=== interrupt_controller ===
===== src/rtl/mips_pkg.sv =====
// Shared types and constants for the interrupt controller slice.
// FSM encoding, reset mask level and default source count.
package mips_pkg;

  typedef enum logic [1:0] {
    IDLE,
    REQ,
    SVC
  } state_e;

  localparam int   NUM_IRQ_DEF = 8;
  localparam logic MASK_RST    = 1'b1;

endpackage


===== src/rtl/prio_enc.sv =====
// Lowest-index-wins priority encoder.
// Produces the index of the highest-priority set request plus a valid flag.
module prio_enc #(
  parameter int NUM_IRQ = 8,
  parameter int VEC_W   = 3
) (
  input  logic [NUM_IRQ-1:0] req_i,
  output logic [VEC_W-1:0]   idx_o,
  output logic               valid_o
);

  always_comb begin
    idx_o   = '0;
    valid_o = 1'b0;
    for (int i = NUM_IRQ - 1; i >= 0; i--) begin
      if (req_i[i]) begin
        idx_o   = VEC_W'(i);
        valid_o = 1'b1;
      end
    end
  end

endmodule


===== src/rtl/interrupt_controller.sv =====
// Latches, masks and prioritises IRQ/NMI edges and runs the
// INT/NMI -> INA handshake with the Controller until end-of-interrupt.
module interrupt_controller
  import mips_pkg::*;
#(
  parameter int NUM_IRQ = NUM_IRQ_DEF,
  parameter int VEC_W   = 3
) (
  input  logic               clk,
  input  logic               rst_n,
  input  logic [NUM_IRQ-1:0] irq,
  input  logic               nmiIn,
  input  logic               maskWe,
  input  logic [NUM_IRQ-1:0] maskData,
  input  logic               INTD,
  input  logic               INA,
  input  logic               eoi,
  output logic               INT,
  output logic               NMI,
  output logic [VEC_W-1:0]   vector,
  output logic               isNmi,
  output logic               inService,
  output logic [NUM_IRQ-1:0] mask
);

  state_e             state_q, state_d;
  logic [NUM_IRQ-1:0] pend_q, pend_d;
  logic [NUM_IRQ-1:0] mask_q, mask_d;
  logic [NUM_IRQ-1:0] irq_q;
  logic               nmi_in_q;
  logic               nmi_pend_q, nmi_pend_d;
  logic               nmi_act_q, nmi_act_d;
  logic               int_q, int_d;
  logic [VEC_W-1:0]   vec_q, vec_d;
  logic               isnmi_q, isnmi_d;

  logic [NUM_IRQ-1:0] elig;
  logic [NUM_IRQ-1:0] clr;
  logic [VEC_W-1:0]   win;
  logic               win_v;
  logic               nmi_rise;
  logic               nmi_act_e;
  logic               nmi_req_e;
  logic               nmi_ack;
  logic               svc_eoi;

  assign elig = pend_q & ~mask_q;

  prio_enc #(
    .NUM_IRQ (NUM_IRQ),
    .VEC_W   (VEC_W)
  ) u_prio (
    .req_i   (elig),
    .idx_o   (win),
    .valid_o (win_v)
  );

  // eoi is applied before INA is judged, so INA sees post-eoi NMI state
  assign nmi_rise  = nmiIn & ~nmi_in_q;
  assign nmi_act_e = nmi_act_q & ~eoi;
  assign nmi_req_e = nmi_pend_q & ~nmi_act_e;
  assign nmi_ack   = INA & nmi_req_e;
  assign svc_eoi   = eoi & ~nmi_act_q & (state_q == SVC);

  always_comb begin
    state_d = state_q;
    int_d   = int_q;
    vec_d   = vec_q;
    isnmi_d = isnmi_q;
    clr     = '0;
    if (nmi_ack) isnmi_d = 1'b1;
    unique case (state_q)
      IDLE: begin
        int_d = 1'b0;
        if (win_v && !INTD && !nmi_act_q) begin
          state_d = REQ;
          int_d   = 1'b1;
        end
      end
      REQ: begin
        if (INTD || !win_v) begin
          state_d = IDLE;
          int_d   = 1'b0;
        end else if (INA && !nmi_req_e) begin
          vec_d      = win;
          clr[win]   = 1'b1;
          int_d      = 1'b0;
          isnmi_d    = 1'b0;
          state_d    = SVC;
        end
      end
      SVC: begin
        int_d = 1'b0;
        if (svc_eoi) state_d = IDLE;
      end
      default: begin
        state_d = IDLE;
        int_d   = 1'b0;
      end
    endcase
  end

  always_comb begin
    pend_d     = (pend_q & ~clr) | (irq & ~irq_q);
    mask_d     = maskWe ? maskData : mask_q;
    nmi_pend_d = (nmi_pend_q & ~nmi_ack) | nmi_rise;
    nmi_act_d  = nmi_ack ? 1'b1 : nmi_act_e;
  end

  always_ff @(posedge clk) begin
    if (!rst_n) begin
      state_q    <= IDLE;
      pend_q     <= '0;
      mask_q     <= {NUM_IRQ{MASK_RST}};
      irq_q      <= irq;
      nmi_in_q   <= nmiIn;
      nmi_pend_q <= 1'b0;
      nmi_act_q  <= 1'b0;
      int_q      <= 1'b0;
      vec_q      <= '0;
      isnmi_q    <= 1'b0;
    end else begin
      state_q    <= state_d;
      pend_q     <= pend_d;
      mask_q     <= mask_d;
      irq_q      <= irq;
      nmi_in_q   <= nmiIn;
      nmi_pend_q <= nmi_pend_d;
      nmi_act_q  <= nmi_act_d;
      int_q      <= int_d;
      vec_q      <= vec_d;
      isnmi_q    <= isnmi_d;
    end
  end

  assign INT       = int_q;
  assign NMI       = nmi_pend_q & ~nmi_act_q;
  assign vector    = vec_q;
  assign isNmi     = isnmi_q;
  assign inService = (state_q == SVC) | nmi_act_q;
  assign mask      = mask_q;

endmodule

===== config.mk =====
export PLATFORM = sky130hd
export DESIGN_NAME = interrupt_controller
export DESIGN_NICKNAME = d
export VERILOG_FILES = /design/src/rtl/mips_pkg.sv /design/src/rtl/prio_enc.sv /design/src/rtl/interrupt_controller.sv
export SDC_FILE = /design/constraint.sdc
export NUM_CORES = 1
export LEC_CHECK = 0
export CAP_MARGIN = 10
export CORE_ASPECT_RATIO = 1.1
export CORE_UTILIZATION = 46
export DETAILED_ROUTE_END_ITERATION = 7
export GPL_ROUTABILITY_DRIVEN = 0
export MAX_ROUTING_LAYER = met4
export PLACE_DENSITY = 0.84
export SKIP_LAST_GASP = 1
export SYNTH_ARGS = -nofsm -noshare
export SYNTH_HDL_FRONTEND = slang
export SYNTH_HIERARCHICAL = 1
export SYNTH_SLANG_ARGS = --single-unit

===== constraint.sdc =====
create_clock -name clk -period 2.11 [get_ports clk]
set_input_delay 0.422 -clock clk [delete_from_list [all_inputs] [get_ports clk]]
set_output_delay 0.422 -clock clk [all_outputs]
set_load 0.02 [all_outputs]

=== kernel_pack_flat ===
### src/rtl/kernel_pack_if.sv
// -----------------------------------------------------------------------------
// kernel_pack_if
//
// Bundles the kernel/bias stream coming from the host DMA and the packed
// kernel-memory write side of kernel_pack into one interface.
//
// Signals:
//   str_data    [STR_WIDTH]   stream beat
//   str_last                  final beat of a packet
//   str_val                   beat valid
//   str_rdy                   beat accepted when str_val & str_rdy
//   wr_data     [WIDE]        packed kernel word
//   wr_data_val               word valid
//   wr_data_rdy               downstream ready
//   wr_last                   word closes a packet
//   wr_addr     [MEM_AWIDTH]  memory address of the current wr_data word
//   pkt_start   [MEM_AWIDTH]  address of first (bias) word of last packet
//   pkt_end     [MEM_AWIDTH]  address of last word of last packet
//   pkt_done                  one-cycle pulse, packet fully handed off
//
// Modports:
//   master : the packer (kernel_pack)
//   slave  : the environment (DMA source + kernel memory / layer controller)
// -----------------------------------------------------------------------------
interface kernel_pack_if #(
    parameter int STR_WIDTH  = 64,
    parameter int WIDE       = 1024,
    parameter int MEM_AWIDTH = 16
);
    logic [STR_WIDTH-1:0]  str_data;
    logic                  str_last;
    logic                  str_val;
    logic                  str_rdy;
    logic [WIDE-1:0]       wr_data;
    logic                  wr_data_val;
    logic                  wr_data_rdy;
    logic                  wr_last;
    logic [MEM_AWIDTH-1:0] wr_addr;
    logic [MEM_AWIDTH-1:0] pkt_start;
    logic [MEM_AWIDTH-1:0] pkt_end;
    logic                  pkt_done;

    modport master (
        input  str_data, str_last, str_val, wr_data_rdy,
        output str_rdy, wr_data, wr_data_val, wr_last, wr_addr,
               pkt_start, pkt_end, pkt_done
    );

    modport slave (
        output str_data, str_last, str_val, wr_data_rdy,
        input  str_rdy, wr_data, wr_data_val, wr_last, wr_addr,
               pkt_start, pkt_end, pkt_done
    );
endinterface

### src/rtl/kernel_pack.sv
// -----------------------------------------------------------------------------
// kernel_pack
//
// Upstream feeder for the kernel memory. Packs consecutive narrow stream beats
// into one full-width kernel word (GROUP_NB*KER_WIDTH*DEPTH_NB bits) per
// memory location, and tracks the memory address each word lands at so the
// layer controller can form read-region start/end values. The first word of
// each packet is the bias word; a packet ends with str_last.
//
// Parameters:
//   GROUP_NB    convolution groups
//   KER_WIDTH   bits per kernel value
//   DEPTH_NB    kernel values per group
//   STR_WIDTH   stream width; must divide WIDE with at least two beats/word
//   MEM_AWIDTH  kernel memory address width
//
// Ports:
//   clk   clock
//   rst   asynchronous active-high reset
//   bus   kernel_pack_if.master: stream in, packed word out, packet tracking
// -----------------------------------------------------------------------------
module kernel_pack #(
    parameter int GROUP_NB   = 4,
    parameter int KER_WIDTH  = 16,
    parameter int DEPTH_NB   = 16,
    parameter int STR_WIDTH  = 64,
    parameter int MEM_AWIDTH = 16
) (
    input  logic          clk,
    input  logic          rst,
    kernel_pack_if.master bus
);
    localparam int WIDE  = GROUP_NB * KER_WIDTH * DEPTH_NB;
    localparam int BEATS = WIDE / STR_WIDTH;
    localparam int CNT_W = (BEATS > 1) ? $clog2(BEATS) : 1;
    localparam logic [CNT_W-1:0] CNT_LAST = CNT_W'(BEATS - 1);

    // ------------------------------------------------------------------
    // State
    // ------------------------------------------------------------------
    logic [CNT_W-1:0]      cnt_q,       cnt_d;
    logic [WIDE-1:0]       buf_q,       buf_d;
    logic [WIDE-1:0]       wr_data_q,   wr_data_d;
    logic                  wr_val_q,    wr_val_d;
    logic                  wr_last_q,   wr_last_d;
    logic [MEM_AWIDTH-1:0] wr_addr_q,   wr_addr_d;
    logic                  pkt_first_q, pkt_first_d;
    logic [MEM_AWIDTH-1:0] start_q,     start_d;
    logic [MEM_AWIDTH-1:0] pkt_start_q, pkt_start_d;
    logic [MEM_AWIDTH-1:0] pkt_end_q,   pkt_end_d;
    logic                  pkt_done_q,  pkt_done_d;

    // ------------------------------------------------------------------
    // Handshake decode
    // ------------------------------------------------------------------
    logic            str_rdy;
    logic            beat_acc;
    logic            word_cmp;
    logic            out_hs;
    logic [WIDE-1:0] merged;

    // Ready depends only on the output register and downstream ready, so
    // there is no combinational path from str_val/str_last to str_rdy.
    assign str_rdy  = ~wr_val_q | bus.wr_data_rdy;
    assign beat_acc = bus.str_val & str_rdy;
    assign word_cmp = beat_acc & ((cnt_q == CNT_LAST) | bus.str_last);
    assign out_hs   = wr_val_q & bus.wr_data_rdy;

    // Buffer with the current beat dropped into lane cnt_q. Lanes above
    // cnt_q are still zero, which is what zero-fills a short final word.
    always_comb begin
        merged = buf_q;
        for (int l = 0; l < BEATS; l++) begin
            if (cnt_q == CNT_W'(l)) begin
                merged[l*STR_WIDTH +: STR_WIDTH] = bus.str_data;
            end
        end
    end

    // ------------------------------------------------------------------
    // Next state
    // ------------------------------------------------------------------
    // NOTE: every _d is given its hold value first, so no path through this
    // block leaves a signal unassigned and no latch can be inferred.
    always_comb begin
        cnt_d       = cnt_q;
        buf_d       = buf_q;
        wr_data_d   = wr_data_q;
        wr_val_d    = wr_val_q;
        wr_last_d   = wr_last_q;
        wr_addr_d   = wr_addr_q;
        pkt_first_d = pkt_first_q;
        start_d     = start_q;
        pkt_start_d = pkt_start_q;
        pkt_end_d   = pkt_end_q;
        pkt_done_d  = 1'b0;

        // Beat collection
        if (beat_acc) begin
            if (word_cmp) begin
                cnt_d = '0;
                buf_d = '0;
            end else begin
                cnt_d = cnt_q + 1'b1;
                buf_d = merged;
            end
        end

        // Output register. A handshake drains the word; a completion in the
        // same cycle reloads it immediately so back-to-back words have no
        // bubble. Without a handshake wr_val_q stays set (str_rdy is low
        // then, so no completion can overwrite a stalled word).
        if (out_hs) begin
            wr_val_d  = 1'b0;
            wr_addr_d = wr_addr_q + 1'b1;   // wraps with the memory pointer
        end
        if (word_cmp) begin
            wr_data_d = merged;
            wr_last_d = bus.str_last;
            wr_val_d  = 1'b1;
        end

        // Packet tracking. The first word handed off after a packet boundary
        // is the bias word; its address opens the region. For a single-word
        // packet the latch is not yet visible, so the live address is used.
        if (out_hs) begin
            if (pkt_first_q) begin
                start_d     = wr_addr_q;
                pkt_first_d = 1'b0;
            end
            if (wr_last_q) begin
                pkt_start_d = pkt_first_q ? wr_addr_q : start_q;
                pkt_end_d   = wr_addr_q;
                pkt_done_d  = 1'b1;
                pkt_first_d = 1'b1;
            end
        end
    end

    // ------------------------------------------------------------------
    // State registers
    // ------------------------------------------------------------------
    // NOTE: non-blocking assignments here so every register samples the
    // pre-edge values computed above, independent of statement order.
    always_ff @(posedge clk or posedge rst) begin
        if (rst) begin
            cnt_q       <= '0;
            // NOTE: the accumulation buffer is plain flops, not a RAM, and
            // must be reset: a word cut short by reset must not leak stale
            // lanes into the first word after release.
            buf_q       <= '0;
            wr_data_q   <= '0;
            wr_val_q    <= 1'b0;
            wr_last_q   <= 1'b0;
            wr_addr_q   <= '0;
            pkt_first_q <= 1'b1;
            start_q     <= '0;
            pkt_start_q <= '0;
            pkt_end_q   <= '0;
            pkt_done_q  <= 1'b0;
        end else begin
            cnt_q       <= cnt_d;
            buf_q       <= buf_d;
            wr_data_q   <= wr_data_d;
            wr_val_q    <= wr_val_d;
            wr_last_q   <= wr_last_d;
            wr_addr_q   <= wr_addr_d;
            pkt_first_q <= pkt_first_d;
            start_q     <= start_d;
            pkt_start_q <= pkt_start_d;
            pkt_end_q   <= pkt_end_d;
            pkt_done_q  <= pkt_done_d;
        end
    end

    // ------------------------------------------------------------------
    // Outputs
    // ------------------------------------------------------------------
    assign bus.str_rdy     = str_rdy;
    assign bus.wr_data     = wr_data_q;
    assign bus.wr_data_val = wr_val_q;
    assign bus.wr_last     = wr_last_q;
    assign bus.wr_addr     = wr_addr_q;
    assign bus.pkt_start   = pkt_start_q;
    assign bus.pkt_end     = pkt_end_q;
    assign bus.pkt_done    = pkt_done_q;

endmodule

### src/flat_wrapper.sv
// flat-port wrapper written by rule: the top's interface ports become plain ports
module kernel_pack_flat 
#(
    parameter int GROUP_NB   = 4,
    parameter int KER_WIDTH  = 16,
    parameter int DEPTH_NB   = 16,
    parameter int STR_WIDTH  = 64,
    parameter int MEM_AWIDTH = 16
)
  (clk, rst, bus_str_data, bus_str_last, bus_str_val, bus_wr_data_rdy, bus_str_rdy, bus_wr_data, bus_wr_data_val, bus_wr_last, bus_wr_addr, bus_pkt_start, bus_pkt_end, bus_pkt_done);
  kernel_pack_if #(.STR_WIDTH(STR_WIDTH), .MEM_AWIDTH(MEM_AWIDTH)) bus_i ();
  input  logic clk;
  input  logic rst;
  input wire logic [$bits(bus_i.str_data)-1:0] bus_str_data;
  input wire logic [$bits(bus_i.str_last)-1:0] bus_str_last;
  input wire logic [$bits(bus_i.str_val)-1:0] bus_str_val;
  input wire logic [$bits(bus_i.wr_data_rdy)-1:0] bus_wr_data_rdy;
  output wire logic [$bits(bus_i.str_rdy)-1:0] bus_str_rdy;
  output wire logic [$bits(bus_i.wr_data)-1:0] bus_wr_data;
  output wire logic [$bits(bus_i.wr_data_val)-1:0] bus_wr_data_val;
  output wire logic [$bits(bus_i.wr_last)-1:0] bus_wr_last;
  output wire logic [$bits(bus_i.wr_addr)-1:0] bus_wr_addr;
  output wire logic [$bits(bus_i.pkt_start)-1:0] bus_pkt_start;
  output wire logic [$bits(bus_i.pkt_end)-1:0] bus_pkt_end;
  output wire logic [$bits(bus_i.pkt_done)-1:0] bus_pkt_done;
  assign bus_i.str_data = bus_str_data;
  assign bus_i.str_last = bus_str_last;
  assign bus_i.str_val = bus_str_val;
  assign bus_i.wr_data_rdy = bus_wr_data_rdy;
  assign bus_str_rdy = bus_i.str_rdy;
  assign bus_wr_data = bus_i.wr_data;
  assign bus_wr_data_val = bus_i.wr_data_val;
  assign bus_wr_last = bus_i.wr_last;
  assign bus_wr_addr = bus_i.wr_addr;
  assign bus_pkt_start = bus_i.pkt_start;
  assign bus_pkt_end = bus_i.pkt_end;
  assign bus_pkt_done = bus_i.pkt_done;
  kernel_pack #(.GROUP_NB(GROUP_NB), .KER_WIDTH(KER_WIDTH), .DEPTH_NB(DEPTH_NB), .STR_WIDTH(STR_WIDTH), .MEM_AWIDTH(MEM_AWIDTH)) u_core (.clk(clk), .rst(rst), .bus(bus_i));
endmodule
### config.mk
export PLATFORM = sky130hd
export DESIGN_NAME = kernel_pack_flat
export DESIGN_NICKNAME = d
export VERILOG_FILES = /design/src/rtl/kernel_pack_if.sv /design/src/rtl/kernel_pack.sv /design/src/flat_wrapper.sv
export SDC_FILE = /design/constraint.sdc
export NUM_CORES = 2
export LEC_CHECK = 0
export ABC_CLOCK_PERIOD_IN_PS = 98900
export CORE_AREA = 2 2 443 445
export CTS_BUF_LIST = sky130_fd_sc_hd__clkbuf_4 sky130_fd_sc_hd__clkbuf_8
export CTS_CLUSTER_SIZE = 10
export DETAILED_ROUTE_END_ITERATION = 8
export DIE_AREA = 0 0 445 447
export PLACE_DENSITY = 0.79
export SLEW_MARGIN = 20
export SYNTH_ARGS = -nofsm -noshare
export SYNTH_HDL_FRONTEND = slang
export SYNTH_SLANG_ARGS = --single-unit
### constraint.sdc
create_clock -name clk -period 98.9 [get_ports clk]
set_input_delay 19.78 -clock clk [delete_from_list [all_inputs] [get_ports clk]]
set_output_delay 19.78 -clock clk [all_outputs]
set_load 0.005 [all_outputs]
=== mux_seq_reg ===
File: src/rtl/mux_seq_pkg.sv
// Shared definitions for the registered channel multiplexer: select modes,
// legal channel-count range and a constant clog2 helper.
package mux_seq_pkg;

    localparam int N_CH_MIN = 2;
    localparam int N_CH_MAX = 16;

    typedef enum logic {
        MODE_DIRECT = 1'b0,
        MODE_SCAN   = 1'b1
    } mode_e;

    // Smallest r with 2**r >= n; usable in parameter and generate expressions.
    function automatic int clog2(input int n);
        int r;
        r = 0;
        for (int v = n - 1; v > 0; v = v >> 1) begin
            r++;
        end
        return r;
    endfunction

endpackage

File: src/rtl/mux_seq_ptr.sv
// Modulo-N round-robin pointer with synchronous clear (priority) and advance
// enable; it never holds an index >= N.
module mux_seq_ptr
    import mux_seq_pkg::*;
#(
    parameter int N = 4,
    parameter int W = clog2(N)
) (
    input  logic         clk,
    input  logic         rst_n,
    input  logic         en,
    input  logic         clr,
    output logic [W-1:0] ptr
);

    localparam logic [W-1:0] LAST = W'(N - 1);

    always_ff @(posedge clk or negedge rst_n) begin
        if (!rst_n) begin
            ptr <= '0;
        end else if (clr) begin
            ptr <= '0;
        end else if (en) begin
            ptr <= (ptr == LAST) ? '0 : ptr + W'(1);
        end
    end

endmodule

File: src/rtl/mux_seq_reg.sv
// Registered N-channel word multiplexer with direct/scan select modes and a
// single-entry valid/ready output stage.
module mux_seq_reg
    import mux_seq_pkg::*;
#(
    parameter int N_CH  = 4,
    parameter int WIDTH = 1,
    parameter int SEL_W = 2
) (
    input  logic                  clk,
    input  logic                  rst_n,
    input  logic                  in_valid,
    output logic                  in_ready,
    input  logic [N_CH*WIDTH-1:0] d,
    input  logic [SEL_W-1:0]      sel,
    input  logic                  scan_en,
    input  logic                  scan_clr,
    output logic                  out_valid,
    input  logic                  out_ready,
    output logic [WIDTH-1:0]      q,
    output logic [SEL_W-1:0]      q_sel,
    output logic                  q_err
);

    localparam int              SW1    = SEL_W + 1;
    localparam logic [SEL_W:0]  N_CH_L = SW1'(N_CH);

    if (SEL_W != clog2(N_CH) || N_CH < N_CH_MIN || N_CH > N_CH_MAX) begin : g_bad_params
        $error("mux_seq_reg: N_CH must be 2..16 and SEL_W must equal clog2(N_CH)");
    end

    mode_e             mode;
    logic [SEL_W-1:0]  scan_ptr;
    logic [SEL_W-1:0]  esel;
    logic              esel_err;
    logic              xfer;
    logic [WIDTH-1:0]  mux_word;

    assign mode     = mode_e'(scan_en);
    assign in_ready = !out_valid || out_ready;
    assign xfer     = in_valid && in_ready;
    assign esel     = (mode == MODE_SCAN) ? scan_ptr : sel;
    assign esel_err = ({1'b0, esel} >= N_CH_L);

    // Out-of-range selects fall through to zero rather than reading past d.
    always_comb begin
        mux_word = '0;
        for (int k = 0; k < N_CH; k++) begin
            if (esel == SEL_W'(k)) begin
                mux_word = d[k*WIDTH +: WIDTH];
            end
        end
    end

    mux_seq_ptr #(
        .N (N_CH),
        .W (SEL_W)
    ) u_ptr (
        .clk   (clk),
        .rst_n (rst_n),
        .en    (xfer && mode == MODE_SCAN),
        .clr   (scan_clr),
        .ptr   (scan_ptr)
    );

    always_ff @(posedge clk or negedge rst_n) begin
        if (!rst_n) begin
            out_valid <= 1'b0;
            q         <= '0;
            q_sel     <= '0;
            q_err     <= 1'b0;
        end else if (xfer) begin
            out_valid <= 1'b1;
            q         <= esel_err ? '0 : mux_word;
            q_sel     <= esel;
            q_err     <= esel_err;
        end else if (out_ready) begin
            out_valid <= 1'b0;
        end
    end

`ifndef SYNTHESIS
    // Copy of the accepted input word, used only to check q against its source.
    logic [N_CH*WIDTH-1:0] d_hold;

    always_ff @(posedge clk or negedge rst_n) begin
        if (!rst_n) begin
            d_hold <= '0;
        end else if (xfer) begin
            d_hold <= d;
        end
    end

    a_stall_stable: assert property (@(posedge clk) disable iff (!rst_n)
        (out_valid && !out_ready) |=> ($stable(q) && $stable(q_sel) && $stable(q_err)));

    a_err_consistent: assert property (@(posedge clk) disable iff (!rst_n)
        q_err == ({1'b0, q_sel} >= N_CH_L));

    a_ptr_range: assert property (@(posedge clk) disable iff (!rst_n)
        {1'b0, scan_ptr} < N_CH_L);

    for (genvar k = 0; k < N_CH; k++) begin : g_data_chk
        a_data: assert property (@(posedge clk) disable iff (!rst_n)
            (out_valid && !q_err && q_sel == SEL_W'(k)) |-> (q == d_hold[k*WIDTH +: WIDTH]));
    end
`endif

endmodule

File: config.mk
export PLATFORM = sky130hd
export DESIGN_NAME = mux_seq_reg
export DESIGN_NICKNAME = d
export VERILOG_FILES = /design/src/rtl/mux_seq_pkg.sv /design/src/rtl/mux_seq_ptr.sv /design/src/rtl/mux_seq_reg.sv
export SDC_FILE = /design/constraint.sdc
export NUM_CORES = 1
export LEC_CHECK = 0
export ABC_AREA = 0
export CORE_AREA = 2 2 39 41
export DETAILED_ROUTE_END_ITERATION = 7
export DIE_AREA = 0 0 41 43
export PLACE_DENSITY = 0.68
export SETUP_SLACK_MARGIN = 0.2
export SYNTH_ARGS = -nofsm -noshare
export SYNTH_HDL_FRONTEND = slang
export SYNTH_HIERARCHICAL = 1
export SYNTH_SLANG_ARGS = --single-unit
export TNS_END_PERCENT = 20
File: constraint.sdc
create_clock -name clk -period 1.1 [get_ports clk]
set_input_delay 0.11 -clock clk [delete_from_list [all_inputs] [get_ports clk]]
set_output_delay 0.11 -clock clk [all_outputs]
set_load 0.02 [all_outputs]
=== reg_file_write ===
## config.mk

```make
export PLATFORM = sky130hd
export DESIGN_NAME = reg_file_write
export DESIGN_NICKNAME = d
export VERILOG_FILES = /design/src/rtl/reg_file_pkg.sv /design/src/rtl/decoder_3_8.sv /design/src/rtl/reg_file_write.sv
export SDC_FILE = /design/constraint.sdc
export NUM_CORES = 1
export LEC_CHECK = 0
export ABC_AREA = 0
export CAP_MARGIN = 0
export CORE_MARGIN = 8
export CORE_UTILIZATION = 43
export DETAILED_ROUTE_END_ITERATION = 7
export PLACE_DENSITY = 0.79
export SYNTH_ARGS = -nofsm -noshare
export SYNTH_HDL_FRONTEND = slang
export SYNTH_SLANG_ARGS = --single-unit
export TNS_END_PERCENT = 5
```

## constraint.sdc

```tcl
create_clock -name clk -period 1.08 [get_ports clk]
set_input_delay 0.108 -clock clk [delete_from_list [all_inputs] [get_ports clk]]
set_output_delay 0.108 -clock clk [all_outputs]
set_load 0.05 [all_outputs]
```

## src/rtl/reg_file_pkg.sv

```systemverilog
// Shared sizing, word type and FSM state encoding for the register file write side.
package reg_file_pkg;

  localparam int WIDTH  = 4;
  localparam int DEPTH  = 8;
  localparam int ADDR_W = $clog2(DEPTH);

  typedef logic [WIDTH-1:0] word_t;

  typedef enum logic {
    IDLE,
    CLEAR
  } rf_state_t;

endpackage

```

## src/rtl/decoder_3_8.sv

```systemverilog
// Address-plus-enable to one-hot select; addresses at or above DEPTH select nothing.
module decoder_3_8 #(
  parameter int DEPTH  = 8,
  parameter int ADDR_W = 3
) (
  input  logic [ADDR_W-1:0] i_addr,
  input  logic              i_en,
  output logic [DEPTH-1:0]  o_onehot
);

  for (genvar gi = 0; gi < DEPTH; gi++) begin : g_dec
    assign o_onehot[gi] = i_en && (i_addr == ADDR_W'(gi));
  end

endmodule

```

## src/rtl/reg_file_write.sv

```systemverilog
// Eight-entry register file write side: single-cycle writes gated by wr_ready,
// plus a one-register-per-cycle clear sweep that blocks writes while it runs.
module reg_file_write #(
  parameter int WIDTH  = reg_file_pkg::WIDTH,
  parameter int DEPTH  = reg_file_pkg::DEPTH,
  localparam int ADDR_W = (DEPTH > 1) ? $clog2(DEPTH) : 1
) (
  input  logic                         clk,
  input  logic                         reset,
  input  logic                         we,
  input  logic [ADDR_W-1:0]            wa,
  input  logic [WIDTH-1:0]             wd,
  output logic                         wr_ready,
  input  logic                         clr_req,
  output logic                         busy,
  output logic [DEPTH-1:0][WIDTH-1:0]  q
);

  import reg_file_pkg::*;

  rf_state_t           r_state;
  rf_state_t           w_state_next;
  logic [ADDR_W-1:0]   r_ptr;
  logic [ADDR_W-1:0]   w_ptr_next;
  logic [DEPTH-1:0]    w_write_onehot;
  logic [DEPTH-1:0]    w_clear_onehot;
  logic [WIDTH-1:0]    r_q [DEPTH];
  logic                w_ptr_last;

  assign wr_ready   = (r_state == IDLE);
  assign busy       = (r_state == CLEAR);
  assign w_ptr_last = (r_ptr == ADDR_W'(DEPTH - 1));

  always_ff @(posedge clk or posedge reset) begin
    if (reset) begin
      r_state <= IDLE;
      r_ptr   <= '0;
    end else begin
      r_state <= w_state_next;
      r_ptr   <= w_ptr_next;
    end
  end

  // clr_req is only looked at in IDLE, so repeats during a sweep cannot extend it
  always_comb begin
    w_state_next = r_state;
    w_ptr_next   = r_ptr;
    case (r_state)
      IDLE: begin
        if (clr_req) begin
          w_state_next = CLEAR;
          w_ptr_next   = '0;
        end
      end
      CLEAR: begin
        if (w_ptr_last) begin
          w_state_next = IDLE;
          w_ptr_next   = '0;
        end else begin
          w_ptr_next = r_ptr + 1'b1;
        end
      end
      default: begin
        w_state_next = IDLE;
        w_ptr_next   = '0;
      end
    endcase
  end

  decoder_3_8 #(
    .DEPTH  (DEPTH),
    .ADDR_W (ADDR_W)
  ) u_write_dec (
    .i_addr   (wa),
    .i_en     (we && wr_ready),
    .o_onehot (w_write_onehot)
  );

  decoder_3_8 #(
    .DEPTH  (DEPTH),
    .ADDR_W (ADDR_W)
  ) u_clear_dec (
    .i_addr   (r_ptr),
    .i_en     (busy),
    .o_onehot (w_clear_onehot)
  );

  // The two selects are never both active (write needs IDLE, clear needs CLEAR);
  // clear is still checked first so a sweep always wins.
  for (genvar gi = 0; gi < DEPTH; gi++) begin : g_reg
    always_ff @(posedge clk or posedge reset) begin
      if (reset) begin
        r_q[gi] <= '0;
      end else if (w_clear_onehot[gi]) begin
        r_q[gi] <= '0;
      end else if (w_write_onehot[gi]) begin
        r_q[gi] <= wd;
      end
    end
    assign q[gi] = r_q[gi];
  end

endmodule

```

### Register map, names as in the netlist, kernel_pack_flat

Other sequential cells in the stronger grey, the rest of the logic in the fainter grey.
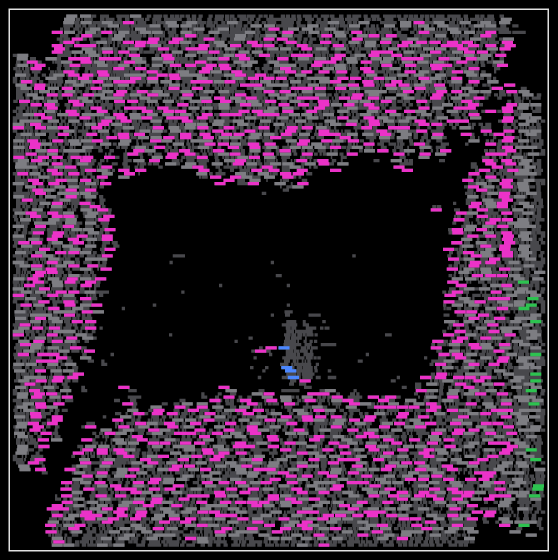
signal	colour	placed flops
`u_core.cnt_q`	blue	4
`u_core.buf_q`	magenta	1024
`u_core.bus.pkt_start`	green	16
share of the final layout cell area in sequential cells: 50.0%
post-layout util: 54.6%
flip-flop and latch power: 1040 uW

==> results_slide.txt, kernel_pack_flat <==
Key Metrics from the Run

Run status
  – Run status: finished, final reports clean

Cells and area
  – Ratio of cells with drive above 1 in the final layout: 10.1%
  – Design area: 106000 um2
  – Post-layout instance count excluding filler cells: 10873

Synth
  – Post-synthesis cell area: 87000 um2
  – Share of synthesized registers carrying an async set or reset: 100%
  – # Cells Yosys: 7200
  – Yosys Warn Count: 0
  – Most common library cells after synthesis: sky130_fd_sc_hd__dfrtp_1 (2119), sky130_fd_sc_hd__nor2_1 (1038), sky130_fd_sc_hd__a21oi_1 (1024)
  – Count of distinct cell types in the synthesized netlist: 44
  – Most common flop cell mapped by yosys: sky130_fd_sc_hd__dfrtp_1
  – Most area-hungry cell type in the Yosys netlist: sky130_fd_sc_hd__dfrtp_1

Routing
  – Number of DRC violations after detailed routing: 0
  – First DRT Iteration DRCs: 6873

Global route
  – Met1 GRT Util: 36.5%
  – Number of global-route vias before repair: 65317
  – Overall global routing resource usage: 29.8%

Power and ir drop
  – Cell leakage power: 0.0516 uW
  – Areal power density over the cells: 21.4 nW/um2
  – Overall Power: 2280 uW

Final timing
  – Worst hold margin: 482 ps

Critical path
  – CP max stage cell: sky130_fd_sc_hd__clkdlybuf4s50_1
  – Top cell by count, worst path: sky130_fd_sc_hd__clkdlybuf4s50_1
  – CP Max Fanout: 6
  – Sort of element at the end of the critical path: output port

Run
  – Max-cap violations: 0

Placed design
  – Number of input and output port buffers inserted: 1144

CTS
  – Post-cts sizing count: 0

Floorplan
  – Initial Utilization: 44.8%
==> kernel_pack_flat: cell families after synthesis <==
kind of cell,synth area share (%)
buf+inv,5.25
simple gates,5.52
xor+xnor,0.151
flops,61.0
compound gates,16.3
fa+ha+maj,0.101
mux,11.7
==> kernel_pack_flat: path summary, 6_finish.rpt <==
path,startpoint,endpoint,slack [ps],depth (start not counted)
min in group asynchronous,rst,u_core.buf_q[871],19280,2
setup reg to reg,u_core.cnt_q[0],u_core.bus.wr_data[520],91630,10
max in group asynchronous,rst,u_core.buf_q[454],74130,8
hold reg to reg,u_core.bus.pkt_start[2],u_core.bus.pkt_start[2],480,2
setup / recovery,bus_wr_data_rdy,bus_str_rdy,58000,3
hold / removal,u_core.bus.pkt_start[2],u_core.bus.pkt_start[2],480,2
==> kernel_pack_flat: area by class of cell <==
cell class                 count  area, um2
sequential                  2120      53100
tap                         2542       3180
clock buffer                 542       6800
fill                       15681      88100
timing repair buffer        1295      12800
antenna                        7       17.5
inverter                       8       37.5
clock inverter                41        509
multi-input combinational   4318      29700
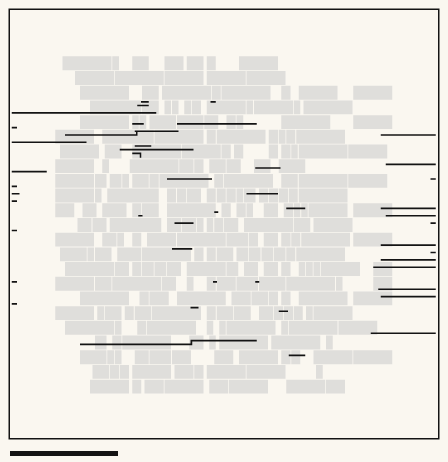
*M3 wires, reg_file_write*
Scale bar: 20 um.
share of all routed wire	5.0%
longest straight run	26.4 um
wire length on this layer	281 um
nets with wire on the layer	38
Post-Route WL: 5.62 mm
routed via count: 1654
global-route met3 utilization: 5.42%

### The metal 2 layer, reg_file_write

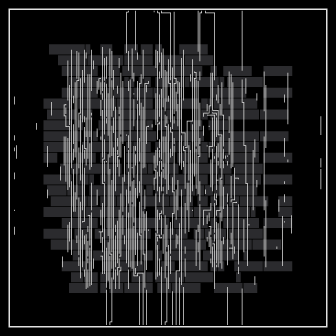
main direction	vertical
nets with wire on the layer	240
wire length on this layer	3080 um
longest straight run	33.0 um
GR Util met2: 29.7%

==> results_slide.txt, reg_file_write <==
Key Metrics from the Run

Run status
  – Run status: complete, but fails checks
  – Violations in the final reports: negative setup slack

Run
  – Log Warnings: 33

Cells and area
  – Non-clock inverter count in the final layout: 6
  – Non-clock buffer area fraction after layout: 35.6%
  – Post-layout instance count excluding filler cells: 302
  – Signed area change from the synthesized netlist to the final layout: 76.0%
  – Storage element area: 906 um2

Final timing
  – # setup viols final: 38
  – Clock Skews: 3.61 ps
  – Worst hold margin: 168 ps
  – Final setup slack of the worst path: -202 ps

Synth
  – Xor and xnor fraction of the mapped netlist area: 0%
  – Sequential fraction of the synthesis area: 52.4%
  – Post-synth area from yosys stat: 1720 um2
  – Share of synthesized registers carrying an async set or reset: 100%

Routing
  – First DRT Iteration DRCs: 80
  – WL/cell: 18.6 um

Critical path
  – Peak per-stage delay on the critical path: 450 ps
  – Crit start category: flip-flop
  – Setup slack of the worst register-to-register path: -200 ps
  – CP max stage cell: sky130_fd_sc_hd__dfrtp_2

Global route
  – Number of global-route vias before repair: 1759
  – Maximum number of pins on one net before global-route repair: 37

Floorplan
  – Width of the die: 79.2 um
reg_file_write: worst register-to-register path, cell delays in order, from the launching register on:
cell and delay (ps):
sky130_fd_sc_hd__dfrtp_2 450, sky130_fd_sc_hd__and3b_2 280, sky130_fd_sc_hd__buf_12 150, sky130_fd_sc_hd__and2_4 180
sky130_fd_sc_hd__o21ai_1 100
reg_file_write: routing by layer:
| metal | share of wire (%) | wire length [um] |
|---|---|---|
| met4 | 1.8 | 99 |
| met1 | 38 | 2160 |
| met2 | 55 | 3080 |
| met3 | 5.0 | 281 |
| met5 | 0 | 0 |
reg_file_write: sequential cells by signal, summed over array words and instances (netlist names):
| register | count |
|---|---|
| r_ptr | 3 |
| busy | 1 |
| q | 32 |
reg_file_write: power breakdown:
part / internal (uW) / switching (uW)
registers: 1890 / 762
logic: 2780 / 3020
clock network: 438 / 463
total: 5110 / 4240
reg_file_write: final timing paths:
kind                          from        to  cells after the start
min in group clk           clr_req      busy                      3
min reg2reg                   q[0]      q[0]                      2
max in group asynchronous    reset  r_ptr[1]                      3
max                           busy     q[22]                      4
max reg2reg                   busy     q[22]                      4
min                          reset     q[11]                      3
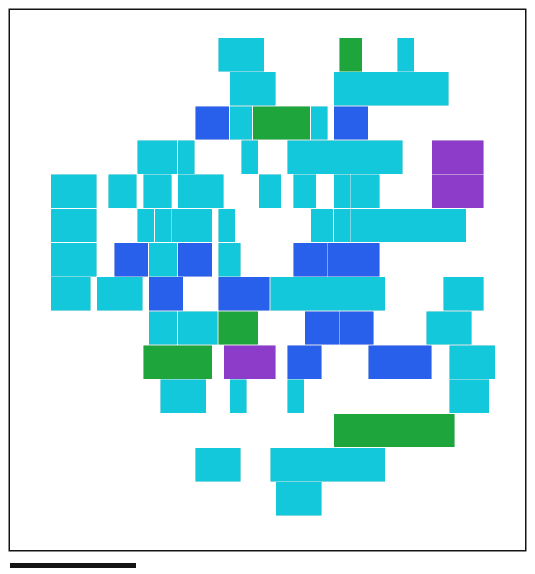
*Cells by drive strength, mux_seq_reg*
Scale bar: 10 um.
size	colour	cells	share
_0 and _1 cells	cyan	44	69%
_3 and _4 cells	blue	12	19%
_6 and larger	purple	3	4.7%
_2 cells	green	5	7.8%
signed area change from the synthesized netlist to the final layout: 77.8%
Non-CTS buffers: 23
final setup slack of the worst path: -105 ps
design area: 621 um2

==> results_slide.txt, mux_seq_reg <==
Key Metrics from the Run

Critical path
  – Setup slack of the worst register-to-register path: -100 ps
  – CP max stage cell: sky130_fd_sc_hd__dfrtp_2
  – List of cells traversed by the critical path: nand2b_4, and3_4, or3b_1, a21oi_2
  – Worst path buffer plus inverter count: 0

Run
  – Log Warnings: 29

Run status
  – Run status: complete, but fails checks
  – Violations in the final reports: negative setup slack

Global route
  – Met1 GRT Util: 13.8%
  – Overflow after GRT: 0

Final timing
  – Final setup slack of the worst path: -105 ps
  – Max Freq: 830 MHz
  – Worst hold margin: 107 ps
  – Setup repair after global routing missed its margin: true
  – # setup viols final: 3

Floorplan
  – Number of rows created at floorplan: 14
  – Number of I/O pins: 18

Routing
  – Post-Route WL: 799 um
  – First DRT Iteration DRCs: 4
  – WL/cell: 9.99 um

Placed design
  – Number of input and output port buffers inserted: 16

Synth
  – Xor and xnor fraction of the mapped netlist area: 0%
==> mux_seq_reg: power by group <==
part           total [uW]  internal (uW)  switching, uW
clock                 217            137           79.3
sequential            259            243           16.2
combinational         197            108           89.0
total                 673            489            184
==> mux_seq_reg: worst max path at each step <==
| stage | start | to | slack, ps | depth (start not counted) |
|---|---|---|---|---|
| floorplan | out_valid | u_ptr/ptr[0] | -200 | 4 |
| global placement | scan_en | q | -310 | 5 |
| detailed placement | scan_en | u_ptr/ptr[0] | -320 | 4 |
| CTS | out_valid | u_ptr/ptr[0] | -100 | 4 |
| global route | out_valid | u_ptr/ptr[0] | -140 | 4 |
| finish | out_valid | u_ptr/ptr[0] | -100 | 4 |
==> mux_seq_reg: layout make-up <==
| class | count | share of cell area, % |
|---|---|---|
| well taps | 16 | 3.23 |
| repair buffers | 23 | 33.9 |
| inverters | 2 | 1.21 |
| flip-flops and latches | 6 | 24.4 |
| multi-input cells | 29 | 33.1 |
| clock buffers | 4 | 4.23 |
==> mux_seq_reg: registers in the layout, indices dropped and copies added, names as in the netlist <==
register   count
q_sel          2
u_ptr/ptr      2
out_valid      1
q              1
### Met1 routing, interrupt_controller

Scale bar: 20 um.
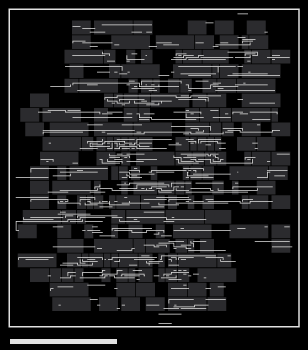
longest straight run	17.0 um
share of all routed wire	43%
nets with wire on the layer	189
wire length on this layer	1260 um
Post-Route WL: 2.93 mm
met1 GRT Util: 22.8%
routed via count: 1171

==> results_slide.txt, interrupt_controller <==
Key Metrics from the Run

Cells and area
  – Antenna Diode Count: 0
  – Signed area change from the synthesized netlist to the final layout: 36.2%
  – Post-layout util: 66.7%

Synth
  – Compound-gate portion of the synthesized area: 13.0%
  – Post-Syn Nets: 170
  – Most common library cells after synthesis: sky130_fd_sc_hd__dfxtp_1 (34), sky130_fd_sc_hd__nand2_1 (21), sky130_fd_sc_hd__nor2b_1 (17)
  – Largest cells by area after synthesis: sky130_fd_sc_hd__dfxtp_1 (50%), sky130_fd_sc_hd__nor2b_1 (7.8%), sky130_fd_sc_hd__mux2i_1 (5.9%)
  – Post-synth area from yosys stat: 1360 um2

CTS
  – Num CTS Buffers: 5
  – Clock input transition at the sequential cells of the worst setup and hold paths: 100 ps
  – Post CTS Setup Buffer Count: 0

Placed design
  – Post-DP HPWL: 2.19 mm
  – Cell area after placement: 1770 um2

Critical path
  – Sort of element at the end of the critical path: output port
  – Destination of the worst register-to-register timing path: vector[1]
  – Number of logic stages on the critical path including buffering: 3
  – CP Max Fanout: 5
  – WP data required: 1690 ps

Power and ir drop
  – Maximum vdd ir drop: 0.615 mV
  – Overall Power: 1330 uW

Final timing
  – Final setup slack of the worst path: 154 ps
  – Number of max-slew violations in the final report: 0
  – Final clock period utilization by the worst path: 92.7%

Global route
  – Wire length of the first global-routing pass: 4.81 mm
  – Number of global-route vias before repair: 1158

Min path
  – Worst min-delay path category: reg -> reg

Floorplan
  – Number of I/O pins: 38
  – Number of rows created at floorplan: 20

Run status
  – Run status: finished, final reports clean
==> interrupt_controller: area by class of cell <==
cell class              count  area (um2)
repair buffers             41         400
clock buffers               8        78.8
fillers                   227         925
multi-input cells         103         633
well taps                  33        41.3
flip-flops and latches     34         681
inverters                   5        18.8
==> interrupt_controller: power by group <==
part           leakage [uW]  switching, uW  internal (uW)
clock             0.0000446            214            227
combinational      0.000389           86.6            103
sequential         0.000282           19.6            677
total              0.000716            320           1010
==> interrupt_controller: state kept, by name, summed over array words and instances, names as in the netlist, named ones only <==
| name | flops |
|---|---|
| nmi_in_q | 1 |
| INT | 1 |
| nmi_act_q | 1 |
| vector | 3 |
| state_q | 2 |
| pend_q | 8 |
| irq_q | 8 |
| nmi_pend_q | 1 |
| mask | 8 |
==> interrupt_controller: per-layer routing <==
| layer | GRT usage, % | routed length (um) |
|---|---|---|
| met1 | 22.8 | 1260 |
| met2 | 36.7 | 1450 |
| met3 | 6.15 | 165 |
| met4 | 11.7 | 53 |
| met5 | - | 0 |

=== sample_window_buffer ===
### M3 wires, sample_window_buffer

Scale bar: 100 um.
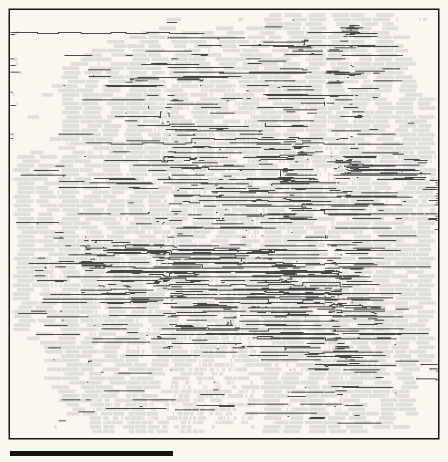

File: config.mk
export PLATFORM = sky130hd
export DESIGN_NAME = sample_window_buffer
export DESIGN_NICKNAME = d
export VERILOG_FILES = /design/src/rtl/sample_window_buffer.sv
export SDC_FILE = /design/constraint.sdc
export NUM_CORES = 1
export LEC_CHECK = 0
export ABC_AREA = 0
export ABC_CLOCK_PERIOD_IN_PS = 5700
export CAP_MARGIN = 0
export CORE_UTILIZATION = 62
export DETAILED_ROUTE_END_ITERATION = 16
export GPL_ROUTABILITY_DRIVEN = 1
export GPL_TIMING_DRIVEN = 0
export PLACE_DENSITY_LB_ADDON = 0.3
export SYNTH_ARGS = -nofsm -noshare
export SYNTH_HDL_FRONTEND = slang
export SYNTH_SLANG_ARGS = --single-unit
File: constraint.sdc
create_clock -name clk -period 5.7 [get_ports clk]
set_clock_uncertainty 0.2 [all_clocks]
set_input_delay 1.425 -clock clk [delete_from_list [all_inputs] [get_ports clk]]
set_output_delay 1.425 -clock clk [all_outputs]
set_load 0.005 [all_outputs]
File: src/rtl/sample_window_buffer.sv
// sample_window_buffer: circular delay line pairing each accepted sample with the one leaving a W-sample window.
//
// Ports:
//   clk, reset        rising-edge clock, synchronous active-high reset
//   window_load       latch window_size this cycle (clamped to 1..SIZE_MAX_WINDOW)
//   window_size       requested window length
//   in_valid, in_data sample strobe and sample, accepted every asserted cycle
//   out_valid         one cycle after each accepted sample
//   out_new_data      registered copy of the accepted sample
//   out_old_data      sample leaving the window, 0 while filling
//   out_window_full   window holds W valid samples including this one
//   window_err        sticky out-of-range load flag, built only with WINDOW_RANGE_CHECK_EN
module sample_window_buffer #(
  parameter int SIZE_DATA       = 16,
  parameter int SIZE_MAX_WINDOW = 64,
  parameter int SIZE_WINDOW     = 8,
  localparam int AW = $clog2(SIZE_MAX_WINDOW),
  localparam int WW = AW + 1
) (
  input  logic                 clk,
  input  logic                 reset,
  input  logic                 window_load,
  input  logic [WW-1:0]        window_size,
  input  logic                 in_valid,
  input  logic [SIZE_DATA-1:0] in_data,
  output logic                 out_valid,
  output logic [SIZE_DATA-1:0] out_new_data,
  output logic [SIZE_DATA-1:0] out_old_data,
  output logic                 out_window_full,
  output logic                 window_err
);
  typedef enum logic {FILL, RUN} state_t;
  state_t               state_q;
  logic [SIZE_DATA-1:0] mem [SIZE_MAX_WINDOW];
  logic [AW-1:0]        wr_ptr_q, rd_addr;
  logic [WW-1:0]        w_q, w_d, w_clamp, fill_q, fill_d, fill_base;
  logic                 full_d, use_mem, bad_size;
  always_comb begin
    bad_size  = window_size == '0 || window_size > WW'(SIZE_MAX_WINDOW);
    w_clamp   = window_size == '0 ? WW'(1) : window_size > WW'(SIZE_MAX_WINDOW) ? WW'(SIZE_MAX_WINDOW) : window_size;
    // a load takes effect for the sample accepted in the same cycle
    w_d       = window_load ? w_clamp : w_q;
    fill_base = window_load ? '0 : fill_q;
    use_mem   = !window_load && state_q == RUN;
    // W = depth wraps to the write address; the array read sees pre-write content
    rd_addr   = wr_ptr_q - w_d[AW-1:0];
    fill_d    = in_valid && fill_base < w_d ? fill_base + WW'(1) : fill_base;
    full_d    = fill_d == w_d;
  end
  always_ff @(posedge clk)
    if (in_valid && !reset) mem[wr_ptr_q] <= in_data;
  always_ff @(posedge clk) begin
    if (reset) begin
      state_q         <= FILL;
      wr_ptr_q        <= '0;
      fill_q          <= '0;
      w_q             <= WW'(SIZE_WINDOW);
      out_valid       <= 1'b0;
      out_new_data    <= '0;
      out_old_data    <= '0;
      out_window_full <= 1'b0;
    end else begin
      w_q       <= w_d;
      fill_q    <= fill_d;
      out_valid <= in_valid;
      state_q   <= in_valid && full_d ? RUN : window_load ? FILL : state_q;
      if (in_valid) begin
        wr_ptr_q        <= wr_ptr_q + AW'(1);
        out_new_data    <= in_data;
        out_old_data    <= use_mem ? mem[rd_addr] : '0;
        out_window_full <= full_d;
      end
    end
  end
`ifdef WINDOW_RANGE_CHECK_EN
  logic err_q;
  always_ff @(posedge clk)
    if (reset) err_q <= 1'b0;
    else if (window_load && bad_size) err_q <= 1'b1;
  assign window_err = err_q;
`else
  logic unused_bad;
  assign unused_bad = bad_size;
  assign window_err = 1'b0;
`endif
endmodule

=== seq_detector_param ===
**src/rtl/seq_detector_param.sv**
```systemverilog
// ============================================================================
//  Module   : seq_detector_param
//  Purpose  : Serial pattern detector with a run-time loadable pattern, Mealy
//             and registered match flags, and a saturating match counter.
//  Revision : 1.0  initial release
// ============================================================================
`default_nettype none

module seq_detector_param #(
    parameter int                   PATTERN_W   = 4,
    parameter logic [PATTERN_W-1:0] DEFAULT_PAT = 'b1011,
    parameter int                   CNT_W       = 8
) (
    input  logic                 clk,
    input  logic                 rst,
    input  logic                 x_in,
    input  logic                 x_valid,
    input  logic                 overlap,
    input  logic                 pat_load,
    input  logic [PATTERN_W-1:0] pat_in,
    input  logic                 cnt_clr,
    output logic                 y_out,
    output logic                 y_q,
    output logic [CNT_W-1:0]     match_cnt,
    output logic                 cnt_sat
);

    localparam int                FILL_W   = (PATTERN_W > 2) ? $clog2(PATTERN_W) : 1;
    localparam logic [FILL_W-1:0] FILL_MAX = FILL_W'(PATTERN_W - 1);

    typedef enum logic [0:0] {
        ST_FILL  = 1'b0,
        ST_ARMED = 1'b1
    } state_t;

    state_t                 r_state;
    logic [PATTERN_W-1:0]   r_pattern;
    logic [PATTERN_W-2:0]   r_hist;
    logic [FILL_W-1:0]      r_fill;
    logic                   r_y_q;
    logic [CNT_W-1:0]       r_cnt;

    logic [PATTERN_W-1:0]   w_cand;
    logic                   w_match;
    logic                   w_sat;

    assign w_cand  = {r_hist, x_in};
    // ARMED guarantees a full window, so a zero pattern cannot hit on reset-cleared history.
    assign w_match = !rst && (r_state == ST_ARMED) && x_valid && !pat_load
                     && (w_cand == r_pattern);
    assign w_sat   = &r_cnt;

    assign y_out     = w_match;
    assign y_q       = r_y_q;
    assign match_cnt = r_cnt;
    assign cnt_sat   = w_sat;

    always_ff @(posedge clk) begin
        if (rst) begin
            r_pattern <= DEFAULT_PAT;
            r_hist    <= '0;
            r_fill    <= '0;
            r_state   <= ST_FILL;
            r_y_q     <= 1'b0;
            r_cnt     <= '0;
        end else begin
            r_y_q <= w_match;

            if (cnt_clr) begin
                r_cnt <= '0;
            end else if (w_match && !w_sat) begin
                r_cnt <= r_cnt + CNT_W'(1);
            end

            if (pat_load) begin
                r_pattern <= pat_in;
                r_hist    <= '0;
                r_fill    <= '0;
                r_state   <= ST_FILL;
            end else if (x_valid) begin
                if (w_match && !overlap) begin
                    r_hist  <= '0;
                    r_fill  <= '0;
                    r_state <= ST_FILL;
                end else begin
                    r_hist <= w_cand[PATTERN_W-2:0];
                    if (r_fill != FILL_MAX) begin
                        r_fill <= r_fill + FILL_W'(1);
                    end
                    if (r_fill >= FILL_MAX - FILL_W'(1)) begin
                        r_state <= ST_ARMED;
                    end
                end
            end
        end
    end

endmodule

`default_nettype wire
```
**config.mk**
```make
export PLATFORM = sky130hd
export DESIGN_NAME = seq_detector_param
export DESIGN_NICKNAME = d
export VERILOG_FILES = /design/src/rtl/seq_detector_param.sv
export SDC_FILE = /design/constraint.sdc
export NUM_CORES = 1
export LEC_CHECK = 0
export CAP_MARGIN = 20
export CORE_MARGIN = 10
export CORE_UTILIZATION = 43
export CTS_CLUSTER_SIZE = 14
export DETAILED_ROUTE_END_ITERATION = 12
export PLACE_DENSITY = 0.76
export SETUP_SLACK_MARGIN = 0.3
export SLEW_MARGIN = 20
export SYNTH_ARGS = -nofsm -noshare
export SYNTH_HDL_FRONTEND = slang
export SYNTH_SLANG_ARGS = --single-unit
```
**constraint.sdc**
```tcl
create_clock -name clk -period 1.7 [get_ports clk]
set_input_delay 0.34 -clock clk [delete_from_list [all_inputs] [get_ports clk]]
set_output_delay 0.34 -clock clk [all_outputs]
set_load 0.03 [all_outputs]
```

==> notes/layouts.md <==
Pictures saved along the way, in no particular order.

Register map, names as in the netlist.
Other sequential cells in the stronger grey, the rest of the logic in the fainter grey.
picture 1
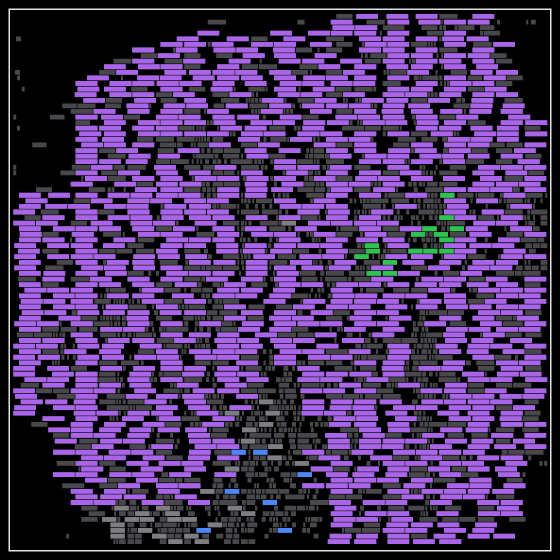
picture 2
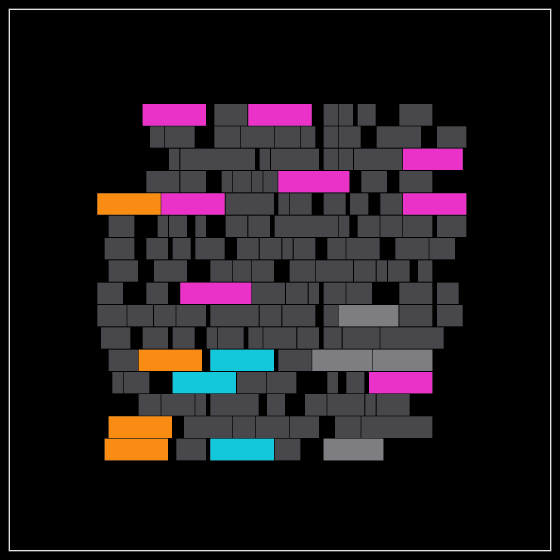
| picture | from |
|---|---|
| picture 2 | seq_detector_param |
| picture 1 | sample_window_buffer |
Of these, most sequential cells: picture 1
Of these, most cells: picture 1

Key to picture 1:
signal	colour	placed flops	where
`mem`	purple	1024	spread over the die
`fill_q`	blue	7	bottom middle
`out_old_data`	green	16	right middle
not coloured	32

### Met1 routing, sample_window_buffer

Scale bar: 100 um.
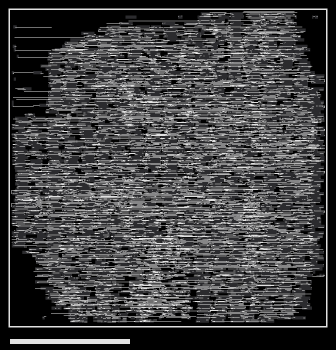
longest straight run	81.0 um
main direction	horizontal
nets with wire on the layer	2406
Post-Route WL: 105 mm
met1 GRT Util: 43.6%
routed via count: 22799

## Picture notes: 'M3 wires' of sample_window_buffer
share of all routed wire	12%
main direction	horizontal
wire length on this layer	12600 um
global-route met3 utilization: 7.63%

==> results_slide.txt, sample_window_buffer <==
Key Metrics from the Run

Run status
  – Run status: finished, final reports clean

Routing
  – Number of DRC violations after detailed routing: 0
  – First DRT Iteration DRCs: 3089
  – WL/cell: 30.9 um
  – Iteration tally of the first detailed-router pass: 6

Final timing
  – Worst hold margin: 290 ps
  – # setup viols final: 0
  – Setup repair after global routing missed its margin: false
  – Crit path time final: 5600 ps

Synth
  – Share of synthesized registers carrying an async set or reset: 0%
  – # Cells Yosys: 2232
  – Top area contributor share: 72.9%
  – Synthesized registers: 1079

Power and ir drop
  – Internal Power: 13500 uW
  – Switching share of power: 24.4%
  – Comb power: 2430 uW
  – Reported clock group power: 6800 uW
  – Cell leakage power: 0.0156 uW
  – Flip-flop and latch power: 8700 uW

Critical path
  – Number of cells on the worst reg-to-reg path: 14
  – List of cells traversed by the critical path: clkdlybuf4s50_1, buf_6, and2b_4, nand3_1, nand2_1, ha_1, inv_1, fa_1, xor2_1, xnor2_2, buf_4, clkbuf_1, nand2_1, nand3_1, and3_1, o21ai_1, nand4_1
  – Peak per-stage delay on the critical path: 600 ps

Global route
  – Overflow after GRT: 0
  – Number of global-route vias before repair: 22780

CTS
  – Post-cts sizing count: 18
  – Root buffer cell: sky130_fd_sc_hd__clkbuf_16

Cells and area
  – Register with the most flip-flops: mem
  – Regs by FF count: mem x1024, out_new_data x16, out_old_data x16

Placed design
  – Number of input and output port buffers inserted: 60
-- sample_window_buffer: synthesized netlist by cell type (all sizes together), types with 8 or more instances --
| cell type | count |
|---|---|
| nor2 | 109 |
| ha | 11 |
| xor2 | 8 |
| nor2b | 14 |
| buf | 61 |
| and3 | 36 |
| mux2i | 21 |
| nand4 | 20 |
| clkbuf | 62 |
| a311oi | 16 |
| mux4 | 256 |
| o21ai | 25 |
| nand3 | 137 |
| a21oi | 13 |
| nand2 | 291 |
| xnor2 | 15 |
| dfxtp | 55 |
| edfxtp | 1024 |
-- sample_window_buffer: final cells by class --
class / instances / area share [%]
sequential: 1079 / 66.3
multi-input combinational: 1023 / 20.7
clock buffer: 132 / 5.81
timing repair buffer: 99 / 2.42
tap: 873 / 2.27
buffer: 123 / 1.27
clock inverter: 56 / 1.15
inverter: 7 / 0.0547
-- sample_window_buffer: kinds of logic after synthesis --
group | after synthesis | share of synthesized area (%)
AND-OR/OR-AND | 71 | 1.23
multiplexers | 278 | 14.2
AND/OR/NAND/NOR | 637 | 6.76
flip-flops | 1079 | 75.5
buffers and inverters | 130 | 1.43
other | 1 | 0.00888
XOR/XNOR | 23 | 0.531
adder cells (fa/ha/maj) | 13 | 0.400
### M3 wires, seq_detector_param

Scale bar: 20 um.
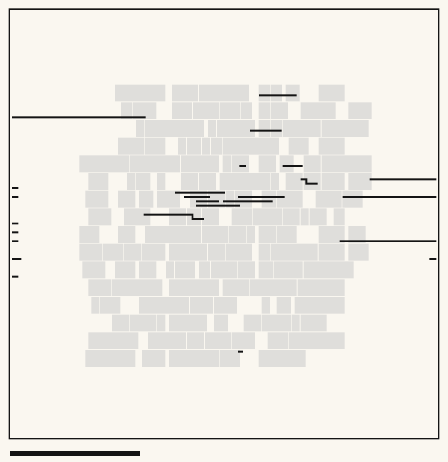
nets with wire on the layer	21
wire length on this layer	126 um
share of all routed wire	4.2%
longest straight run	20.2 um
main direction	horizontal
Post-Route WL: 3.05 mm
global-route met3 utilization: 2.54%
routed via count: 934

==> results_slide.txt, seq_detector_param <==
Key Metrics from the Run

Cells and area
  – Highest-count cells in the layout ignoring fill and taps: sky130_fd_sc_hd__buf_4 (19), sky130_fd_sc_hd__dfxtp_2 (12), sky130_fd_sc_hd__buf_6 (11)
  – Ratio of cells with drive above 1 in the final layout: 55.9%
  – Layout Nets: 160

Min path
  – End point of the worst hold path: match_cnt[1]
  – Depth of the worst hold-timing path: 2
  – Hold Crit Start: match_cnt[1]

Floorplan
  – Chip area: 4330 um2
  – Number of I/O pins: 22
  – Die Y-Extent: 65.8 um
  – Initial Utilization: 45.5%

Synth
  – Adder share: 4.16%
  – Post-synthesis cell area: 902 um2
  – Cell count after synthesis: 96
  – Largest cells by area after synthesis: sky130_fd_sc_hd__dfxtp_1 (42%), sky130_fd_sc_hd__xnor2_1 (5.8%), sky130_fd_sc_hd__mux2i_1 (5.5%)
  – Share of synthesized cell area in and, or, nand and nor gates: 25.8%
  – Sequential fraction of the synthesis area: 42.2%
  – Post-synth area from yosys stat: 902 um2
  – Fraction of synthesized area in multiplexers: 5.55%

Power and ir drop
  – Switching share of power: 26.2%

Routing
  – DRT antenna net count: 0
  – Via density per instance: 5.43

Final timing
  – Final setup slack of the worst path: -140 ps
  – Headroom to the max-slew limit: 76.3%
  – # setup viols final: 9
  – Actual slew at the worst max-slew pin: 353 ps

Run status
  – Run status: complete, but fails checks
  – Violations in the final reports: negative setup slack

Critical path
  – Arrival time of data at the critical path endpoint: 1500 ps
  – Setup slack of the worst register-to-register path: -130 ps
  – Number of cells on the worst reg-to-reg path: 8
  – Launch point of the worst path: r_pattern[1]
  – Capturing instance or port of the critical path: y_out
  – Sort of element at the end of the critical path: output port

CTS
  – Later-pin clock latency in the skew report: 310 ps
  – CTS tree: built
  – Clock input transition at the sequential cells of the worst setup and hold paths: 130 ps

Global route
  – Wire length of the first global-routing pass: 4.08 mm
-- seq_detector_param: critical path, stage by stage (launching register included) --
cell	delay (ps)
sky130_fd_sc_hd__dfxtp_2	360
sky130_fd_sc_hd__xnor2_2	210
sky130_fd_sc_hd__nand4_4	100
sky130_fd_sc_hd__or2_1	230
sky130_fd_sc_hd__buf_6	130
sky130_fd_sc_hd__clkinv_4	40
sky130_fd_sc_hd__buf_6	120
-- seq_detector_param: layout make-up --
cell class                 count  area [um2]  area share, %
clock buffer                   3        22.5           1.46
clock inverter                 1        5.00          0.325
inverter                       4        20.0           1.30
multi-input combinational     69         628           40.8
sequential                    19         403           26.2
tap                           27        33.8           2.19
timing repair buffer          49         428           27.8
-- seq_detector_param: power groups by stage --
stage	sequential (uW)	clock, uW	combinational, uW
floorplan	472	0	50.6
finish	464	245	115
detailed placement	474	0	91.0
CTS	462	245	101
global route	465	265	123
global placement	473	0	88.0
-- seq_detector_param: layer usage --
metal,up-vias,routed length (um),track usage (%)
met4,0,43,8.82
met3,4,126,2.54
met5,-,0,0
li1,439,-,-
met2,36,1630,20.7
met1,455,1240,12.4

=== gcd_engine_flat ===
### Register map, names as in the netlist, gcd_engine_flat

Other sequential cells in the stronger grey, the rest of the logic in the fainter grey.
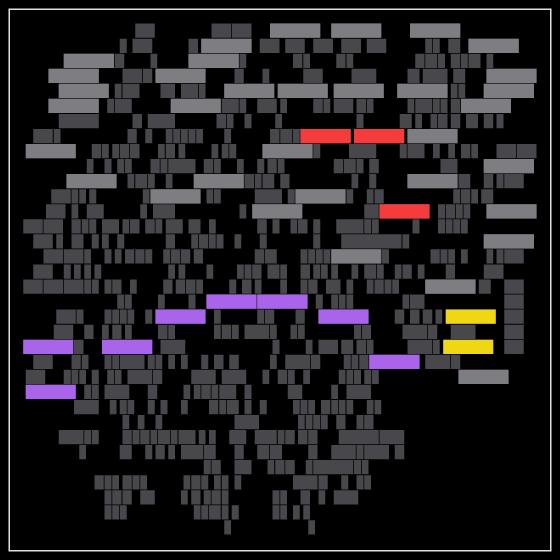

===== config.mk =====
export PLATFORM = sky130hd
export DESIGN_NAME = gcd_engine_flat
export DESIGN_NICKNAME = d
export VERILOG_FILES = /design/src/rtl/gcd_if.sv /design/src/rtl/gcd_engine.sv /design/src/flat_wrapper.sv
export SDC_FILE = /design/constraint.sdc
export NUM_CORES = 1
export LEC_CHECK = 0
export ABC_AREA = 1
export CORE_MARGIN = 2
export CORE_UTILIZATION = 40
export CTS_CLUSTER_SIZE = 10
export DETAILED_ROUTE_END_ITERATION = 16
export GPL_TIMING_DRIVEN = 0
export SKIP_LAST_GASP = 1
export SLEW_MARGIN = 20
export SYNTH_ARGS = -nofsm -noshare
export SYNTH_HDL_FRONTEND = slang
export SYNTH_SLANG_ARGS = --single-unit

===== constraint.sdc =====
create_clock -name clk -period 4 [get_ports clk]
set_clock_uncertainty 0.05 [all_clocks]
set_input_delay 0.8 -clock clk [delete_from_list [all_inputs] [get_ports clk]]
set_output_delay 0.8 -clock clk [all_outputs]
set_load 0.02 [all_outputs]

===== src/rtl/gcd_if.sv =====
// Operand/result bundle for gcd_engine: start request with operands in,
// status, result and cycle count out.
// Handshake: go_i is a request sampled only while busy_o=0 (the cycle done_o
// is high counts as not busy); the operands ride with it. A request seen
// while busy_o=1 is dropped, not queued. done_o pulses once per accepted
// request and the result fields stay valid until the next done_o.
interface gcd_if #(
    parameter int WIDTH = 8,
    parameter int CW    = 8
);
    logic             go_i;
    logic [WIDTH-1:0] x_i;
    logic [WIDTH-1:0] y_i;
    logic             busy_o;
    logic             done_o;
    logic [WIDTH-1:0] d_o;
    logic             zero_o;
    logic [CW-1:0]    cyc_o;
    logic [1:0]       state_o;

    modport master (
        output go_i, x_i, y_i,
        input  busy_o, done_o, d_o, zero_o, cyc_o, state_o
    );

    modport slave (
        input  go_i, x_i, y_i,
        output busy_o, done_o, d_o, zero_o, cyc_o, state_o
    );
endinterface


===== src/rtl/gcd_engine.sv =====
// Binary (Stein) gcd engine: shift/subtract only, one step per clock,
// with a saturating count of the cycles each computation took.
module gcd_engine #(
    parameter int WIDTH = 8,
    parameter int CW    = 8
) (
    input logic  clk,
    input logic  rst,
    gcd_if.slave bus
);
    localparam int KW = (WIDTH > 2) ? $clog2(WIDTH) : 1;

    typedef enum logic [1:0] {
        IDLE   = 2'd0,
        REDUCE = 2'd1,
        ITER   = 2'd2,
        FINISH = 2'd3
    } state_t;

    state_t           state_q, state_d;
    logic [WIDTH-1:0] x_q, y_q;
    logic [KW-1:0]    k_q;
    logic [CW-1:0]    cnt_q;
    logic [CW-1:0]    cnt_inc;
    logic [WIDTH-1:0] d_q;
    logic             zero_q;
    logic [CW-1:0]    cyc_q;
    logic             done_q;
    logic             op_zero;
    logic             both_even;

    assign op_zero   = (bus.x_i == '0) || (bus.y_i == '0);
    assign both_even = !x_q[0] && !y_q[0];
    assign cnt_inc   = (&cnt_q) ? cnt_q : cnt_q + 1'b1;

    always_ff @(posedge clk or posedge rst) begin
        if (rst) state_q <= IDLE;
        else     state_q <= state_d;
    end

    always_comb begin
        state_d = state_q;
        case (state_q)
            IDLE: begin
                if (bus.go_i) state_d = op_zero ? FINISH : REDUCE;
            end
            REDUCE: begin
                if (!both_even) state_d = ITER;
            end
            ITER: begin
                // Equality is only tested once both values are odd.
                if (x_q[0] && y_q[0] && (x_q == y_q)) state_d = FINISH;
            end
            FINISH: state_d = IDLE;
            default: state_d = IDLE;
        endcase
    end

    always_ff @(posedge clk or posedge rst) begin
        if (rst) begin
            x_q    <= '0;
            y_q    <= '0;
            k_q    <= '0;
            cnt_q  <= '0;
            d_q    <= '0;
            zero_q <= 1'b0;
            cyc_q  <= '0;
            done_q <= 1'b0;
        end else begin
            done_q <= 1'b0;
            case (state_q)
                IDLE: begin
                    if (bus.go_i) begin
                        k_q   <= '0;
                        cnt_q <= '0;
                        if (op_zero) begin
                            x_q <= bus.x_i | bus.y_i;
                            y_q <= '0;
                        end else begin
                            x_q <= bus.x_i;
                            y_q <= bus.y_i;
                        end
                    end
                end
                REDUCE: begin
                    cnt_q <= cnt_inc;
                    if (both_even) begin
                        x_q <= x_q >> 1;
                        y_q <= y_q >> 1;
                        k_q <= k_q + 1'b1;
                    end
                end
                ITER: begin
                    cnt_q <= cnt_inc;
                    if (!x_q[0])            x_q <= x_q >> 1;
                    else if (!y_q[0])       y_q <= y_q >> 1;
                    else if (x_q == y_q)    x_q <= x_q;
                    // Both odd here, so the difference is even and non-negative.
                    else if (x_q > y_q)     x_q <= (x_q - y_q) >> 1;
                    else                    y_q <= (y_q - x_q) >> 1;
                end
                FINISH: begin
                    d_q    <= x_q << k_q;
                    zero_q <= (x_q == '0);
                    cyc_q  <= cnt_inc;
                    done_q <= 1'b1;
                end
                default: ;
            endcase
        end
    end

    assign bus.busy_o  = (state_q != IDLE);
    assign bus.done_o  = done_q;
    assign bus.d_o     = d_q;
    assign bus.zero_o  = zero_q;
    assign bus.cyc_o   = cyc_q;
    assign bus.state_o = state_q;
endmodule

===== src/flat_wrapper.sv =====
// flat-port wrapper written by rule: the top's interface ports become plain ports
module gcd_engine_flat 
#(
    parameter int WIDTH = 8,
    parameter int CW    = 8
)
  (clk, rst, bus_go_i, bus_x_i, bus_y_i, bus_busy_o, bus_done_o, bus_d_o, bus_zero_o, bus_cyc_o, bus_state_o);
  gcd_if #(.WIDTH(WIDTH), .CW(CW)) bus_i ();
  input logic clk;
  input logic rst;
  input wire logic [$bits(bus_i.go_i)-1:0] bus_go_i;
  input wire logic [$bits(bus_i.x_i)-1:0] bus_x_i;
  input wire logic [$bits(bus_i.y_i)-1:0] bus_y_i;
  output wire logic [$bits(bus_i.busy_o)-1:0] bus_busy_o;
  output wire logic [$bits(bus_i.done_o)-1:0] bus_done_o;
  output wire logic [$bits(bus_i.d_o)-1:0] bus_d_o;
  output wire logic [$bits(bus_i.zero_o)-1:0] bus_zero_o;
  output wire logic [$bits(bus_i.cyc_o)-1:0] bus_cyc_o;
  output wire logic [$bits(bus_i.state_o)-1:0] bus_state_o;
  assign bus_i.go_i = bus_go_i;
  assign bus_i.x_i = bus_x_i;
  assign bus_i.y_i = bus_y_i;
  assign bus_busy_o = bus_i.busy_o;
  assign bus_done_o = bus_i.done_o;
  assign bus_d_o = bus_i.d_o;
  assign bus_zero_o = bus_i.zero_o;
  assign bus_cyc_o = bus_i.cyc_o;
  assign bus_state_o = bus_i.state_o;
  gcd_engine #(.WIDTH(WIDTH), .CW(CW)) u_core (.clk(clk), .rst(rst), .bus(bus_i));
endmodule

=== exec_unit ===
## config.mk

```make
export PLATFORM = sky130hd
export DESIGN_NAME = exec_unit
export DESIGN_NICKNAME = d
export VERILOG_FILES = /design/src/rtl/exec_unit.sv
export SDC_FILE = /design/constraint.sdc
export NUM_CORES = 1
export LEC_CHECK = 0
export CORE_UTILIZATION = 35
export DETAILED_ROUTE_END_ITERATION = 16
export PLACE_DENSITY = 0.64
export SETUP_SLACK_MARGIN = 0.05
export SYNTH_ARGS = -nofsm -noshare
export SYNTH_HDL_FRONTEND = slang
export SYNTH_SLANG_ARGS = --single-unit
export TNS_END_PERCENT = 100
```

## constraint.sdc

```tcl
create_clock -name clk -period 2.9 [get_ports clk]
set_input_delay 0.58 -clock clk [delete_from_list [all_inputs] [get_ports clk]]
set_output_delay 0.58 -clock clk [all_outputs]
set_load 0.02 [all_outputs]
```

## src/rtl/exec_unit.sv

```systemverilog
// Execute/writeback stage for the 4x8-bit register file.
// Single-cycle ALU ops write back on the accept edge; shifts and the
// optional shift-add multiplier iterate one bit per cycle and stall issue.
module exec_unit #(
    parameter int DATA_W     = 8,
    parameter int REG_AW     = 2,
    parameter int MUL_ENABLE = 1
) (
    input  logic              clk,
    input  logic              rst_n,
    input  logic              issue_valid,
    output logic              issue_ready,
    input  logic [2:0]        op,
    input  logic [REG_AW-1:0] rd,
    input  logic [DATA_W-1:0] rs_val,
    input  logic [DATA_W-1:0] rt_val,
    output logic              is_write,
    output logic [REG_AW-1:0] reg_write,
    output logic [DATA_W-1:0] write_val,
    output logic              busy,
    output logic              flag_z,
    output logic              flag_c
);

    localparam int CNT_W = $clog2(DATA_W + 1);

    localparam logic [2:0] OP_ADD = 3'd0;
    localparam logic [2:0] OP_SUB = 3'd1;
    localparam logic [2:0] OP_AND = 3'd2;
    localparam logic [2:0] OP_OR  = 3'd3;
    localparam logic [2:0] OP_XOR = 3'd4;
    localparam logic [2:0] OP_SHL = 3'd5;
    localparam logic [2:0] OP_SHR = 3'd6;
    localparam logic [2:0] OP_MUL = 3'd7;

    typedef enum logic {IDLE, BUSY} state_t;

    state_t              state;
    logic [CNT_W-1:0]    cnt;
    logic [2:0]          op_q;
    logic [REG_AW-1:0]   rd_q;
    logic [DATA_W-1:0]   acc;      // shift operand, or multiply partial sum
    logic [DATA_W-1:0]   mcand;    // multiplicand, shifted left each step
    logic [DATA_W-1:0]   mplr;     // multiplier, shifted right each step

    logic                accept;
    logic                start_multi;
    logic [2:0]          shamt;
    logic [DATA_W:0]     single_res;
    logic [DATA_W-1:0]   iter_val;

    // Single-cycle result; bit DATA_W is carry (ADD) or borrow (SUB).
    function automatic logic [DATA_W:0] alu_single(
        input logic [2:0]        f_op,
        input logic [DATA_W-1:0] a,
        input logic [DATA_W-1:0] b
    );
        logic [DATA_W:0] r;
        case (f_op)
            OP_ADD:  r = {1'b0, a} + {1'b0, b};
            OP_SUB:  r = {1'b0, a} - {1'b0, b};
            OP_AND:  r = {1'b0, a & b};
            OP_OR:   r = {1'b0, a | b};
            OP_XOR:  r = {1'b0, a ^ b};
            OP_SHL,
            OP_SHR:  r = {1'b0, a};        // only reached with shift amount 0
            default: r = '0;               // MUL with the multiplier disabled
        endcase
        return r;
    endfunction

    // Accept decode and the single-cycle ALU result
    always_comb begin
        issue_ready = (state == IDLE);
        busy        = (state == BUSY);
        accept      = issue_valid && issue_ready;
        shamt       = rt_val[2:0];
        start_multi = 1'b0;
        if ((op == OP_SHL || op == OP_SHR) && shamt != 3'd0)
            start_multi = 1'b1;
        if (op == OP_MUL && MUL_ENABLE != 0)
            start_multi = 1'b1;
        single_res = alu_single(op, rs_val, rt_val);
    end

    // Value the iterative datapath holds after the current BUSY step
    always_comb begin
        iter_val = acc;
        case (op_q)
            OP_SHL:  iter_val = acc << 1;
            OP_SHR:  iter_val = acc >> 1;
            default: iter_val = acc + (mplr[0] ? mcand : '0);
        endcase
    end

    // Control FSM, iteration datapath and registered write-back port
    always_ff @(posedge clk or negedge rst_n) begin
        if (!rst_n) begin
            state     <= IDLE;
            cnt       <= '0;
            op_q      <= '0;
            rd_q      <= '0;
            acc       <= '0;
            mcand     <= '0;
            mplr      <= '0;
            is_write  <= 1'b0;
            reg_write <= '0;
            write_val <= '0;
            flag_z    <= 1'b0;
            flag_c    <= 1'b0;
        end else begin
            is_write <= 1'b0;
            case (state)
                IDLE: begin
                    if (accept) begin
                        if (start_multi) begin
                            state <= BUSY;
                            op_q  <= op;
                            rd_q  <= rd;
                            mcand <= rs_val;
                            mplr  <= rt_val;
                            if (op == OP_MUL) begin
                                cnt <= CNT_W'(DATA_W);
                                acc <= '0;
                            end else begin
                                cnt <= CNT_W'(shamt);
                                acc <= rs_val;
                            end
                        end else begin
                            is_write  <= 1'b1;
                            reg_write <= rd;
                            write_val <= single_res[DATA_W-1:0];
                            flag_z    <= (single_res[DATA_W-1:0] == '0);
                            if (op == OP_ADD || op == OP_SUB)
                                flag_c <= single_res[DATA_W];
                        end
                    end
                end
                BUSY: begin
                    acc   <= iter_val;
                    mcand <= mcand << 1;
                    mplr  <= mplr >> 1;
                    cnt   <= cnt - 1'b1;
                    if (cnt == CNT_W'(1)) begin
                        state     <= IDLE;
                        is_write  <= 1'b1;
                        reg_write <= rd_q;
                        write_val <= iter_val;
                        flag_z    <= (iter_val == '0);
                    end
                end
                default: state <= IDLE;
            endcase
        end
    end

endmodule

```

=== final_logic ===
===== config.mk =====
export PLATFORM = sky130hd
export DESIGN_NAME = final_logic
export DESIGN_NICKNAME = d
export VERILOG_FILES = /design/src/rtl/final_logic_pkg.sv /design/src/rtl/final_logic_out.sv /design/src/rtl/final_logic.sv
export SDC_FILE = /design/constraint.sdc
export NUM_CORES = 1
export LEC_CHECK = 0
export CORE_UTILIZATION = 25
export CTS_CLUSTER_SIZE = 12
export DETAILED_ROUTE_END_ITERATION = 16
export PLACE_DENSITY = 0.41
export SLEW_MARGIN = 15
export SYNTH_ARGS = -nofsm -noshare
export SYNTH_HDL_FRONTEND = slang
export SYNTH_HIERARCHICAL = 1
export SYNTH_SLANG_ARGS = --single-unit

===== constraint.sdc =====
create_clock -name clk -period 2.4 [get_ports clk]
set_input_delay 0.24 -clock clk [delete_from_list [all_inputs] [get_ports clk]]
set_output_delay 0.24 -clock clk [all_outputs]
set_load 0.02 [all_outputs]

===== src/rtl/final_logic_pkg.sv =====
// rtl/final_logic_pkg.sv - shared types and constants for the final_logic receive path
//
// Contents:
//   state_t        control FSM encoding (RESET/INIT/IDLE/ACTIVE)
//   DATA_WIDTH_DEF default word width
//   ADDR_WIDTH_DEF default output FIFO address width
//   DEPTH_DEF      default output FIFO depth
//   DEST_BIT       destination-select bit for the default word width
//   THR_WIDTH      width of the almost-full thresholds
//   depth_of()     FIFO depth for a given address width

package final_logic_pkg;

  localparam int DATA_WIDTH_DEF = 6;
  localparam int ADDR_WIDTH_DEF = 2;
  localparam int DEPTH_DEF      = 2 ** ADDR_WIDTH_DEF;
  localparam int DEST_BIT       = DATA_WIDTH_DEF - 1;
  localparam int THR_WIDTH      = 4;

  typedef enum logic [1:0] {
    ST_RESET  = 2'd0,
    ST_INIT   = 2'd1,
    ST_IDLE   = 2'd2,
    ST_ACTIVE = 2'd3
  } state_t;

  function automatic int depth_of(input int aw);
    return 2 ** aw;
  endfunction

endpackage


===== src/rtl/final_logic_out.sv =====
// rtl/final_logic_out.sv - output FIFO with latched-threshold almost_full and sticky error
//
// Module out_fifo ports:
//   clk          in   clock, rising edge
//   reset        in   asynchronous active-low reset
//   clear_err    in   clears the sticky error flag
//   thr_valid    in   threshold has been latched; gates almost_full
//   threshold    in   almost-full threshold
//   push         in   write strobe
//   push_data    in   write data
//   pop          in   read strobe
//   data_out     out  registered read data, holds when no successful pop
//   empty, full  out  occupancy status
//   almost_full  out  count >= threshold
//   error        out  sticky: pop while empty, or push dropped because full

module out_fifo
  import final_logic_pkg::*;
#(
  parameter int data_width    = DATA_WIDTH_DEF,
  parameter int address_width = ADDR_WIDTH_DEF
) (
  input  logic                  clk,
  input  logic                  reset,
  input  logic                  clear_err,
  input  logic                  thr_valid,
  input  logic [THR_WIDTH-1:0]  threshold,
  input  logic                  push,
  input  logic [data_width-1:0] push_data,
  input  logic                  pop,
  output logic [data_width-1:0] data_out,
  output logic                  empty,
  output logic                  full,
  output logic                  almost_full,
  output logic                  error
);

  localparam int depth = depth_of(address_width);
  localparam logic [address_width:0] full_count = (address_width + 1)'(depth);

  logic [data_width-1:0]    mem [depth];
  logic [address_width-1:0] wr_ptr;
  logic [address_width-1:0] rd_ptr;
  logic [address_width:0]   count;
  logic                     do_push;
  logic                     do_pop;

  assign empty = (count == '0);
  assign full  = (count == full_count);

  // Until a threshold has been latched the flag stays low, so the reset
  // value of almost_full is 0 even though the cleared threshold is 0.
  assign almost_full = thr_valid && (int'(count) >= int'(threshold));

  assign do_pop  = pop && !empty;
  // A full FIFO still accepts a word when a read frees a slot in the same cycle.
  assign do_push = push && (!full || do_pop);

  always_ff @(posedge clk) begin
    if (do_push) begin
      mem[wr_ptr] <= push_data;
    end
  end

  always_ff @(posedge clk or negedge reset) begin
    if (!reset) begin
      wr_ptr   <= '0;
      rd_ptr   <= '0;
      count    <= '0;
      data_out <= '0;
      error    <= 1'b0;
    end else begin
      if (do_push) begin
        wr_ptr <= wr_ptr + 1'b1;
      end
      if (do_pop) begin
        rd_ptr   <= rd_ptr + 1'b1;
        data_out <= mem[rd_ptr];
      end
      case ({do_push, do_pop})
        2'b10:   count <= count + 1'b1;
        2'b01:   count <= count - 1'b1;
        default: count <= count;
      endcase
      if (clear_err) begin
        error <= 1'b0;
      end else if ((pop && empty) || (push && !do_push)) begin
        error <= 1'b1;
      end
    end
  end

endmodule


===== src/rtl/final_logic.sv =====
// rtl/final_logic.sv - drains VC0/VC1 FIFOs by strict priority into destination FIFOs D0/D1
//
// Ports:
//   clk, reset                  clock; asynchronous active-low reset
//   init                        enter INIT and latch thresholds
//   Umbral_D0, Umbral_D1        almost-full thresholds, latched in INIT
//   data_in_VC0/VC1             VC FIFO read data, valid the cycle after a pop
//   empty_fifo_VC0/VC1          VC FIFO empty flags
//   pop_D0, pop_D1              downstream reads of D0/D1
//   pop_VC0_fifo/VC1_fifo       read strobes to the VC FIFOs
//   data_out_D0/D1              registered read data of D0/D1
//   empty/full/almost_full/error_D0/D1  output FIFO status
//   idle_out                    high only in IDLE

module final_logic
  import final_logic_pkg::*;
#(
  parameter int data_width    = DATA_WIDTH_DEF,
  parameter int address_width = ADDR_WIDTH_DEF
) (
  input  logic                  clk,
  input  logic                  reset,
  input  logic                  init,
  input  logic [THR_WIDTH-1:0]  Umbral_D0,
  input  logic [THR_WIDTH-1:0]  Umbral_D1,
  input  logic [data_width-1:0] data_in_VC0,
  input  logic [data_width-1:0] data_in_VC1,
  input  logic                  empty_fifo_VC0,
  input  logic                  empty_fifo_VC1,
  input  logic                  pop_D0,
  input  logic                  pop_D1,
  output logic                  pop_VC0_fifo,
  output logic                  pop_VC1_fifo,
  output logic [data_width-1:0] data_out_D0,
  output logic [data_width-1:0] data_out_D1,
  output logic                  empty_D0,
  output logic                  empty_D1,
  output logic                  full_D0,
  output logic                  full_D1,
  output logic                  almost_full_D0,
  output logic                  almost_full_D1,
  output logic                  error_D0,
  output logic                  error_D1,
  output logic                  idle_out
);

  localparam int dest_bit = data_width - 1;

  state_t                state_q;
  state_t                state_d;
  logic [THR_WIDTH-1:0]  umbral_d0_q;
  logic [THR_WIDTH-1:0]  umbral_d1_q;
  logic                  thr_loaded_q;
  logic                  inflight_q;
  logic                  vc_sel_q;
  logic                  in_init;
  logic                  pause;
  logic                  drained;
  logic [data_width-1:0] route_word;
  logic                  push_d0;
  logic                  push_d1;

  assign in_init = (state_q == ST_INIT);
  assign pause   = almost_full_D0 || almost_full_D1;
  assign drained = empty_fifo_VC0 && empty_fifo_VC1 && empty_D0 && empty_D1 && !inflight_q;

  always_comb begin
    state_d      = state_q;
    pop_VC0_fifo = 1'b0;
    pop_VC1_fifo = 1'b0;
    idle_out     = 1'b0;
    case (state_q)
      ST_RESET: state_d = ST_INIT;
      ST_INIT: begin
        if (!init) state_d = ST_IDLE;
      end
      ST_IDLE: begin
        idle_out     = 1'b1;
        pop_VC0_fifo = !pause && !empty_fifo_VC0;
        pop_VC1_fifo = !pause && empty_fifo_VC0 && !empty_fifo_VC1;
        if (init) begin
          state_d = ST_INIT;
        end else if (!empty_fifo_VC0 || !empty_fifo_VC1) begin
          state_d = ST_ACTIVE;
        end
      end
      ST_ACTIVE: begin
        pop_VC0_fifo = !pause && !empty_fifo_VC0;
        pop_VC1_fifo = !pause && empty_fifo_VC0 && !empty_fifo_VC1;
        if (init) begin
          state_d = ST_INIT;
        end else if (drained) begin
          state_d = ST_IDLE;
        end
      end
      default: state_d = ST_RESET;
    endcase
  end

  // The in-flight register is not gated by the FSM: a word popped just
  // before entering INIT still lands in its destination FIFO.
  always_ff @(posedge clk or negedge reset) begin
    if (!reset) begin
      state_q      <= ST_RESET;
      umbral_d0_q  <= '0;
      umbral_d1_q  <= '0;
      thr_loaded_q <= 1'b0;
      inflight_q   <= 1'b0;
      vc_sel_q     <= 1'b0;
    end else begin
      state_q    <= state_d;
      inflight_q <= pop_VC0_fifo || pop_VC1_fifo;
      vc_sel_q   <= pop_VC1_fifo;
      if (in_init) begin
        umbral_d0_q  <= Umbral_D0;
        umbral_d1_q  <= Umbral_D1;
        thr_loaded_q <= 1'b1;
      end
    end
  end

  assign route_word = vc_sel_q ? data_in_VC1 : data_in_VC0;
  assign push_d0    = inflight_q && !route_word[dest_bit];
  assign push_d1    = inflight_q && route_word[dest_bit];

  out_fifo #(
    .data_width   (data_width),
    .address_width(address_width)
  ) u_fifo_d0 (
    .clk        (clk),
    .reset      (reset),
    .clear_err  (in_init),
    .thr_valid  (thr_loaded_q),
    .threshold  (umbral_d0_q),
    .push       (push_d0),
    .push_data  (route_word),
    .pop        (pop_D0),
    .data_out   (data_out_D0),
    .empty      (empty_D0),
    .full       (full_D0),
    .almost_full(almost_full_D0),
    .error      (error_D0)
  );

  out_fifo #(
    .data_width   (data_width),
    .address_width(address_width)
  ) u_fifo_d1 (
    .clk        (clk),
    .reset      (reset),
    .clear_err  (in_init),
    .thr_valid  (thr_loaded_q),
    .threshold  (umbral_d1_q),
    .push       (push_d1),
    .push_data  (route_word),
    .pop        (pop_D1),
    .data_out   (data_out_D1),
    .empty      (empty_D1),
    .full       (full_D1),
    .almost_full(almost_full_D1),
    .error      (error_D1)
  );

endmodule


=== cpt_run_ctrl ===
## config.mk

```make
export PLATFORM = sky130hd
export DESIGN_NAME = cpt_run_ctrl
export DESIGN_NICKNAME = d
export VERILOG_FILES = /design/src/rtl/cpt_run_ctrl.sv
export SDC_FILE = /design/constraint.sdc
export NUM_CORES = 1
export LEC_CHECK = 0
export CAP_MARGIN = 25
export CORE_MARGIN = 5
export CORE_UTILIZATION = 52
export DETAILED_ROUTE_END_ITERATION = 8
export PLACE_DENSITY = 0.84
export SLEW_MARGIN = 20
export SYNTH_ARGS = -nofsm -noshare
export SYNTH_HDL_FRONTEND = slang
export SYNTH_SLANG_ARGS = --single-unit
```

## constraint.sdc

```tcl
create_clock -name clk -period 3.6 [get_ports clk]
set_input_delay 0.72 -clock clk [delete_from_list [all_inputs] [get_ports clk]]
set_output_delay 0.72 -clock clk [all_outputs]
set_load 0.02 [all_outputs]
```

## src/rtl/cpt_run_ctrl.sv

```systemverilog
// Run controller and prescaler driving the enable of an up-counter.
// Issues 1-clk activate pulses every div+1 clocks and halts exactly at limit.
module cpt_run_ctrl #(
  parameter int WIDTH = 8,
  parameter int DIV_W = 8
) (
  input  logic             clk,
  input  logic             reset,
  input  logic             start,
  input  logic             stop,
  input  logic             step,
  input  logic [DIV_W-1:0] div,
  input  logic [WIDTH-1:0] limit,
  input  logic [WIDTH-1:0] cpt,
  output logic             activate,
  output logic             busy,
  output logic             done
);

  typedef enum logic [1:0] {
    S_IDLE = 2'd0,
    S_RUN  = 2'd1,
    S_STEP = 2'd2,
    S_DONE = 2'd3
  } state_t;

  state_t           state_q, state_d;
  logic [DIV_W-1:0] pre_q, pre_d;
  logic             act_q, act_d;
  logic             busy_q, busy_d;
  logic             done_q, done_d;
  logic [WIDTH-1:0] nxt;
  logic             at_limit;

  // Value the counter will hold after this edge, given the pulse now on the wire.
  assign nxt      = cpt + {{(WIDTH-1){1'b0}}, act_q};
  assign at_limit = (nxt == limit);

  always_comb begin
    state_d = state_q;
    pre_d   = pre_q;
    act_d   = 1'b0;
    case (state_q)
      S_IDLE: begin
        pre_d = '0;
        if (stop) begin
          state_d = S_IDLE;
        end else if (start) begin
          state_d = at_limit ? S_DONE : S_RUN;
        end else if (step) begin
          state_d = at_limit ? S_DONE : S_STEP;
        end
      end
      S_RUN: begin
        if (stop) begin
          state_d = S_IDLE;
          pre_d   = '0;
        end else if (at_limit) begin
          state_d = S_DONE;
          pre_d   = '0;
        end else if (pre_q >= div) begin
          // >= so a div lowered below the running pre fires at once instead of wrapping
          act_d = 1'b1;
          pre_d = '0;
        end else begin
          pre_d = pre_q + 1'b1;
        end
      end
      S_STEP: begin
        state_d = S_IDLE;
        act_d   = ~stop;
      end
      S_DONE: begin
        pre_d = '0;
        if (stop) begin
          state_d = S_IDLE;
        end
      end
      default: begin
        state_d = S_IDLE;
        pre_d   = '0;
      end
    endcase
    busy_d = (state_d == S_RUN) || (state_d == S_STEP);
    done_d = (state_d == S_DONE);
  end

  always_ff @(posedge clk or negedge reset) begin
    if (!reset) begin
      state_q <= S_IDLE;
      pre_q   <= '0;
      act_q   <= 1'b0;
      busy_q  <= 1'b0;
      done_q  <= 1'b0;
    end else begin
      state_q <= state_d;
      pre_q   <= pre_d;
      act_q   <= act_d;
      busy_q  <= busy_d;
      done_q  <= done_d;
    end
  end

  assign activate = act_q;
  assign busy     = busy_q;
  assign done     = done_q;

endmodule
```

### M3 wires, gcd_engine_flat

Scale bar: 20 um.
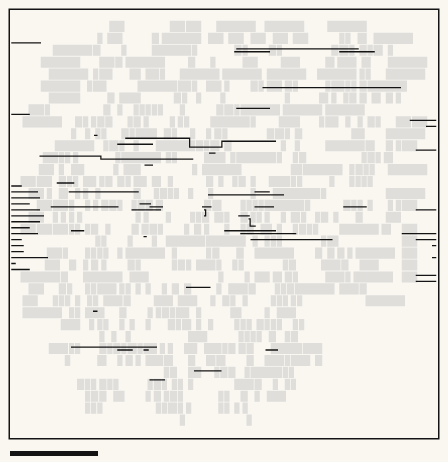
main direction	horizontal
nets with wire on the layer	59
wire length on this layer	452 um
longest straight run	31.3 um
share of all routed wire	4.7%
routed via count: 3433
global-route met3 utilization: 2.88%
Post-Route WL: 9.58 mm

### The metal 2 layer, gcd_engine_flat

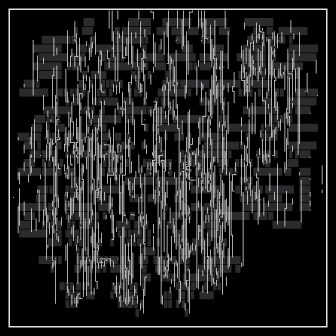
longest straight run	43.2 um
nets with wire on the layer	477
wire length on this layer	4350 um
share of all routed wire	45%
GR Util met2: 34.9%

## Picture notes: 'Register map, names as in the netlist' of gcd_engine_flat
signal	colour	placed flops
`u_core.bus.state_o`	yellow	2
`u_core.k_q`	red	3
`u_core.y_q`	purple	8
post-layout util: 48.5%
share of the final layout cell area in sequential cells: 28.2%
storage element area: 1180 um2
flip-flop and latch power: 899 uW

==> results_slide.txt, gcd_engine_flat <==
Key Metrics from the Run

Power and ir drop
  – Switching power summed over all nets: 2170 uW
  – Internal Power: 1860 uW

Global route
  – Wire length of the first global-routing pass: 16.1 mm
  – Overflow after GRT: 0
  – Number of global-route vias before repair: 3336

Min path
  – End point of the worst hold path: u_core.bus.cyc_o[7]

Critical path
  – Category of cells accounting for the largest share of critical-path delay: simple AND/OR/NAND/NOR gates
  – Top cell by count, worst path: sky130_fd_sc_hd__nand2_1
  – Setup slack of the worst register-to-register path: 1290 ps
  – Sort of element at the end of the critical path: flip-flop
  – Destination of the worst register-to-register timing path: u_core.x_q[4]
  – WP data required: 4190 ps
  – Worst path buffer plus inverter count: 2
  – Number of logic stages on the critical path including buffering: 14

Cells and area
  – Layout Nets: 612
  – Non-clock buffer area fraction after layout: 11.2%
  – Antenna Diode Count: 0

Synth
  – Compound-gate portion of the synthesized area: 14.8%
  – # Cells Yosys: 521
  – Most area-hungry cell type in the Yosys netlist: sky130_fd_sc_hd__dfrtp_1
  – Most common flop cell mapped by yosys: sky130_fd_sc_hd__dfrtp_1
  – Largest cells by area after synthesis: sky130_fd_sc_hd__dfrtp_1 (34%), sky130_fd_sc_hd__nand2_1 (18%), sky130_fd_sc_hd__ha_1 (8.2%)

CTS
  – Clock input transition at the sequential cells of the worst setup and hold paths: 100 ps
  – Later-pin clock latency in the skew report: 310 ps

Run status
  – Run status: finished, final reports clean

Final timing
  – Final hold violation count: 0
## gcd_engine_flat: layout by cell type, fill, tap and decap left out, drive strengths merged
master and n:
o21ai 42, clkdlybuf4s50 39, o31ai 1, nand2 172, nor4 1, a21oi 36, bufinv 1, clkinvlp 1
fa 2, nor3 6, buf 6, o211ai 2, nand3 24, o21a 1, ha 23, xor2 6
dfrtp 47, inv 74, nand4 5, or2 5, o22ai 8, nor2 52, clkbuf 11, o221ai 4
## gcd_engine_flat: stage by stage
stage	power, uW	instance area (um2)	util [%]	std cells	worst slack [ps]
after global placement	3620	4030	46.9	668	967
after CTS	4040	4160	48.5	677	1300
after global routing	4470	4160	48.5	677	1090
after detailed placement	3650	4050	47.1	669	1340
final	4030	4160	48.5	677	1290
after floorplan	2860	3500	-	521	1840
## gcd_engine_flat: power by group through the flow
stage | clock (uW) | combinational, uW | sequential, uW
final | 373 | 2760 | 899
after global routing | 390 | 3150 | 931
after CTS | 375 | 2760 | 899
after detailed placement | 0 | 2750 | 907
after global placement | 0 | 2720 | 900
after floorplan | 0 | 1930 | 939
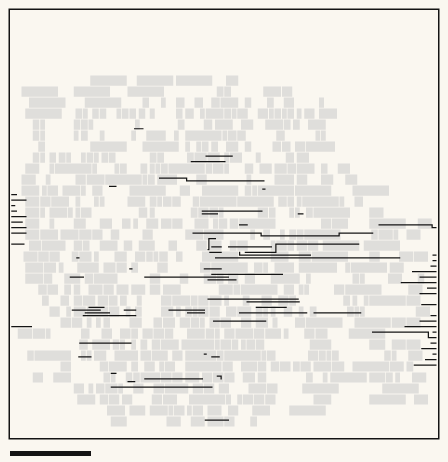
*M3 wires, exec_unit*
Scale bar: 20 um.
longest straight run	45.5 um
share of all routed wire	5.1%
nets with wire on the layer	69
global-route met3 utilization: 3.65%
routed via count: 3738
Post-Route WL: 11.5 mm

==> results_slide.txt, exec_unit <==
Key Metrics from the Run

Cells and area
  – Flop count: 47
  – Storage element area: 1180 um2
  – Ratio of cells with drive above 1 in the final layout: 19.4%
  – Post-layout instance count excluding filler cells: 681
  – Leading cell kind: multi-input combinational cells
  – Multi-input comb cells: 364

Synth
  – Fraction of synthesized area in multiplexers: 2.55%
  – Top comb family, area: AND-OR/OR-AND gates
  – Most common flop cell mapped by yosys: sky130_fd_sc_hd__dfrtp_1

Critical path
  – Reg2reg start: mplr[0]
  – Capturing instance or port of the critical path: flag_z
  – Destination of the worst register-to-register timing path: write_val[6]
  – Peak per-stage delay on the critical path: 370 ps
  – WP data required: 3090 ps

CTS
  – Total clock sinks: 47

Floorplan
  – Initial Utilization: 36.4%
  – Number of rows created at floorplan: 37

Global route
  – Overall global routing resource usage: 20.7%

Min path
  – Worst min-delay path category: in -> async

Power and ir drop
  – Cell leakage power: 0.00226 uW

Run
  – Log Warnings: 38

Final timing
  – Crit path time final: 2810 ps

Run status
  – Run status: finished, final reports clean
-- exec_unit: state kept, by name, summed over array words and instances, names as in the netlist --
| register | count |
|---|---|
| busy | 1 |
| acc | 8 |
| is_write | 1 |
| flag_z | 1 |
| flag_c | 1 |
| cnt | 4 |
| mplr | 8 |
| reg_write | 2 |
| mcand | 8 |
| op_q | 3 |
| rd_q | 2 |
| write_val | 8 |
-- exec_unit: through the flow --
stage	power, uW	hold slack, ps	setup slack [ps]	utilization, %	cell area, um2
after floorplan	2280	284	-28.2	-	3830
after global placement	2860	461	-490	44.7	4630
after detailed placement	2910	474	-538	44.7	4630
after CTS	3340	249	55.4	46.1	4780
after global routing	3640	271	-88.2	47.6	4930
final	3390	246	92.1	47.6	4930
-- exec_unit: layer usage --
layer  share of wire (%)  wire [um]
met5                   0          0
met4                 2.0        227
met3                 5.1        590
met2                  47       5450
met1                  46       5260
-- exec_unit: power breakdown --
group / internal [uW] / total [uW] / switching [uW]
Combinational: 819 / 1800 / 986
Sequential: 925 / 1170 / 242
Clock: 171 / 414 / 243
Total: 1910 / 3390 / 1470
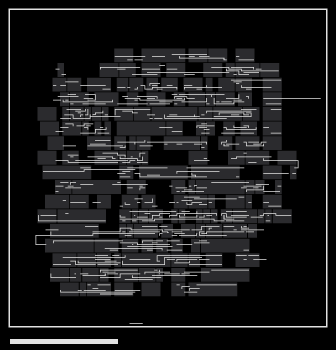
*Met1 routing, cpt_run_ctrl*
Scale bar: 20 um.
wire length on this layer	1160 um
nets with wire on the layer	191
longest straight run	15.2 um
share of all routed wire	44%
main direction	horizontal
met1 GRT Util: 20.1%
routed via count: 1079

### The metal 2 layer, cpt_run_ctrl

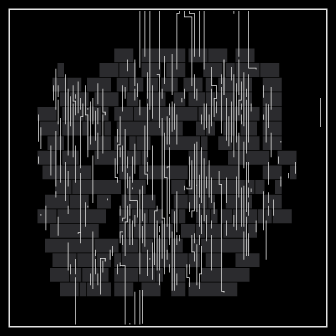
longest straight run	19.9 um
main direction	vertical
wire length on this layer	1290 um
GR Util met2: 28.2%
Post-Route WL: 2.65 mm

==> results_slide.txt, cpt_run_ctrl <==
Key Metrics from the Run

Routing
  – WL/cell: 13.6 um
  – Met2 WL post-DR: 1.29 mm
  – Detailed-route wire length on metal 1: 1.16 mm

Global route
  – Maximum number of pins on one net before global-route repair: 14
  – Number of global-route vias before repair: 1087
  – Number of antenna violations at the first check in global routing: 0
  – Overall global routing resource usage: 16.2%

Placed design
  – Number of input and output port buffers inserted: 31
  – Placer's final routability congestion estimate: 0.797

Synth
  – Cell count after synthesis: 133
  – Flip-flops with a built-in enable: 0
  – Yosys Warn Count: 0
  – # Cells Yosys: 133

Floorplan
  – Chip area: 3450 um2
  – Number of I/O pins: 32
  – Width of the die: 58.8 um
  – Core outline area: 2230 um2

Final timing
  – Setup repair after global routing missed its margin: false
  – Clock Skews: 6.75 ps
  – Number of max-slew violations in the final report: 0
  – Final hold violation count: 0
  – Final clock period utilization by the worst path: 81.1%

Cells and area
  – Most frequent logic cell in the layout: sky130_fd_sc_hd__clkdlybuf4s50_1
  – Storage element area: 325 um2
  – Area of the multi-input gates: 855 um2
  – Ratio of cells with drive above 1 in the final layout: 6.59%

Run status
  – Run status: finished, final reports clean

Min path
  – Worst min-delay path category: reg -> reg
  – End point of the worst hold path: pre_q[7]

CTS
  – Num CTS Buffers: 3
  – # H-tree levels: 1
  – CTS tree: built
  – Max Root-Sink Buffers: 2
  – Total clock sinks: 13

Critical path
  – Arrival time of data at the critical path endpoint: 3080 ps
  – Number of logic stages on the critical path including buffering: 9
  – List of cells traversed by the critical path: clkdlybuf4s50_1, ha_1, ha_1, xnor2_1, o211ai_1, nor3b_1, nor3b_4, a21o_2, ha_1
  – Crit start category: input port
  – Top cell by count, worst path: sky130_fd_sc_hd__ha_1
  – Reg2reg start: activate

Run
  – Max-cap violations: 0
[cpt_run_ctrl: power breakdown]
part           leakage, uW  internal (uW)  switching (uW)
Sequential        0.000178            153            5.98
Combinational     0.000522           72.9            62.6
Clock            0.0000150           42.9            48.5
[cpt_run_ctrl: state kept, by name (all words and copies together), names as in the netlist]
signal    flops
state_q       2
activate      1
busy          1
pre_q         8
done          1
[cpt_run_ctrl: per-stage QoR]
| stage | hold WS [ps] | worst slack [ps] | total power (uW) |
|---|---|---|---|
| 6_report | 562 | 682 | 386 |
| 4_1_cts | 560 | 665 | 387 |
| 3_5_place_dp | 542 | 409 | 297 |
| 5_1_grt | 602 | 533 | 411 |
| 3_3_place_gp | 526 | 531 | 292 |
| 2_1_floorplan | 424 | 1090 | 238 |
[cpt_run_ctrl: final cells by class]
class                   instances  area share (%)
multi-input cells             105            53.3
flip-flops and latches         13            20.3
repair buffers                 31            19.3
inverters                      14            3.28
well taps                      28            2.18
clock buffers                   4            1.64
[cpt_run_ctrl: cells by family after synthesis]
family	share of synthesized area [%]
AOI/OAI and AO/OA	20.0
muxes	2.43
adders and majority gates	16.2
buffers and inverters	4.55
DFF	26.3
xor gates and xnor gates	11.0
and+or+nand+nor	19.4
### Met1 routing, final_logic

Scale bar: 50 um.
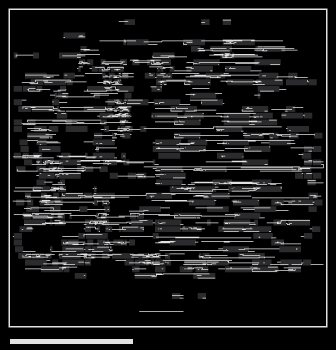
nets with wire on the layer	334
longest straight run	63.5 um
main direction	horizontal
Post-Route WL: 8.02 mm
routed via count: 2264

==> results_slide.txt, final_logic <==
Key Metrics from the Run

Floorplan
  – Width of the die: 129 um

CTS
  – Number of buffers inserted by hold repair at cts: 0
  – Root buffer cell: sky130_fd_sc_hd__clkbuf_16

Cells and area
  – Post-layout util: 34.4%
  – Post-layout instance count excluding filler cells: 555

Synth
  – Most area-hungry cell type in the Yosys netlist: sky130_fd_sc_hd__edfxtp_1
  – Post-synthesis cell area: 4010 um2
  – Cell count after synthesis: 257

Critical path
  – Capturing instance or port of the critical path: pop_VC1_fifo

Run
  – Log Warnings: 34

Final timing
  – Final setup slack of the worst path: -148 ps
  – # setup viols final: 2
  – Final hold violation count: 24
  – Worst hold margin: -22.0 ps

Run status
  – Violations in the final reports: negative hold slack, negative setup slack
  – Run status: complete, but fails checks

Routing
  – Iteration tally of the first detailed-router pass: 4
==> final_logic: area by class of cell <==
type	instances	area (um2)
clock buffers	10	229
clock inverters	6	42.5
fillers	1521	10100
inverters	22	82.6
multi-input cells	136	1480
flip-flops and latches	89	2470
well taps	211	264
repair buffers	81	738
==> final_logic: flip-flops by register name (all words and copies together), names as in the netlist, 2 cells and up <==
name / flops
u_fifo_d0/mem: 24
u_fifo_d1/wr_ptr: 2
u_fifo_d0/wr_ptr: 2
u_fifo_d1/rd_ptr: 2
u_fifo_d1/count: 3
umbral_d0_q: 4
state_q: 2
u_fifo_d1/mem: 24
u_fifo_d0/rd_ptr: 2
u_fifo_d1/data_out: 6
u_fifo_d0/data_out: 6
u_fifo_d0/count: 3
umbral_d1_q: 4
==> final_logic: power groups by stage <==
stage / registers [uW] / clock network [uW] / logic, uW
floorplan: 2310 / 0 / 1330
global placement: 2290 / 0 / 2160
detailed placement: 2300 / 0 / 2170
CTS: 2280 / 1360 / 2310
global route: 2320 / 1420 / 2600
finish: 2260 / 1300 / 2370

==> notes/layouts.md <==
Pictures saved along the way, in no particular order.

Cell placement.
(a)
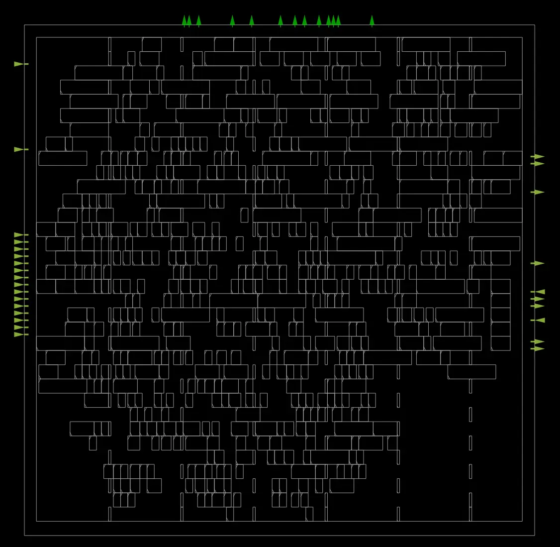
(b)
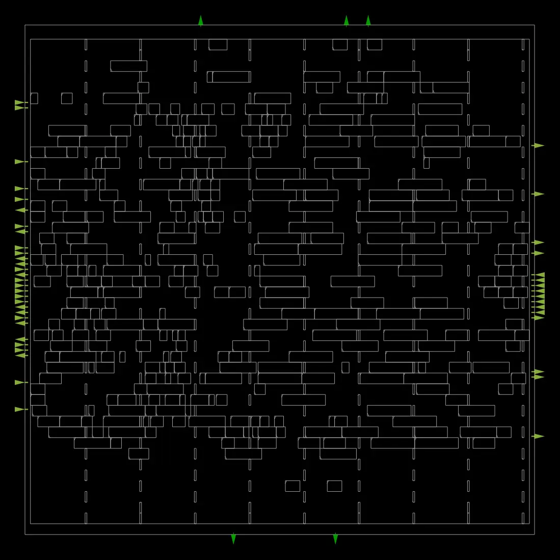
(c)
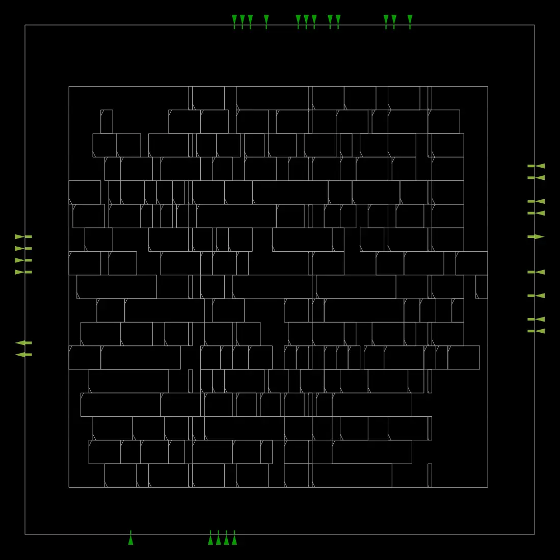
(d)
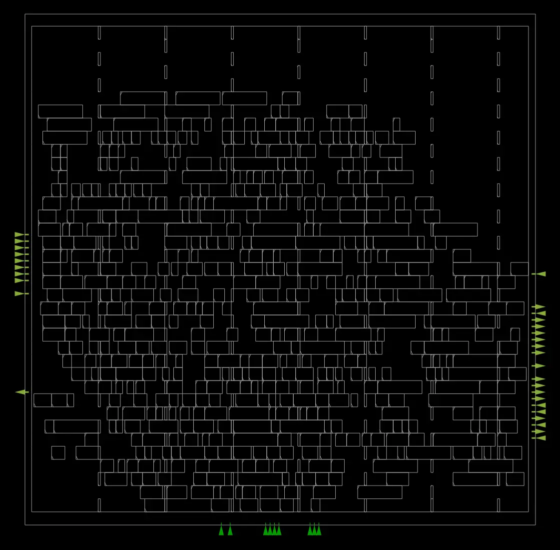
- gcd_engine_flat = (a)
- final_logic = (b)
- exec_unit = (d)
- cpt_run_ctrl = (c)


=== rc4_keysearch_ctrl ===
### Cell placement, rc4_keysearch_ctrl

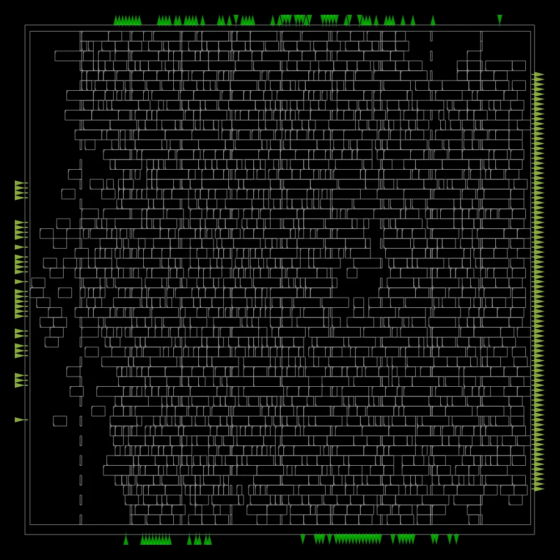

`src/rtl/rc4_keysearch_ctrl.sv`:
```
// rc4_keysearch_ctrl
// Hands out candidate RC4 keys from an inclusive range [key_lo, key_hi] to
// N_CORES decrypt pipelines. It reports the first key that decrypts to a
// valid message, or it reports that the range ran out.
//
//  state       | meaning
//  ------------+-------------------------------------------------------------
//  S_IDLE      | no search active; waits for start
//  S_RUN       | dispatching keys and collecting core results (busy=1)
//  S_SOLVED    | a core reported a valid decrypt; found_key/found_core held
//  S_EXHAUSTED | every key in range was tried, or lo>hi; nothing valid
module rc4_keysearch_ctrl #(
   parameter int KEY_W   = 24,
   parameter int N_CORES = 4,
   parameter int IDX_W   = 2
) (
   input  logic                       clk,
   input  logic                       reset_n,
   input  logic                       start,
   input  logic                       abort,
   input  logic [KEY_W-1:0]           key_lo,
   input  logic [KEY_W-1:0]           key_hi,
   output logic [N_CORES*KEY_W-1:0]   core_key,
   output logic [N_CORES-1:0]         core_restart,
   input  logic [N_CORES-1:0]         core_done,
   input  logic [N_CORES-1:0]         core_valid,
   output logic                       busy,
   output logic                       solved,
   output logic                       exhausted,
   output logic [KEY_W-1:0]           found_key,
   output logic [IDX_W-1:0]           found_core,
   output logic [KEY_W:0]             keys_tried
);

   localparam int CNT_W = KEY_W + 1;

   typedef enum logic [1:0] {
      S_IDLE      = 2'd0,
      S_RUN       = 2'd1,
      S_SOLVED    = 2'd2,
      S_EXHAUSTED = 2'd3
   } state_t;

   state_t               state;
   logic [KEY_W-1:0]     hi_r;
   // One bit wider than a key so that hi = all-ones ends the range instead of wrapping.
   logic [CNT_W-1:0]     next_key;
   logic [N_CORES-1:0]   core_busy;

   logic [N_CORES-1:0]   accepted;
   logic [N_CORES-1:0]   winners;
   logic [N_CORES-1:0]   dispatch;
   logic                 taken;
   logic                 win_any;
   logic [IDX_W-1:0]     win_idx;
   logic [KEY_W-1:0]     win_key;
   logic [CNT_W-1:0]     done_cnt;
   logic                 key_left;
   logic                 all_idle_after;

   // Per-cycle decode: accepted dones, lowest-index winner, next core to load.
   always_comb begin
      accepted = (state == S_RUN) ? (core_done & core_busy) : '0;
      winners  = accepted & core_valid;
      win_any  = |winners;
      win_idx  = '0;
      win_key  = '0;
      for (int c = N_CORES - 1; c >= 0; c--) begin
         if (winners[c]) begin
            win_idx = IDX_W'(c);
            win_key = core_key[c*KEY_W +: KEY_W];
         end
      end
      done_cnt = '0;
      for (int c = 0; c < N_CORES; c++) begin
         done_cnt = done_cnt + CNT_W'(accepted[c]);
      end
      key_left       = (next_key <= {1'b0, hi_r});
      all_idle_after = ((core_busy & ~accepted) == '0);
      // Look only at the registered busy flags. A core that finishes this
      // cycle can therefore be reloaded no earlier than the next cycle.
      dispatch = '0;
      taken    = 1'b0;
      for (int c = 0; c < N_CORES; c++) begin
         if (!core_busy[c] && !taken) begin
            dispatch[c] = 1'b1;
            taken       = 1'b1;
         end
      end
      if (!key_left) begin
         dispatch = '0;
      end
   end

   // Search sequencer: state, key dispatch, result capture. Every output is registered.
   always_ff @(posedge clk) begin
      if (!reset_n) begin
         state        <= S_IDLE;
         hi_r         <= '0;
         next_key     <= '0;
         core_busy    <= '0;
         core_key     <= '0;
         core_restart <= '0;
         busy         <= 1'b0;
         solved       <= 1'b0;
         exhausted    <= 1'b0;
         found_key    <= '0;
         found_core   <= '0;
         keys_tried   <= '0;
      end else begin
         core_restart <= '0;
         if (abort) begin
            state     <= S_IDLE;
            busy      <= 1'b0;
            solved    <= 1'b0;
            exhausted <= 1'b0;
            core_busy <= '0;
         end else begin
            case (state)
               S_IDLE, S_SOLVED, S_EXHAUSTED: begin
                  if (start) begin
                     hi_r       <= key_hi;
                     solved     <= 1'b0;
                     exhausted  <= 1'b0;
                     keys_tried <= '0;
                     core_busy  <= '0;
                     if (key_lo > key_hi) begin
                        state     <= S_EXHAUSTED;
                        busy      <= 1'b0;
                        exhausted <= 1'b1;
                        next_key  <= {1'b0, key_lo};
                     end else begin
                        // Every core is idle at start, so the first key always
                        // goes to core 0. Loading it on this edge makes its
                        // restart pulse appear in the same cycle that busy rises.
                        state                <= S_RUN;
                        busy                 <= 1'b1;
                        core_restart[0]      <= 1'b1;
                        core_key[KEY_W-1:0]  <= key_lo;
                        core_busy            <= N_CORES'(1);
                        next_key             <= {1'b0, key_lo} + CNT_W'(1);
                     end
                  end
               end
               S_RUN: begin
                  keys_tried <= keys_tried + done_cnt;
                  if (win_any) begin
                     state      <= S_SOLVED;
                     busy       <= 1'b0;
                     solved     <= 1'b1;
                     found_key  <= win_key;
                     found_core <= win_idx;
                     core_busy  <= '0;
                  end else if (!key_left && all_idle_after) begin
                     state     <= S_EXHAUSTED;
                     busy      <= 1'b0;
                     exhausted <= 1'b1;
                     core_busy <= '0;
                  end else begin
                     core_busy <= (core_busy & ~accepted) | dispatch;
                     for (int c = 0; c < N_CORES; c++) begin
                        if (dispatch[c]) begin
                           core_restart[c]              <= 1'b1;
                           core_key[c*KEY_W +: KEY_W]   <= next_key[KEY_W-1:0];
                        end
                     end
                     if (|dispatch) begin
                        next_key <= next_key + CNT_W'(1);
                     end
                  end
               end
               default: begin
                  state <= S_IDLE;
                  busy  <= 1'b0;
               end
            endcase
         end
      end
   end

endmodule

```
`config.mk`:
```
export PLATFORM = sky130hd
export DESIGN_NAME = rc4_keysearch_ctrl
export DESIGN_NICKNAME = d
export VERILOG_FILES = /design/src/rtl/rc4_keysearch_ctrl.sv
export SDC_FILE = /design/constraint.sdc
export NUM_CORES = 1
export LEC_CHECK = 0
export CAP_MARGIN = 0
export CORE_UTILIZATION = 58
export CTS_BUF_LIST = sky130_fd_sc_hd__clkbuf_4
export DETAILED_ROUTE_END_ITERATION = 7
export PLACE_DENSITY = 0.95
export SYNTH_ARGS = -nofsm -noshare
export SYNTH_HDL_FRONTEND = slang
export SYNTH_SLANG_ARGS = --single-unit
```
`constraint.sdc`:
```
create_clock -name clk -period 7.4 [get_ports clk]
set_clock_uncertainty 0.2 [all_clocks]
set_input_delay 1.85 -clock clk [delete_from_list [all_inputs] [get_ports clk]]
set_output_delay 1.85 -clock clk [all_outputs]
set_load 0.03 [all_outputs]
```
=== mem_stage_inst1 ===
## src/rtl/mem_stage_pkg.sv

```systemverilog
// Shared types and constants for the MEM pipeline stage.
// Holds the FSM encoding, writeback-source codes and the timeout defaults.
package mem_stage_pkg;

    typedef enum logic [1:0] {
        S_IDLE    = 2'd0,
        S_REQ     = 2'd1,
        S_WAIT_RD = 2'd2,
        S_DONE    = 2'd3
    } mem_state_e;

    localparam logic [1:0] WB_ALU     = 2'b00;
    localparam logic [1:0] WB_LOAD    = 2'b01;
    localparam logic [1:0] WB_PC1     = 2'b10;
    localparam logic [1:0] WB_ALU_ALT = 2'b11;

    localparam int unsigned TIMEOUT_DEFAULT = 15;
    localparam logic [31:0] TIMEOUT_RDATA   = 32'hDEADBEEF;

    // Link value is the 8-bit PC plus one, wrapping at 8'hFF.
    function automatic logic [31:0] wb_select(input logic [1:0]  sel,
                                              input logic [31:0] alu,
                                              input logic [31:0] ld,
                                              input logic [7:0]  pc);
        case (sel)
            WB_LOAD:            return ld;
            WB_PC1:             return {24'd0, pc + 8'd1};
            WB_ALU, WB_ALU_ALT: return alu;
            default:            return alu;
        endcase
    endfunction

endpackage

```

## src/rtl/mem_wb_reg.sv

```systemverilog
// MEM/WB pipeline register. A bubble clears only the write enable so a
// stalled instruction never writes back twice; the data fields hold.
module mem_wb_reg (
    input  logic        clk,
    input  logic        reset,
    input  logic        bubble_i,
    input  logic        wen_i,
    input  logic [31:0] result_i,
    input  logic [4:0]  dest_i,
    input  logic [7:0]  pc_i,
    output logic        wen_o,
    output logic [31:0] result_o,
    output logic [4:0]  dest_o,
    output logic [7:0]  pc_o
);

    logic        wen_q;
    logic [31:0] result_q;
    logic [4:0]  dest_q;
    logic [7:0]  pc_q;

    always_ff @(posedge clk or negedge reset) begin
        if (!reset) begin
            wen_q    <= 1'b0;
            result_q <= '0;
            dest_q   <= '0;
            pc_q     <= '0;
        end else if (bubble_i) begin
            wen_q    <= 1'b0;
        end else begin
            wen_q    <= wen_i;
            result_q <= result_i;
            dest_q   <= dest_i;
            pc_q     <= pc_i;
        end
    end

    assign wen_o    = wen_q;
    assign result_o = result_q;
    assign dest_o   = dest_q;
    assign pc_o     = pc_q;

endmodule

```

## src/rtl/mem_stage_inst1.sv

```systemverilog
// MEM pipeline stage: issues loads/stores on a ready/rvalid memory port and
// stalls upstream until done. Define MEM_TIMEOUT_EN for an abort-on-timeout path.
module mem_stage_inst1 import mem_stage_pkg::*; #(
    parameter int unsigned TIMEOUT_CYCLES = TIMEOUT_DEFAULT
) (
    input  logic        clk,
    input  logic        reset,
    input  logic [31:0] alu_out_m,
    input  logic [31:0] read_data2_m,
    input  logic [4:0]  dest_reg_m,
    input  logic [7:0]  pc_m,
    input  logic        mem_read_en_m,
    input  logic        mem_write_en_m,
    input  logic        reg_write_en_m,
    input  logic [1:0]  memto_reg_m,
    output logic        dmem_req,
    output logic        dmem_we,
    output logic [31:0] dmem_addr,
    output logic [31:0] dmem_wdata,
    input  logic        dmem_ready,
    input  logic        dmem_rvalid,
    input  logic [31:0] dmem_rdata,
    output logic        stall_m,
    output logic [31:0] wb_result,
    output logic [4:0]  wb_dest_reg,
    output logic        wb_reg_write_en,
    output logic [7:0]  wb_pc,
    output logic        mem_err
);

    mem_state_e  state_q, state_d;
    logic [31:0] ldbuf_q, ldbuf_d;
    logic        stall_raw;
    logic        tmo_hit;
    logic        is_mem, is_load;

    // Read wins when both enables are set.
    assign is_mem  = mem_read_en_m | mem_write_en_m;
    assign is_load = mem_read_en_m;

    always_ff @(posedge clk or negedge reset) begin
        if (!reset) begin
            state_q <= S_IDLE;
            ldbuf_q <= '0;
        end else begin
            state_q <= state_d;
            ldbuf_q <= ldbuf_d;
        end
    end

    always_comb begin
        state_d   = state_q;
        ldbuf_d   = ldbuf_q;
        stall_raw = 1'b0;
        case (state_q)
            S_IDLE: begin
                if (is_mem) begin
                    stall_raw = 1'b1;
                    state_d   = S_REQ;
                end
            end
            S_REQ: begin
                stall_raw = 1'b1;
                if (dmem_ready) begin
                    state_d = is_load ? S_WAIT_RD : S_DONE;
                end else if (tmo_hit) begin
                    state_d = S_DONE;
                    ldbuf_d = TIMEOUT_RDATA;
                end
            end
            S_WAIT_RD: begin
                stall_raw = 1'b1;
                if (dmem_rvalid) begin
                    ldbuf_d = dmem_rdata;
                    state_d = S_DONE;
                end else if (tmo_hit) begin
                    state_d = S_DONE;
                    ldbuf_d = TIMEOUT_RDATA;
                end
            end
            S_DONE:  state_d = S_IDLE;
            default: state_d = S_IDLE;
        endcase
    end

    // Reset must drop the stall even while a memory op is still presented.
    assign stall_m    = stall_raw & reset;
    assign dmem_req   = (state_q == S_REQ);
    assign dmem_we    = dmem_req & mem_write_en_m & ~mem_read_en_m;
    assign dmem_addr  = dmem_req ? alu_out_m : '0;
    assign dmem_wdata = dmem_req ? read_data2_m : '0;

`ifdef MEM_TIMEOUT_EN
    logic [7:0] cnt_q;
    logic       mem_err_q;

    assign tmo_hit = ((state_q == S_REQ && !dmem_ready) ||
                      (state_q == S_WAIT_RD && !dmem_rvalid)) &&
                     (cnt_q == 8'(TIMEOUT_CYCLES - 1));

    always_ff @(posedge clk or negedge reset) begin
        if (!reset) begin
            cnt_q     <= '0;
            mem_err_q <= 1'b0;
        end else begin
            mem_err_q <= tmo_hit;
            if (state_d != state_q)
                cnt_q <= '0;
            else if (state_q == S_REQ || state_q == S_WAIT_RD)
                cnt_q <= cnt_q + 8'd1;
        end
    end

    assign mem_err = mem_err_q;
`else
    assign tmo_hit = 1'b0;
    assign mem_err = 1'b0;
`endif

    // Out-of-range limits leave an empty marker block in the elaborated tree.
    if (TIMEOUT_CYCLES < 1 || TIMEOUT_CYCLES > 255) begin : g_timeout_out_of_range
    end

    mem_wb_reg u_wb (
        .clk      (clk),
        .reset    (reset),
        .bubble_i (stall_m),
        .wen_i    (reg_write_en_m),
        .result_i (wb_select(memto_reg_m, alu_out_m, ldbuf_q, pc_m)),
        .dest_i   (dest_reg_m),
        .pc_i     (pc_m),
        .wen_o    (wb_reg_write_en),
        .result_o (wb_result),
        .dest_o   (wb_dest_reg),
        .pc_o     (wb_pc)
    );

endmodule

```

## config.mk

```make
export PLATFORM = sky130hd
export DESIGN_NAME = mem_stage_inst1
export DESIGN_NICKNAME = d
export VERILOG_FILES = /design/src/rtl/mem_stage_pkg.sv /design/src/rtl/mem_wb_reg.sv /design/src/rtl/mem_stage_inst1.sv
export SDC_FILE = /design/constraint.sdc
export NUM_CORES = 1
export LEC_CHECK = 0
export ABC_AREA = 1
export CORE_MARGIN = 2
export CORE_UTILIZATION = 40
export CTS_CLUSTER_DIAMETER = 120
export CTS_CLUSTER_SIZE = 16
export DETAILED_ROUTE_END_ITERATION = 10
export PLACE_DENSITY = 0.86
export SKIP_CTS_REPAIR_TIMING = 1
export SLEW_MARGIN = 15
export SYNTH_ARGS = -nofsm -noshare
export SYNTH_HDL_FRONTEND = slang
export SYNTH_SLANG_ARGS = --single-unit
export TNS_END_PERCENT = 50
```

## constraint.sdc

```tcl
create_clock -name clk -period 3.4 [get_ports clk]
set_input_delay 0.34 -clock clk [delete_from_list [all_inputs] [get_ports clk]]
set_output_delay 0.34 -clock clk [all_outputs]
set_load 0.05 [all_outputs]
```

=== risc_multicycle_controller_flat ===
===== config.mk =====
export PLATFORM = sky130hd
export DESIGN_NAME = risc_multicycle_controller_flat
export DESIGN_NICKNAME = d
export VERILOG_FILES = /design/src/rtl/risc_multicycle_controller_if.sv /design/src/rtl/risc_multicycle_controller.sv /design/src/flat_wrapper.sv
export SDC_FILE = /design/constraint.sdc
export NUM_CORES = 1
export LEC_CHECK = 0
export ABC_CLOCK_PERIOD_IN_PS = 1800
export CORE_AREA = 4 4 66 68
export CTS_CLUSTER_SIZE = 25
export DETAILED_ROUTE_END_ITERATION = 8
export DIE_AREA = 0 0 70 72
export GPL_TIMING_DRIVEN = 0
export PLACE_DENSITY = 0.8
export SLEW_MARGIN = 20
export SYNTH_ARGS = -nofsm -noshare
export SYNTH_HDL_FRONTEND = slang
export SYNTH_SLANG_ARGS = --single-unit

===== constraint.sdc =====
create_clock -name clk -period 1.8 [get_ports clk]
set_input_delay 0.27 -clock clk [delete_from_list [all_inputs] [get_ports clk]]
set_output_delay 0.27 -clock clk [all_outputs]
set_load 0.005 [all_outputs]

===== src/rtl/risc_multicycle_controller_if.sv =====
// Control bundle between the multicycle controller and its datapath/memory port.
// The controller uses the master modport; the datapath side uses the slave modport.
interface risc_multicycle_controller_if;
    logic [6:0]  opcode;
    logic [2:0]  funct3;
    logic [6:0]  funct7;
    logic        zero;
    logic        mem_ready;
    logic        mem_req;
    logic        mem_write;
    logic        adr_src;
    logic        ir_write;
    logic        pc_write;
    logic        reg_write;
    logic [1:0]  alu_src_a;
    logic [1:0]  alu_src_b;
    logic [2:0]  alu_op;
    logic [1:0]  imm_src;
    logic [1:0]  result_src;
    logic        instr_done;
    logic        illegal;
    logic [31:0] cycle_count;
    logic [31:0] instret;

    modport master (
        input  opcode, funct3, funct7, zero, mem_ready,
        output mem_req, mem_write, adr_src, ir_write, pc_write, reg_write,
               alu_src_a, alu_src_b, alu_op, imm_src, result_src,
               instr_done, illegal, cycle_count, instret
    );

    modport slave (
        output opcode, funct3, funct7, zero, mem_ready,
        input  mem_req, mem_write, adr_src, ir_write, pc_write, reg_write,
               alu_src_a, alu_src_b, alu_op, imm_src, result_src,
               instr_done, illegal, cycle_count, instret
    );
endinterface


===== src/rtl/risc_multicycle_controller.sv =====
// Moore FSM sequencing an RV32I-subset shared-memory datapath; arbitrates the memory port via req/ready.
// RISC_MC_PERF_EN builds the cycle_count/instret counters; otherwise both ports are tied to 0.
module risc_multicycle_controller (
    input  logic                          clk,
    input  logic                          rst,
    risc_multicycle_controller_if.master  bus
);
    localparam logic [3:0] FETCH    = 4'd0;
    localparam logic [3:0] DECODE   = 4'd1;
    localparam logic [3:0] MEMADR   = 4'd2;
    localparam logic [3:0] MEMREAD  = 4'd3;
    localparam logic [3:0] MEMWB    = 4'd4;
    localparam logic [3:0] MEMWRITE = 4'd5;
    localparam logic [3:0] EXECR    = 4'd6;
    localparam logic [3:0] EXECI    = 4'd7;
    localparam logic [3:0] ALUWB    = 4'd8;
    localparam logic [3:0] BRANCH   = 4'd9;
    localparam logic [3:0] JAL      = 4'd10;
    localparam logic [3:0] TRAP     = 4'd11;

    localparam logic [6:0] OP_LOAD   = 7'b0000011;
    localparam logic [6:0] OP_STORE  = 7'b0100011;
    localparam logic [6:0] OP_RTYPE  = 7'b0110011;
    localparam logic [6:0] OP_ITYPE  = 7'b0010011;
    localparam logic [6:0] OP_BRANCH = 7'b1100011;
    localparam logic [6:0] OP_JAL    = 7'b1101111;

    logic [3:0] state, state_nxt;
    logic       mem_req, mem_write, adr_src, ir_write, pc_write, reg_write;
    logic       instr_done, illegal;
    logic [1:0] alu_src_a, alu_src_b, imm_src, result_src;
    logic [2:0] alu_op;

    function automatic logic [2:0] alu_decode(input logic [2:0] f3, input logic sub_en);
        case (f3)
            3'b000:  return sub_en ? 3'b001 : 3'b000;
            3'b111:  return 3'b010;
            3'b110:  return 3'b011;
            3'b001:  return 3'b100;
            3'b101:  return 3'b101;
            default: return 3'b000;
        endcase
    endfunction

    always_ff @(posedge clk or posedge rst) begin
        if (rst) state <= FETCH;
        else     state <= state_nxt;
    end

    always_comb begin
        state_nxt  = state;
        mem_req    = 1'b0;
        mem_write  = 1'b0;
        adr_src    = 1'b0;
        ir_write   = 1'b0;
        pc_write   = 1'b0;
        reg_write  = 1'b0;
        alu_src_a  = 2'b00;
        alu_src_b  = 2'b00;
        alu_op     = 3'b000;
        imm_src    = 2'b00;
        result_src = 2'b00;
        instr_done = 1'b0;
        illegal    = 1'b0;
        case (state)
            FETCH: begin
                mem_req    = 1'b1;
                alu_src_b  = 2'b10;
                result_src = 2'b10;
                ir_write   = bus.mem_ready;
                pc_write   = bus.mem_ready;
                if (bus.mem_ready) state_nxt = DECODE;
            end
            DECODE: begin
                // Branch target precomputed into ALU-out while the opcode is dispatched.
                alu_src_a = 2'b01;
                alu_src_b = 2'b01;
                imm_src   = 2'b10;
                case (bus.opcode)
                    OP_LOAD, OP_STORE: state_nxt = MEMADR;
                    OP_RTYPE:          state_nxt = EXECR;
                    OP_ITYPE:          state_nxt = EXECI;
                    OP_BRANCH:         state_nxt = BRANCH;
                    OP_JAL:            state_nxt = JAL;
                    default:           state_nxt = TRAP;
                endcase
            end
            MEMADR: begin
                alu_src_a = 2'b10;
                alu_src_b = 2'b01;
                imm_src   = (bus.opcode == OP_STORE) ? 2'b01 : 2'b00;
                state_nxt = (bus.opcode == OP_STORE) ? MEMWRITE : MEMREAD;
            end
            MEMREAD: begin
                mem_req = 1'b1;
                adr_src = 1'b1;
                if (bus.mem_ready) state_nxt = MEMWB;
            end
            MEMWB: begin
                reg_write  = 1'b1;
                result_src = 2'b01;
                instr_done = 1'b1;
                state_nxt  = FETCH;
            end
            MEMWRITE: begin
                mem_req    = 1'b1;
                mem_write  = 1'b1;
                adr_src    = 1'b1;
                instr_done = bus.mem_ready;
                if (bus.mem_ready) state_nxt = FETCH;
            end
            EXECR: begin
                alu_src_a = 2'b10;
                alu_op    = alu_decode(bus.funct3, bus.funct7 == 7'b0100000);
                state_nxt = ALUWB;
            end
            EXECI: begin
                alu_src_a = 2'b10;
                alu_src_b = 2'b01;
                alu_op    = alu_decode(bus.funct3, 1'b0);
                state_nxt = ALUWB;
            end
            ALUWB: begin
                reg_write  = 1'b1;
                instr_done = 1'b1;
                state_nxt  = FETCH;
            end
            BRANCH: begin
                alu_src_a  = 2'b10;
                alu_op     = 3'b001;
                pc_write   = (bus.funct3 == 3'b000) ? bus.zero : !bus.zero;
                instr_done = 1'b1;
                state_nxt  = FETCH;
            end
            JAL: begin
                // PC takes the target from ALU-out; link value old-PC+4 goes to ALU-out for ALUWB.
                pc_write  = 1'b1;
                alu_src_a = 2'b01;
                alu_src_b = 2'b10;
                state_nxt = ALUWB;
            end
            TRAP: begin
                illegal = 1'b1;
            end
            default: state_nxt = FETCH;
        endcase
    end

    // Outputs are forced low during reset so strobes drop without waiting for a clock.
    assign bus.mem_req    = rst ? 1'b0  : mem_req;
    assign bus.mem_write  = rst ? 1'b0  : mem_write;
    assign bus.adr_src    = rst ? 1'b0  : adr_src;
    assign bus.ir_write   = rst ? 1'b0  : ir_write;
    assign bus.pc_write   = rst ? 1'b0  : pc_write;
    assign bus.reg_write  = rst ? 1'b0  : reg_write;
    assign bus.alu_src_a  = rst ? 2'b00 : alu_src_a;
    assign bus.alu_src_b  = rst ? 2'b00 : alu_src_b;
    assign bus.alu_op     = rst ? 3'b000 : alu_op;
    assign bus.imm_src    = rst ? 2'b00 : imm_src;
    assign bus.result_src = rst ? 2'b00 : result_src;
    assign bus.instr_done = rst ? 1'b0  : instr_done;
    assign bus.illegal    = rst ? 1'b0  : illegal;

`ifdef RISC_MC_PERF_EN
    logic [31:0] cycle_q, instret_q;

    always_ff @(posedge clk or posedge rst) begin
        if (rst) begin
            cycle_q   <= 32'd0;
            instret_q <= 32'd0;
        end else begin
            if (state != TRAP) cycle_q   <= cycle_q + 32'd1;
            if (instr_done)    instret_q <= instret_q + 32'd1;
        end
    end

    assign bus.cycle_count = cycle_q;
    assign bus.instret     = instret_q;
`else
    assign bus.cycle_count = 32'd0;
    assign bus.instret     = 32'd0;
`endif
endmodule


===== src/flat_wrapper.sv =====
// flat-port wrapper written by rule: the top's interface ports become plain ports
module risc_multicycle_controller_flat 
  (clk, rst, bus_opcode, bus_funct3, bus_funct7, bus_zero, bus_mem_ready, bus_mem_req, bus_mem_write, bus_adr_src, bus_ir_write, bus_pc_write, bus_reg_write, bus_alu_src_a, bus_alu_src_b, bus_alu_op, bus_imm_src, bus_result_src, bus_instr_done, bus_illegal, bus_cycle_count, bus_instret);
  risc_multicycle_controller_if bus_i ();
  input  logic clk;
  input  logic rst;
  input wire logic [$bits(bus_i.opcode)-1:0] bus_opcode;
  input wire logic [$bits(bus_i.funct3)-1:0] bus_funct3;
  input wire logic [$bits(bus_i.funct7)-1:0] bus_funct7;
  input wire logic [$bits(bus_i.zero)-1:0] bus_zero;
  input wire logic [$bits(bus_i.mem_ready)-1:0] bus_mem_ready;
  output wire logic [$bits(bus_i.mem_req)-1:0] bus_mem_req;
  output wire logic [$bits(bus_i.mem_write)-1:0] bus_mem_write;
  output wire logic [$bits(bus_i.adr_src)-1:0] bus_adr_src;
  output wire logic [$bits(bus_i.ir_write)-1:0] bus_ir_write;
  output wire logic [$bits(bus_i.pc_write)-1:0] bus_pc_write;
  output wire logic [$bits(bus_i.reg_write)-1:0] bus_reg_write;
  output wire logic [$bits(bus_i.alu_src_a)-1:0] bus_alu_src_a;
  output wire logic [$bits(bus_i.alu_src_b)-1:0] bus_alu_src_b;
  output wire logic [$bits(bus_i.alu_op)-1:0] bus_alu_op;
  output wire logic [$bits(bus_i.imm_src)-1:0] bus_imm_src;
  output wire logic [$bits(bus_i.result_src)-1:0] bus_result_src;
  output wire logic [$bits(bus_i.instr_done)-1:0] bus_instr_done;
  output wire logic [$bits(bus_i.illegal)-1:0] bus_illegal;
  output wire logic [$bits(bus_i.cycle_count)-1:0] bus_cycle_count;
  output wire logic [$bits(bus_i.instret)-1:0] bus_instret;
  assign bus_i.opcode = bus_opcode;
  assign bus_i.funct3 = bus_funct3;
  assign bus_i.funct7 = bus_funct7;
  assign bus_i.zero = bus_zero;
  assign bus_i.mem_ready = bus_mem_ready;
  assign bus_mem_req = bus_i.mem_req;
  assign bus_mem_write = bus_i.mem_write;
  assign bus_adr_src = bus_i.adr_src;
  assign bus_ir_write = bus_i.ir_write;
  assign bus_pc_write = bus_i.pc_write;
  assign bus_reg_write = bus_i.reg_write;
  assign bus_alu_src_a = bus_i.alu_src_a;
  assign bus_alu_src_b = bus_i.alu_src_b;
  assign bus_alu_op = bus_i.alu_op;
  assign bus_imm_src = bus_i.imm_src;
  assign bus_result_src = bus_i.result_src;
  assign bus_instr_done = bus_i.instr_done;
  assign bus_illegal = bus_i.illegal;
  assign bus_cycle_count = bus_i.cycle_count;
  assign bus_instret = bus_i.instret;
  risc_multicycle_controller u_core (.clk(clk), .rst(rst), .bus(bus_i));
endmodule

### Cell placement, risc_multicycle_controller_flat

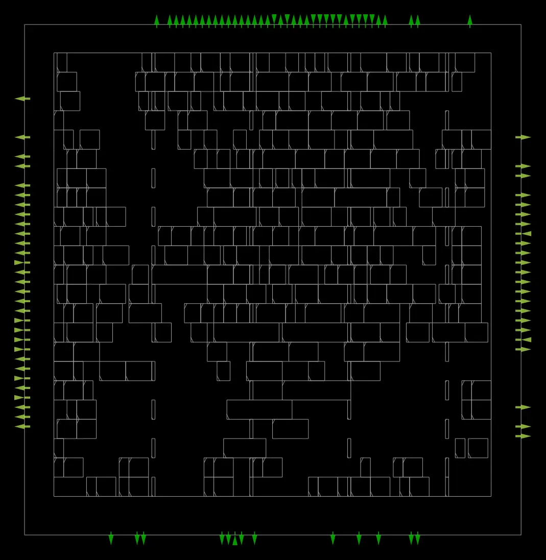
Fillers: 363
# Taps: 50
number of rows created at floorplan: 23
flop count: 4
post-layout instance count excluding filler cells: 334

### Met1 routing, risc_multicycle_controller_flat

Scale bar: 20 um.
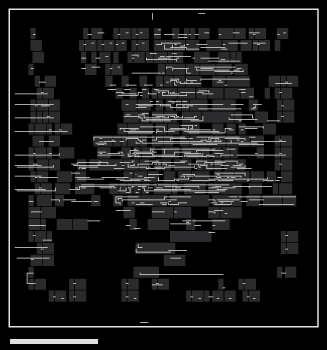
nets with wire on the layer	257
share of all routed wire	37%
main direction	horizontal
longest straight run	26.2 um
wire length on this layer	1310 um
Post-Route WL: 3.53 mm
met1 GRT Util: 14.4%
routed via count: 1356

==> results_slide.txt, risc_multicycle_controller_flat <==
Key Metrics from the Run

Run status
  – Run status: complete, but fails checks
  – Violations in the final reports: negative setup slack

Synth
  – Cell count after synthesis: 162
  – Post-synthesis cell area: 1170 um2

Final timing
  – Final setup slack of the worst path: -75.3 ps
  – # setup viols final: 3
  – Clock Skews: 0.140 ps

Power and ir drop
  – Portion of total power attributed to sequential cells: 8.8%

Routing
  – First DRT Iteration DRCs: 92

CTS
  – Number of buffers inserted by hold repair at cts: 0
  – Post-cts sizing count: 75
  – Later-pin clock latency in the skew report: 210 ps

Critical path
  – Kind of critical path: reg -> out
  – Number of cells on the worst reg-to-reg path: 6
  – Number of logic stages on the critical path including buffering: 5

Cells and area
  – ClkCell Share: 1.92%
  – Highest-count cells in the layout ignoring fill and taps: sky130_fd_sc_hd__buf_4 (77), sky130_fd_sc_hd__conb_1 (64), sky130_fd_sc_hd__clkdlybuf4s50_1 (15)

Floorplan
  – Number of I/O pins: 104
risc_multicycle_controller_flat: worst register-to-register path: cells and delay by family (launching register included):
kind            cells  cell delay, ps
compound gates      2             370
flops               1             360
simple gates        2             310
buf+inv             2             270
risc_multicycle_controller_flat: cell usage after synthesis (4+ instances only):
library cell	number
sky130_fd_sc_hd__buf_4	65
sky130_fd_sc_hd__nor3_1	8
sky130_fd_sc_hd__nor2_1	7
sky130_fd_sc_hd__buf_2	6
sky130_fd_sc_hd__nand3_1	5
sky130_fd_sc_hd__dfrtp_1	4
sky130_fd_sc_hd__nand2_1	4
sky130_fd_sc_hd__nand2b_1	4
sky130_fd_sc_hd__nor2b_1	4
sky130_fd_sc_hd__o21ai_0	4
risc_multicycle_controller_flat: power by group through the flow:
stage	Clock, uW	Sequential, uW	Combinational [uW]
6_report	181	177	1650
5_1_grt	195	185	1790
4_1_cts	185	181	1400
3_5_place_dp	0	142	1180
3_3_place_gp	0	141	1170
2_1_floorplan	0	140	807
risc_multicycle_controller_flat: metal layers:
layer  global-route usage [%]  part of all wire [%]
met3                     2.08                    10
met2                     22.0                    51
met1                     14.4                    37
met5                        0                     0
met4                     4.89                   1.4
### Register map, names as in the netlist, rc4_keysearch_ctrl

Other sequential cells in the stronger grey, the rest of the logic in the fainter grey.
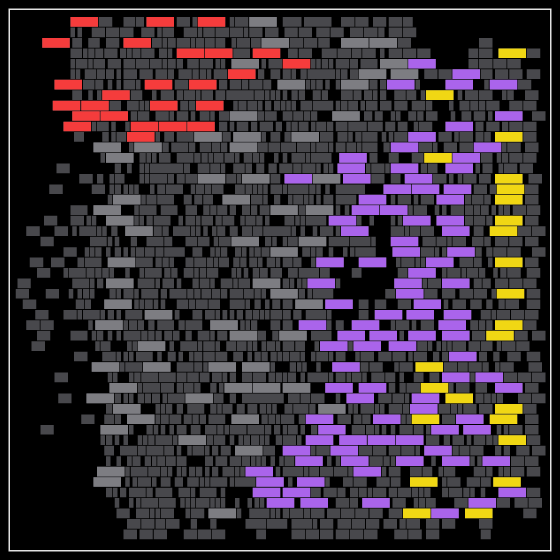
signal	colour	placed flops
`found_key`	yellow	24
`keys_tried`	red	25
`core_key`	purple	96
not coloured	64
storage element area: 4180 um2
share of the final layout cell area in sequential cells: 30.3%
post-layout util: 73.5%
flip-flop and latch power: 1240 uW

Notes on 'Cell placement' of rc4_keysearch_ctrl above:
number of rows created at floorplan: 50
flop count: 209
Fillers: 1300
core outline area: 18800 um2
# Taps: 234

==> results_slide.txt, rc4_keysearch_ctrl <==
Key Metrics from the Run

Final timing
  – Setup repair after global routing missed its margin: false
  – Headroom to the max-slew limit: 27.3%
  – Fin Setup TNS: 0 ps

Global route
  – Wire length of the first global-routing pass: 53.9 mm
  – Maximum number of pins on one net before global-route repair: 92
  – Met1 GRT Util: 42.9%

Placed design
  – Placer's final routability congestion estimate: 0.941

Floorplan
  – Die Y-Extent: 140 um
  – Width of the die: 140 um

Routing
  – First DRT Iteration DRCs: 1322
  – Post-Route WL: 34.1 mm

Run status
  – Run status: finished, final reports clean

CTS
  – Post-cts sizing count: 0
  – Later-pin clock latency in the skew report: 690 ps
  – Clock input transition at the sequential cells of the worst setup and hold paths: 60 ps
  – Root buffer cell: sky130_fd_sc_hd__clkbuf_4

Power and ir drop
  – Overall Power: 2620 uW
  – Switching share of power: 30.3%

Critical path
  – Kind of critical path: in -> reg
  – Reg2reg start: state[0]
  – Capturing instance or port of the critical path: keys_tried[24]
  – CP max stage cell: sky130_fd_sc_hd__a2111oi_0

Cells and area
  – Post-layout instance count excluding filler cells: 1795
  – Signed area change from the synthesized netlist to the final layout: 24.0%
  – Ratio of cells with drive above 1 in the final layout: 8.53%

Synth
  – Top area contributor share: 37.6%
  – Synthesized registers: 209

Min path
  – End point of the worst hold path: hi_r[16]
## rc4_keysearch_ctrl: layout make-up
cell class | instances | area [um2] | share of cell area (%)
Sequential cell | 209 | 4180 | 30.3
Multi-Input combinational cell | 970 | 6180 | 44.8
Antenna cell | 1 | 2.50 | 0.0181
Inverter | 67 | 254 | 1.84
Clock inverter | 12 | 73.8 | 0.535
Timing Repair Buffer | 228 | 2240 | 16.3
Clock buffer | 74 | 556 | 4.03
Tap cell | 234 | 293 | 2.12
## rc4_keysearch_ctrl: registers in the layout, indices dropped and copies added (netlist names), 2 cells and up
register      cells
core_restart      4
hi_r             24
found_core        2
core_key         96
state             2
next_key         25
core_busy         4
keys_tried       25
found_key        24
## rc4_keysearch_ctrl: cells by family (layout without fill, tap and decap cells)
kind of cell	after synthesis	in the layout	synth area share (%)
fa+ha+maj	54	54	6.28
xor+xnor	41	41	3.23
buf+inv	163	381	6.90
other cells	0	1	0
compound gates	287	287	18.2
flops	209	209	37.6
simple gates	515	515	21.2
mux	73	73	6.57
### Met1 routing, mem_stage_inst1

Scale bar: 20 um.
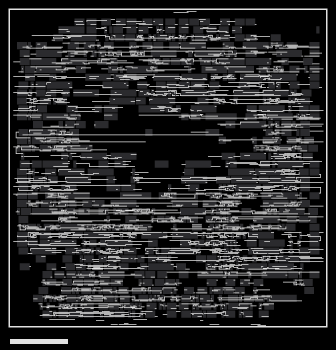
share of all routed wire	42%
main direction	horizontal
nets with wire on the layer	748
wire length on this layer	5610 um
longest straight run	56.6 um
met1 GRT Util: 27.7%
routed via count: 4298
Post-Route WL: 13.3 mm

### The metal 2 layer, mem_stage_inst1

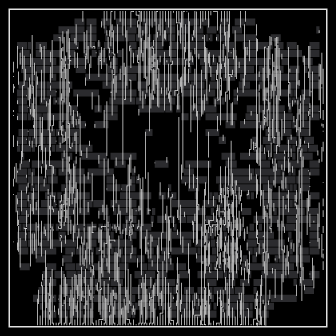
nets with wire on the layer	736
wire length on this layer	6590 um
longest straight run	55.4 um
GR Util met2: 39.5%

==> results_slide.txt, mem_stage_inst1 <==
Key Metrics from the Run

Run status
  – Run status: finished, final reports clean

CTS
  – Max Root-Sink Buffers: 2

Run
  – Max-cap violations: 0

Critical path
  – Destination of the worst register-to-register timing path: u_wb.result_o[25]
  – CP Max Fanout: 43
  – Number of cells on the worst reg-to-reg path: 8

Global route
  – Overflow after GRT: 0

Synth
  – Most area-hungry cell type in the Yosys netlist: sky130_fd_sc_hd__dfrtp_1
  – Compound-gate portion of the synthesized area: 7.23%
  – Top area contributor share: 45.5%
  – Post-Syn Nets: 655

Cells and area
  – Signed area change from the synthesized netlist to the final layout: 58.4%
  – Antenna Diode Count: 0
  – Post-layout instance count excluding filler cells: 894
  – Ratio of cells with drive above 1 in the final layout: 10.7%

Routing
  – First DRT Iteration DRCs: 147
  – Via density per instance: 4.81
  – Number of DRC violations after detailed routing: 0

Placed design
  – Number of input and output port buffers inserted: 230
  – Post-DP HPWL: 10.1 mm
  – Placer's final routability congestion estimate: 0.928

Final timing
  – Worst hold margin: 77.2 ps
  – Actual slew at the worst max-slew pin: 566 ps

Floorplan
  – Chip area: 11800 um2

Power and ir drop
  – Reported clock group power: 806 uW
mem_stage_inst1: critical path, stage by stage, from the launching register on:
cell and delay [ps]:
sky130_fd_sc_hd__dfrtp_1 440, sky130_fd_sc_hd__inv_1 130, sky130_fd_sc_hd__ha_2 190, sky130_fd_sc_hd__buf_4 360, sky130_fd_sc_hd__nand2_1 90, sky130_fd_sc_hd__nor2_1 100, sky130_fd_sc_hd__clkdlybuf4s50_1 810
mem_stage_inst1: routing by layer:
metal	share of wire, %	GRT usage, %	up-vias
met5	0	0	-
met4	1.5	6.78	0
met3	6.8	5.32	19
met2	50	39.5	169
met1	42	27.7	2029
li1	-	-	2081
mem_stage_inst1: final cells by class:
class / count / area, um2 / area share (%)
timing repair buffer: 239 / 2360 / 34.0
tap: 140 / 175 / 2.51
inverter: 88 / 330 / 4.74
sequential: 80 / 2000 / 28.7
clock inverter: 4 / 76.3 / 1.10
clock buffer: 12 / 155 / 2.23
multi-input combinational: 331 / 1860 / 26.7
mem_stage_inst1: registers in the layout, summed over array words and instances (netlist names):
register	count
ldbuf_q	32
u_wb.result_o	32
u_wb.pc_o	8
u_wb.dest_o	5
state_q	2
u_wb.wen_o	1

=== up_down_counter_4b ===
### M3 wires, up_down_counter_4b

Scale bar: 10 um.
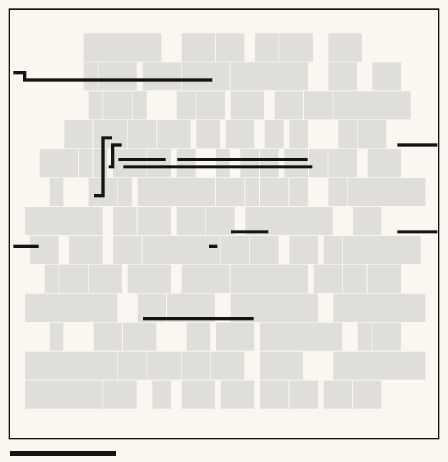

[src/rtl/up_down_counter_4b.sv]
// Synchronous up/down counter with modular wrap, zero/max decode,
// a registered wrap pulse and a saturating wrap tally.
module up_down_counter_4b #(
    parameter int unsigned WIDTH = 4,
    parameter int unsigned WRAPW = 8
) (
    input  logic             clk,
    input  logic             rst,
    input  logic             ud,
    output logic [WIDTH-1:0] counter,
    output logic             is_zero,
    output logic             is_max,
    output logic             wrap,
    output logic [WRAPW-1:0] wrap_cnt
);

    localparam logic [WIDTH-1:0] CNT_MAX  = {WIDTH{1'b1}};
    localparam logic [WIDTH-1:0] CNT_ZERO = {WIDTH{1'b0}};
    localparam logic [WRAPW-1:0] WC_MAX   = {WRAPW{1'b1}};

    logic [WIDTH-1:0] counter_q, counter_d;
    logic             wrap_q, wrap_d;
    logic [WRAPW-1:0] wrap_cnt_q, wrap_cnt_d;

    // Next-state: step in the sampled direction; flag a wrap at either end.
    always_comb begin
        counter_d  = counter_q;
        wrap_d     = 1'b0;
        wrap_cnt_d = wrap_cnt_q;
        if (ud) begin
            counter_d = counter_q + WIDTH'(1);
            wrap_d    = (counter_q == CNT_MAX);
        end else begin
            counter_d = counter_q - WIDTH'(1);
            wrap_d    = (counter_q == CNT_ZERO);
        end
        if (wrap_d && (wrap_cnt_q != WC_MAX)) begin
            wrap_cnt_d = wrap_cnt_q + WRAPW'(1);
        end
    end

    always_ff @(posedge clk) begin
        if (rst) begin
            counter_q  <= CNT_ZERO;
            wrap_q     <= 1'b0;
            wrap_cnt_q <= {WRAPW{1'b0}};
        end else begin
            counter_q  <= counter_d;
            wrap_q     <= wrap_d;
            wrap_cnt_q <= wrap_cnt_d;
        end
    end

    assign counter  = counter_q;
    assign wrap     = wrap_q;
    assign wrap_cnt = wrap_cnt_q;
    assign is_zero  = (counter_q == CNT_ZERO);
    assign is_max   = (counter_q == CNT_MAX);

endmodule

[config.mk]
export PLATFORM = sky130hd
export DESIGN_NAME = up_down_counter_4b
export DESIGN_NICKNAME = d
export VERILOG_FILES = /design/src/rtl/up_down_counter_4b.sv
export SDC_FILE = /design/constraint.sdc
export NUM_CORES = 1
export LEC_CHECK = 0
export CAP_MARGIN = 20
export CORE_MARGIN = 1
export CORE_UTILIZATION = 45
export CTS_CLUSTER_SIZE = 10
export DETAILED_ROUTE_END_ITERATION = 6
export PLACE_DENSITY = 0.73
export SLEW_MARGIN = 25
export SYNTH_ARGS = -nofsm -noshare
export SYNTH_HDL_FRONTEND = slang
export SYNTH_SLANG_ARGS = --single-unit
[constraint.sdc]
create_clock -name clk -period 1.65 [get_ports clk]
set_input_delay 0.495 -clock clk [delete_from_list [all_inputs] [get_ports clk]]
set_output_delay 0.495 -clock clk [all_outputs]
set_load 0.03 [all_outputs]
=== sr_latch_bist ===
==> config.mk <==
export PLATFORM = sky130hd
export DESIGN_NAME = sr_latch_bist
export DESIGN_NICKNAME = d
export VERILOG_FILES = /design/src/rtl/sr_latch_bist.sv
export SDC_FILE = /design/constraint.sdc
export NUM_CORES = 1
export LEC_CHECK = 0
export CORE_ASPECT_RATIO = 0.75
export CORE_UTILIZATION = 30
export DETAILED_ROUTE_END_ITERATION = 10
export PLACE_DENSITY = 0.61
export SYNTH_ARGS = -nofsm -noshare
export SYNTH_HDL_FRONTEND = slang
export SYNTH_SLANG_ARGS = --single-unit
==> constraint.sdc <==
create_clock -name clk -period 5.2 [get_ports clk]
set_input_delay 0.78 -clock clk [delete_from_list [all_inputs] [get_ports clk]]
set_output_delay 0.78 -clock clk [all_outputs]
set_load 0.01 [all_outputs]
==> src/rtl/sr_latch_bist.sv <==
// Built-in self-test engine for a gated SR latch: drives a fixed five-step
// S/R/enable sequence, checks Q/Q_bar at the end of each step, reports results.
module sr_latch_bist #(
    parameter int STEP_CYCLES = 4
) (
    input  logic       clk,
    input  logic       reset,
    input  logic       start,
    input  logic       Q_in,
    input  logic       Q_bar_in,
    output logic       S_out,
    output logic       R_out,
    output logic       enable_out,
    output logic       busy,
    output logic       done,
    output logic       pass,
    output logic [2:0] err_step,
    output logic [7:0] err_count
);

    localparam int            CW        = (STEP_CYCLES > 1) ? $clog2(STEP_CYCLES) : 1;
    localparam logic [CW-1:0] CYC_LAST  = CW'(STEP_CYCLES - 1);
    localparam logic [2:0]    LAST_STEP = 3'd4;
    localparam logic [2:0]    NO_FAIL   = 3'd7;

    typedef enum logic [1:0] {IDLE, RUN, DONE} state_t;

    state_t        state;
    logic [2:0]    step;
    logic [CW-1:0] cyc;

    // {S, R, enable} applied during each step
    function automatic logic [2:0] drive_vec(input logic [2:0] idx);
        case (idx)
            3'd0:    return 3'b101;
            3'd1:    return 3'b001;
            3'd2:    return 3'b011;
            3'd3:    return 3'b100;
            3'd4:    return 3'b001;
            default: return 3'b000;
        endcase
    endfunction

    // {Q, Q_bar} expected at the end of each step
    function automatic logic [1:0] expect_vec(input logic [2:0] idx);
        case (idx)
            3'd0:    return 2'b10;
            3'd1:    return 2'b10;
            default: return 2'b01;
        endcase
    endfunction

    function automatic logic [7:0] sat_inc(input logic [7:0] val);
        return (val == 8'hFF) ? val : val + 8'd1;
    endfunction

    logic [1:0] cur_exp;
    logic [2:0] nxt_drive;
    logic       step_end;
    logic       step_fail;
    logic [7:0] count_next;
    logic [2:0] first_next;

    always_comb begin
        cur_exp    = expect_vec(step);
        nxt_drive  = drive_vec(step + 3'd1);
        step_end   = (state == RUN) && (cyc == CYC_LAST);
        step_fail  = step_end && ((Q_in != cur_exp[1]) || (Q_bar_in != cur_exp[0]));
        count_next = step_fail ? sat_inc(err_count) : err_count;
        first_next = (step_fail && (err_step == NO_FAIL)) ? step : err_step;
    end

    always_ff @(posedge clk) begin
        if (reset) begin
            state      <= IDLE;
            step       <= 3'd0;
            cyc        <= '0;
            S_out      <= 1'b0;
            R_out      <= 1'b0;
            enable_out <= 1'b0;
            busy       <= 1'b0;
            done       <= 1'b0;
            pass       <= 1'b0;
            err_step   <= NO_FAIL;
            err_count  <= 8'd0;
        end else begin
            case (state)
                IDLE, DONE: begin
                    if (start) begin
                        state                          <= RUN;
                        step                           <= 3'd0;
                        cyc                            <= '0;
                        {S_out, R_out, enable_out}     <= drive_vec(3'd0);
                        busy                           <= 1'b1;
                        done                           <= 1'b0;
                        pass                           <= 1'b0;
                        err_step                       <= NO_FAIL;
                        err_count                      <= 8'd0;
                    end
                end
                RUN: begin
                    err_count <= count_next;
                    err_step  <= first_next;
                    if (step_end) begin
                        cyc <= '0;
                        if (step == LAST_STEP) begin
                            // Final compare lands on the same edge that publishes the result
                            state                      <= DONE;
                            {S_out, R_out, enable_out} <= 3'b000;
                            busy                       <= 1'b0;
                            done                       <= 1'b1;
                            pass                       <= (count_next == 8'd0);
                        end else begin
                            step                       <= step + 3'd1;
                            {S_out, R_out, enable_out} <= nxt_drive;
                        end
                    end else begin
                        cyc <= cyc + 1'b1;
                    end
                end
                default: state <= IDLE;
            endcase
        end
    end

endmodule

=== storage_arbiter ===
### src/rtl/storage_arbiter.sv
// storage_arbiter: round-robin arbiter that shares the single storage_controller port
// between the instruction-fetch and data requesters, one transaction outstanding at a time.
// Data writes at or above SRAM_LIMIT are rejected with an error response, and programming
// mode blocks new grants.
// Optional feature: define STORAGE_ARB_TIMEOUT_EN to build a read watchdog that ends a
// read with an error response after TIMEOUT_CYC cycles without mem_out_valid_i.
module storage_arbiter #(
  parameter int unsigned MEM_W       = 32,
  parameter logic [31:0] SRAM_LIMIT  = 32'h0000_2000,
  parameter int unsigned WR_LAT      = 1,
  parameter int unsigned TIMEOUT_CYC = 1024
) (
  input  logic               clk_i,
  input  logic               rst_ni,
  // Instruction fetch requester (read only)
  input  logic               if_req_i,
  input  logic [31:0]        if_addr_i,
  output logic               if_gnt_o,
  output logic               if_rvalid_o,
  output logic [MEM_W-1:0]   if_rdata_o,
  output logic               if_err_o,
  // Data requester
  input  logic               dt_req_i,
  input  logic               dt_we_i,
  input  logic [MEM_W/8-1:0] dt_be_i,
  input  logic [31:0]        dt_addr_i,
  input  logic [MEM_W-1:0]   dt_wdata_i,
  output logic               dt_gnt_o,
  output logic               dt_rvalid_o,
  output logic [MEM_W-1:0]   dt_rdata_o,
  output logic               dt_err_o,
  // Programming mode blocks new grants
  input  logic               prog_mode_i,
  // storage_controller port
  output logic               mem_access_o,
  output logic               mem_is_writing_o,
  output logic [31:0]        mem_addr_o,
  output logic [MEM_W-1:0]   mem_d_in_o,
  output logic [MEM_W/8-1:0] mem_be_o,
  input  logic [MEM_W-1:0]   mem_d_out_i,
  input  logic               mem_out_valid_i,
  output logic               busy_o
);

  localparam int unsigned BeW = MEM_W / 8;

`ifdef STORAGE_ARB_TIMEOUT_EN
  localparam int unsigned CntMax = (TIMEOUT_CYC > WR_LAT) ? TIMEOUT_CYC : WR_LAT;
`else
  localparam int unsigned CntMax = WR_LAT;
`endif
  localparam int unsigned CntW = (CntMax > 1) ? $clog2(CntMax) : 1;
  localparam logic [CntW-1:0] WrLast = CntW'(WR_LAT - 1);
`ifdef STORAGE_ARB_TIMEOUT_EN
  localparam logic [CntW-1:0] ToLast = CntW'(TIMEOUT_CYC - 1);
`endif

  typedef enum logic [2:0] {
    StIdle,
    StIssue,
    StWaitRd,
    StWaitWr,
    StResp,
    StErr
  } state_e;

  state_e           state_q, state_d;
  logic             owner_q, owner_d;  // 0: ifetch, 1: data
  logic             rr_q, rr_d;        // side that wins when both request
  logic             we_q, we_d;
  logic [BeW-1:0]   be_q, be_d;
  logic [31:0]      addr_q, addr_d;
  logic [MEM_W-1:0] wdata_q, wdata_d;
  logic             err_q, err_d;
  logic [CntW-1:0]  cnt_q, cnt_d;
  logic [MEM_W-1:0] if_rdata_q, if_rdata_d;
  logic [MEM_W-1:0] dt_rdata_q, dt_rdata_d;
  logic             pick_dt;
  logic             mem_drive;

  // Latched request stays on the memory port from ISSUE until the access completes
  assign mem_drive        = (state_q == StIssue) || (state_q == StWaitRd) ||
                            (state_q == StWaitWr);
  assign mem_access_o     = (state_q == StIssue);
  assign mem_is_writing_o = mem_drive & we_q;
  assign mem_addr_o       = mem_drive ? addr_q : '0;
  assign mem_d_in_o       = mem_drive ? wdata_q : '0;
  assign mem_be_o         = mem_drive ? be_q : '0;
  assign busy_o           = (state_q != StIdle);
  assign if_rdata_o       = if_rdata_q;
  assign dt_rdata_o       = dt_rdata_q;

  // Next-state, grant and response-pulse logic
  always_comb begin
    state_d     = state_q;
    owner_d     = owner_q;
    rr_d        = rr_q;
    we_d        = we_q;
    be_d        = be_q;
    addr_d      = addr_q;
    wdata_d     = wdata_q;
    err_d       = err_q;
    cnt_d       = cnt_q;
    if_rdata_d  = if_rdata_q;
    dt_rdata_d  = dt_rdata_q;
    pick_dt     = 1'b0;
    if_gnt_o    = 1'b0;
    dt_gnt_o    = 1'b0;
    if_rvalid_o = 1'b0;
    dt_rvalid_o = 1'b0;
    if_err_o    = 1'b0;
    dt_err_o    = 1'b0;

    unique case (state_q)
      StIdle: begin
        if (!prog_mode_i && (if_req_i || dt_req_i)) begin
          pick_dt = dt_req_i && (!if_req_i || rr_q);
          cnt_d   = '0;
          err_d   = 1'b0;
          if (pick_dt) begin
            dt_gnt_o = rst_ni;
            owner_d  = 1'b1;
            rr_d     = 1'b0;
            we_d     = dt_we_i;
            be_d     = dt_be_i;
            addr_d   = dt_addr_i;
            wdata_d  = dt_wdata_i;
            if (dt_we_i && (dt_addr_i >= SRAM_LIMIT)) begin
              // Out-of-window write never reaches the memory
              state_d    = StErr;
              dt_rdata_d = '0;
            end else begin
              state_d = StIssue;
            end
          end else begin
            if_gnt_o = rst_ni;
            owner_d  = 1'b0;
            rr_d     = 1'b1;
            we_d     = 1'b0;
            be_d     = '1;
            addr_d   = if_addr_i;
            wdata_d  = '0;
            state_d  = StIssue;
          end
        end
      end
      StIssue: begin
        cnt_d   = '0;
        state_d = we_q ? StWaitWr : StWaitRd;
      end
      StWaitRd: begin
        if (mem_out_valid_i) begin
          state_d = StResp;
          err_d   = 1'b0;
          if (owner_q) dt_rdata_d = mem_d_out_i;
          else         if_rdata_d = mem_d_out_i;
        end
`ifdef STORAGE_ARB_TIMEOUT_EN
        else if (cnt_q == ToLast) begin
          state_d = StResp;
          err_d   = 1'b1;
          if (owner_q) dt_rdata_d = '0;
          else         if_rdata_d = '0;
        end else begin
          cnt_d = cnt_q + 1'b1;
        end
`endif
      end
      StWaitWr: begin
        // No downstream ack for writes: completion is purely time based
        if (cnt_q == WrLast) begin
          state_d = StResp;
          err_d   = 1'b0;
          if (owner_q) dt_rdata_d = '0;
          else         if_rdata_d = '0;
        end else begin
          cnt_d = cnt_q + 1'b1;
        end
      end
      StResp: begin
        if (owner_q) begin
          dt_rvalid_o = 1'b1;
          dt_err_o    = err_q;
        end else begin
          if_rvalid_o = 1'b1;
          if_err_o    = err_q;
        end
        state_d = StIdle;
      end
      StErr: begin
        dt_rvalid_o = 1'b1;
        dt_err_o    = 1'b1;
        state_d     = StIdle;
      end
      default: state_d = StIdle;
    endcase
  end

  // State and latched-request registers
  always_ff @(posedge clk_i or negedge rst_ni) begin
    if (!rst_ni) begin
      state_q    <= StIdle;
      owner_q    <= 1'b0;
      rr_q       <= 1'b0;
      we_q       <= 1'b0;
      be_q       <= '0;
      addr_q     <= '0;
      wdata_q    <= '0;
      err_q      <= 1'b0;
      cnt_q      <= '0;
      if_rdata_q <= '0;
      dt_rdata_q <= '0;
    end else begin
      state_q    <= state_d;
      owner_q    <= owner_d;
      rr_q       <= rr_d;
      we_q       <= we_d;
      be_q       <= be_d;
      addr_q     <= addr_d;
      wdata_q    <= wdata_d;
      err_q      <= err_d;
      cnt_q      <= cnt_d;
      if_rdata_q <= if_rdata_d;
      dt_rdata_q <= dt_rdata_d;
    end
  end

endmodule
### config.mk
export PLATFORM = sky130hd
export DESIGN_NAME = storage_arbiter
export DESIGN_NICKNAME = d
export VERILOG_FILES = /design/src/rtl/storage_arbiter.sv
export SDC_FILE = /design/constraint.sdc
export NUM_CORES = 1
export LEC_CHECK = 0
export CORE_UTILIZATION = 40
export CTS_CLUSTER_SIZE = 25
export DETAILED_ROUTE_END_ITERATION = 6
export PLACE_DENSITY_LB_ADDON = 0.15
export SYNTH_ARGS = -nofsm -noshare
export SYNTH_HDL_FRONTEND = slang
export SYNTH_SLANG_ARGS = --single-unit
### constraint.sdc
create_clock -name clk_i -period 2.55 [get_ports clk_i]
set_input_delay 0.255 -clock clk_i [delete_from_list [all_inputs] [get_ports clk_i]]
set_output_delay 0.255 -clock clk_i [all_outputs]
set_load 0.05 [all_outputs]

==> notes/layouts.md <==
Pictures saved along the way, in no particular order.

The metal 2 layer.
Plate I
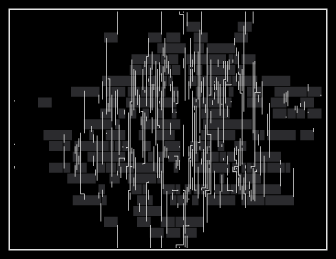
Plate II
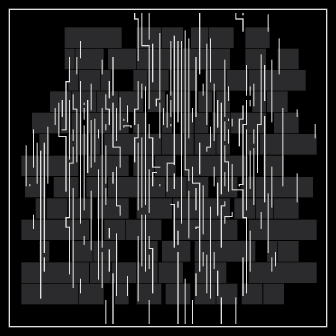
Plate III
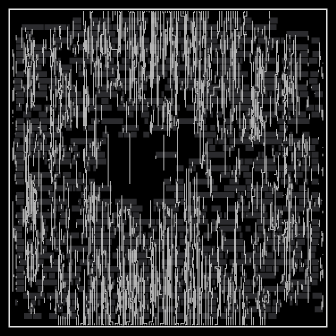
- sr_latch_bist = Plate I
- storage_arbiter = Plate III
- up_down_counter_4b = Plate II

### Register map, names as in the netlist, up_down_counter_4b

Other sequential cells in the stronger grey, the rest of the logic in the fainter grey.
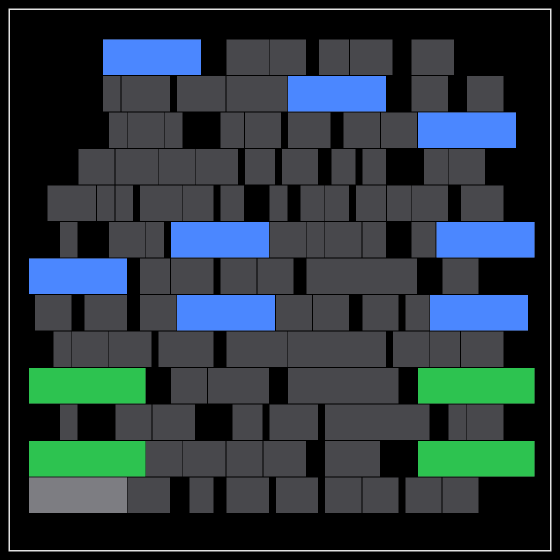
signal	colour	placed flops
`wrap_cnt`	blue	8
`counter`	green	4
not coloured	1
share of the final layout cell area in sequential cells: 26.4%
flip-flop and latch power: 390 uW
storage element area: 275 um2

## Picture notes: 'M3 wires' of up_down_counter_4b
share of all routed wire	4.6%
main direction	horizontal
wire length on this layer	85.0 um
nets with wire on the layer	10
Post-Route WL: 1.84 mm
routed via count: 703
global-route met3 utilization: 6.67%

==> results_slide.txt, up_down_counter_4b <==
Key Metrics from the Run

Routing
  – Met2 WL post-DR: 895 um
  – Number of DRC violations after detailed routing: 0
  – First DRT Iteration DRCs: 22
  – Via density per instance: 5.67
  – Iteration tally of the first detailed-router pass: 4

CTS
  – Number of buffers inserted by hold repair at cts: 0
  – Root buffer cell: sky130_fd_sc_hd__clkbuf_4
  – Total clock sinks: 13
  – Later-pin clock latency in the skew report: 280 ps
  – # H-tree levels: 1

Cells and area
  – Multi-input comb cells: 52
  – Non-clock inverter count in the final layout: 4
  – Leading cell kind: multi-input combinational cells
  – Fillers: 98
  – Total of clock buffers placed in the layout: 3

Run status
  – Run status: finished, final reports clean

Final timing
  – Crit path time final: 1630 ps
  – Final hold violation count: 0
  – Final setup slack of the worst path: 17.3 ps

Floorplan
  – Die Y-Extent: 40.2 um
  – Width of the die: 40.2 um
  – Core outline area: 1330 um2
  – Initial Utilization: 49.3%
  – Chip area: 1620 um2

Critical path
  – Sort of element at the end of the critical path: output port
  – Capturing instance or port of the critical path: is_zero
  – WP data required: 1150 ps
  – Peak per-stage delay on the critical path: 370 ps
  – Arrival time of data at the critical path endpoint: 1140 ps
  – Worst path buffer plus inverter count: 1
  – Number of logic stages on the critical path including buffering: 2

Synth
  – Post-synthesis cell area: 658 um2
  – Synthesized registers: 13

Placed design
  – Number of placed instances, taps included: 113

Global route
  – Global-route layer with the greatest usage: met2
[up_down_counter_4b: cells in the mapped netlist (all sizes together)]
master	number	area share, %
and4	1	1.3
ha	3	5.7
o21ai	1	0.76
nor2b	1	0.95
o31ai	4	4.6
o311a	1	1.5
nand3	5	3.8
a21o	1	1.1
a21oi	6	4.6
a211oi	1	1.1
o21bai	1	1.1
mux2i	2	3.6
nor4	2	4.2
xnor2	2	2.7
inv	4	2.3
and3	1	0.95
nand4	2	1.9
o31a	1	1.3
nand2	3	1.7
clkbuf	2	1.1
dfxtp	13	40
or3	1	0.95
fa	1	3.0
or4	4	4.6
buf	1	0.76
nor2	6	3.4
xor2	1	1.3
[up_down_counter_4b: cells by family (layout without fill, tap and decap cells)]
logic type	after synthesis	after routing	share of synthesized area (%)
fa+ha+maj	4	4	8.75
simple gates	26	26	23.8
mux	2	3	3.61
flops	13	13	39.5
xor+xnor	3	3	3.99
buf+inv	7	44	4.18
compound gates	16	16	16.2
[up_down_counter_4b: power by group through the flow]
stage	Sequential (uW)	Combinational (uW)	Clock, uW
finish	390	390	208
global route	395	409	223
global placement	399	316	0
CTS	396	347	205
floorplan	455	138	0
detailed placement	401	320	0
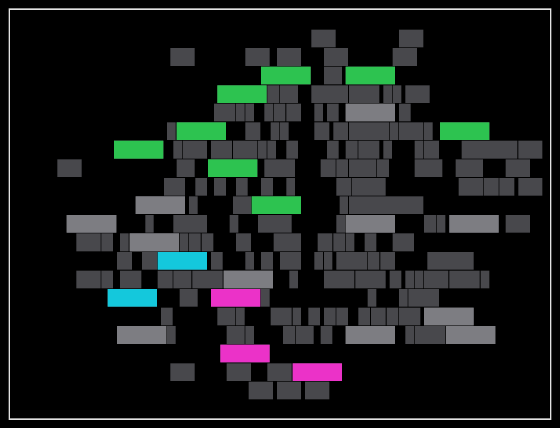
*Register map, names as in the netlist, sr_latch_bist*
Other sequential cells in the stronger grey, the rest of the logic in the fainter grey.
signal	colour	placed flops
`err_count`	green	8
`state`	cyan	2
`err_step`	magenta	3
flip-flop and latch power: 192 uW
share of the final layout cell area in sequential cells: 28.7%
storage element area: 480 um2
post-layout util: 40.0%

==> results_slide.txt, sr_latch_bist <==
Key Metrics from the Run

Run status
  – Run status: finished, final reports clean

Min path
  – End point of the worst hold path: R_out
  – Worst min-delay path category: reg -> reg

Final timing
  – Headroom to the max-slew limit: 50.4%

Synth
  – Adder share: 7.46%
  – Largest cells by area after synthesis: sky130_fd_sc_hd__dfxtp_1 (36%), sky130_fd_sc_hd__ha_1 (7.5%), sky130_fd_sc_hd__nor2_1 (7.3%)
  – Count of distinct cell types in the synthesized netlist: 41

CTS
  – Num CTS Buffers: 3
  – Later-pin clock latency in the skew report: 270 ps
  – Max Root-Sink Buffers: 2

Critical path
  – CP Max Fanout: 4
  – Setup slack of the worst register-to-register path: 3030 ps

Floorplan
  – # Taps: 55

Placed design
  – Post-DP HPWL: 2.28 mm

Power and ir drop
  – Portion of total power attributed to sequential cells: 48.7%

Routing
  – Number of DRC violations after detailed routing: 0

Global route
  – Maximum number of pins on one net before global-route repair: 22
-- sr_latch_bist: worst max-delay path: cells and delay by family --
family | cells | cell delay [ps]
simple gates | 2 | 510
buf+inv | 1 | 470
mux | 2 | 400
compound gates | 2 | 280
-- sr_latch_bist: flip-flops by register name, summed over array words and instances (netlist names) --
name and count:
state 2, done 1, R_out 1, busy 1, step 3, S_out 1
pass 1, enable_out 1, err_step 3, err_count 8, cyc 2
-- sr_latch_bist: worst max path at each step --
stage | start | end | slack (ps) | depth (start not counted)
after floorplan | step[0] | pass | 3250 | 8
after global routing | Q_in | pass | 2790 | 7
after global placement | Q_in | pass | 2730 | 7
final | Q_in | pass | 2940 | 7
after detailed placement | Q_bar_in | pass | 2650 | 7
after CTS | Q_in | pass | 2930 | 7
-- sr_latch_bist: routing by layer --
layer | global-route usage [%] | part of all wire [%] | vias up
met5 | 0 | 0 | -
met4 | 2.34 | 0.55 | 0
met3 | 4.12 | 8.1 | 2
met2 | 21.7 | 42 | 40
met1 | 21.3 | 50 | 527
li1 | - | - | 607
### M3 wires, storage_arbiter

Scale bar: 50 um.
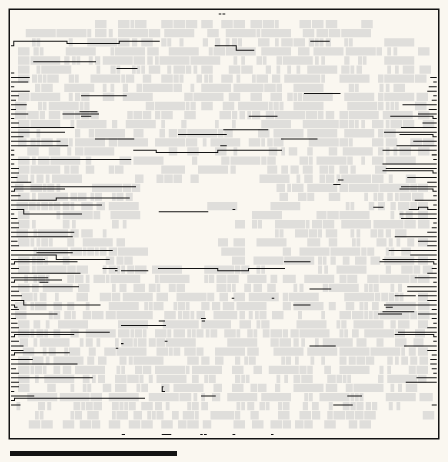
main direction	horizontal
nets with wire on the layer	174
longest straight run	38.9 um
wire length on this layer	1580 um
share of all routed wire	8.3%
routed via count: 6142
global-route met3 utilization: 8.31%
Post-Route WL: 19.2 mm

==> results_slide.txt, storage_arbiter <==
Key Metrics from the Run

Global route
  – Number of global-route vias before repair: 5873

Power and ir drop
  – Combinational cell fraction of total power: 55.7%
  – Overall Power: 14400 uW

Cells and area
  – Total of clock buffers placed in the layout: 19
  – Multi-input comb cells: 541
  – Design area: 9880 um2
  – Non-clock buffer area fraction after layout: 28.9%

Critical path
  – List of cells traversed by the critical path: or3_4, nor3_4, buf_6, and3_2, buf_12
  – Number of cells on the worst reg-to-reg path: 6
  – Kind of critical path: reg -> out

Final timing
  – # setup viols final: 0

Synth
  – Compound-gate portion of the synthesized area: 10.7%

CTS
  – CTS tree: built
  – # H-tree levels: 4

Routing
  – Number of DRC violations after detailed routing: 0

Placed design
  – Cell area after placement: 9260 um2

Run status
  – Run status: finished, final reports clean
==> storage_arbiter: cells in the mapped netlist, types with 2 or more instances <==
master / n / area (um2)
sky130_fd_sc_hd__o21ai_0: 8 / 40.0
sky130_fd_sc_hd__and3_1: 2 / 12.5
sky130_fd_sc_hd__nand2_1: 239 / 897
sky130_fd_sc_hd__nand3_1: 65 / 325
sky130_fd_sc_hd__nor4_1: 4 / 25.0
sky130_fd_sc_hd__a21oi_1: 2 / 10.0
sky130_fd_sc_hd__a31oi_1: 32 / 200
sky130_fd_sc_hd__o31ai_1: 32 / 240
sky130_fd_sc_hd__o21a_1: 2 / 15.0
sky130_fd_sc_hd__clkbuf_1: 59 / 221
sky130_fd_sc_hd__inv_1: 2 / 7.51
sky130_fd_sc_hd__and2_1: 69 / 432
sky130_fd_sc_hd__nor2_1: 37 / 139
sky130_fd_sc_hd__dfrtp_1: 138 / 3450
sky130_fd_sc_hd__o21ai_1: 30 / 150
sky130_fd_sc_hd__or3_1: 3 / 18.8
sky130_fd_sc_hd__nor2b_1: 3 / 18.8
sky130_fd_sc_hd__nor3b_1: 2 / 15.0
sky130_fd_sc_hd__buf_2: 5 / 25.0

=== icmp_serial_flat ===
**config.mk**
```make
export PLATFORM = sky130hd
export DESIGN_NAME = icmp_serial_flat
export DESIGN_NICKNAME = d
export VERILOG_FILES = /design/src/rtl/icmp_serial_if.sv /design/src/rtl/icmp_serial.sv /design/src/flat_wrapper.sv
export SDC_FILE = /design/constraint.sdc
export NUM_CORES = 1
export LEC_CHECK = 0
export CAP_MARGIN = 20
export CORE_MARGIN = 3
export CORE_UTILIZATION = 30
export DETAILED_ROUTE_END_ITERATION = 16
export GPL_ROUTABILITY_DRIVEN = 0
export MAX_ROUTING_LAYER = met4
export PLACE_DENSITY = 0.57
export SLEW_MARGIN = 0
export SYNTH_ARGS = -nofsm -noshare
export SYNTH_HDL_FRONTEND = slang
export SYNTH_SLANG_ARGS = --single-unit
export TNS_END_PERCENT = 20
```
**constraint.sdc**
```tcl
create_clock -name clk -period 3.4 [get_ports clk]
set_input_delay 0.51 -clock clk [delete_from_list [all_inputs] [get_ports clk]]
set_output_delay 0.51 -clock clk [all_outputs]
set_load 0.05 [all_outputs]
```
**src/rtl/icmp_serial_if.sv**
```systemverilog
// rtl/icmp_serial_if.sv - operand/result handshake bundle for icmp_serial
//
// Signals:
//   in_valid / in_ready : operand pair handshake (a, b sampled on accept)
//   a, b                : BW-bit operands
//   out_valid/out_ready : result handshake
//   eq ne slt sle sgt sge ult ule ugt uge : comparison flags
// Modports: master = operand producer / result consumer, slave = comparator.
`timescale 1ns/1ps
interface icmp_serial_if #(
  parameter int BW = 8
);
  logic          in_valid;
  logic          in_ready;
  logic [BW-1:0] a;
  logic [BW-1:0] b;
  logic          out_valid;
  logic          out_ready;
  logic          eq, ne, slt, sle, sgt, sge, ult, ule, ugt, uge;

  modport master (
    output in_valid, a, b, out_ready,
    input  in_ready, out_valid, eq, ne, slt, sle, sgt, sge, ult, ule, ugt, uge
  );

  modport slave (
    input  in_valid, a, b, out_ready,
    output in_ready, out_valid, eq, ne, slt, sle, sgt, sge, ult, ule, ugt, uge
  );
endinterface

```
**src/rtl/icmp_serial.sv**
```systemverilog
// rtl/icmp_serial.sv - digit-serial MSB-first integer comparator, ten-flag result
//
// Ports:
//   clk : rising-edge clock
//   rst : synchronous active-high reset
//   io  : icmp_serial_if.slave (in_valid/in_ready/a/b, out_valid/out_ready, flags)
// Parameters: BW operand width (>=2), DIGIT bits scanned per cycle (BW % DIGIT == 0).
// Optional: define ICMP_SERIAL_EARLY_EXIT_EN to finish on the first differing digit.
`timescale 1ns/1ps
module icmp_serial #(
  parameter int BW    = 8,
  parameter int DIGIT = 1
) (
  input  logic          clk,
  input  logic          rst,
  icmp_serial_if.slave  io
);

  localparam int N  = BW / DIGIT;
  localparam int CW = (N > 1) ? $clog2(N) : 1;

  if (BW < 2 || DIGIT < 1 || (BW % DIGIT) != 0) begin : g_bad_params
    $error("icmp_serial: BW must be >= 2 and a multiple of DIGIT");
  end

  typedef enum logic [1:0] {IDLE, RUN, DONE} state_t;

  state_t          state_q, state_d;
  logic [BW-1:0]   a_sh_q, a_sh_d;
  logic [BW-1:0]   b_sh_q, b_sh_d;
  logic            a_sign_q, a_sign_d;
  logic            b_sign_q, b_sign_d;
  logic            decided_q, decided_d;
  logic            lt_u_q, lt_u_d;
  logic [CW-1:0]   cnt_q, cnt_d;
  logic            in_ready_q, in_ready_d;
  logic            out_valid_q, out_valid_d;
  // {eq, ne, slt, sle, sgt, sge, ult, ule, ugt, uge}
  logic [9:0]      flags_q, flags_d;

  logic [DIGIT-1:0] dig_a, dig_b;
  logic             differ;
  logic             dec_nxt, lt_nxt;
  logic             last_digit, exit_now;

  assign dig_a  = a_sh_q[BW-1 -: DIGIT];
  assign dig_b  = b_sh_q[BW-1 -: DIGIT];
  assign differ = (dig_a != dig_b);

  // Only the first differing digit (from the MSB) decides the unsigned order.
  assign dec_nxt    = decided_q | differ;
  assign lt_nxt     = decided_q ? lt_u_q : (differ & (dig_a < dig_b));
  assign last_digit = (cnt_q == CW'(N - 1));

`ifdef ICMP_SERIAL_EARLY_EXIT_EN
  assign exit_now = last_digit | (!decided_q & differ);
`else
  assign exit_now = last_digit;
`endif

  function automatic logic [9:0] derive_flags(input logic dec, input logic lt,
                                              input logic as, input logic bs);
    logic f_eq, f_ult, f_ugt, f_slt, f_sgt;
    f_eq  = !dec;
    f_ult = lt;
    f_ugt = dec & !lt;
    if (as != bs) begin
      // Mixed signs: the negative operand is the smaller one.
      f_slt = as & !bs;
      f_sgt = !f_slt & dec;
    end else begin
      f_slt = f_ult;
      f_sgt = f_ugt;
    end
    return {f_eq, dec, f_slt, f_slt | f_eq, f_sgt, f_sgt | f_eq,
            f_ult, f_ult | f_eq, f_ugt, f_ugt | f_eq};
  endfunction

  always_comb begin
    state_d     = state_q;
    a_sh_d      = a_sh_q;
    b_sh_d      = b_sh_q;
    a_sign_d    = a_sign_q;
    b_sign_d    = b_sign_q;
    decided_d   = decided_q;
    lt_u_d      = lt_u_q;
    cnt_d       = cnt_q;
    in_ready_d  = in_ready_q;
    out_valid_d = out_valid_q;
    flags_d     = flags_q;

    case (state_q)
      IDLE: begin
        if (io.in_valid && in_ready_q) begin
          state_d    = RUN;
          a_sh_d     = io.a;
          b_sh_d     = io.b;
          a_sign_d   = io.a[BW-1];
          b_sign_d   = io.b[BW-1];
          decided_d  = 1'b0;
          lt_u_d     = 1'b0;
          cnt_d      = '0;
          in_ready_d = 1'b0;
        end
      end
      RUN: begin
        a_sh_d    = a_sh_q << DIGIT;
        b_sh_d    = b_sh_q << DIGIT;
        decided_d = dec_nxt;
        lt_u_d    = lt_nxt;
        cnt_d     = cnt_q + CW'(1);
        if (exit_now) begin
          state_d     = DONE;
          out_valid_d = 1'b1;
          flags_d     = derive_flags(dec_nxt, lt_nxt, a_sign_q, b_sign_q);
        end
      end
      DONE: begin
        // Return to IDLE without accepting in the same cycle.
        if (io.out_ready) begin
          state_d     = IDLE;
          out_valid_d = 1'b0;
          in_ready_d  = 1'b1;
        end
      end
      default: begin
        state_d     = IDLE;
        out_valid_d = 1'b0;
        in_ready_d  = 1'b1;
      end
    endcase
  end

  always_ff @(posedge clk) begin
    if (rst) begin
      state_q     <= IDLE;
      a_sh_q      <= '0;
      b_sh_q      <= '0;
      a_sign_q    <= 1'b0;
      b_sign_q    <= 1'b0;
      decided_q   <= 1'b0;
      lt_u_q      <= 1'b0;
      cnt_q       <= '0;
      in_ready_q  <= 1'b1;
      out_valid_q <= 1'b0;
      flags_q     <= '0;
    end else begin
      state_q     <= state_d;
      a_sh_q      <= a_sh_d;
      b_sh_q      <= b_sh_d;
      a_sign_q    <= a_sign_d;
      b_sign_q    <= b_sign_d;
      decided_q   <= decided_d;
      lt_u_q      <= lt_u_d;
      cnt_q       <= cnt_d;
      in_ready_q  <= in_ready_d;
      out_valid_q <= out_valid_d;
      flags_q     <= flags_d;
    end
  end

  assign io.in_ready  = in_ready_q;
  assign io.out_valid = out_valid_q;
  assign {io.eq, io.ne, io.slt, io.sle, io.sgt, io.sge,
          io.ult, io.ule, io.ugt, io.uge} = flags_q;

endmodule
```
**src/flat_wrapper.sv**
```systemverilog
// flat-port wrapper written by rule: the top's interface ports become plain ports
module icmp_serial_flat 
#(
  parameter int BW    = 8,
  parameter int DIGIT = 1
)
  (clk, rst, io_in_valid, io_a, io_b, io_out_ready, io_in_ready, io_out_valid, io_eq, io_ne, io_slt, io_sle, io_sgt, io_sge, io_ult, io_ule, io_ugt, io_uge);
  icmp_serial_if #(.BW(BW)) io_i ();
  input  logic clk;
  input  logic rst;
  input wire logic [$bits(io_i.in_valid)-1:0] io_in_valid;
  input wire logic [$bits(io_i.a)-1:0] io_a;
  input wire logic [$bits(io_i.b)-1:0] io_b;
  input wire logic [$bits(io_i.out_ready)-1:0] io_out_ready;
  output wire logic [$bits(io_i.in_ready)-1:0] io_in_ready;
  output wire logic [$bits(io_i.out_valid)-1:0] io_out_valid;
  output wire logic [$bits(io_i.eq)-1:0] io_eq;
  output wire logic [$bits(io_i.ne)-1:0] io_ne;
  output wire logic [$bits(io_i.slt)-1:0] io_slt;
  output wire logic [$bits(io_i.sle)-1:0] io_sle;
  output wire logic [$bits(io_i.sgt)-1:0] io_sgt;
  output wire logic [$bits(io_i.sge)-1:0] io_sge;
  output wire logic [$bits(io_i.ult)-1:0] io_ult;
  output wire logic [$bits(io_i.ule)-1:0] io_ule;
  output wire logic [$bits(io_i.ugt)-1:0] io_ugt;
  output wire logic [$bits(io_i.uge)-1:0] io_uge;
  assign io_i.in_valid = io_in_valid;
  assign io_i.a = io_a;
  assign io_i.b = io_b;
  assign io_i.out_ready = io_out_ready;
  assign io_in_ready = io_i.in_ready;
  assign io_out_valid = io_i.out_valid;
  assign io_eq = io_i.eq;
  assign io_ne = io_i.ne;
  assign io_slt = io_i.slt;
  assign io_sle = io_i.sle;
  assign io_sgt = io_i.sgt;
  assign io_sge = io_i.sge;
  assign io_ult = io_i.ult;
  assign io_ule = io_i.ule;
  assign io_ugt = io_i.ugt;
  assign io_uge = io_i.uge;
  icmp_serial #(.BW(BW), .DIGIT(DIGIT)) u_core (.clk(clk), .rst(rst), .io(io_i));
endmodule
```
=== morse_encoder ===
$ cat config.mk
export PLATFORM = sky130hd
export DESIGN_NAME = morse_encoder
export DESIGN_NICKNAME = d
export VERILOG_FILES = /design/src/rtl/morse_encoder.sv
export SDC_FILE = /design/constraint.sdc
export NUM_CORES = 1
export LEC_CHECK = 0
export CAP_MARGIN = 10
export CORE_ASPECT_RATIO = 2
export CORE_MARGIN = 2
export CORE_UTILIZATION = 40
export DETAILED_ROUTE_END_ITERATION = 8
export PLACE_DENSITY = 0.7
export SYNTH_ARGS = -nofsm -noshare
export SYNTH_HDL_FRONTEND = slang
export SYNTH_SLANG_ARGS = --single-unit
$ cat constraint.sdc
create_clock -name clock -period 3.9 [get_ports clock]
set_clock_uncertainty 0.05 [all_clocks]
set_input_delay 1.17 -clock clock [delete_from_list [all_inputs] [get_ports clock]]
set_output_delay 1.17 -clock clock [all_outputs]
set_load 0.005 [all_outputs]
$ cat src/rtl/morse_encoder.sv
// Morse keyer: one character per handshake, keyed out with standard unit timing scaled by mode+1.
// Define MORSE_DIGITS_EN to enable digit codes 26-35; otherwise they are rejected like invalid codes.
module morse_encoder #(
  parameter int UNIT_CYCLES = 25000
) (
  input  logic       clock,
  input  logic       rst,
  input  logic       in_valid,
  input  logic [5:0] in_code,
  input  logic [1:0] mode,
  output logic       in_ready,
  output logic       key_out,
  output logic       busy,
  output logic       done,
  output logic       err
);

  localparam logic [2:0] S_IDLE = 3'd0;
  localparam logic [2:0] S_MARK = 3'd1;
  localparam logic [2:0] S_GAP  = 3'd2;
  localparam logic [2:0] S_CGAP = 3'd3;
  localparam logic [2:0] S_WGAP = 3'd4;

  localparam int TICK_W = $clog2(UNIT_CYCLES);
  localparam logic [TICK_W-1:0] TICK_LAST = TICK_W'(UNIT_CYCLES - 1);

  logic [2:0]        state, state_nx;
  logic [TICK_W-1:0] tick;
  logic [1:0]        mcnt, k;
  logic [2:0]        ucnt, eidx, seg_last;
  logic [4:0]        pat;
  logic [7:0]        rom;
  logic              rom_char, rom_space, seg_end, take;

  // ROM entry = {length, pattern}; pattern is right-aligned, first element in bit length-1, 1 = dash
  always_comb begin
    rom = 8'd0;
    case (in_code)
      6'd0:  rom = {3'd2, 5'b00001};
      6'd1:  rom = {3'd4, 5'b01000};
      6'd2:  rom = {3'd4, 5'b01010};
      6'd3:  rom = {3'd3, 5'b00100};
      6'd4:  rom = {3'd1, 5'b00000};
      6'd5:  rom = {3'd4, 5'b00010};
      6'd6:  rom = {3'd3, 5'b00110};
      6'd7:  rom = {3'd4, 5'b00000};
      6'd8:  rom = {3'd2, 5'b00000};
      6'd9:  rom = {3'd4, 5'b00111};
      6'd10: rom = {3'd3, 5'b00101};
      6'd11: rom = {3'd4, 5'b00100};
      6'd12: rom = {3'd2, 5'b00011};
      6'd13: rom = {3'd2, 5'b00010};
      6'd14: rom = {3'd3, 5'b00111};
      6'd15: rom = {3'd4, 5'b00110};
      6'd16: rom = {3'd4, 5'b01101};
      6'd17: rom = {3'd3, 5'b00010};
      6'd18: rom = {3'd3, 5'b00000};
      6'd19: rom = {3'd1, 5'b00001};
      6'd20: rom = {3'd3, 5'b00001};
      6'd21: rom = {3'd4, 5'b00001};
      6'd22: rom = {3'd3, 5'b00011};
      6'd23: rom = {3'd4, 5'b01001};
      6'd24: rom = {3'd4, 5'b01011};
      6'd25: rom = {3'd4, 5'b01100};
`ifdef MORSE_DIGITS_EN
      6'd26: rom = {3'd5, 5'b11111};
      6'd27: rom = {3'd5, 5'b01111};
      6'd28: rom = {3'd5, 5'b00111};
      6'd29: rom = {3'd5, 5'b00011};
      6'd30: rom = {3'd5, 5'b00001};
      6'd31: rom = {3'd5, 5'b00000};
      6'd32: rom = {3'd5, 5'b10000};
      6'd33: rom = {3'd5, 5'b11000};
      6'd34: rom = {3'd5, 5'b11100};
      6'd35: rom = {3'd5, 5'b11110};
`endif
      default: rom = 8'd0;
    endcase
  end

  assign rom_char  = (rom[7:5] != 3'd0);
  assign rom_space = (in_code == 6'd36);
  assign take      = (state == S_IDLE) && in_valid && (rom_char || rom_space);

  // Last unit index of the current segment; a segment ends when all three counters hit their limits
  always_comb begin
    seg_last = 3'd0;
    case (state)
      S_MARK:  seg_last = pat[eidx] ? 3'd2 : 3'd0;
      S_CGAP:  seg_last = 3'd2;
      S_WGAP:  seg_last = 3'd6;
      default: seg_last = 3'd0;
    endcase
  end

  assign seg_end = (state != S_IDLE) && (tick == TICK_LAST) && (mcnt == k) && (ucnt == seg_last);

  always_comb begin
    state_nx = state;
    case (state)
      S_IDLE: if (take) state_nx = rom_char ? S_MARK : S_WGAP;
      S_MARK: if (seg_end) state_nx = (eidx != 3'd0) ? S_GAP : S_CGAP;
      S_GAP:  if (seg_end) state_nx = S_MARK;
      S_CGAP, S_WGAP: if (seg_end) state_nx = S_IDLE;
      default: state_nx = S_IDLE;
    endcase
  end

  always_ff @(posedge clock) begin
    if (rst) begin
      state    <= S_IDLE;
      tick     <= '0;
      mcnt     <= 2'd0;
      ucnt     <= 3'd0;
      eidx     <= 3'd0;
      k        <= 2'd0;
      key_out  <= 1'b0;
      in_ready <= 1'b1;
      busy     <= 1'b0;
      done     <= 1'b0;
      err      <= 1'b0;
    end else begin
      state    <= state_nx;
      key_out  <= (state_nx == S_MARK);
      in_ready <= (state_nx == S_IDLE);
      busy     <= (state_nx != S_IDLE);
      done     <= ((state == S_CGAP) || (state == S_WGAP)) && seg_end;
      err      <= (state == S_IDLE) && in_valid && !rom_char && !rom_space;
      if ((state == S_IDLE) || seg_end) begin
        tick <= '0;
        mcnt <= 2'd0;
        ucnt <= 3'd0;
      end else if (tick == TICK_LAST) begin
        tick <= '0;
        if (mcnt == k) begin
          mcnt <= 2'd0;
          ucnt <= ucnt + 3'd1;
        end else begin
          mcnt <= mcnt + 2'd1;
        end
      end else begin
        tick <= tick + 1'b1;
      end
      if (take) begin
        k    <= mode;
        eidx <= rom_char ? (rom[7:5] - 3'd1) : 3'd0;
      end else if ((state == S_MARK) && seg_end && (eidx != 3'd0)) begin
        eidx <= eidx - 3'd1;
      end
    end
  end

  // Element pattern is only consulted in MARK, so it needs no reset
  always_ff @(posedge clock) begin
    if (take) pat <= rom[4:0];
  end

endmodule

=== thermo_gen ===
## src/rtl/thermo_pkg.sv

```systemverilog
// Shared types, default sizing and helper function for the thermometer expander.
package thermo_pkg;

  typedef enum logic [1:0] {
    IDLE = 2'd0,
    FILL = 2'd1,
    HOLD = 2'd2
  } state_t;

  localparam int T_WIDTH = 255;
  localparam int T_CW    = 8;
  localparam int T_CHUNK = 16;

  // Integer ceiling division, used to size the FILL sweep.
  function automatic int ceil_div(input int a, input int b);
    return (a + b - 1) / b;
  endfunction

endpackage

```

## src/rtl/thermo_chunk.sv

```systemverilog
// Combinational mask for one chunk of the thermometer word:
// bit k is set when position base+k lies below both cnt and WIDTH.
module thermo_chunk
  import thermo_pkg::*;
#(
  parameter int WIDTH = T_WIDTH,
  parameter int CW    = T_CW,
  parameter int CHUNK = T_CHUNK,
  parameter int IW    = $clog2(T_WIDTH + T_CHUNK)
) (
  input  logic [IW-1:0]    i_base,
  input  logic [CW-1:0]    i_cnt,
  output logic [CHUNK-1:0] o_mask
);

  logic [IW-1:0] w_pos;

  // Compare every position of the chunk at the index width, cnt zero-extended.
  always_comb begin
    o_mask = '0;
    w_pos  = '0;
    for (int k = 0; k < CHUNK; k++) begin
      w_pos     = i_base + IW'(k);
      o_mask[k] = (w_pos < IW'(i_cnt)) && (w_pos < IW'(WIDTH));
    end
  end

endmodule

```

## src/rtl/thermo_gen.sv

```systemverilog
// Count-to-thermometer expander: accepts N, writes bits [N-1:0] of a
// WIDTH-bit word CHUNK bits per cycle, then holds it on a valid/ready port.
module thermo_gen
  import thermo_pkg::*;
#(
  parameter int WIDTH = T_WIDTH,
  parameter int CW    = T_CW,
  parameter int CHUNK = T_CHUNK
) (
  input  logic             clk,
  input  logic             rst,
  input  logic             in_valid,
  output logic             in_ready,
  input  logic [CW-1:0]    in_count,
  output logic             out_valid,
  input  logic             out_ready,
  output logic [WIDTH-1:0] out,
  output logic             out_sat
);

  // idx steps past WIDTH on the last chunk, so it is sized to never wrap.
  localparam int IW  = $clog2(WIDTH + CHUNK);
  localparam int NCH = ceil_div(WIDTH, CHUNK);

  state_t           r_state;
  state_t           w_state_nxt;
  logic [IW-1:0]    r_idx;
  logic [CW-1:0]    r_cnt;
  logic             r_sat;
  logic             r_out_valid;
  logic [WIDTH-1:0] r_out;

  logic [CHUNK-1:0] w_mask;
  logic [WIDTH-1:0] w_out_fill;
  logic             w_last;
  logic             w_accept;
  logic             w_over;

  assign w_accept = (r_state == IDLE) && in_valid;
  assign w_over   = (int'(in_count) > WIDTH);
  assign w_last   = (r_idx + IW'(CHUNK)) >= IW'(WIDTH);

  thermo_chunk #(
    .WIDTH (WIDTH),
    .CW    (CW),
    .CHUNK (CHUNK),
    .IW    (IW)
  ) u_chunk (
    .i_base (r_idx),
    .i_cnt  (r_cnt),
    .o_mask (w_mask)
  );

  // Merge the current chunk mask into the word; idx is always a chunk multiple,
  // and positions at or above WIDTH do not exist in the word.
  always_comb begin
    w_out_fill = r_out;
    for (int j = 0; j < WIDTH; j++) begin
      if (r_idx == IW'((j / CHUNK) * CHUNK)) begin
        w_out_fill[j] = w_mask[j % CHUNK];
      end
    end
  end

  // FSM state register.
  always_ff @(posedge clk or posedge rst) begin
    if (rst) r_state <= IDLE;
    else     r_state <= w_state_nxt;
  end

  // Next-state decode: accept in IDLE, sweep NCH chunks in FILL, wait in HOLD.
  always_comb begin
    w_state_nxt = r_state;
    case (r_state)
      IDLE:    if (in_valid)  w_state_nxt = FILL;
      FILL:    if (w_last)    w_state_nxt = HOLD;
      HOLD:    if (out_ready) w_state_nxt = IDLE;
      default:                w_state_nxt = IDLE;
    endcase
  end

  // Datapath: latch clamped count on acceptance, fill one chunk per cycle,
  // raise valid with the last chunk and drop it on the output handshake.
  always_ff @(posedge clk or posedge rst) begin
    if (rst) begin
      r_idx       <= '0;
      r_cnt       <= '0;
      r_sat       <= 1'b0;
      r_out       <= '0;
      r_out_valid <= 1'b0;
    end else if (w_accept) begin
      r_cnt <= w_over ? CW'(WIDTH) : in_count;
      r_sat <= w_over;
      r_out <= '0;
      r_idx <= '0;
    end else if (r_state == FILL) begin
      r_out <= w_out_fill;
      r_idx <= r_idx + IW'(CHUNK);
      if (w_last) r_out_valid <= 1'b1;
    end else if ((r_state == HOLD) && out_ready) begin
      r_out_valid <= 1'b0;
    end
  end

  assign in_ready  = (r_state == IDLE);
  assign out_valid = r_out_valid;
  assign out       = r_out;
  assign out_sat   = r_sat;

endmodule
```

## config.mk

```make
export PLATFORM = sky130hd
export DESIGN_NAME = thermo_gen
export DESIGN_NICKNAME = d
export VERILOG_FILES = /design/src/rtl/thermo_pkg.sv /design/src/rtl/thermo_chunk.sv /design/src/rtl/thermo_gen.sv
export SDC_FILE = /design/constraint.sdc
export NUM_CORES = 1
export LEC_CHECK = 0
export ABC_CLOCK_PERIOD_IN_PS = 11000
export CORE_MARGIN = 1
export CORE_UTILIZATION = 55
export CTS_BUF_LIST = sky130_fd_sc_hd__clkbuf_2
export CTS_CLUSTER_DIAMETER = 30
export DETAILED_ROUTE_END_ITERATION = 10
export PLACE_DENSITY = 0.89
export SLEW_MARGIN = 10
export SYNTH_ARGS = -nofsm -noshare
export SYNTH_HDL_FRONTEND = slang
export SYNTH_HIERARCHICAL = 1
export SYNTH_SLANG_ARGS = --single-unit
```

## constraint.sdc

```tcl
create_clock -name clk -period 11 [get_ports clk]
set_input_delay 1.1 -clock clk [delete_from_list [all_inputs] [get_ports clk]]
set_output_delay 1.1 -clock clk [all_outputs]
set_load 0.01 [all_outputs]
```

=== mem_stage_sized ===
## src/rtl/mem_stage_sized.sv

```systemverilog
// Pipeline memory stage: sized loads/stores, request/ready memory port,
// misalignment detection and wait timeout.
module mem_stage_sized #(
  parameter int MAX_WAIT = 16,
  parameter int ADDR_W   = 32
) (
  input  logic              clk,
  input  logic              reset,
  input  logic [31:0]       alu_result_in,
  input  logic [31:0]       write_data_in,
  input  logic [4:0]        rd_in,
  input  logic              is_load_in,
  input  logic              is_store_in,
  input  logic              is_write_in,
  input  logic [1:0]        size_in,
  input  logic              unsigned_in,
  output logic [31:0]       wb_data_out,
  output logic [4:0]        rd_out,
  output logic              is_write_out,
  output logic              stall_req,
  output logic              misaligned_exc,
  output logic              bus_err,
  output logic              mem_req,
  output logic              mem_we,
  output logic [ADDR_W-1:0] mem_addr,
  output logic [3:0]        mem_be,
  output logic [31:0]       mem_wdata,
  input  logic [31:0]       mem_rdata,
  input  logic              mem_ready
);

  typedef enum logic [1:0] {
    S_IDLE,
    S_WAIT,
    S_RESP
  } state_t;

  state_t      r_state;
  logic [7:0]  r_wait_cnt;
  logic [31:0] r_rdata_q;
  logic        r_err_q;

  logic [1:0]  w_a;
  logic        w_mem_op;
  logic        w_load;
  logic        w_half;
  logic        w_word;
  logic        w_mis;
  logic        w_access;
  logic        w_resp;
  logic        w_fault;
  logic [3:0]  w_be;
  logic [31:0] w_wdata;

  assign w_a      = alu_result_in[1:0];
  assign w_mem_op = is_load_in | is_store_in;
  assign w_load   = is_load_in & ~is_store_in;
  assign w_half   = (size_in == 2'b01);
  assign w_word   = size_in[1];
  assign w_mis    = w_mem_op &
                    ((w_half & w_a[0]) | (w_word & (|w_a)));
  assign w_access = w_mem_op & ~w_mis;
  assign w_resp   = (r_state == S_RESP);
  assign w_fault  = w_resp & r_err_q;

  function automatic logic [31:0] extract(
    input logic [31:0] rdata,
    input logic [1:0]  a,
    input logic [1:0]  sz,
    input logic        uns
  );
    logic [31:0] s;
    s = rdata >> {a, 3'b000};
    unique case (1'b1)
      (sz == 2'b00): extract = uns ? {24'd0, s[7:0]}
                                   : {{24{s[7]}}, s[7:0]};
      (sz == 2'b01): extract = uns ? {16'd0, s[15:0]}
                                   : {{16{s[15]}}, s[15:0]};
      default:       extract = s;
    endcase
  endfunction

  always_comb begin
    w_be    = 4'b1111;
    w_wdata = write_data_in;
    unique case (1'b1)
      (size_in == 2'b00): begin
        w_be    = 4'b0001 << w_a;
        w_wdata = {4{write_data_in[7:0]}};
      end
      w_half: begin
        w_be    = w_a[1] ? 4'b1100 : 4'b0011;
        w_wdata = {2{write_data_in[15:0]}};
      end
      default: ;
    endcase
  end

  assign mem_addr  = {alu_result_in[ADDR_W-1:2], 2'b00};
  assign mem_be    = w_access ? w_be : 4'b0000;
  assign mem_wdata = w_wdata;
  assign mem_we    = w_access & is_store_in;
  assign rd_out    = rd_in;

  assign mem_req        = ~reset & w_access & ~w_resp;
  assign stall_req      = ~reset &
                          ((r_state == S_WAIT) |
                           ((r_state == S_IDLE) & w_access & ~mem_ready));
  assign misaligned_exc = ~reset & w_mis;
  assign bus_err        = ~reset & w_fault;
  assign is_write_out   = is_write_in & ~w_mis & ~w_fault;

  always_comb begin
    wb_data_out = alu_result_in;
    if (w_access && w_load) begin
      if (w_resp)
        wb_data_out = extract(r_rdata_q, w_a, size_in, unsigned_in);
      else
        wb_data_out = extract(mem_rdata, w_a, size_in, unsigned_in);
    end
    if (w_fault)
      wb_data_out = 32'd0;
  end

  always_ff @(posedge clk) begin
    if (reset) begin
      r_state    <= S_IDLE;
      r_wait_cnt <= 8'd0;
      r_rdata_q  <= 32'd0;
      r_err_q    <= 1'b0;
    end else begin
      unique case (r_state)
        S_IDLE: begin
          if (w_access && !mem_ready) begin
            r_state    <= S_WAIT;
            r_wait_cnt <= 8'd0;
          end
        end
        S_WAIT: begin
          if (mem_ready) begin
            r_rdata_q <= mem_rdata;
            r_state   <= S_RESP;
          end else if (r_wait_cnt == 8'(MAX_WAIT - 1)) begin
            r_err_q <= 1'b1;
            r_state <= S_RESP;
          end else begin
            r_wait_cnt <= r_wait_cnt + 8'd1;
          end
        end
        S_RESP: begin
          r_state <= S_IDLE;
          r_err_q <= 1'b0;
        end
        default: r_state <= S_IDLE;
      endcase
    end
  end

endmodule

```

## config.mk

```make
export PLATFORM = sky130hd
export DESIGN_NAME = mem_stage_sized
export DESIGN_NICKNAME = d
export VERILOG_FILES = /design/src/rtl/mem_stage_sized.sv
export SDC_FILE = /design/constraint.sdc
export NUM_CORES = 1
export LEC_CHECK = 0
export CORE_MARGIN = 5
export CORE_UTILIZATION = 44
export DETAILED_ROUTE_END_ITERATION = 10
export PLACE_DENSITY = 0.9
export SYNTH_ARGS = -nofsm -noshare
export SYNTH_HDL_FRONTEND = slang
export SYNTH_SLANG_ARGS = --single-unit
```

## constraint.sdc

```tcl
create_clock -name clk -period 8.8 [get_ports clk]
set_clock_uncertainty 0.15 [all_clocks]
set_input_delay 2.2 -clock clk [delete_from_list [all_inputs] [get_ports clk]]
set_output_delay 2.2 -clock clk [all_outputs]
set_load 0.05 [all_outputs]
```

### Met1 routing, mem_stage_sized

Scale bar: 20 um.
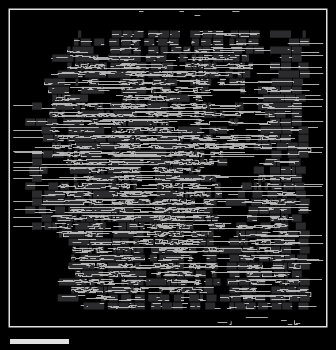
share of all routed wire	37%
wire length on this layer	6220 um
longest straight run	34.0 um
main direction	horizontal
nets with wire on the layer	724
met1 GRT Util: 33.6%
Post-Route WL: 16.7 mm
routed via count: 5004

==> results_slide.txt, mem_stage_sized <==
Key Metrics from the Run

Critical path
  – CP max stage cell: sky130_fd_sc_hd__nor2_1
  – Setup slack of the worst register-to-register path: 6470 ps
  – Crit start category: input port
  – WP data required: 6450 ps
  – List of cells traversed by the critical path: clkdlybuf4s50_1, nor2_1, nand2_1, nand2_1, clkdlybuf4s50_1

Final timing
  – Crit path time final: 7620 ps
  – Final hold violation count: 0
  – Max Freq: 131 MHz

Placed design
  – Placer's final routability congestion estimate: 0.957

Synth
  – Count of distinct cell types in the synthesized netlist: 54
  – Flip-flops with a built-in enable: 0
  – Sequential fraction of the synthesis area: 20.6%
  – Fraction of synthesized area in multiplexers: 18.6%
  – Share of synthesized cell area in and, or, nand and nor gates: 21.0%
  – Post-synth area from yosys stat: 4180 um2
  – Top comb family, area: AND-OR/OR-AND gates
  – Top area contributor share: 20.6%
  – Yosys Warn Count: 0

Cells and area
  – Storage element area: 861 um2
  – Area of the multi-input gates: 2750 um2
  – Multi-input comb cells: 434
  – Regs by FF count: r_rdata_q x32, r_wait_cnt x8, r_state x2
  – Fillers: 774

Power and ir drop
  – Maximum vdd ir drop: 0.101 mV
  – Part of the power in the clock network: 20.7%

CTS
  – Number of buffers inserted by hold repair at cts: 0
  – Post CTS Setup Buffer Count: 0
  – Root buffer cell: sky130_fd_sc_hd__clkbuf_8
  – CTS tree: built
  – Later-pin clock latency in the skew report: 290 ps

Run status
  – Run status: finished, final reports clean

Routing
  – Detailed-route wire length on metal 1: 6.22 mm
  – DRT antenna net count: 0
  – Via density per instance: 5.93

Global route
  – Overall global routing resource usage: 27.4%
  – Global-route met3 utilization: 5.52%
  – Global-route layer with the greatest usage: met2
  – Wire length of the first global-routing pass: 25.2 mm
  – Maximum number of pins on one net before global-route repair: 42

Floorplan
  – Number of I/O pins: 221
  – Die Y-Extent: 107 um

Run
  – Max-cap violations: 0
mem_stage_sized: worst max-delay path: cells and delay by family:
kind | cells | cell delay (ps)
AND/OR/NAND/NOR | 3 | 1460
buffers and inverters | 2 | 1600
mem_stage_sized: power by group through the flow:
stage	clock network (uW)	logic [uW]	registers (uW)
final	150	369	202
after floorplan	0	234	205
after global placement	0	363	206
after detailed placement	0	367	207
after CTS	151	368	202
after global routing	162	385	203
mem_stage_sized: through the flow:
stage          total power, uW  hold WS (ps)  setup slack [ps]
2_1_floorplan              439           283              1960
4_1_cts                    721           308              1270
3_5_place_dp               573           294              1270
5_1_grt                    750           331              1080
6_report                   722           311              1180
3_3_place_gp               570           289              1330
mem_stage_sized: worst max path at each step:
stage,start,endpoint,slack (ps),cells after the start
global route,size_in[1],wb_data_out[26],1080,7
CTS,size_in[1],wb_data_out[26],1270,7
detailed placement,size_in[1],mem_wdata[11],1270,5
floorplan,size_in[1],wb_data_out[10],1960,6
global placement,alu_result_in[0],wb_data_out[26],1330,8
finish,size_in[1],mem_wdata[11],1180,5
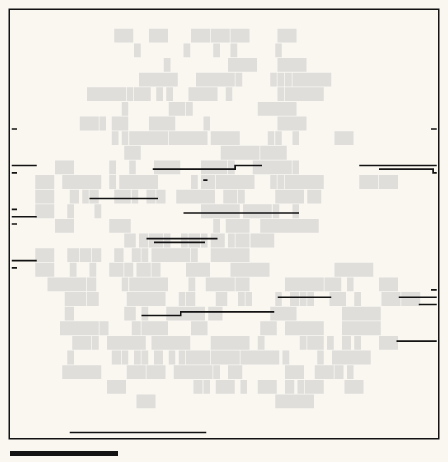
*M3 wires, icmp_serial_flat*
Scale bar: 20 um.
nets with wire on the layer	22
share of all routed wire	5.6%
Post-Route WL: 3.54 mm
global-route met3 utilization: 3.95%
routed via count: 1379

==> results_slide.txt, icmp_serial_flat <==
Key Metrics from the Run

Critical path
  – WP data required: 2890 ps

Placed design
  – Number of input and output port buffers inserted: 31
  – Number of placed instances, taps included: 280
  – Post-DP HPWL: 2.44 mm

Floorplan
  – Initial Utilization: 31.4%
  – Number of I/O pins: 32
  – # Taps: 70

Cells and area
  – ClkCell Share: 5.59%
  – Flop count: 37
  – Non-clock buffer area fraction after layout: 15.6%

Routing
  – First DRT Iteration DRCs: 115

Final timing
  – Setup repair after global routing missed its margin: false
  – Headroom to the max-slew limit: 61.3%

Power and ir drop
  – Maximum vdd ir drop: 0.218 mV

Run status
  – Run status: finished, final reports clean

Global route
  – Number of antenna violations at the first check in global routing: 0
  – Number of global-route vias before repair: 1257

Synth
  – Post-synth area from yosys stat: 1620 um2
icmp_serial_flat: power by group:
group | switching, uW | internal [uW] | total [uW]
logic | 76.5 | 65.3 | 142
registers | 18.5 | 459 | 478
clock network | 152 | 239 | 391
total | 247 | 764 | 1010
icmp_serial_flat: registers in the layout, summed over array words and instances (netlist names):
signal,flops
u_core.flags_q,10
u_core.decided_q,1
u_core.io.out_valid,1
u_core.io.in_ready,1
u_core.a_sh_q,8
u_core.b_sh_q,8
u_core.lt_u_q,1
u_core.cnt_q,3
u_core.b_sign_q,1
u_core.state_q,2
u_core.a_sign_q,1
icmp_serial_flat: per-layer routing:
metal  up-vias  GRT usage (%)  wire, um
met2        33           17.6      1560
met3         4           3.95       196
met5         -              -         0
met4         0           6.19        74
met1       631           16.1      1710
li1        711              -         -
icmp_serial_flat: kinds of logic (layout without fill, tap and decap cells):
group                      after synthesis  count (layout)  share of synthesized area [%]
and+or+nand+nor                         91              91                           23.9
AOI/OAI and AO/OA                       38              38                           19.6
DFF                                     37              37                           45.6
buffers and inverters                   16              45                           5.32
adders and majority gates                4               4                           3.08
muxes                                    3               3                           2.54
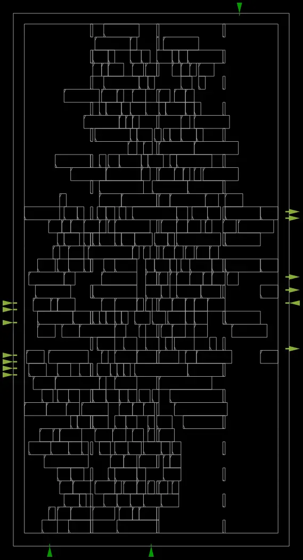
*Cell placement, morse_encoder*
Fillers: 487
core outline area: 5610 um2

==> results_slide.txt, morse_encoder <==
Key Metrics from the Run

Run status
  – Run status: finished, final reports clean

Min path
  – Worst min-delay path category: reg -> reg
  – Depth of the worst hold-timing path: 1

Power and ir drop
  – Flip-flop and latch power: 462 uW
  – Maximum vdd ir drop: 0.453 mV
  – Largest power group: registers
  – Switching power summed over all nets: 354 uW

Cells and area
  – Antenna Diode Count: 0
  – Most frequent logic cell in the layout: sky130_fd_sc_hd__nor2_1
  – Share of the final layout cell area in sequential cells: 26.7%

Run
  – Log Warnings: 36

Final timing
  – Actual slew at the worst max-slew pin: 451 ps
  – Crit path time final: 3750 ps
  – Final setup slack of the worst path: 155 ps

Floorplan
  – Initial Utilization: 40.8%

CTS
  – Clock input transition at the sequential cells of the worst setup and hold paths: 50 ps
  – Num CTS Buffers: 5

Synth
  – Sequential fraction of the synthesis area: 34.1%
  – Count of distinct cell types in the synthesized netlist: 47

Critical path
  – Number of logic stages on the critical path including buffering: 12
  – Capturing instance or port of the critical path: eidx[2]

Routing
  – Post-Route WL: 5.17 mm
  – Detailed-route wire length on metal 1: 2.29 mm
[morse_encoder: logic make-up (layout without fill, tap and decap cells)]
kind of cell    Yosys count  in the layout  synth area share, %
fa+ha+maj                13             13                 7.10
simple gates            114            114                 25.9
buf+inv                  26             67                 4.37
compound gates           50             50                 15.0
flops                    37             37                 34.1
mux                      14             14                 7.81
xor+xnor                 15             15                 5.73
[morse_encoder: flip-flops by register name, indices dropped and copies added, names as in the netlist, 2 cells and up]
name	flops
eidx	3
tick	15
pat	4
ucnt	3
state	3
k	2
mcnt	2
[morse_encoder: synthesized netlist by cell type, drive strengths merged (3+ instances only)]
| library cell | instances |
|---|---|
| clkbuf | 8 |
| or4 | 4 |
| buf | 4 |
| o21ai | 14 |
| and3 | 3 |
| nor3 | 6 |
| nand3 | 6 |
| edfxtp | 4 |
| a31oi | 4 |
| inv | 14 |
| nand2b | 5 |
| nor2 | 35 |
| a21oi | 11 |
| ha | 13 |
| or3 | 6 |
| a211oi | 4 |
| nand2 | 21 |
| a2111o | 3 |
| mux2i | 10 |
| mux4 | 3 |
| dfxtp | 33 |
| nor2b | 7 |
| xor2 | 5 |
| nor3b | 7 |
| xnor2 | 10 |
### The metal 2 layer, thermo_gen

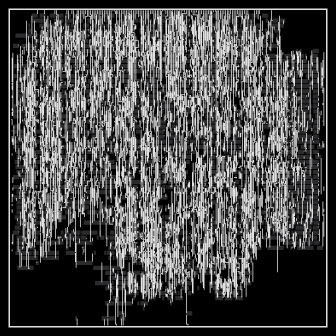
longest straight run	58.1 um
share of all routed wire	44%
Post-Route WL: 51.2 mm
routed via count: 14786
GR Util met2: 52.5%

==> results_slide.txt, thermo_gen <==
Key Metrics from the Run

Routing
  – Iteration tally of the first detailed-router pass: 7
  – DRT antenna net count: 0

Cells and area
  – Area of the multi-input gates: 7920 um2
  – Total of clock buffers placed in the layout: 106
  – Multi-input comb cells: 1311
  – Signed area change from the synthesized netlist to the final layout: 21.4%
  – ClkCell Share: 3.63%
  – Most frequent logic cell in the layout: sky130_fd_sc_hd__nand2_1

Critical path
  – Reg2reg start: r_state[1]
  – WP data required: 11740 ps
  – Crit start category: flip-flop
  – CP Max Fanout: 109

Synth
  – Most area-hungry cell type in the Yosys netlist: sky130_fd_sc_hd__dfrtp_1
  – Count of distinct cell types in the synthesized netlist: 64
  – # Cells Yosys: 1746

Final timing
  – Final clock period utilization by the worst path: 37.8%
  – Headroom to the max-slew limit: 7.61%

Global route
  – Number of global-route vias before repair: 14552

CTS
  – CTS tree: built

Run status
  – Run status: finished, final reports clean

Power and ir drop
  – Cell leakage power: 0.00858 uW

Placed design
  – Post-place setup slack: 6390 ps
## thermo_gen: routing by layer
metal,up-vias,track usage (%),part of all wire [%]
li1,6498,-,-
met5,-,0,0
met2,973,52.5,44
met3,224,10.3,13
met1,7091,45.4,37
met4,0,22.8,6.3
## thermo_gen: power by group through the flow
stage                     sequential, uW  combinational (uW)  clock, uW
after floorplan                     1680                2010          0
after global placement              1600                3560          0
after detailed placement            1600                3700          0
after CTS                           1590                3720        763
after global routing                1630                4080        814
final                               1600                3860        761
## thermo_gen: state kept, by name, indices dropped and copies added, names as in the netlist
register / cells
out: 255
out_valid: 1
r_cnt: 8
r_idx: 5
r_state: 2
## thermo_gen: cells by family (layout without fill, tap and decap cells)
group	Yosys count	count (layout)	synth area share (%)
and+or+nand+nor	689	689	20.7
DFF	271	271	43.6
muxes	25	25	1.86
adders and majority gates	112	112	9.00
other	1	28	0.0241
AOI/OAI and AO/OA	377	377	13.3
buffers and inverters	190	452	6.96
xor gates and xnor gates	81	81	4.56
## thermo_gen: per-stage QoR
stage / std cells / hold WS [ps]
finish: 2413 / 515
global route: 2413 / 534
CTS: 2412 / 518
detailed placement: 2290 / 492
global placement: 2290 / 493
floorplan: 1772 / 481

==> screenshots <==
Register map, names as in the netlist.
Other sequential cells in the stronger grey, the rest of the logic in the fainter grey.
panel A
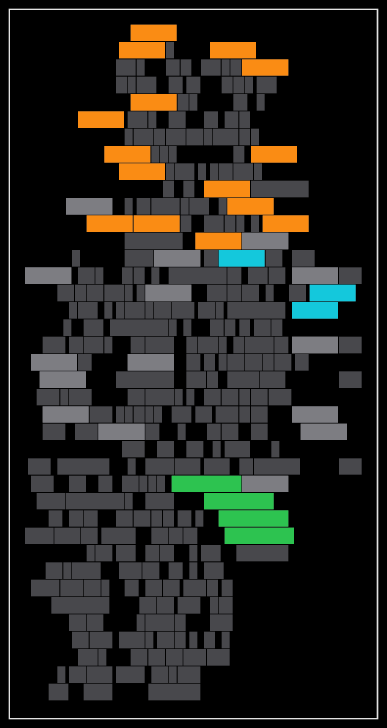
panel B
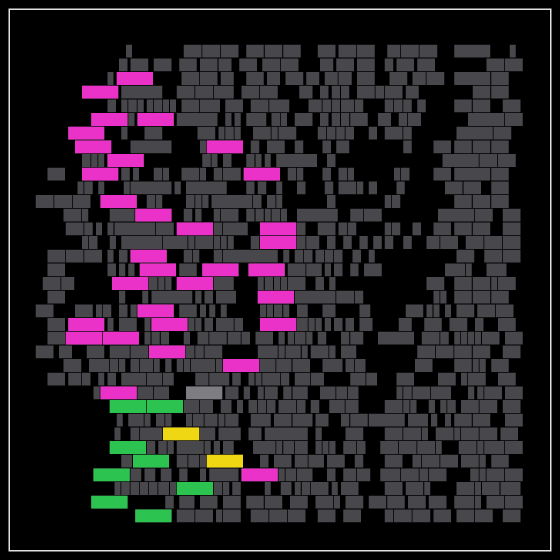
panel C
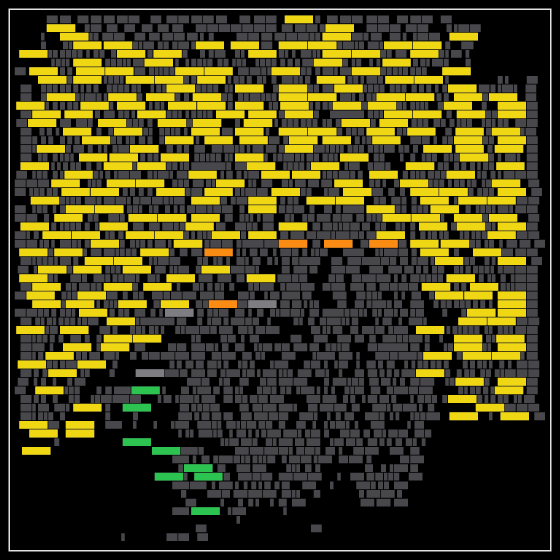
panel D
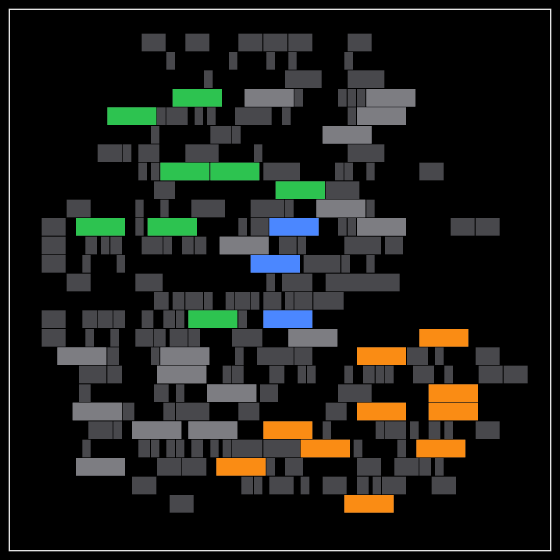
- icmp_serial_flat = panel D
- thermo_gen = panel C
- mem_stage_sized = panel B
- morse_encoder = panel A
- most sequential cells: panel C

Key to panel C:
signal	colour	placed flops
`r_cnt`	green	8
`out`	yellow	255
`r_idx`	orange	5
not coloured	3


=== prog_ram ===
### Met1 routing, prog_ram

Scale bar: 50 um.
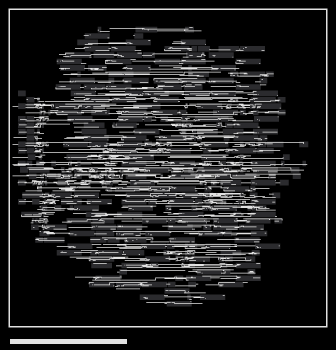

==> src/rtl/prog_ram.sv <==
// prog_ram: parametrised program/data RAM with a sequential valid/ready program loader.
// CPU side: combinational read (optionally masked to the operand field) and a
// clocked write. Loader side: i_ld_start arms a load at address 0, words then stream
// in one per accepted handshake until i_ld_last or the top address.
// Optional feature macro: PROG_RAM_CLEAR_ON_RESET_EN. When it is defined, reset enters a
// CLEAR sweep that zeroes every word (DEPTH cycles) before the CPU may use the array.
// OPERAND_WIDTH must be strictly less than DATA_WIDTH.

module prog_ram #(
  parameter int unsigned DATA_WIDTH    = 8,
  parameter int unsigned ADDR_WIDTH    = 4,
  parameter int unsigned OPERAND_WIDTH = 4
) (
  input  logic                  i_clk,
  input  logic                  i_rst,
  input  logic                  i_we,
  input  logic                  i_operand,
  input  logic [ADDR_WIDTH-1:0] i_addr,
  input  logic [DATA_WIDTH-1:0] i_bus_data,
  output logic [DATA_WIDTH-1:0] o_bus_data,
  input  logic                  i_ld_start,
  input  logic                  i_ld_valid,
  input  logic                  i_ld_last,
  input  logic [DATA_WIDTH-1:0] i_ld_data,
  output logic                  o_ld_ready,
  output logic                  o_ld_done,
  output logic                  o_busy
);

  localparam int unsigned DEPTH = 2 ** ADDR_WIDTH;

  // Highest address; a load or clear sweep ends after writing it.
  localparam logic [ADDR_WIDTH-1:0] LAST_ADDR = {ADDR_WIDTH{1'b1}};

  // Keeps only the low operand field of a word.
  localparam logic [DATA_WIDTH-1:0] OPERAND_MASK =
      {{(DATA_WIDTH - OPERAND_WIDTH){1'b0}}, {OPERAND_WIDTH{1'b1}}};

`ifdef PROG_RAM_CLEAR_ON_RESET_EN
  typedef enum logic [1:0] {StIdle, StLoad, StClear} state_e;
  localparam state_e RESET_STATE = StClear;
`else
  typedef enum logic [1:0] {StIdle, StLoad} state_e;
  localparam state_e RESET_STATE = StIdle;
`endif

  state_e                  state_q, state_d;
  logic [ADDR_WIDTH-1:0]   ptr_q, ptr_d;
  logic                    done_q, done_d;

  logic                    mem_we;
  logic [ADDR_WIDTH-1:0]   mem_waddr;
  logic [DATA_WIDTH-1:0]   mem_wdata;
  logic [DATA_WIDTH-1:0]   rd_word;

  // No reset on the array: contents survive reset unless the clear sweep runs.
  logic [DATA_WIDTH-1:0]   mem [DEPTH];

  // State register: FSM state, load/clear pointer and the registered done pulse.
  always_ff @(posedge i_clk or posedge i_rst) begin
    if (i_rst) begin
      state_q <= RESET_STATE;
      ptr_q   <= '0;
      done_q  <= 1'b0;
    end else begin
      state_q <= state_d;
      ptr_q   <= ptr_d;
      done_q  <= done_d;
    end
  end

  // Next-state logic: start a load from IDLE, advance the pointer on each write,
  // and return to IDLE after the final word (last flag or top address).
  always_comb begin
    state_d = state_q;
    ptr_d   = ptr_q;
    unique case (state_q)
      StIdle: begin
        if (i_ld_start) begin
          state_d = StLoad;
          ptr_d   = '0;
        end
      end
      StLoad: begin
        if (i_ld_valid) begin
          if (i_ld_last || (ptr_q == LAST_ADDR)) begin
            // Hold the pointer so it never wraps inside a load.
            state_d = StIdle;
          end else begin
            ptr_d = ptr_q + 1'b1;
          end
        end
      end
`ifdef PROG_RAM_CLEAR_ON_RESET_EN
      StClear: begin
        if (ptr_q == LAST_ADDR) begin
          state_d = StIdle;
          ptr_d   = '0;
        end else begin
          ptr_d = ptr_q + 1'b1;
        end
      end
`endif
      default: begin
        state_d = StIdle;
        ptr_d   = '0;
      end
    endcase
  end

  // Output logic: handshake/busy flags and selection of the single array write port.
  always_comb begin
    o_ld_ready = 1'b0;
    o_busy     = 1'b1;
    done_d     = 1'b0;
    mem_we     = 1'b0;
    mem_waddr  = i_addr;
    mem_wdata  = i_bus_data;
    unique case (state_q)
      StIdle: begin
        o_busy = 1'b0;
        mem_we = i_we;
      end
      StLoad: begin
        // Ready depends only on state; no path from i_ld_valid.
        o_ld_ready = 1'b1;
        if (i_ld_valid) begin
          mem_we    = 1'b1;
          mem_waddr = ptr_q;
          mem_wdata = i_ld_data;
          done_d    = i_ld_last || (ptr_q == LAST_ADDR);
        end
      end
`ifdef PROG_RAM_CLEAR_ON_RESET_EN
      StClear: begin
        mem_we    = 1'b1;
        mem_waddr = ptr_q;
        mem_wdata = '0;
      end
`endif
      default: begin
        o_busy = 1'b1;
      end
    endcase
  end

  // Array write port; writes are suppressed while reset is held.
  always_ff @(posedge i_clk) begin
    if (mem_we && !i_rst) begin
      mem[mem_waddr] <= mem_wdata;
    end
  end

  assign o_ld_done = done_q;

  // Combinational read, blanked while the CPU is locked out.
  assign rd_word    = mem[i_addr];
  assign o_bus_data = o_busy    ? '0 :
                      i_operand ? (rd_word & OPERAND_MASK) :
                                  rd_word;

endmodule

==> config.mk <==
export PLATFORM = sky130hd
export DESIGN_NAME = prog_ram
export DESIGN_NICKNAME = d
export VERILOG_FILES = /design/src/rtl/prog_ram.sv
export SDC_FILE = /design/constraint.sdc
export NUM_CORES = 1
export LEC_CHECK = 0
export CORE_MARGIN = 3
export CORE_UTILIZATION = 34
export CTS_CLUSTER_DIAMETER = 60
export CTS_CLUSTER_SIZE = 14
export DETAILED_ROUTE_END_ITERATION = 10
export GPL_TIMING_DRIVEN = 0
export PLACE_DENSITY = 0.57
export SYNTH_ARGS = -nofsm -noshare
export SYNTH_HDL_FRONTEND = slang
export SYNTH_SLANG_ARGS = --single-unit
==> constraint.sdc <==
create_clock -name i_clk -period 3.1 [get_ports i_clk]
set_clock_uncertainty 0.15 [all_clocks]
set_input_delay 0.62 -clock i_clk [delete_from_list [all_inputs] [get_ports i_clk]]
set_output_delay 0.62 -clock i_clk [all_outputs]
set_load 0.02 [all_outputs]
=== alu_ctrl_pipe ===
## src/rtl/alu_ctrl_pkg.sv

```systemverilog
// Shared ALU control codes, ALUop encodings and FSM state type for alu_ctrl_pipe.
// The M-extension codes are only produced when ALUCTRL_RV32M_EN is defined.
package alu_ctrl_pkg;

    localparam logic [4:0] ALU_AND      = 5'b00000;
    localparam logic [4:0] ALU_OR       = 5'b00001;
    localparam logic [4:0] ALU_ADD      = 5'b00010;
    localparam logic [4:0] ALU_SLL      = 5'b00011;
    localparam logic [4:0] ALU_SLT      = 5'b00100;
    localparam logic [4:0] ALU_SLTU     = 5'b00101;
    localparam logic [4:0] ALU_SUB      = 5'b00110;
    localparam logic [4:0] ALU_XOR      = 5'b00111;
    localparam logic [4:0] ALU_SRL      = 5'b01000;
    localparam logic [4:0] ALU_SRA      = 5'b01010;
    localparam logic [4:0] ALU_MDU_BASE = 5'b10000;

    localparam logic [1:0] ALUOP_MEM = 2'b00;
    localparam logic [1:0] ALUOP_BR  = 2'b01;
    localparam logic [1:0] ALUOP_R   = 2'b10;
    localparam logic [1:0] ALUOP_I   = 2'b11;

    typedef enum logic {
        ST_RUN      = 1'b0,
        ST_MDU_WAIT = 1'b1
    } state_t;

    // Base operation selected by funct3 alone, before funct7 refinements.
    function automatic logic [4:0] funct3_code(input logic [2:0] f3);
        case (f3)
            3'b000:  funct3_code = ALU_ADD;
            3'b001:  funct3_code = ALU_SLL;
            3'b010:  funct3_code = ALU_SLT;
            3'b011:  funct3_code = ALU_SLTU;
            3'b100:  funct3_code = ALU_XOR;
            3'b101:  funct3_code = ALU_SRL;
            3'b110:  funct3_code = ALU_OR;
            default: funct3_code = ALU_AND;
        endcase
    endfunction

endpackage

```

## src/rtl/alu_ctrl_fifo.sv

```systemverilog
// Small synchronous FIFO with extra-bit pointers; head data reads zero while empty.
module alu_ctrl_fifo #(
    parameter int DEPTH = 2,
    parameter int W     = 11
) (
    input  logic         clk,
    input  logic         rst,
    input  logic         i_push,
    input  logic         i_pop,
    input  logic [W-1:0] i_wdata,
    output logic [W-1:0] o_rdata,
    output logic         o_full,
    output logic         o_empty
);
    localparam int AW = (DEPTH > 1) ? $clog2(DEPTH) : 1;

    logic [W-1:0] r_mem [DEPTH];
    logic [AW:0]  r_wr_ptr;
    logic [AW:0]  r_rd_ptr;
    logic         w_do_push;
    logic         w_do_pop;

    assign o_empty   = (r_wr_ptr == r_rd_ptr);
    assign o_full    = (r_wr_ptr[AW] != r_rd_ptr[AW]) &&
                       (r_wr_ptr[AW-1:0] == r_rd_ptr[AW-1:0]);
    assign w_do_push = i_push && !o_full;
    assign w_do_pop  = i_pop && !o_empty;

    always_ff @(posedge clk or posedge rst) begin
        if (rst) begin
            r_wr_ptr <= '0;
            r_rd_ptr <= '0;
        end else begin
            if (w_do_push) r_wr_ptr <= r_wr_ptr + {{AW{1'b0}}, 1'b1};
            if (w_do_pop)  r_rd_ptr <= r_rd_ptr + {{AW{1'b0}}, 1'b1};
        end
    end

    always_ff @(posedge clk) begin
        if (w_do_push) r_mem[r_wr_ptr[AW-1:0]] <= i_wdata;
    end

    // Masking keeps never-written storage from leaking out after reset.
    assign o_rdata = o_empty ? '0 : r_mem[r_rd_ptr[AW-1:0]];

endmodule

```

## src/rtl/alu_ctrl_pipe.sv

```systemverilog
// ALU control decoder feeding an output FIFO, with dispatch stalled during MDU ops.
// Optional macro ALUCTRL_RV32M_EN enables M-extension decode and the MDU_WAIT state.
module alu_ctrl_pipe
    import alu_ctrl_pkg::*;
#(
    parameter int CTRL_W    = 5,
    parameter int DEPTH     = 2,
    parameter int TAG_W     = 4,
    parameter int ERR_CNT_W = 8
) (
    input  logic                 clk,
    input  logic                 rst,
    input  logic                 in_valid,
    output logic                 in_ready,
    input  logic [1:0]           in_aluop,
    input  logic [2:0]           in_funct3,
    input  logic                 in_funct7_5,
    input  logic                 in_funct7_0,
    input  logic [TAG_W-1:0]     in_tag,
    output logic                 out_valid,
    input  logic                 out_ready,
    output logic [CTRL_W-1:0]    out_ctrl,
    output logic                 out_illegal,
    output logic                 out_mdu,
    output logic [TAG_W-1:0]     out_tag,
    input  logic                 mdu_done,
    output logic                 busy,
    output logic [ERR_CNT_W-1:0] err_cnt
);
`ifdef ALUCTRL_RV32M_EN
    localparam logic MDU_EN = 1'b1;
`else
    localparam logic MDU_EN = 1'b0;
`endif
    localparam int ENT_W = CTRL_W + 2 + TAG_W;

    state_t               r_state;
    state_t               w_state_next;
    logic [ERR_CNT_W-1:0] r_err_cnt;
    logic [4:0]           w_dec_code;
    logic                 w_dec_ill;
    logic                 w_dec_mdu;
    logic                 w_push;
    logic                 w_pop;
    logic                 w_full;
    logic                 w_empty;
    logic [ENT_W-1:0]     w_wdata;
    logic [ENT_W-1:0]     w_head;
    logic                 w_head_mdu;

    always_comb begin
        w_dec_code = ALU_AND;
        w_dec_ill  = 1'b0;
        w_dec_mdu  = 1'b0;
        case (in_aluop)
            ALUOP_MEM: w_dec_code = ALU_ADD;
            ALUOP_BR:  w_dec_code = ALU_SUB;
            ALUOP_R: begin
                if (in_funct7_0) begin
                    if (MDU_EN) begin
                        w_dec_code = ALU_MDU_BASE | {2'b00, in_funct3};
                        w_dec_mdu  = 1'b1;
                    end else begin
                        w_dec_ill = 1'b1;
                    end
                end else if (in_funct7_5) begin
                    if (in_funct3 == 3'b000)      w_dec_code = ALU_SUB;
                    else if (in_funct3 == 3'b101) w_dec_code = ALU_SRA;
                    else                          w_dec_ill  = 1'b1;
                end else begin
                    w_dec_code = funct3_code(in_funct3);
                end
            end
            default: begin
                if (in_funct3 == 3'b001 && (in_funct7_5 || in_funct7_0)) begin
                    w_dec_ill = 1'b1;
                end else if (in_funct3 == 3'b101) begin
                    if (in_funct7_0) w_dec_ill  = 1'b1;
                    else             w_dec_code = in_funct7_5 ? ALU_SRA : ALU_SRL;
                end else begin
                    w_dec_code = funct3_code(in_funct3);
                end
            end
        endcase
    end

    // in_ready ignores out_ready so a full FIFO refuses pushes even on a pop cycle.
    assign in_ready  = !w_full;
    assign w_push    = in_valid && in_ready;
    assign out_valid = (r_state == ST_RUN) && !w_empty;
    assign w_pop     = out_valid && out_ready;
    assign w_wdata   = {CTRL_W'(w_dec_code), w_dec_ill, w_dec_mdu, in_tag};

    alu_ctrl_fifo #(
        .DEPTH (DEPTH),
        .W     (ENT_W)
    ) u_fifo (
        .clk     (clk),
        .rst     (rst),
        .i_push  (w_push),
        .i_pop   (w_pop),
        .i_wdata (w_wdata),
        .o_rdata (w_head),
        .o_full  (w_full),
        .o_empty (w_empty)
    );

    assign out_ctrl    = w_head[ENT_W-1 -: CTRL_W];
    assign out_illegal = w_head[TAG_W+1];
    assign w_head_mdu  = w_head[TAG_W];
    assign out_tag     = w_head[TAG_W-1:0];
    assign out_mdu     = MDU_EN && w_head_mdu;
    assign busy        = MDU_EN && (r_state == ST_MDU_WAIT);

    always_comb begin
        w_state_next = r_state;
        case (r_state)
            ST_RUN:      if (MDU_EN && w_pop && w_head_mdu) w_state_next = ST_MDU_WAIT;
            ST_MDU_WAIT: if (mdu_done) w_state_next = ST_RUN;
            default:     w_state_next = ST_RUN;
        endcase
    end

    always_ff @(posedge clk or posedge rst) begin
        if (rst) begin
            r_state   <= ST_RUN;
            r_err_cnt <= '0;
        end else begin
            r_state <= w_state_next;
            if (w_push && w_dec_ill && !(&r_err_cnt)) begin
                r_err_cnt <= r_err_cnt + ERR_CNT_W'(1);
            end
        end
    end

    assign err_cnt = r_err_cnt;

endmodule

```

## config.mk

```make
export PLATFORM = sky130hd
export DESIGN_NAME = alu_ctrl_pipe
export DESIGN_NICKNAME = d
export VERILOG_FILES = /design/src/rtl/alu_ctrl_pkg.sv /design/src/rtl/alu_ctrl_fifo.sv /design/src/rtl/alu_ctrl_pipe.sv
export SDC_FILE = /design/constraint.sdc
export NUM_CORES = 1
export LEC_CHECK = 0
export CAP_MARGIN = 10
export CELL_PAD_IN_SITES_DETAIL_PLACEMENT = 0
export CELL_PAD_IN_SITES_GLOBAL_PLACEMENT = 1
export CORE_MARGIN = 8
export CORE_UTILIZATION = 40
export CTS_BUF_LIST = sky130_fd_sc_hd__clkbuf_4
export DETAILED_ROUTE_END_ITERATION = 10
export GPL_TIMING_DRIVEN = 0
export PLACE_DENSITY_LB_ADDON = 0.1
export SKIP_LAST_GASP = 1
export SYNTH_ARGS = -nofsm -noshare
export SYNTH_HDL_FRONTEND = slang
export SYNTH_SLANG_ARGS = --single-unit
```

## constraint.sdc

```tcl
create_clock -name clk -period 2.25 [get_ports clk]
set_clock_uncertainty 0.2 [all_clocks]
set_input_delay 0.45 -clock clk [delete_from_list [all_inputs] [get_ports clk]]
set_output_delay 0.45 -clock clk [all_outputs]
set_load 0.01 [all_outputs]
```

=== kt8_ctrl ===
File: config.mk
export PLATFORM = sky130hd
export DESIGN_NAME = kt8_ctrl
export DESIGN_NICKNAME = d
export VERILOG_FILES = /design/src/rtl/kt8_ctrl.sv
export SDC_FILE = /design/constraint.sdc
export NUM_CORES = 1
export LEC_CHECK = 0
export CAP_MARGIN = 10
export CORE_MARGIN = 1
export CORE_UTILIZATION = 40
export DETAILED_ROUTE_END_ITERATION = 16
export PLACE_DENSITY = 0.83
export SYNTH_ARGS = -nofsm -noshare
export SYNTH_HDL_FRONTEND = slang
export SYNTH_SLANG_ARGS = --single-unit
File: constraint.sdc
create_clock -name clk_i -period 1.7 [get_ports clk_i]
set_input_delay 0.255 -clock clk_i [delete_from_list [all_inputs] [get_ports clk_i]]
set_output_delay 0.255 -clock clk_i [all_outputs]
set_load 0.005 [all_outputs]
File: src/rtl/kt8_ctrl.sv
// KT8 sequencing controller: fetches opcode/operand bytes, drives A/B/R load
// enables and selects, the ALU function code and the zero/carry flags.
module kt8_ctrl #(
   parameter bit HALT_EN = 1'b1
) (
   input  logic       clk_i,
   input  logic       rst_i,
   input  logic       instr_valid_i,
   input  logic [7:0] instr_i,
   output logic       instr_ready_o,
   input  logic [7:0] alu_res_i,
   input  logic       alu_cout_i,
   output logic [7:0] d_o,
   output logic       a_en_o,
   output logic       b_en_o,
   output logic       r_en_o,
   output logic       a_sel_o,
   output logic       b_sel_o,
   output logic [2:0] alu_op_o,
   output logic       z_o,
   output logic       c_o,
   output logic       out_valid_o,
   input  logic       out_ready_i,
   output logic       busy_o,
   output logic       halted_o
);

   // state | meaning
   // FETCH | waiting for an opcode byte
   // OPER  | waiting for the immediate operand of LDA/LDB
   // LOAD  | one cycle: load A or B from d_o
   // EXEC  | one cycle: load R from the ALU, update flags
   // XFER  | one cycle: load A or B from R
   // OUTW  | offering R to the consumer until it is taken
   // HALT  | stopped, only reset leaves
   typedef enum logic [2:0] {
      FETCH, OPER, LOAD, EXEC, XFER, OUTW, HALT
   } state_t;

   state_t     state, state_nxt;
   logic [2:0] opc;

   always_ff @(posedge clk_i) begin
      if (rst_i) begin
         state    <= FETCH;
         opc      <= 3'd0;
         alu_op_o <= 3'd0;
         d_o      <= 8'h00;
         z_o      <= 1'b0;
         c_o      <= 1'b0;
      end else begin
         state <= state_nxt;
         if (state == FETCH && instr_valid_i) begin
            opc      <= instr_i[7:5];
            alu_op_o <= instr_i[4:2];
         end
         if (state == OPER && instr_valid_i) begin
            d_o <= instr_i;
         end
         if (state == EXEC) begin
            z_o <= (alu_res_i == 8'h00);
            c_o <= alu_cout_i;
         end
      end
   end

   always_comb begin
      state_nxt     = state;
      instr_ready_o = 1'b0;
      a_en_o        = 1'b0;
      b_en_o        = 1'b0;
      r_en_o        = 1'b0;
      a_sel_o       = 1'b0;
      b_sel_o       = 1'b0;
      out_valid_o   = 1'b0;
      case (state)
         FETCH: begin
            instr_ready_o = 1'b1;
            if (instr_valid_i) begin
               case (instr_i[7:5])
                  3'b000, 3'b001: state_nxt = OPER;
                  3'b010:         state_nxt = EXEC;
                  3'b011, 3'b100: state_nxt = XFER;
                  3'b101:         state_nxt = OUTW;
                  3'b111:         state_nxt = HALT_EN ? HALT : FETCH;
                  default:        state_nxt = FETCH;
               endcase
            end
         end
         OPER: begin
            instr_ready_o = 1'b1;
            if (instr_valid_i) state_nxt = LOAD;
         end
         LOAD: begin
            a_en_o    = (opc == 3'b000);
            b_en_o    = (opc != 3'b000);
            state_nxt = FETCH;
         end
         EXEC: begin
            r_en_o    = 1'b1;
            state_nxt = FETCH;
         end
         XFER: begin
            a_en_o    = (opc == 3'b011);
            a_sel_o   = (opc == 3'b011);
            b_en_o    = (opc != 3'b011);
            b_sel_o   = (opc != 3'b011);
            state_nxt = FETCH;
         end
         OUTW: begin
            out_valid_o = 1'b1;
            if (out_ready_i) state_nxt = FETCH;
         end
         HALT:    state_nxt = HALT;
         default: state_nxt = FETCH;
      endcase
      // reset aborts whatever is in flight before any register is written
      if (rst_i) begin
         instr_ready_o = 1'b0;
         a_en_o        = 1'b0;
         b_en_o        = 1'b0;
         r_en_o        = 1'b0;
         a_sel_o       = 1'b0;
         b_sel_o       = 1'b0;
         out_valid_o   = 1'b0;
         state_nxt     = FETCH;
      end
   end

   assign busy_o   = (state != FETCH);
   assign halted_o = (state == HALT);

endmodule
=== shared_fifo_reader ===
File: src/rtl/shared_fifo_reader_pkg.sv
// Shared definitions for the linked-list FIFO reader and its proof tops:
// reader FSM state encoding and a modulo-N index increment.
package shared_fifo_reader_pkg;

  typedef enum logic [1:0] {
    IDLE  = 2'd0,
    RUN   = 2'd1,
    DRAIN = 2'd2
  } state_t;

  // Explicit wrap so non-power-of-two FIFO counts step correctly.
  function automatic int unsigned next_idx(input int unsigned idx, input int unsigned n);
    return (idx + 32'd1 >= n) ? 32'd0 : idx + 32'd1;
  endfunction

endpackage

File: src/rtl/shared_fifo_reader_skid.sv
// Two-entry tagged output buffer: words leave in push order, simultaneous
// push and pop is allowed even when full.
module tagged_skid_buffer #(
  parameter int WIDTH     = 8,
  parameter int SEL_WIDTH = 1
) (
  input  logic                 clk,
  input  logic                 rst,
  input  logic                 push,
  input  logic [WIDTH-1:0]     push_data,
  input  logic [SEL_WIDTH-1:0] push_tag,
  input  logic                 pop,
  output logic                 full,
  output logic                 empty,
  output logic [WIDTH-1:0]     head_data,
  output logic [SEL_WIDTH-1:0] head_tag
);

  logic [WIDTH-1:0]     data_mem [2];
  logic [SEL_WIDTH-1:0] tag_mem  [2];
  logic                 wr_ptr;
  logic                 rd_ptr;
  logic [1:0]           count;
  logic [1:0]           count_next;
  logic                 push_ok;
  logic                 pop_ok;

  assign empty   = (count == 2'd0);
  assign full    = (count == 2'd2);
  assign pop_ok  = pop && !empty;
  assign push_ok = push && (!full || pop_ok);

  always_comb begin
    count_next = count;
    case ({push_ok, pop_ok})
      2'b10:   count_next = count + 2'd1;
      2'b01:   count_next = count - 2'd1;
      default: count_next = count;
    endcase
  end

  always_ff @(posedge clk or negedge rst) begin
    if (!rst) begin
      wr_ptr <= 1'b0;
      rd_ptr <= 1'b0;
      count  <= 2'd0;
    end else begin
      if (push_ok) wr_ptr <= ~wr_ptr;
      if (pop_ok)  rd_ptr <= ~rd_ptr;
      count <= count_next;
    end
  end

  // When full, wr_ptr aliases rd_ptr; a same-edge pop frees that slot first.
  always_ff @(posedge clk) begin
    if (push_ok) begin
      data_mem[wr_ptr] <= push_data;
      tag_mem[wr_ptr]  <= push_tag;
    end
  end

  // Storage is not reset, so the head is forced to zero while empty.
  assign head_data = empty ? '0 : data_mem[rd_ptr];
  assign head_tag  = empty ? '0 : tag_mem[rd_ptr];

endmodule

File: src/rtl/shared_fifo_reader.sv
// Round-robin reader for a shared linked-list FIFO: picks a non-empty FIFO,
// pops it and forwards {word, source index} through a 2-entry output buffer.
module shared_fifo_reader
  import shared_fifo_reader_pkg::*;
#(
  parameter int WIDTH     = 8,
  parameter int NUM_FIFOS = 2,
  parameter int SEL_WIDTH = $clog2(NUM_FIFOS)
) (
  input  logic                 clk,
  input  logic                 rst,
  input  logic                 enable,
  input  logic [NUM_FIFOS-1:0] fifo_empty,
  input  logic [WIDTH-1:0]     fifo_data,
  output logic                 pop,
  output logic [SEL_WIDTH-1:0] pop_sel,
  output logic                 out_valid,
  input  logic                 out_ready,
  output logic [WIDTH-1:0]     out_data,
  output logic [SEL_WIDTH-1:0] out_tag,
  output logic                 busy
);

  state_t               state;
  logic [SEL_WIDTH-1:0] rr_ptr;
  logic [SEL_WIDTH-1:0] found_sel;
  logic [SEL_WIDTH-1:0] scan;
  logic                 found;
  logic                 buf_full;
  logic                 buf_empty;
  logic                 xfer;
  logic                 space;
  logic                 pop_fire;
  logic                 drain_done;

  always_comb begin
    found     = 1'b0;
    found_sel = rr_ptr;
    scan      = rr_ptr;
    for (int k = 0; k < NUM_FIFOS; k++) begin
      if (!found && !fifo_empty[scan]) begin
        found     = 1'b1;
        found_sel = scan;
      end
      scan = SEL_WIDTH'(next_idx(32'(scan), unsigned'(NUM_FIFOS)));
    end
  end

  assign xfer      = out_valid && out_ready;
  assign space     = !buf_full || xfer;
  assign pop_fire  = (state == RUN) && found && space;
  assign pop       = pop_fire;
  assign pop_sel   = pop_fire ? found_sel : rr_ptr;
  assign out_valid = !buf_empty;
  assign busy      = (state != IDLE);

  // No pushes outside RUN, so the buffer empties once one entry remains and leaves.
  assign drain_done = buf_empty || (!buf_full && xfer);

  always_ff @(posedge clk or negedge rst) begin
    if (!rst) begin
      state  <= IDLE;
      rr_ptr <= '0;
    end else begin
      if (pop_fire) rr_ptr <= SEL_WIDTH'(next_idx(32'(found_sel), unsigned'(NUM_FIFOS)));
      case (state)
        IDLE:    if (enable) state <= RUN;
        RUN:     if (!enable) state <= buf_empty ? IDLE : DRAIN;
        DRAIN: begin
          if (enable)          state <= RUN;
          else if (drain_done) state <= IDLE;
        end
        default: state <= IDLE;
      endcase
    end
  end

  tagged_skid_buffer #(
    .WIDTH    (WIDTH),
    .SEL_WIDTH(SEL_WIDTH)
  ) u_buf (
    .clk      (clk),
    .rst      (rst),
    .push     (pop_fire),
    .push_data(fifo_data),
    .push_tag (found_sel),
    .pop      (xfer),
    .full     (buf_full),
    .empty    (buf_empty),
    .head_data(out_data),
    .head_tag (out_tag)
  );

endmodule

File: config.mk
export PLATFORM = sky130hd
export DESIGN_NAME = shared_fifo_reader
export DESIGN_NICKNAME = d
export VERILOG_FILES = /design/src/rtl/shared_fifo_reader_pkg.sv /design/src/rtl/shared_fifo_reader_skid.sv /design/src/rtl/shared_fifo_reader.sv
export SDC_FILE = /design/constraint.sdc
export NUM_CORES = 1
export LEC_CHECK = 0
export CAP_MARGIN = 30
export CORE_ASPECT_RATIO = 0.75
export CORE_UTILIZATION = 50
export DETAILED_ROUTE_END_ITERATION = 6
export PLACE_DENSITY = 0.84
export SKIP_CTS_REPAIR_TIMING = 1
export SKIP_LAST_GASP = 1
export SYNTH_ARGS = -nofsm -noshare
export SYNTH_HDL_FRONTEND = slang
export SYNTH_SLANG_ARGS = --single-unit
File: constraint.sdc
create_clock -name clk -period 2.95 [get_ports clk]
set_input_delay 0.295 -clock clk [delete_from_list [all_inputs] [get_ports clk]]
set_output_delay 0.295 -clock clk [all_outputs]
set_load 0.02 [all_outputs]
### Register map, names as in the netlist, alu_ctrl_pipe

Other sequential cells in the stronger grey, the rest of the logic in the fainter grey.
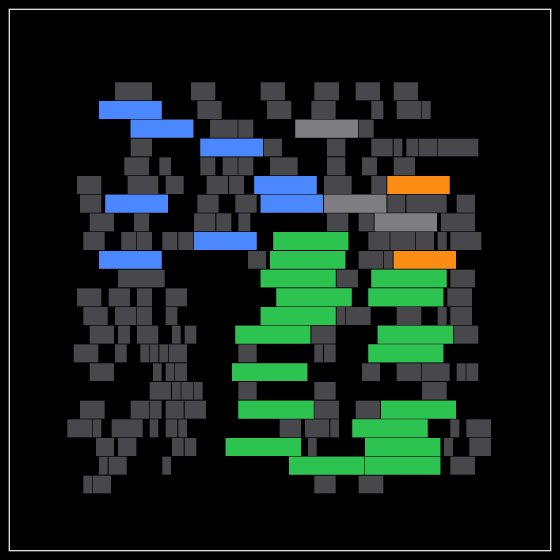
signal	colour	placed flops
`u_fifo.r_mem`	green	18
`u_fifo.r_rd_ptr`	orange	2
`err_cnt`	blue	8
not coloured	3
share of the final layout cell area in sequential cells: 41.9%
flip-flop and latch power: 921 uW
post-layout util: 55.6%
storage element area: 866 um2

### Cell placement, alu_ctrl_pipe

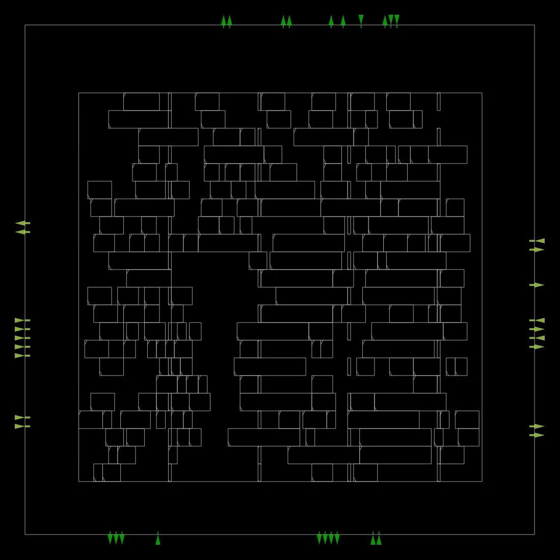
number of rows created at floorplan: 22
post-layout instance count excluding filler cells: 227
flop count: 31
core outline area: 3720 um2

==> results_slide.txt, alu_ctrl_pipe <==
Key Metrics from the Run

Final timing
  – Final setup slack of the worst path: -16.5 ps
  – # setup viols final: 5
  – Final hold violation count: 0

Global route
  – Overall global routing resource usage: 10.2%
  – Global-route layer with the greatest usage: met2

Cells and area
  – Multi-input comb cells: 91
  – Non-clock buffer area fraction after layout: 19.9%

CTS
  – # H-tree levels: 2
  – Number of buffers inserted by hold repair at cts: 0
  – CTS tree: built

Critical path
  – WP data required: 1600 ps

Run status
  – Violations in the final reports: negative setup slack
  – Run status: complete, but fails checks

Routing
  – Met2 WL post-DR: 1.60 mm

Synth
  – Most area-hungry cell type in the Yosys netlist: sky130_fd_sc_hd__edfxtp_1
  – Adder share: 1.60%
  – Share of synthesized registers carrying an async set or reset: 41.9%
  – Sequential fraction of the synthesis area: 55.5%

Power and ir drop
  – Overall Power: 2520 uW
==> alu_ctrl_pipe: worst max-delay path, cell delays in order, from the launching register on <==
cell and delay, ps:
sky130_fd_sc_hd__dfrtp_1 430, sky130_fd_sc_hd__xnor2_2 190, sky130_fd_sc_hd__nor2b_4 190, sky130_fd_sc_hd__buf_4 160, sky130_fd_sc_hd__nor2_1 50, sky130_fd_sc_hd__dlygate4sd2_1 280
==> alu_ctrl_pipe: power by group through the flow <==
stage	Sequential, uW	Clock [uW]	Combinational (uW)
final	921	315	1280
after global routing	942	354	1400
after CTS	912	326	1210
after detailed placement	931	0	1280
after global placement	919	0	1250
after floorplan	916	0	666
==> alu_ctrl_pipe: cells by family (layout without fill, tap and decap cells) <==
group | Yosys count | after routing
and+or+nand+nor | 49 | 49
xor gates and xnor gates | 12 | 12
buffers and inverters | 12 | 57
AOI/OAI and AO/OA | 13 | 13
muxes | 12 | 12
DFF | 31 | 31
adders and majority gates | 2 | 2
other | 1 | 3
==> alu_ctrl_pipe: registers in the layout, indices dropped and copies added (netlist names) <==
register         cells
u_fifo.r_wr_ptr      2
err_cnt              8
u_fifo.r_rd_ptr      2
r_state              1
u_fifo.r_mem        18
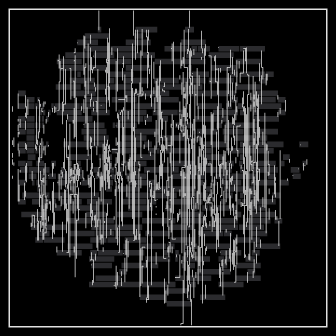
*The metal 2 layer, prog_ram*
wire length on this layer	6200 um
longest straight run	62.9 um
routed via count: 3209
GR Util met2: 23.6%

About 'Met1 routing' of prog_ram:
main direction	horizontal
share of all routed wire	47%
met1 GRT Util: 21.5%
Post-Route WL: 13.4 mm

==> results_slide.txt, prog_ram <==
Key Metrics from the Run

CTS
  – CTS tree: built
  – Post-cts sizing count: 28
  – Number of buffers inserted by hold repair at cts: 0
  – Max Root-Sink Buffers: 2
  – Num CTS Buffers: 17

Global route
  – Number of antenna violations at the first check in global routing: 0
  – Overall global routing resource usage: 15.7%

Min path
  – Worst min-delay path category: in -> async

Cells and area
  – Fillers: 1431
  – Antenna Diode Count: 0

Placed design
  – Post-DP HPWL: 8.73 mm

Synth
  – Top area contributor share: 68.1%
  – Share of synthesized registers carrying an async set or reset: 4.48%
  – Count of distinct cell types in the synthesized netlist: 36
  – Most area-hungry cell type in the Yosys netlist: sky130_fd_sc_hd__edfxtp_1
  – Post-synthesis cell area: 5650 um2
  – Top comb family, area: multiplexers

Final timing
  – Crit path time final: 3100 ps
  – Number of max-slew violations in the final report: 0

Critical path
  – Destination of the worst register-to-register timing path: mem[15][7]
  – CP Max Fanout: 5
  – Sort of element at the end of the critical path: output port
  – Kind of critical path: in -> out

Run status
  – Run status: finished, final reports clean

Routing
  – DRT antenna net count: 0
  – Via density per instance: 5.05
  – First DRT Iteration DRCs: 273

Floorplan
  – Number of I/O pins: 38
[prog_ram: flip-flops by register name (all words and copies together), names as in the netlist]
register   count
o_ld_done      1
mem          128
state_q        1
ptr_q          4
[prog_ram: stage by stage]
stage / util, % / cells / cell area [um2] / worst slack [ps]
2_1_floorplan: - / 348 / 5650 / 620
3_3_place_gp: 39.0 / 599 / 6270 / -681
3_5_place_dp: 39.0 / 599 / 6270 / -682
4_1_cts: 43.1 / 635 / 6910 / 11.4
5_1_grt: 43.1 / 635 / 6910 / -2.82
6_report: 43.1 / 635 / 6910 / 2.56
[prog_ram: power by group]
part           switching (uW)  internal, uW
sequential               40.0          2060
clock                     739          1250
combinational             260           157
total                    1040          3470
[prog_ram: final cells by class]
| type | count | area (um2) | share of cell area [%] |
|---|---|---|---|
| multi-input cells | 192 | 1480 | 21.3 |
| plain buffers | 18 | 178 | 2.57 |
| flip-flops and latches | 134 | 3990 | 57.8 |
| clock inverters | 15 | 163 | 2.35 |
| well taps | 216 | 270 | 3.91 |
| repair buffers | 39 | 394 | 5.70 |
| clock buffers | 17 | 425 | 6.15 |
| inverters | 4 | 15.0 | 0.217 |
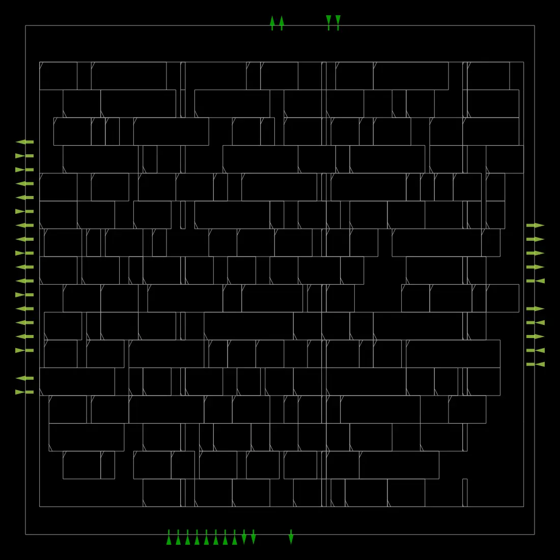
*Cell placement, kt8_ctrl*
post-layout instance count excluding filler cells: 186
core outline area: 2060 um2
post-layout util: 76.6%

==> results_slide.txt, kt8_ctrl <==
Key Metrics from the Run

Final timing
  – Clock Skews: 1.12 ps
  – Max Freq: 543 MHz
  – Final setup slack of the worst path: -141 ps
  – Number of max-slew violations in the final report: 0
  – # setup viols final: 3
  – Final hold violation count: 0

Floorplan
  – # Taps: 27

Global route
  – Overflow after GRT: 0
  – Number of antenna violations at the first check in global routing: 0
  – Number of global-route vias before repair: 976

CTS
  – Post CTS Setup Buffer Count: 10
  – CTS tree: built

Power and ir drop
  – Combinational cell fraction of total power: 30.2%
  – Cell leakage power: 0.000633 uW
  – Part of the power in the clock network: 22.0%
  – Switching share of power: 28.2%

Synth
  – Yosys Warn Count: 0
  – Most area-hungry cell type in the Yosys netlist: sky130_fd_sc_hd__dfxtp_1
  – Most common library cells after synthesis: sky130_fd_sc_hd__nor2_1 (21), sky130_fd_sc_hd__dfxtp_1 (19), sky130_fd_sc_hd__mux2i_1 (15)
  – Post-synthesis cell area: 915 um2

Critical path
  – CP max stage cell: sky130_fd_sc_hd__or4b_4
  – Category of cells accounting for the largest share of critical-path delay: simple AND/OR/NAND/NOR gates

Placed design
  – Post-place setup slack: -576 ps

Run status
  – Run status: complete, but fails checks
  – Violations in the final reports: negative setup slack

Cells and area
  – Antenna Diode Count: 0
  – Ratio of cells with drive above 1 in the final layout: 27.7%
  – Multi-input comb cells: 72
[kt8_ctrl: cells by family (layout without fill, tap and decap cells)]
logic type | Yosys count | in the layout | share of synthesized area, %
mux | 16 | 16 | 17.6
flops | 19 | 19 | 41.6
compound gates | 7 | 7 | 5.20
buf+inv | 8 | 68 | 4.79
simple gates | 49 | 49 | 30.8
[kt8_ctrl: power by group through the flow]
stage	combinational (uW)	sequential (uW)	clock, uW
final	314	498	229
after global routing	337	501	258
after CTS	306	495	231
after detailed placement	281	502	0
after global placement	274	501	0
after floorplan	137	501	0
[kt8_ctrl: state kept, by name, indices dropped and copies added, names as in the netlist]
| name | cells |
|---|---|
| z_o | 1 |
| c_o | 1 |
| opc | 3 |
| d_o | 8 |
| alu_op_o | 3 |
| state | 3 |
[kt8_ctrl: final timing paths]
check,slack [ps],from,endpoint,cells after the start
max,-140,state[0],a_en_o,4
max reg2reg,-40,state[0],state[1],9
min,480,z_o,z_o,2
min reg2reg,480,z_o,z_o,2
[kt8_ctrl: metal layers]
metal  track usage, %  vias to the layer above  wire length [um]
met2             43.2                       37              1400
met1             26.5                      469              1130
li1                 -                      468                 -
met5                0                        -                 0
met4             9.05                        0                52
met3             4.32                        7               137
### M3 wires, shared_fifo_reader

Scale bar: 20 um.
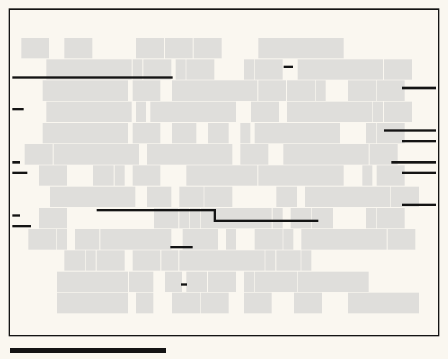
share of all routed wire	5.4%
main direction	horizontal
wire length on this layer	87.5 um
longest straight run	20.2 um
global-route met3 utilization: 7.69%
routed via count: 635
Post-Route WL: 1.63 mm

==> results_slide.txt, shared_fifo_reader <==
Key Metrics from the Run

Run status
  – Run status: finished, final reports clean

Floorplan
  – Die Y-Extent: 41.6 um

CTS
  – Num CTS Buffers: 3
  – Clock input transition at the sequential cells of the worst setup and hold paths: 120 ps
  – Max Root-Sink Buffers: 2
  – # H-tree levels: 1

Run
  – Log Warnings: 26

Final timing
  – Setup repair after global routing missed its margin: false
  – Crit path time final: 2440 ps

Cells and area
  – Register with the most flip-flops: u_buf.data_mem
  – Post-layout instance count excluding filler cells: 125
  – Post-layout util: 74.1%
  – Antenna Diode Count: 0

Critical path
  – Number of logic stages on the critical path including buffering: 5
  – CP Max Fanout: 7

Synth
  – Synthesized registers: 25
  – # Cells Yosys: 73
  – Share of synthesized cell area in and, or, nand and nor gates: 6.82%
  – Post-synthesis cell area: 1050 um2

Global route
  – Overall global routing resource usage: 18.2%

Power and ir drop
  – Cell leakage power: 0.000555 uW
## shared_fifo_reader: Yosys cell counts, types with 2 or more instances
cell	n	share of area, %
sky130_fd_sc_hd__dfrtp_1	7	17
sky130_fd_sc_hd__edfxtp_1	18	52
sky130_fd_sc_hd__inv_1	6	2.2
sky130_fd_sc_hd__mux2i_1	10	9.6
sky130_fd_sc_hd__nor2_1	14	5.0
sky130_fd_sc_hd__xnor2_1	3	2.5
sky130_fd_sc_hd__xor2_1	2	1.7
## shared_fifo_reader: layer usage
metal / wire, um / track usage, % / up-vias
li1: - / - / 310
met1: 678 / 21.1 / 304
met2: 835 / 28.9 / 17
met3: 87 / 7.69 / 4
met5: 0 / 0 / -
met4: 31 / 7.69 / 0
## shared_fifo_reader: layout make-up
class                           instances  area, um2  area share (%)
Tap cell                               22       27.5            2.02
Inverter                                6       22.5            1.65
Multi-Input combinational cell         39        288            21.1
Timing Repair Buffer                   29        283            20.8
Clock buffer                            4       26.3            1.93
Sequential cell                        25        716            52.5
## shared_fifo_reader: power by group
group          internal, uW  switching (uW)
clock                  52.9            90.4
combinational           308             289
sequential              470            80.8
total                   831             460

=== boron_key_sched_seq ===
==> src/rtl/boron_key_sched_seq.sv <==
// Sequential Boron key scheduler: streams round keys K0..K(NUM_ROUNDS) over valid/ready,
// either forward (generated on the fly) or reversed (replayed from a buffer after expansion).
module boron_key_sched_seq #(
  parameter int unsigned KEY_W      = 80,
  parameter int unsigned NUM_ROUNDS = 25
) (
  input  logic             clk_i,
  input  logic             rst_i,
  input  logic             load_i,
  input  logic             mode_i,
  input  logic [KEY_W-1:0] key_in_i,
  output logic             busy_o,
  output logic             rk_valid_o,
  input  logic             rk_ready_i,
  output logic [63:0]      rk_data_o,
  output logic [4:0]       rk_index_o,
  output logic             rk_last_o,
  output logic             done_o
);

  if (!(KEY_W == 80 || KEY_W == 128)) begin : gen_key_w_err
    $error("boron_key_sched_seq: KEY_W must be 80 or 128");
  end
  if (NUM_ROUNDS < 1 || NUM_ROUNDS > 31) begin : gen_rounds_err
    $error("boron_key_sched_seq: NUM_ROUNDS must be in 1..31");
  end

  localparam logic [4:0] LastIdx = 5'(NUM_ROUNDS);
  // Nibble x of the S-box lives at bits [63-4x -: 4].
  localparam logic [63:0] SboxTab = 64'hE4B1_79CA_D20F_8536;

  typedef enum logic [2:0] {StIdle, StEnc, StExpand, StDec, StFin} state_e;

  state_e           state_q, state_d;
  logic [KEY_W-1:0] key_q, key_d;
  logic [4:0]       idx_q, idx_d;
  logic             buf_we;
  logic [63:0]      kbuf_q [NUM_ROUNDS+1];

  function automatic logic [3:0] sbox(input logic [3:0] x);
    return SboxTab[63 - 4 * int'(x) -: 4];
  endfunction

  function automatic logic [KEY_W-1:0] key_update(input logic [KEY_W-1:0] k,
                                                   input logic [4:0]       c);
    logic [KEY_W-1:0] r;
    r = {k[KEY_W-14:0], k[KEY_W-1:KEY_W-13]};
    r[3:0] = sbox(r[3:0]);
    if (KEY_W == 128) begin
      r[7:4] = sbox(r[7:4]);
    end
    r[63:59] = r[63:59] ^ c;
    return r;
  endfunction

  // State, key register, index and replay buffer.
  always_ff @(posedge clk_i) begin
    if (rst_i) begin
      state_q <= StIdle;
      key_q   <= '0;
      idx_q   <= '0;
      for (int i = 0; i <= NUM_ROUNDS; i++) begin
        kbuf_q[i] <= '0;
      end
    end else begin
      state_q <= state_d;
      key_q   <= key_d;
      idx_q   <= idx_d;
      if (buf_we) begin
        kbuf_q[idx_q] <= key_q[63:0];
      end
    end
  end

  // Next-state logic: load acceptance, key updates, index stepping.
  always_comb begin
    state_d = state_q;
    key_d   = key_q;
    idx_d   = idx_q;
    buf_we  = 1'b0;
    unique case (state_q)
      StIdle, StFin: begin
        // FIN accepts a load exactly like IDLE so back-to-back runs lose no cycle.
        if (load_i) begin
          state_d = mode_i ? StExpand : StEnc;
          key_d   = key_in_i;
          idx_d   = '0;
        end else if (state_q == StFin) begin
          state_d = StIdle;
        end
      end
      StEnc: begin
        if (rk_ready_i) begin
          if (idx_q == LastIdx) begin
            state_d = StFin;
          end else begin
            key_d = key_update(key_q, idx_q + 5'd1);
            idx_d = idx_q + 5'd1;
          end
        end
      end
      StExpand: begin
        buf_we = 1'b1;
        key_d  = key_update(key_q, idx_q + 5'd1);
        if (idx_q == LastIdx) begin
          state_d = StDec;
        end else begin
          idx_d = idx_q + 5'd1;
        end
      end
      StDec: begin
        if (rk_ready_i) begin
          if (idx_q == 5'd0) begin
            state_d = StFin;
          end else begin
            idx_d = idx_q - 5'd1;
          end
        end
      end
      default: state_d = StIdle;
    endcase
  end

  // Outputs decoded purely from registered state; rk_ready never reaches rk_valid.
  always_comb begin
    busy_o     = (state_q == StEnc) || (state_q == StExpand) || (state_q == StDec);
    rk_valid_o = (state_q == StEnc) || (state_q == StDec);
    done_o     = (state_q == StFin);
    rk_data_o  = '0;
    rk_index_o = '0;
    rk_last_o  = 1'b0;
    if (state_q == StEnc) begin
      rk_data_o  = key_q[63:0];
      rk_index_o = idx_q;
      rk_last_o  = (idx_q == LastIdx);
    end else if (state_q == StDec) begin
      rk_data_o  = kbuf_q[idx_q];
      rk_index_o = idx_q;
      rk_last_o  = (idx_q == 5'd0);
    end
  end

endmodule

==> config.mk <==
export PLATFORM = sky130hd
export DESIGN_NAME = boron_key_sched_seq
export DESIGN_NICKNAME = d
export VERILOG_FILES = /design/src/rtl/boron_key_sched_seq.sv
export SDC_FILE = /design/constraint.sdc
export NUM_CORES = 2
export LEC_CHECK = 0
export ABC_CLOCK_PERIOD_IN_PS = 6400
export CAP_MARGIN = 20
export CORE_AREA = 10 10 535 537
export DETAILED_ROUTE_END_ITERATION = 10
export DIE_AREA = 0 0 545 547
export DONT_BUFFER_PORTS = 1
export GPL_ROUTABILITY_DRIVEN = 0
export RECOVER_POWER = 25
export SYNTH_ARGS = -nofsm -noshare
export SYNTH_HDL_FRONTEND = slang
export SYNTH_SLANG_ARGS = --single-unit
==> constraint.sdc <==
create_clock -name clk_i -period 6.4 [get_ports clk_i]
set_input_delay 0.64 -clock clk_i [delete_from_list [all_inputs] [get_ports clk_i]]
set_output_delay 0.64 -clock clk_i [all_outputs]
set_load 0.02 [all_outputs]
### Met1 routing, boron_key_sched_seq

Scale bar: 200 um.
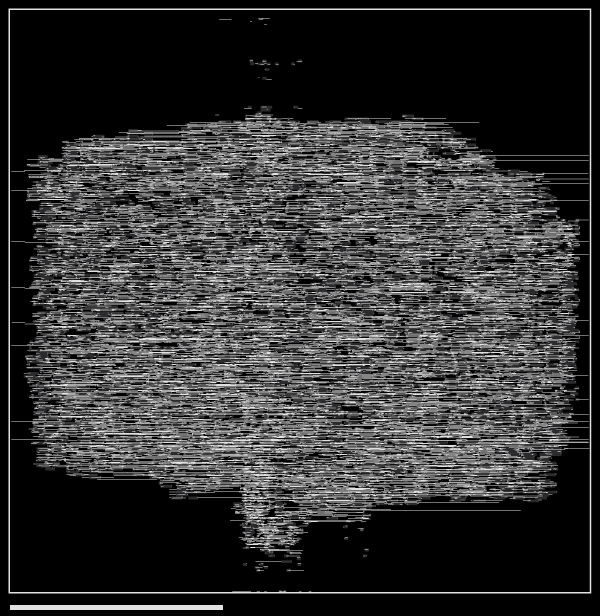
longest straight run	183 um
main direction	horizontal
Post-Route WL: 332 mm
met1 GRT Util: 29.1%
routed via count: 60230

### The metal 2 layer, boron_key_sched_seq

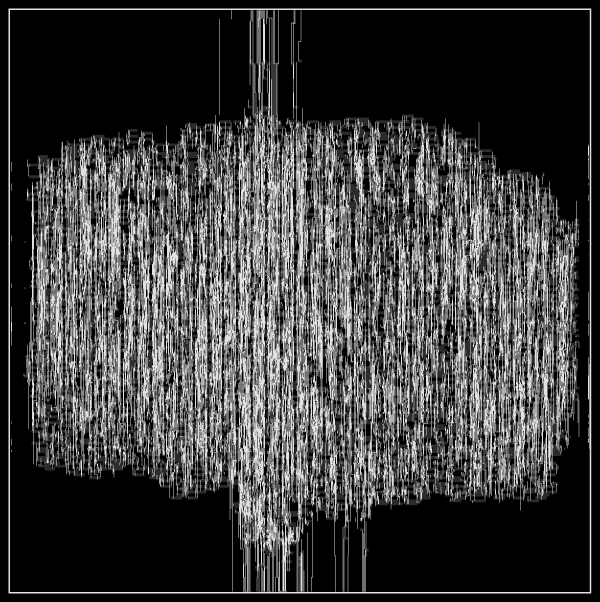
wire length on this layer	154 mm
share of all routed wire	46%
GR Util met2: 34.2%

==> results_slide.txt <==
Key Metrics from the Run

Run status
  – Run status: complete, but fails checks
  – Violations in the final reports: max-capacitance violations, max-slew violations

Run
  – Log Warnings: 38
  – Max-cap violations: 65

Final timing
  – Setup repair after global routing missed its margin: false
  – Number of max-slew violations in the final report: 1967
  – Max Freq: 177 MHz
  – Final hold violation count: 0

Power and ir drop
  – Comb power: 5070 uW
  – Cell leakage power: 0.0359 uW

Global route
  – Overall global routing resource usage: 21.5%
  – Number of global-route vias before repair: 59415

Routing
  – Number of DRC violations after detailed routing: 0
  – DRT antenna net count: 0

Cells and area
  – Antenna Diode Count: 15

Synth
  – Compound-gate portion of the synthesized area: 7.19%

Critical path
  – List of cells traversed by the critical path: nand2b_1, nor3_1, nand2_1, clkbuf_1, o21ai_0, clkbuf_1, buf_4
  – Worst path buffer plus inverter count: 3
  – CP max stage cell: sky130_fd_sc_hd__o21ai_0

Placed design
  – Post-DP HPWL: 173 mm
### M3 wires, boron_key_sched_seq

Scale bar: 200 um.
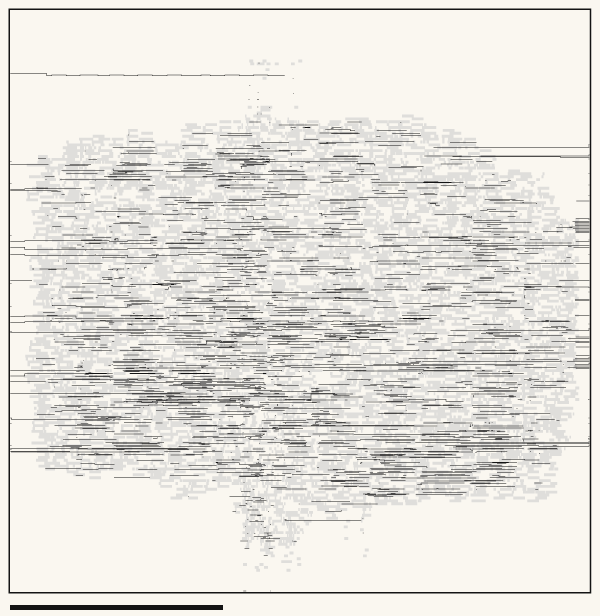
longest straight run	194 um
share of all routed wire	9.6%
wire length on this layer	31.9 mm
nets with wire on the layer	570
global-route met3 utilization: 4.18%

cells in the mapped netlist, drive strengths merged (5+ instances only):
| library cell | instances | area (um2) |
|---|---|---|
| a21oi | 340 | 1700 |
| a22oi | 512 | 3840 |
| a311oi | 75 | 657 |
| and2 | 1673 | 10500 |
| buf | 181 | 1100 |
| clkbuf | 505 | 1900 |
| dfxtp | 93 | 1860 |
| edfxtp | 2048 | 61500 |
| ha | 8 | 100 |
| inv | 8 | 30.0 |
| mux2i | 1026 | 10300 |
| nand2 | 169 | 634 |
| nand2b | 7 | 51.3 |
| nand3 | 5 | 25.0 |
| nor2 | 122 | 473 |
| o211ai | 8 | 60.1 |
| o21ai | 100 | 500 |
| or4 | 64 | 480 |
| xnor2 | 7 | 61.3 |
stage by stage:
step / total power [uW] / hold slack, ps / instance area (um2) / setup WS [ps]
floorplan: 19800 / 455 / 96000 / 53.5
global placement: 21600 / 452 / 100000 / 2200
detailed placement: 21700 / 457 / 101000 / 2170
CTS: 33900 / 0.920 / 108000 / 1260
global route: 34800 / 21.6 / 107000 / 704
finish: 33800 / 43.3 / 107000 / 738
sequential cells by signal, indices dropped and copies added, names as in the netlist, named ones only:
register,cells
kbuf_q,2048
idx_q,5
state_q,3
key_q,80


==> screenshots <==
Register map, names as in the netlist.
Other sequential cells in the stronger grey, the rest of the logic in the fainter grey.
shot_01.png
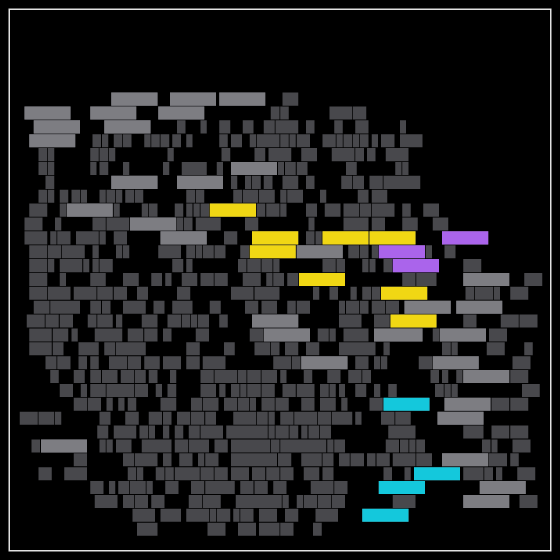
shot_02.png
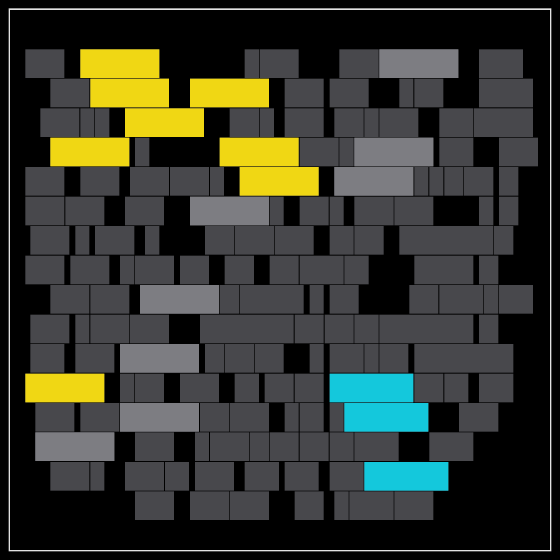
shot_03.png
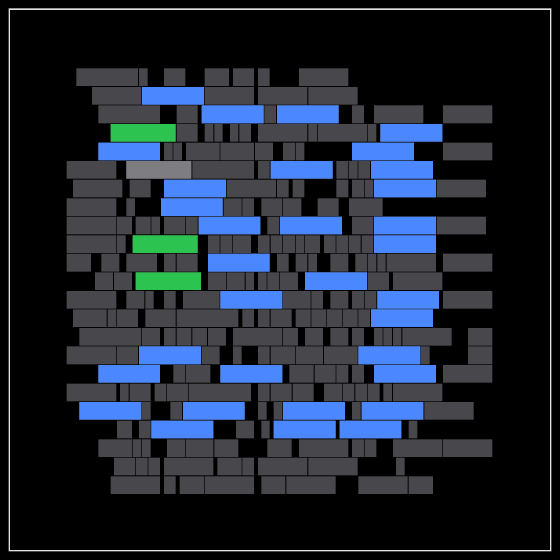
shot_04.png
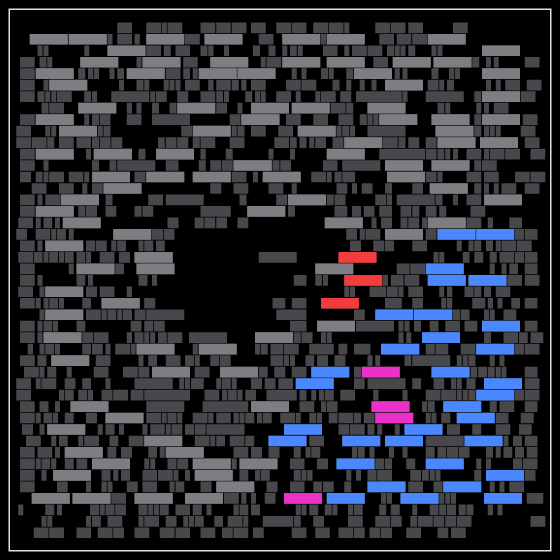
shot_05.png
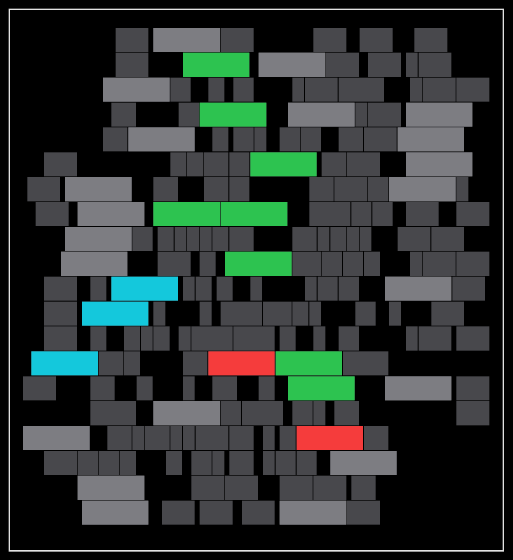
shot_06.png
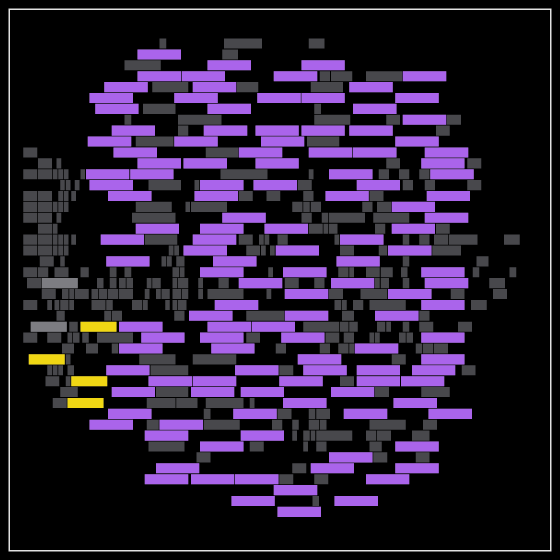
| picture | from |
|---|---|
| shot_01.png | exec_unit |
| shot_03.png | reg_file_write |
| shot_05.png | interrupt_controller |
| shot_06.png | prog_ram |
| shot_02.png | kt8_ctrl |
| shot_04.png | storage_arbiter |

Key to shot_02.png:
signal	colour	placed flops
`d_o`	yellow	8
`state`	cyan	3
not coloured	8


==> notes/layouts.md <==
Pictures saved along the way, in no particular order.

Cell placement.
image #1
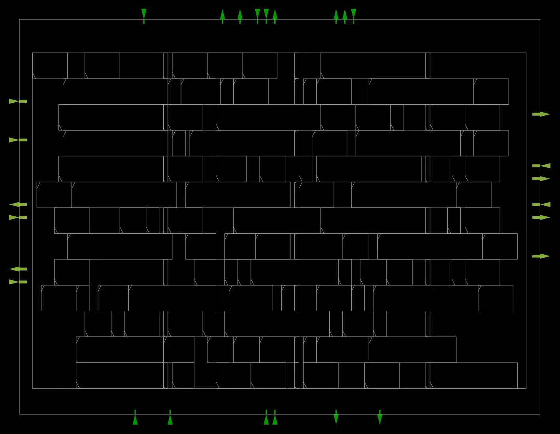
image #2
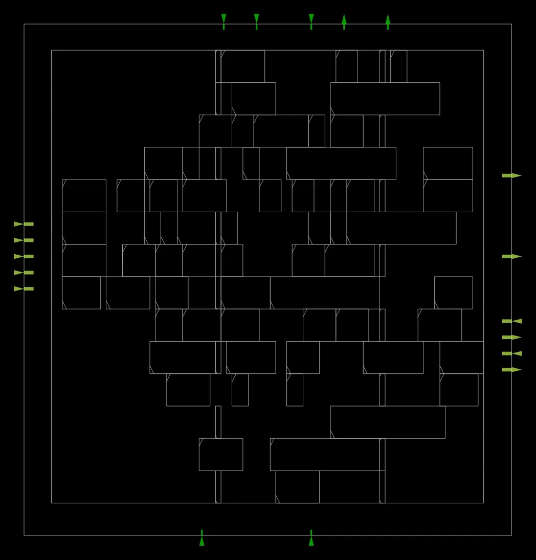
- image #1 = shared_fifo_reader
- image #2 = mux_seq_reg

Power is estimated from default activity; no workload was simulated.
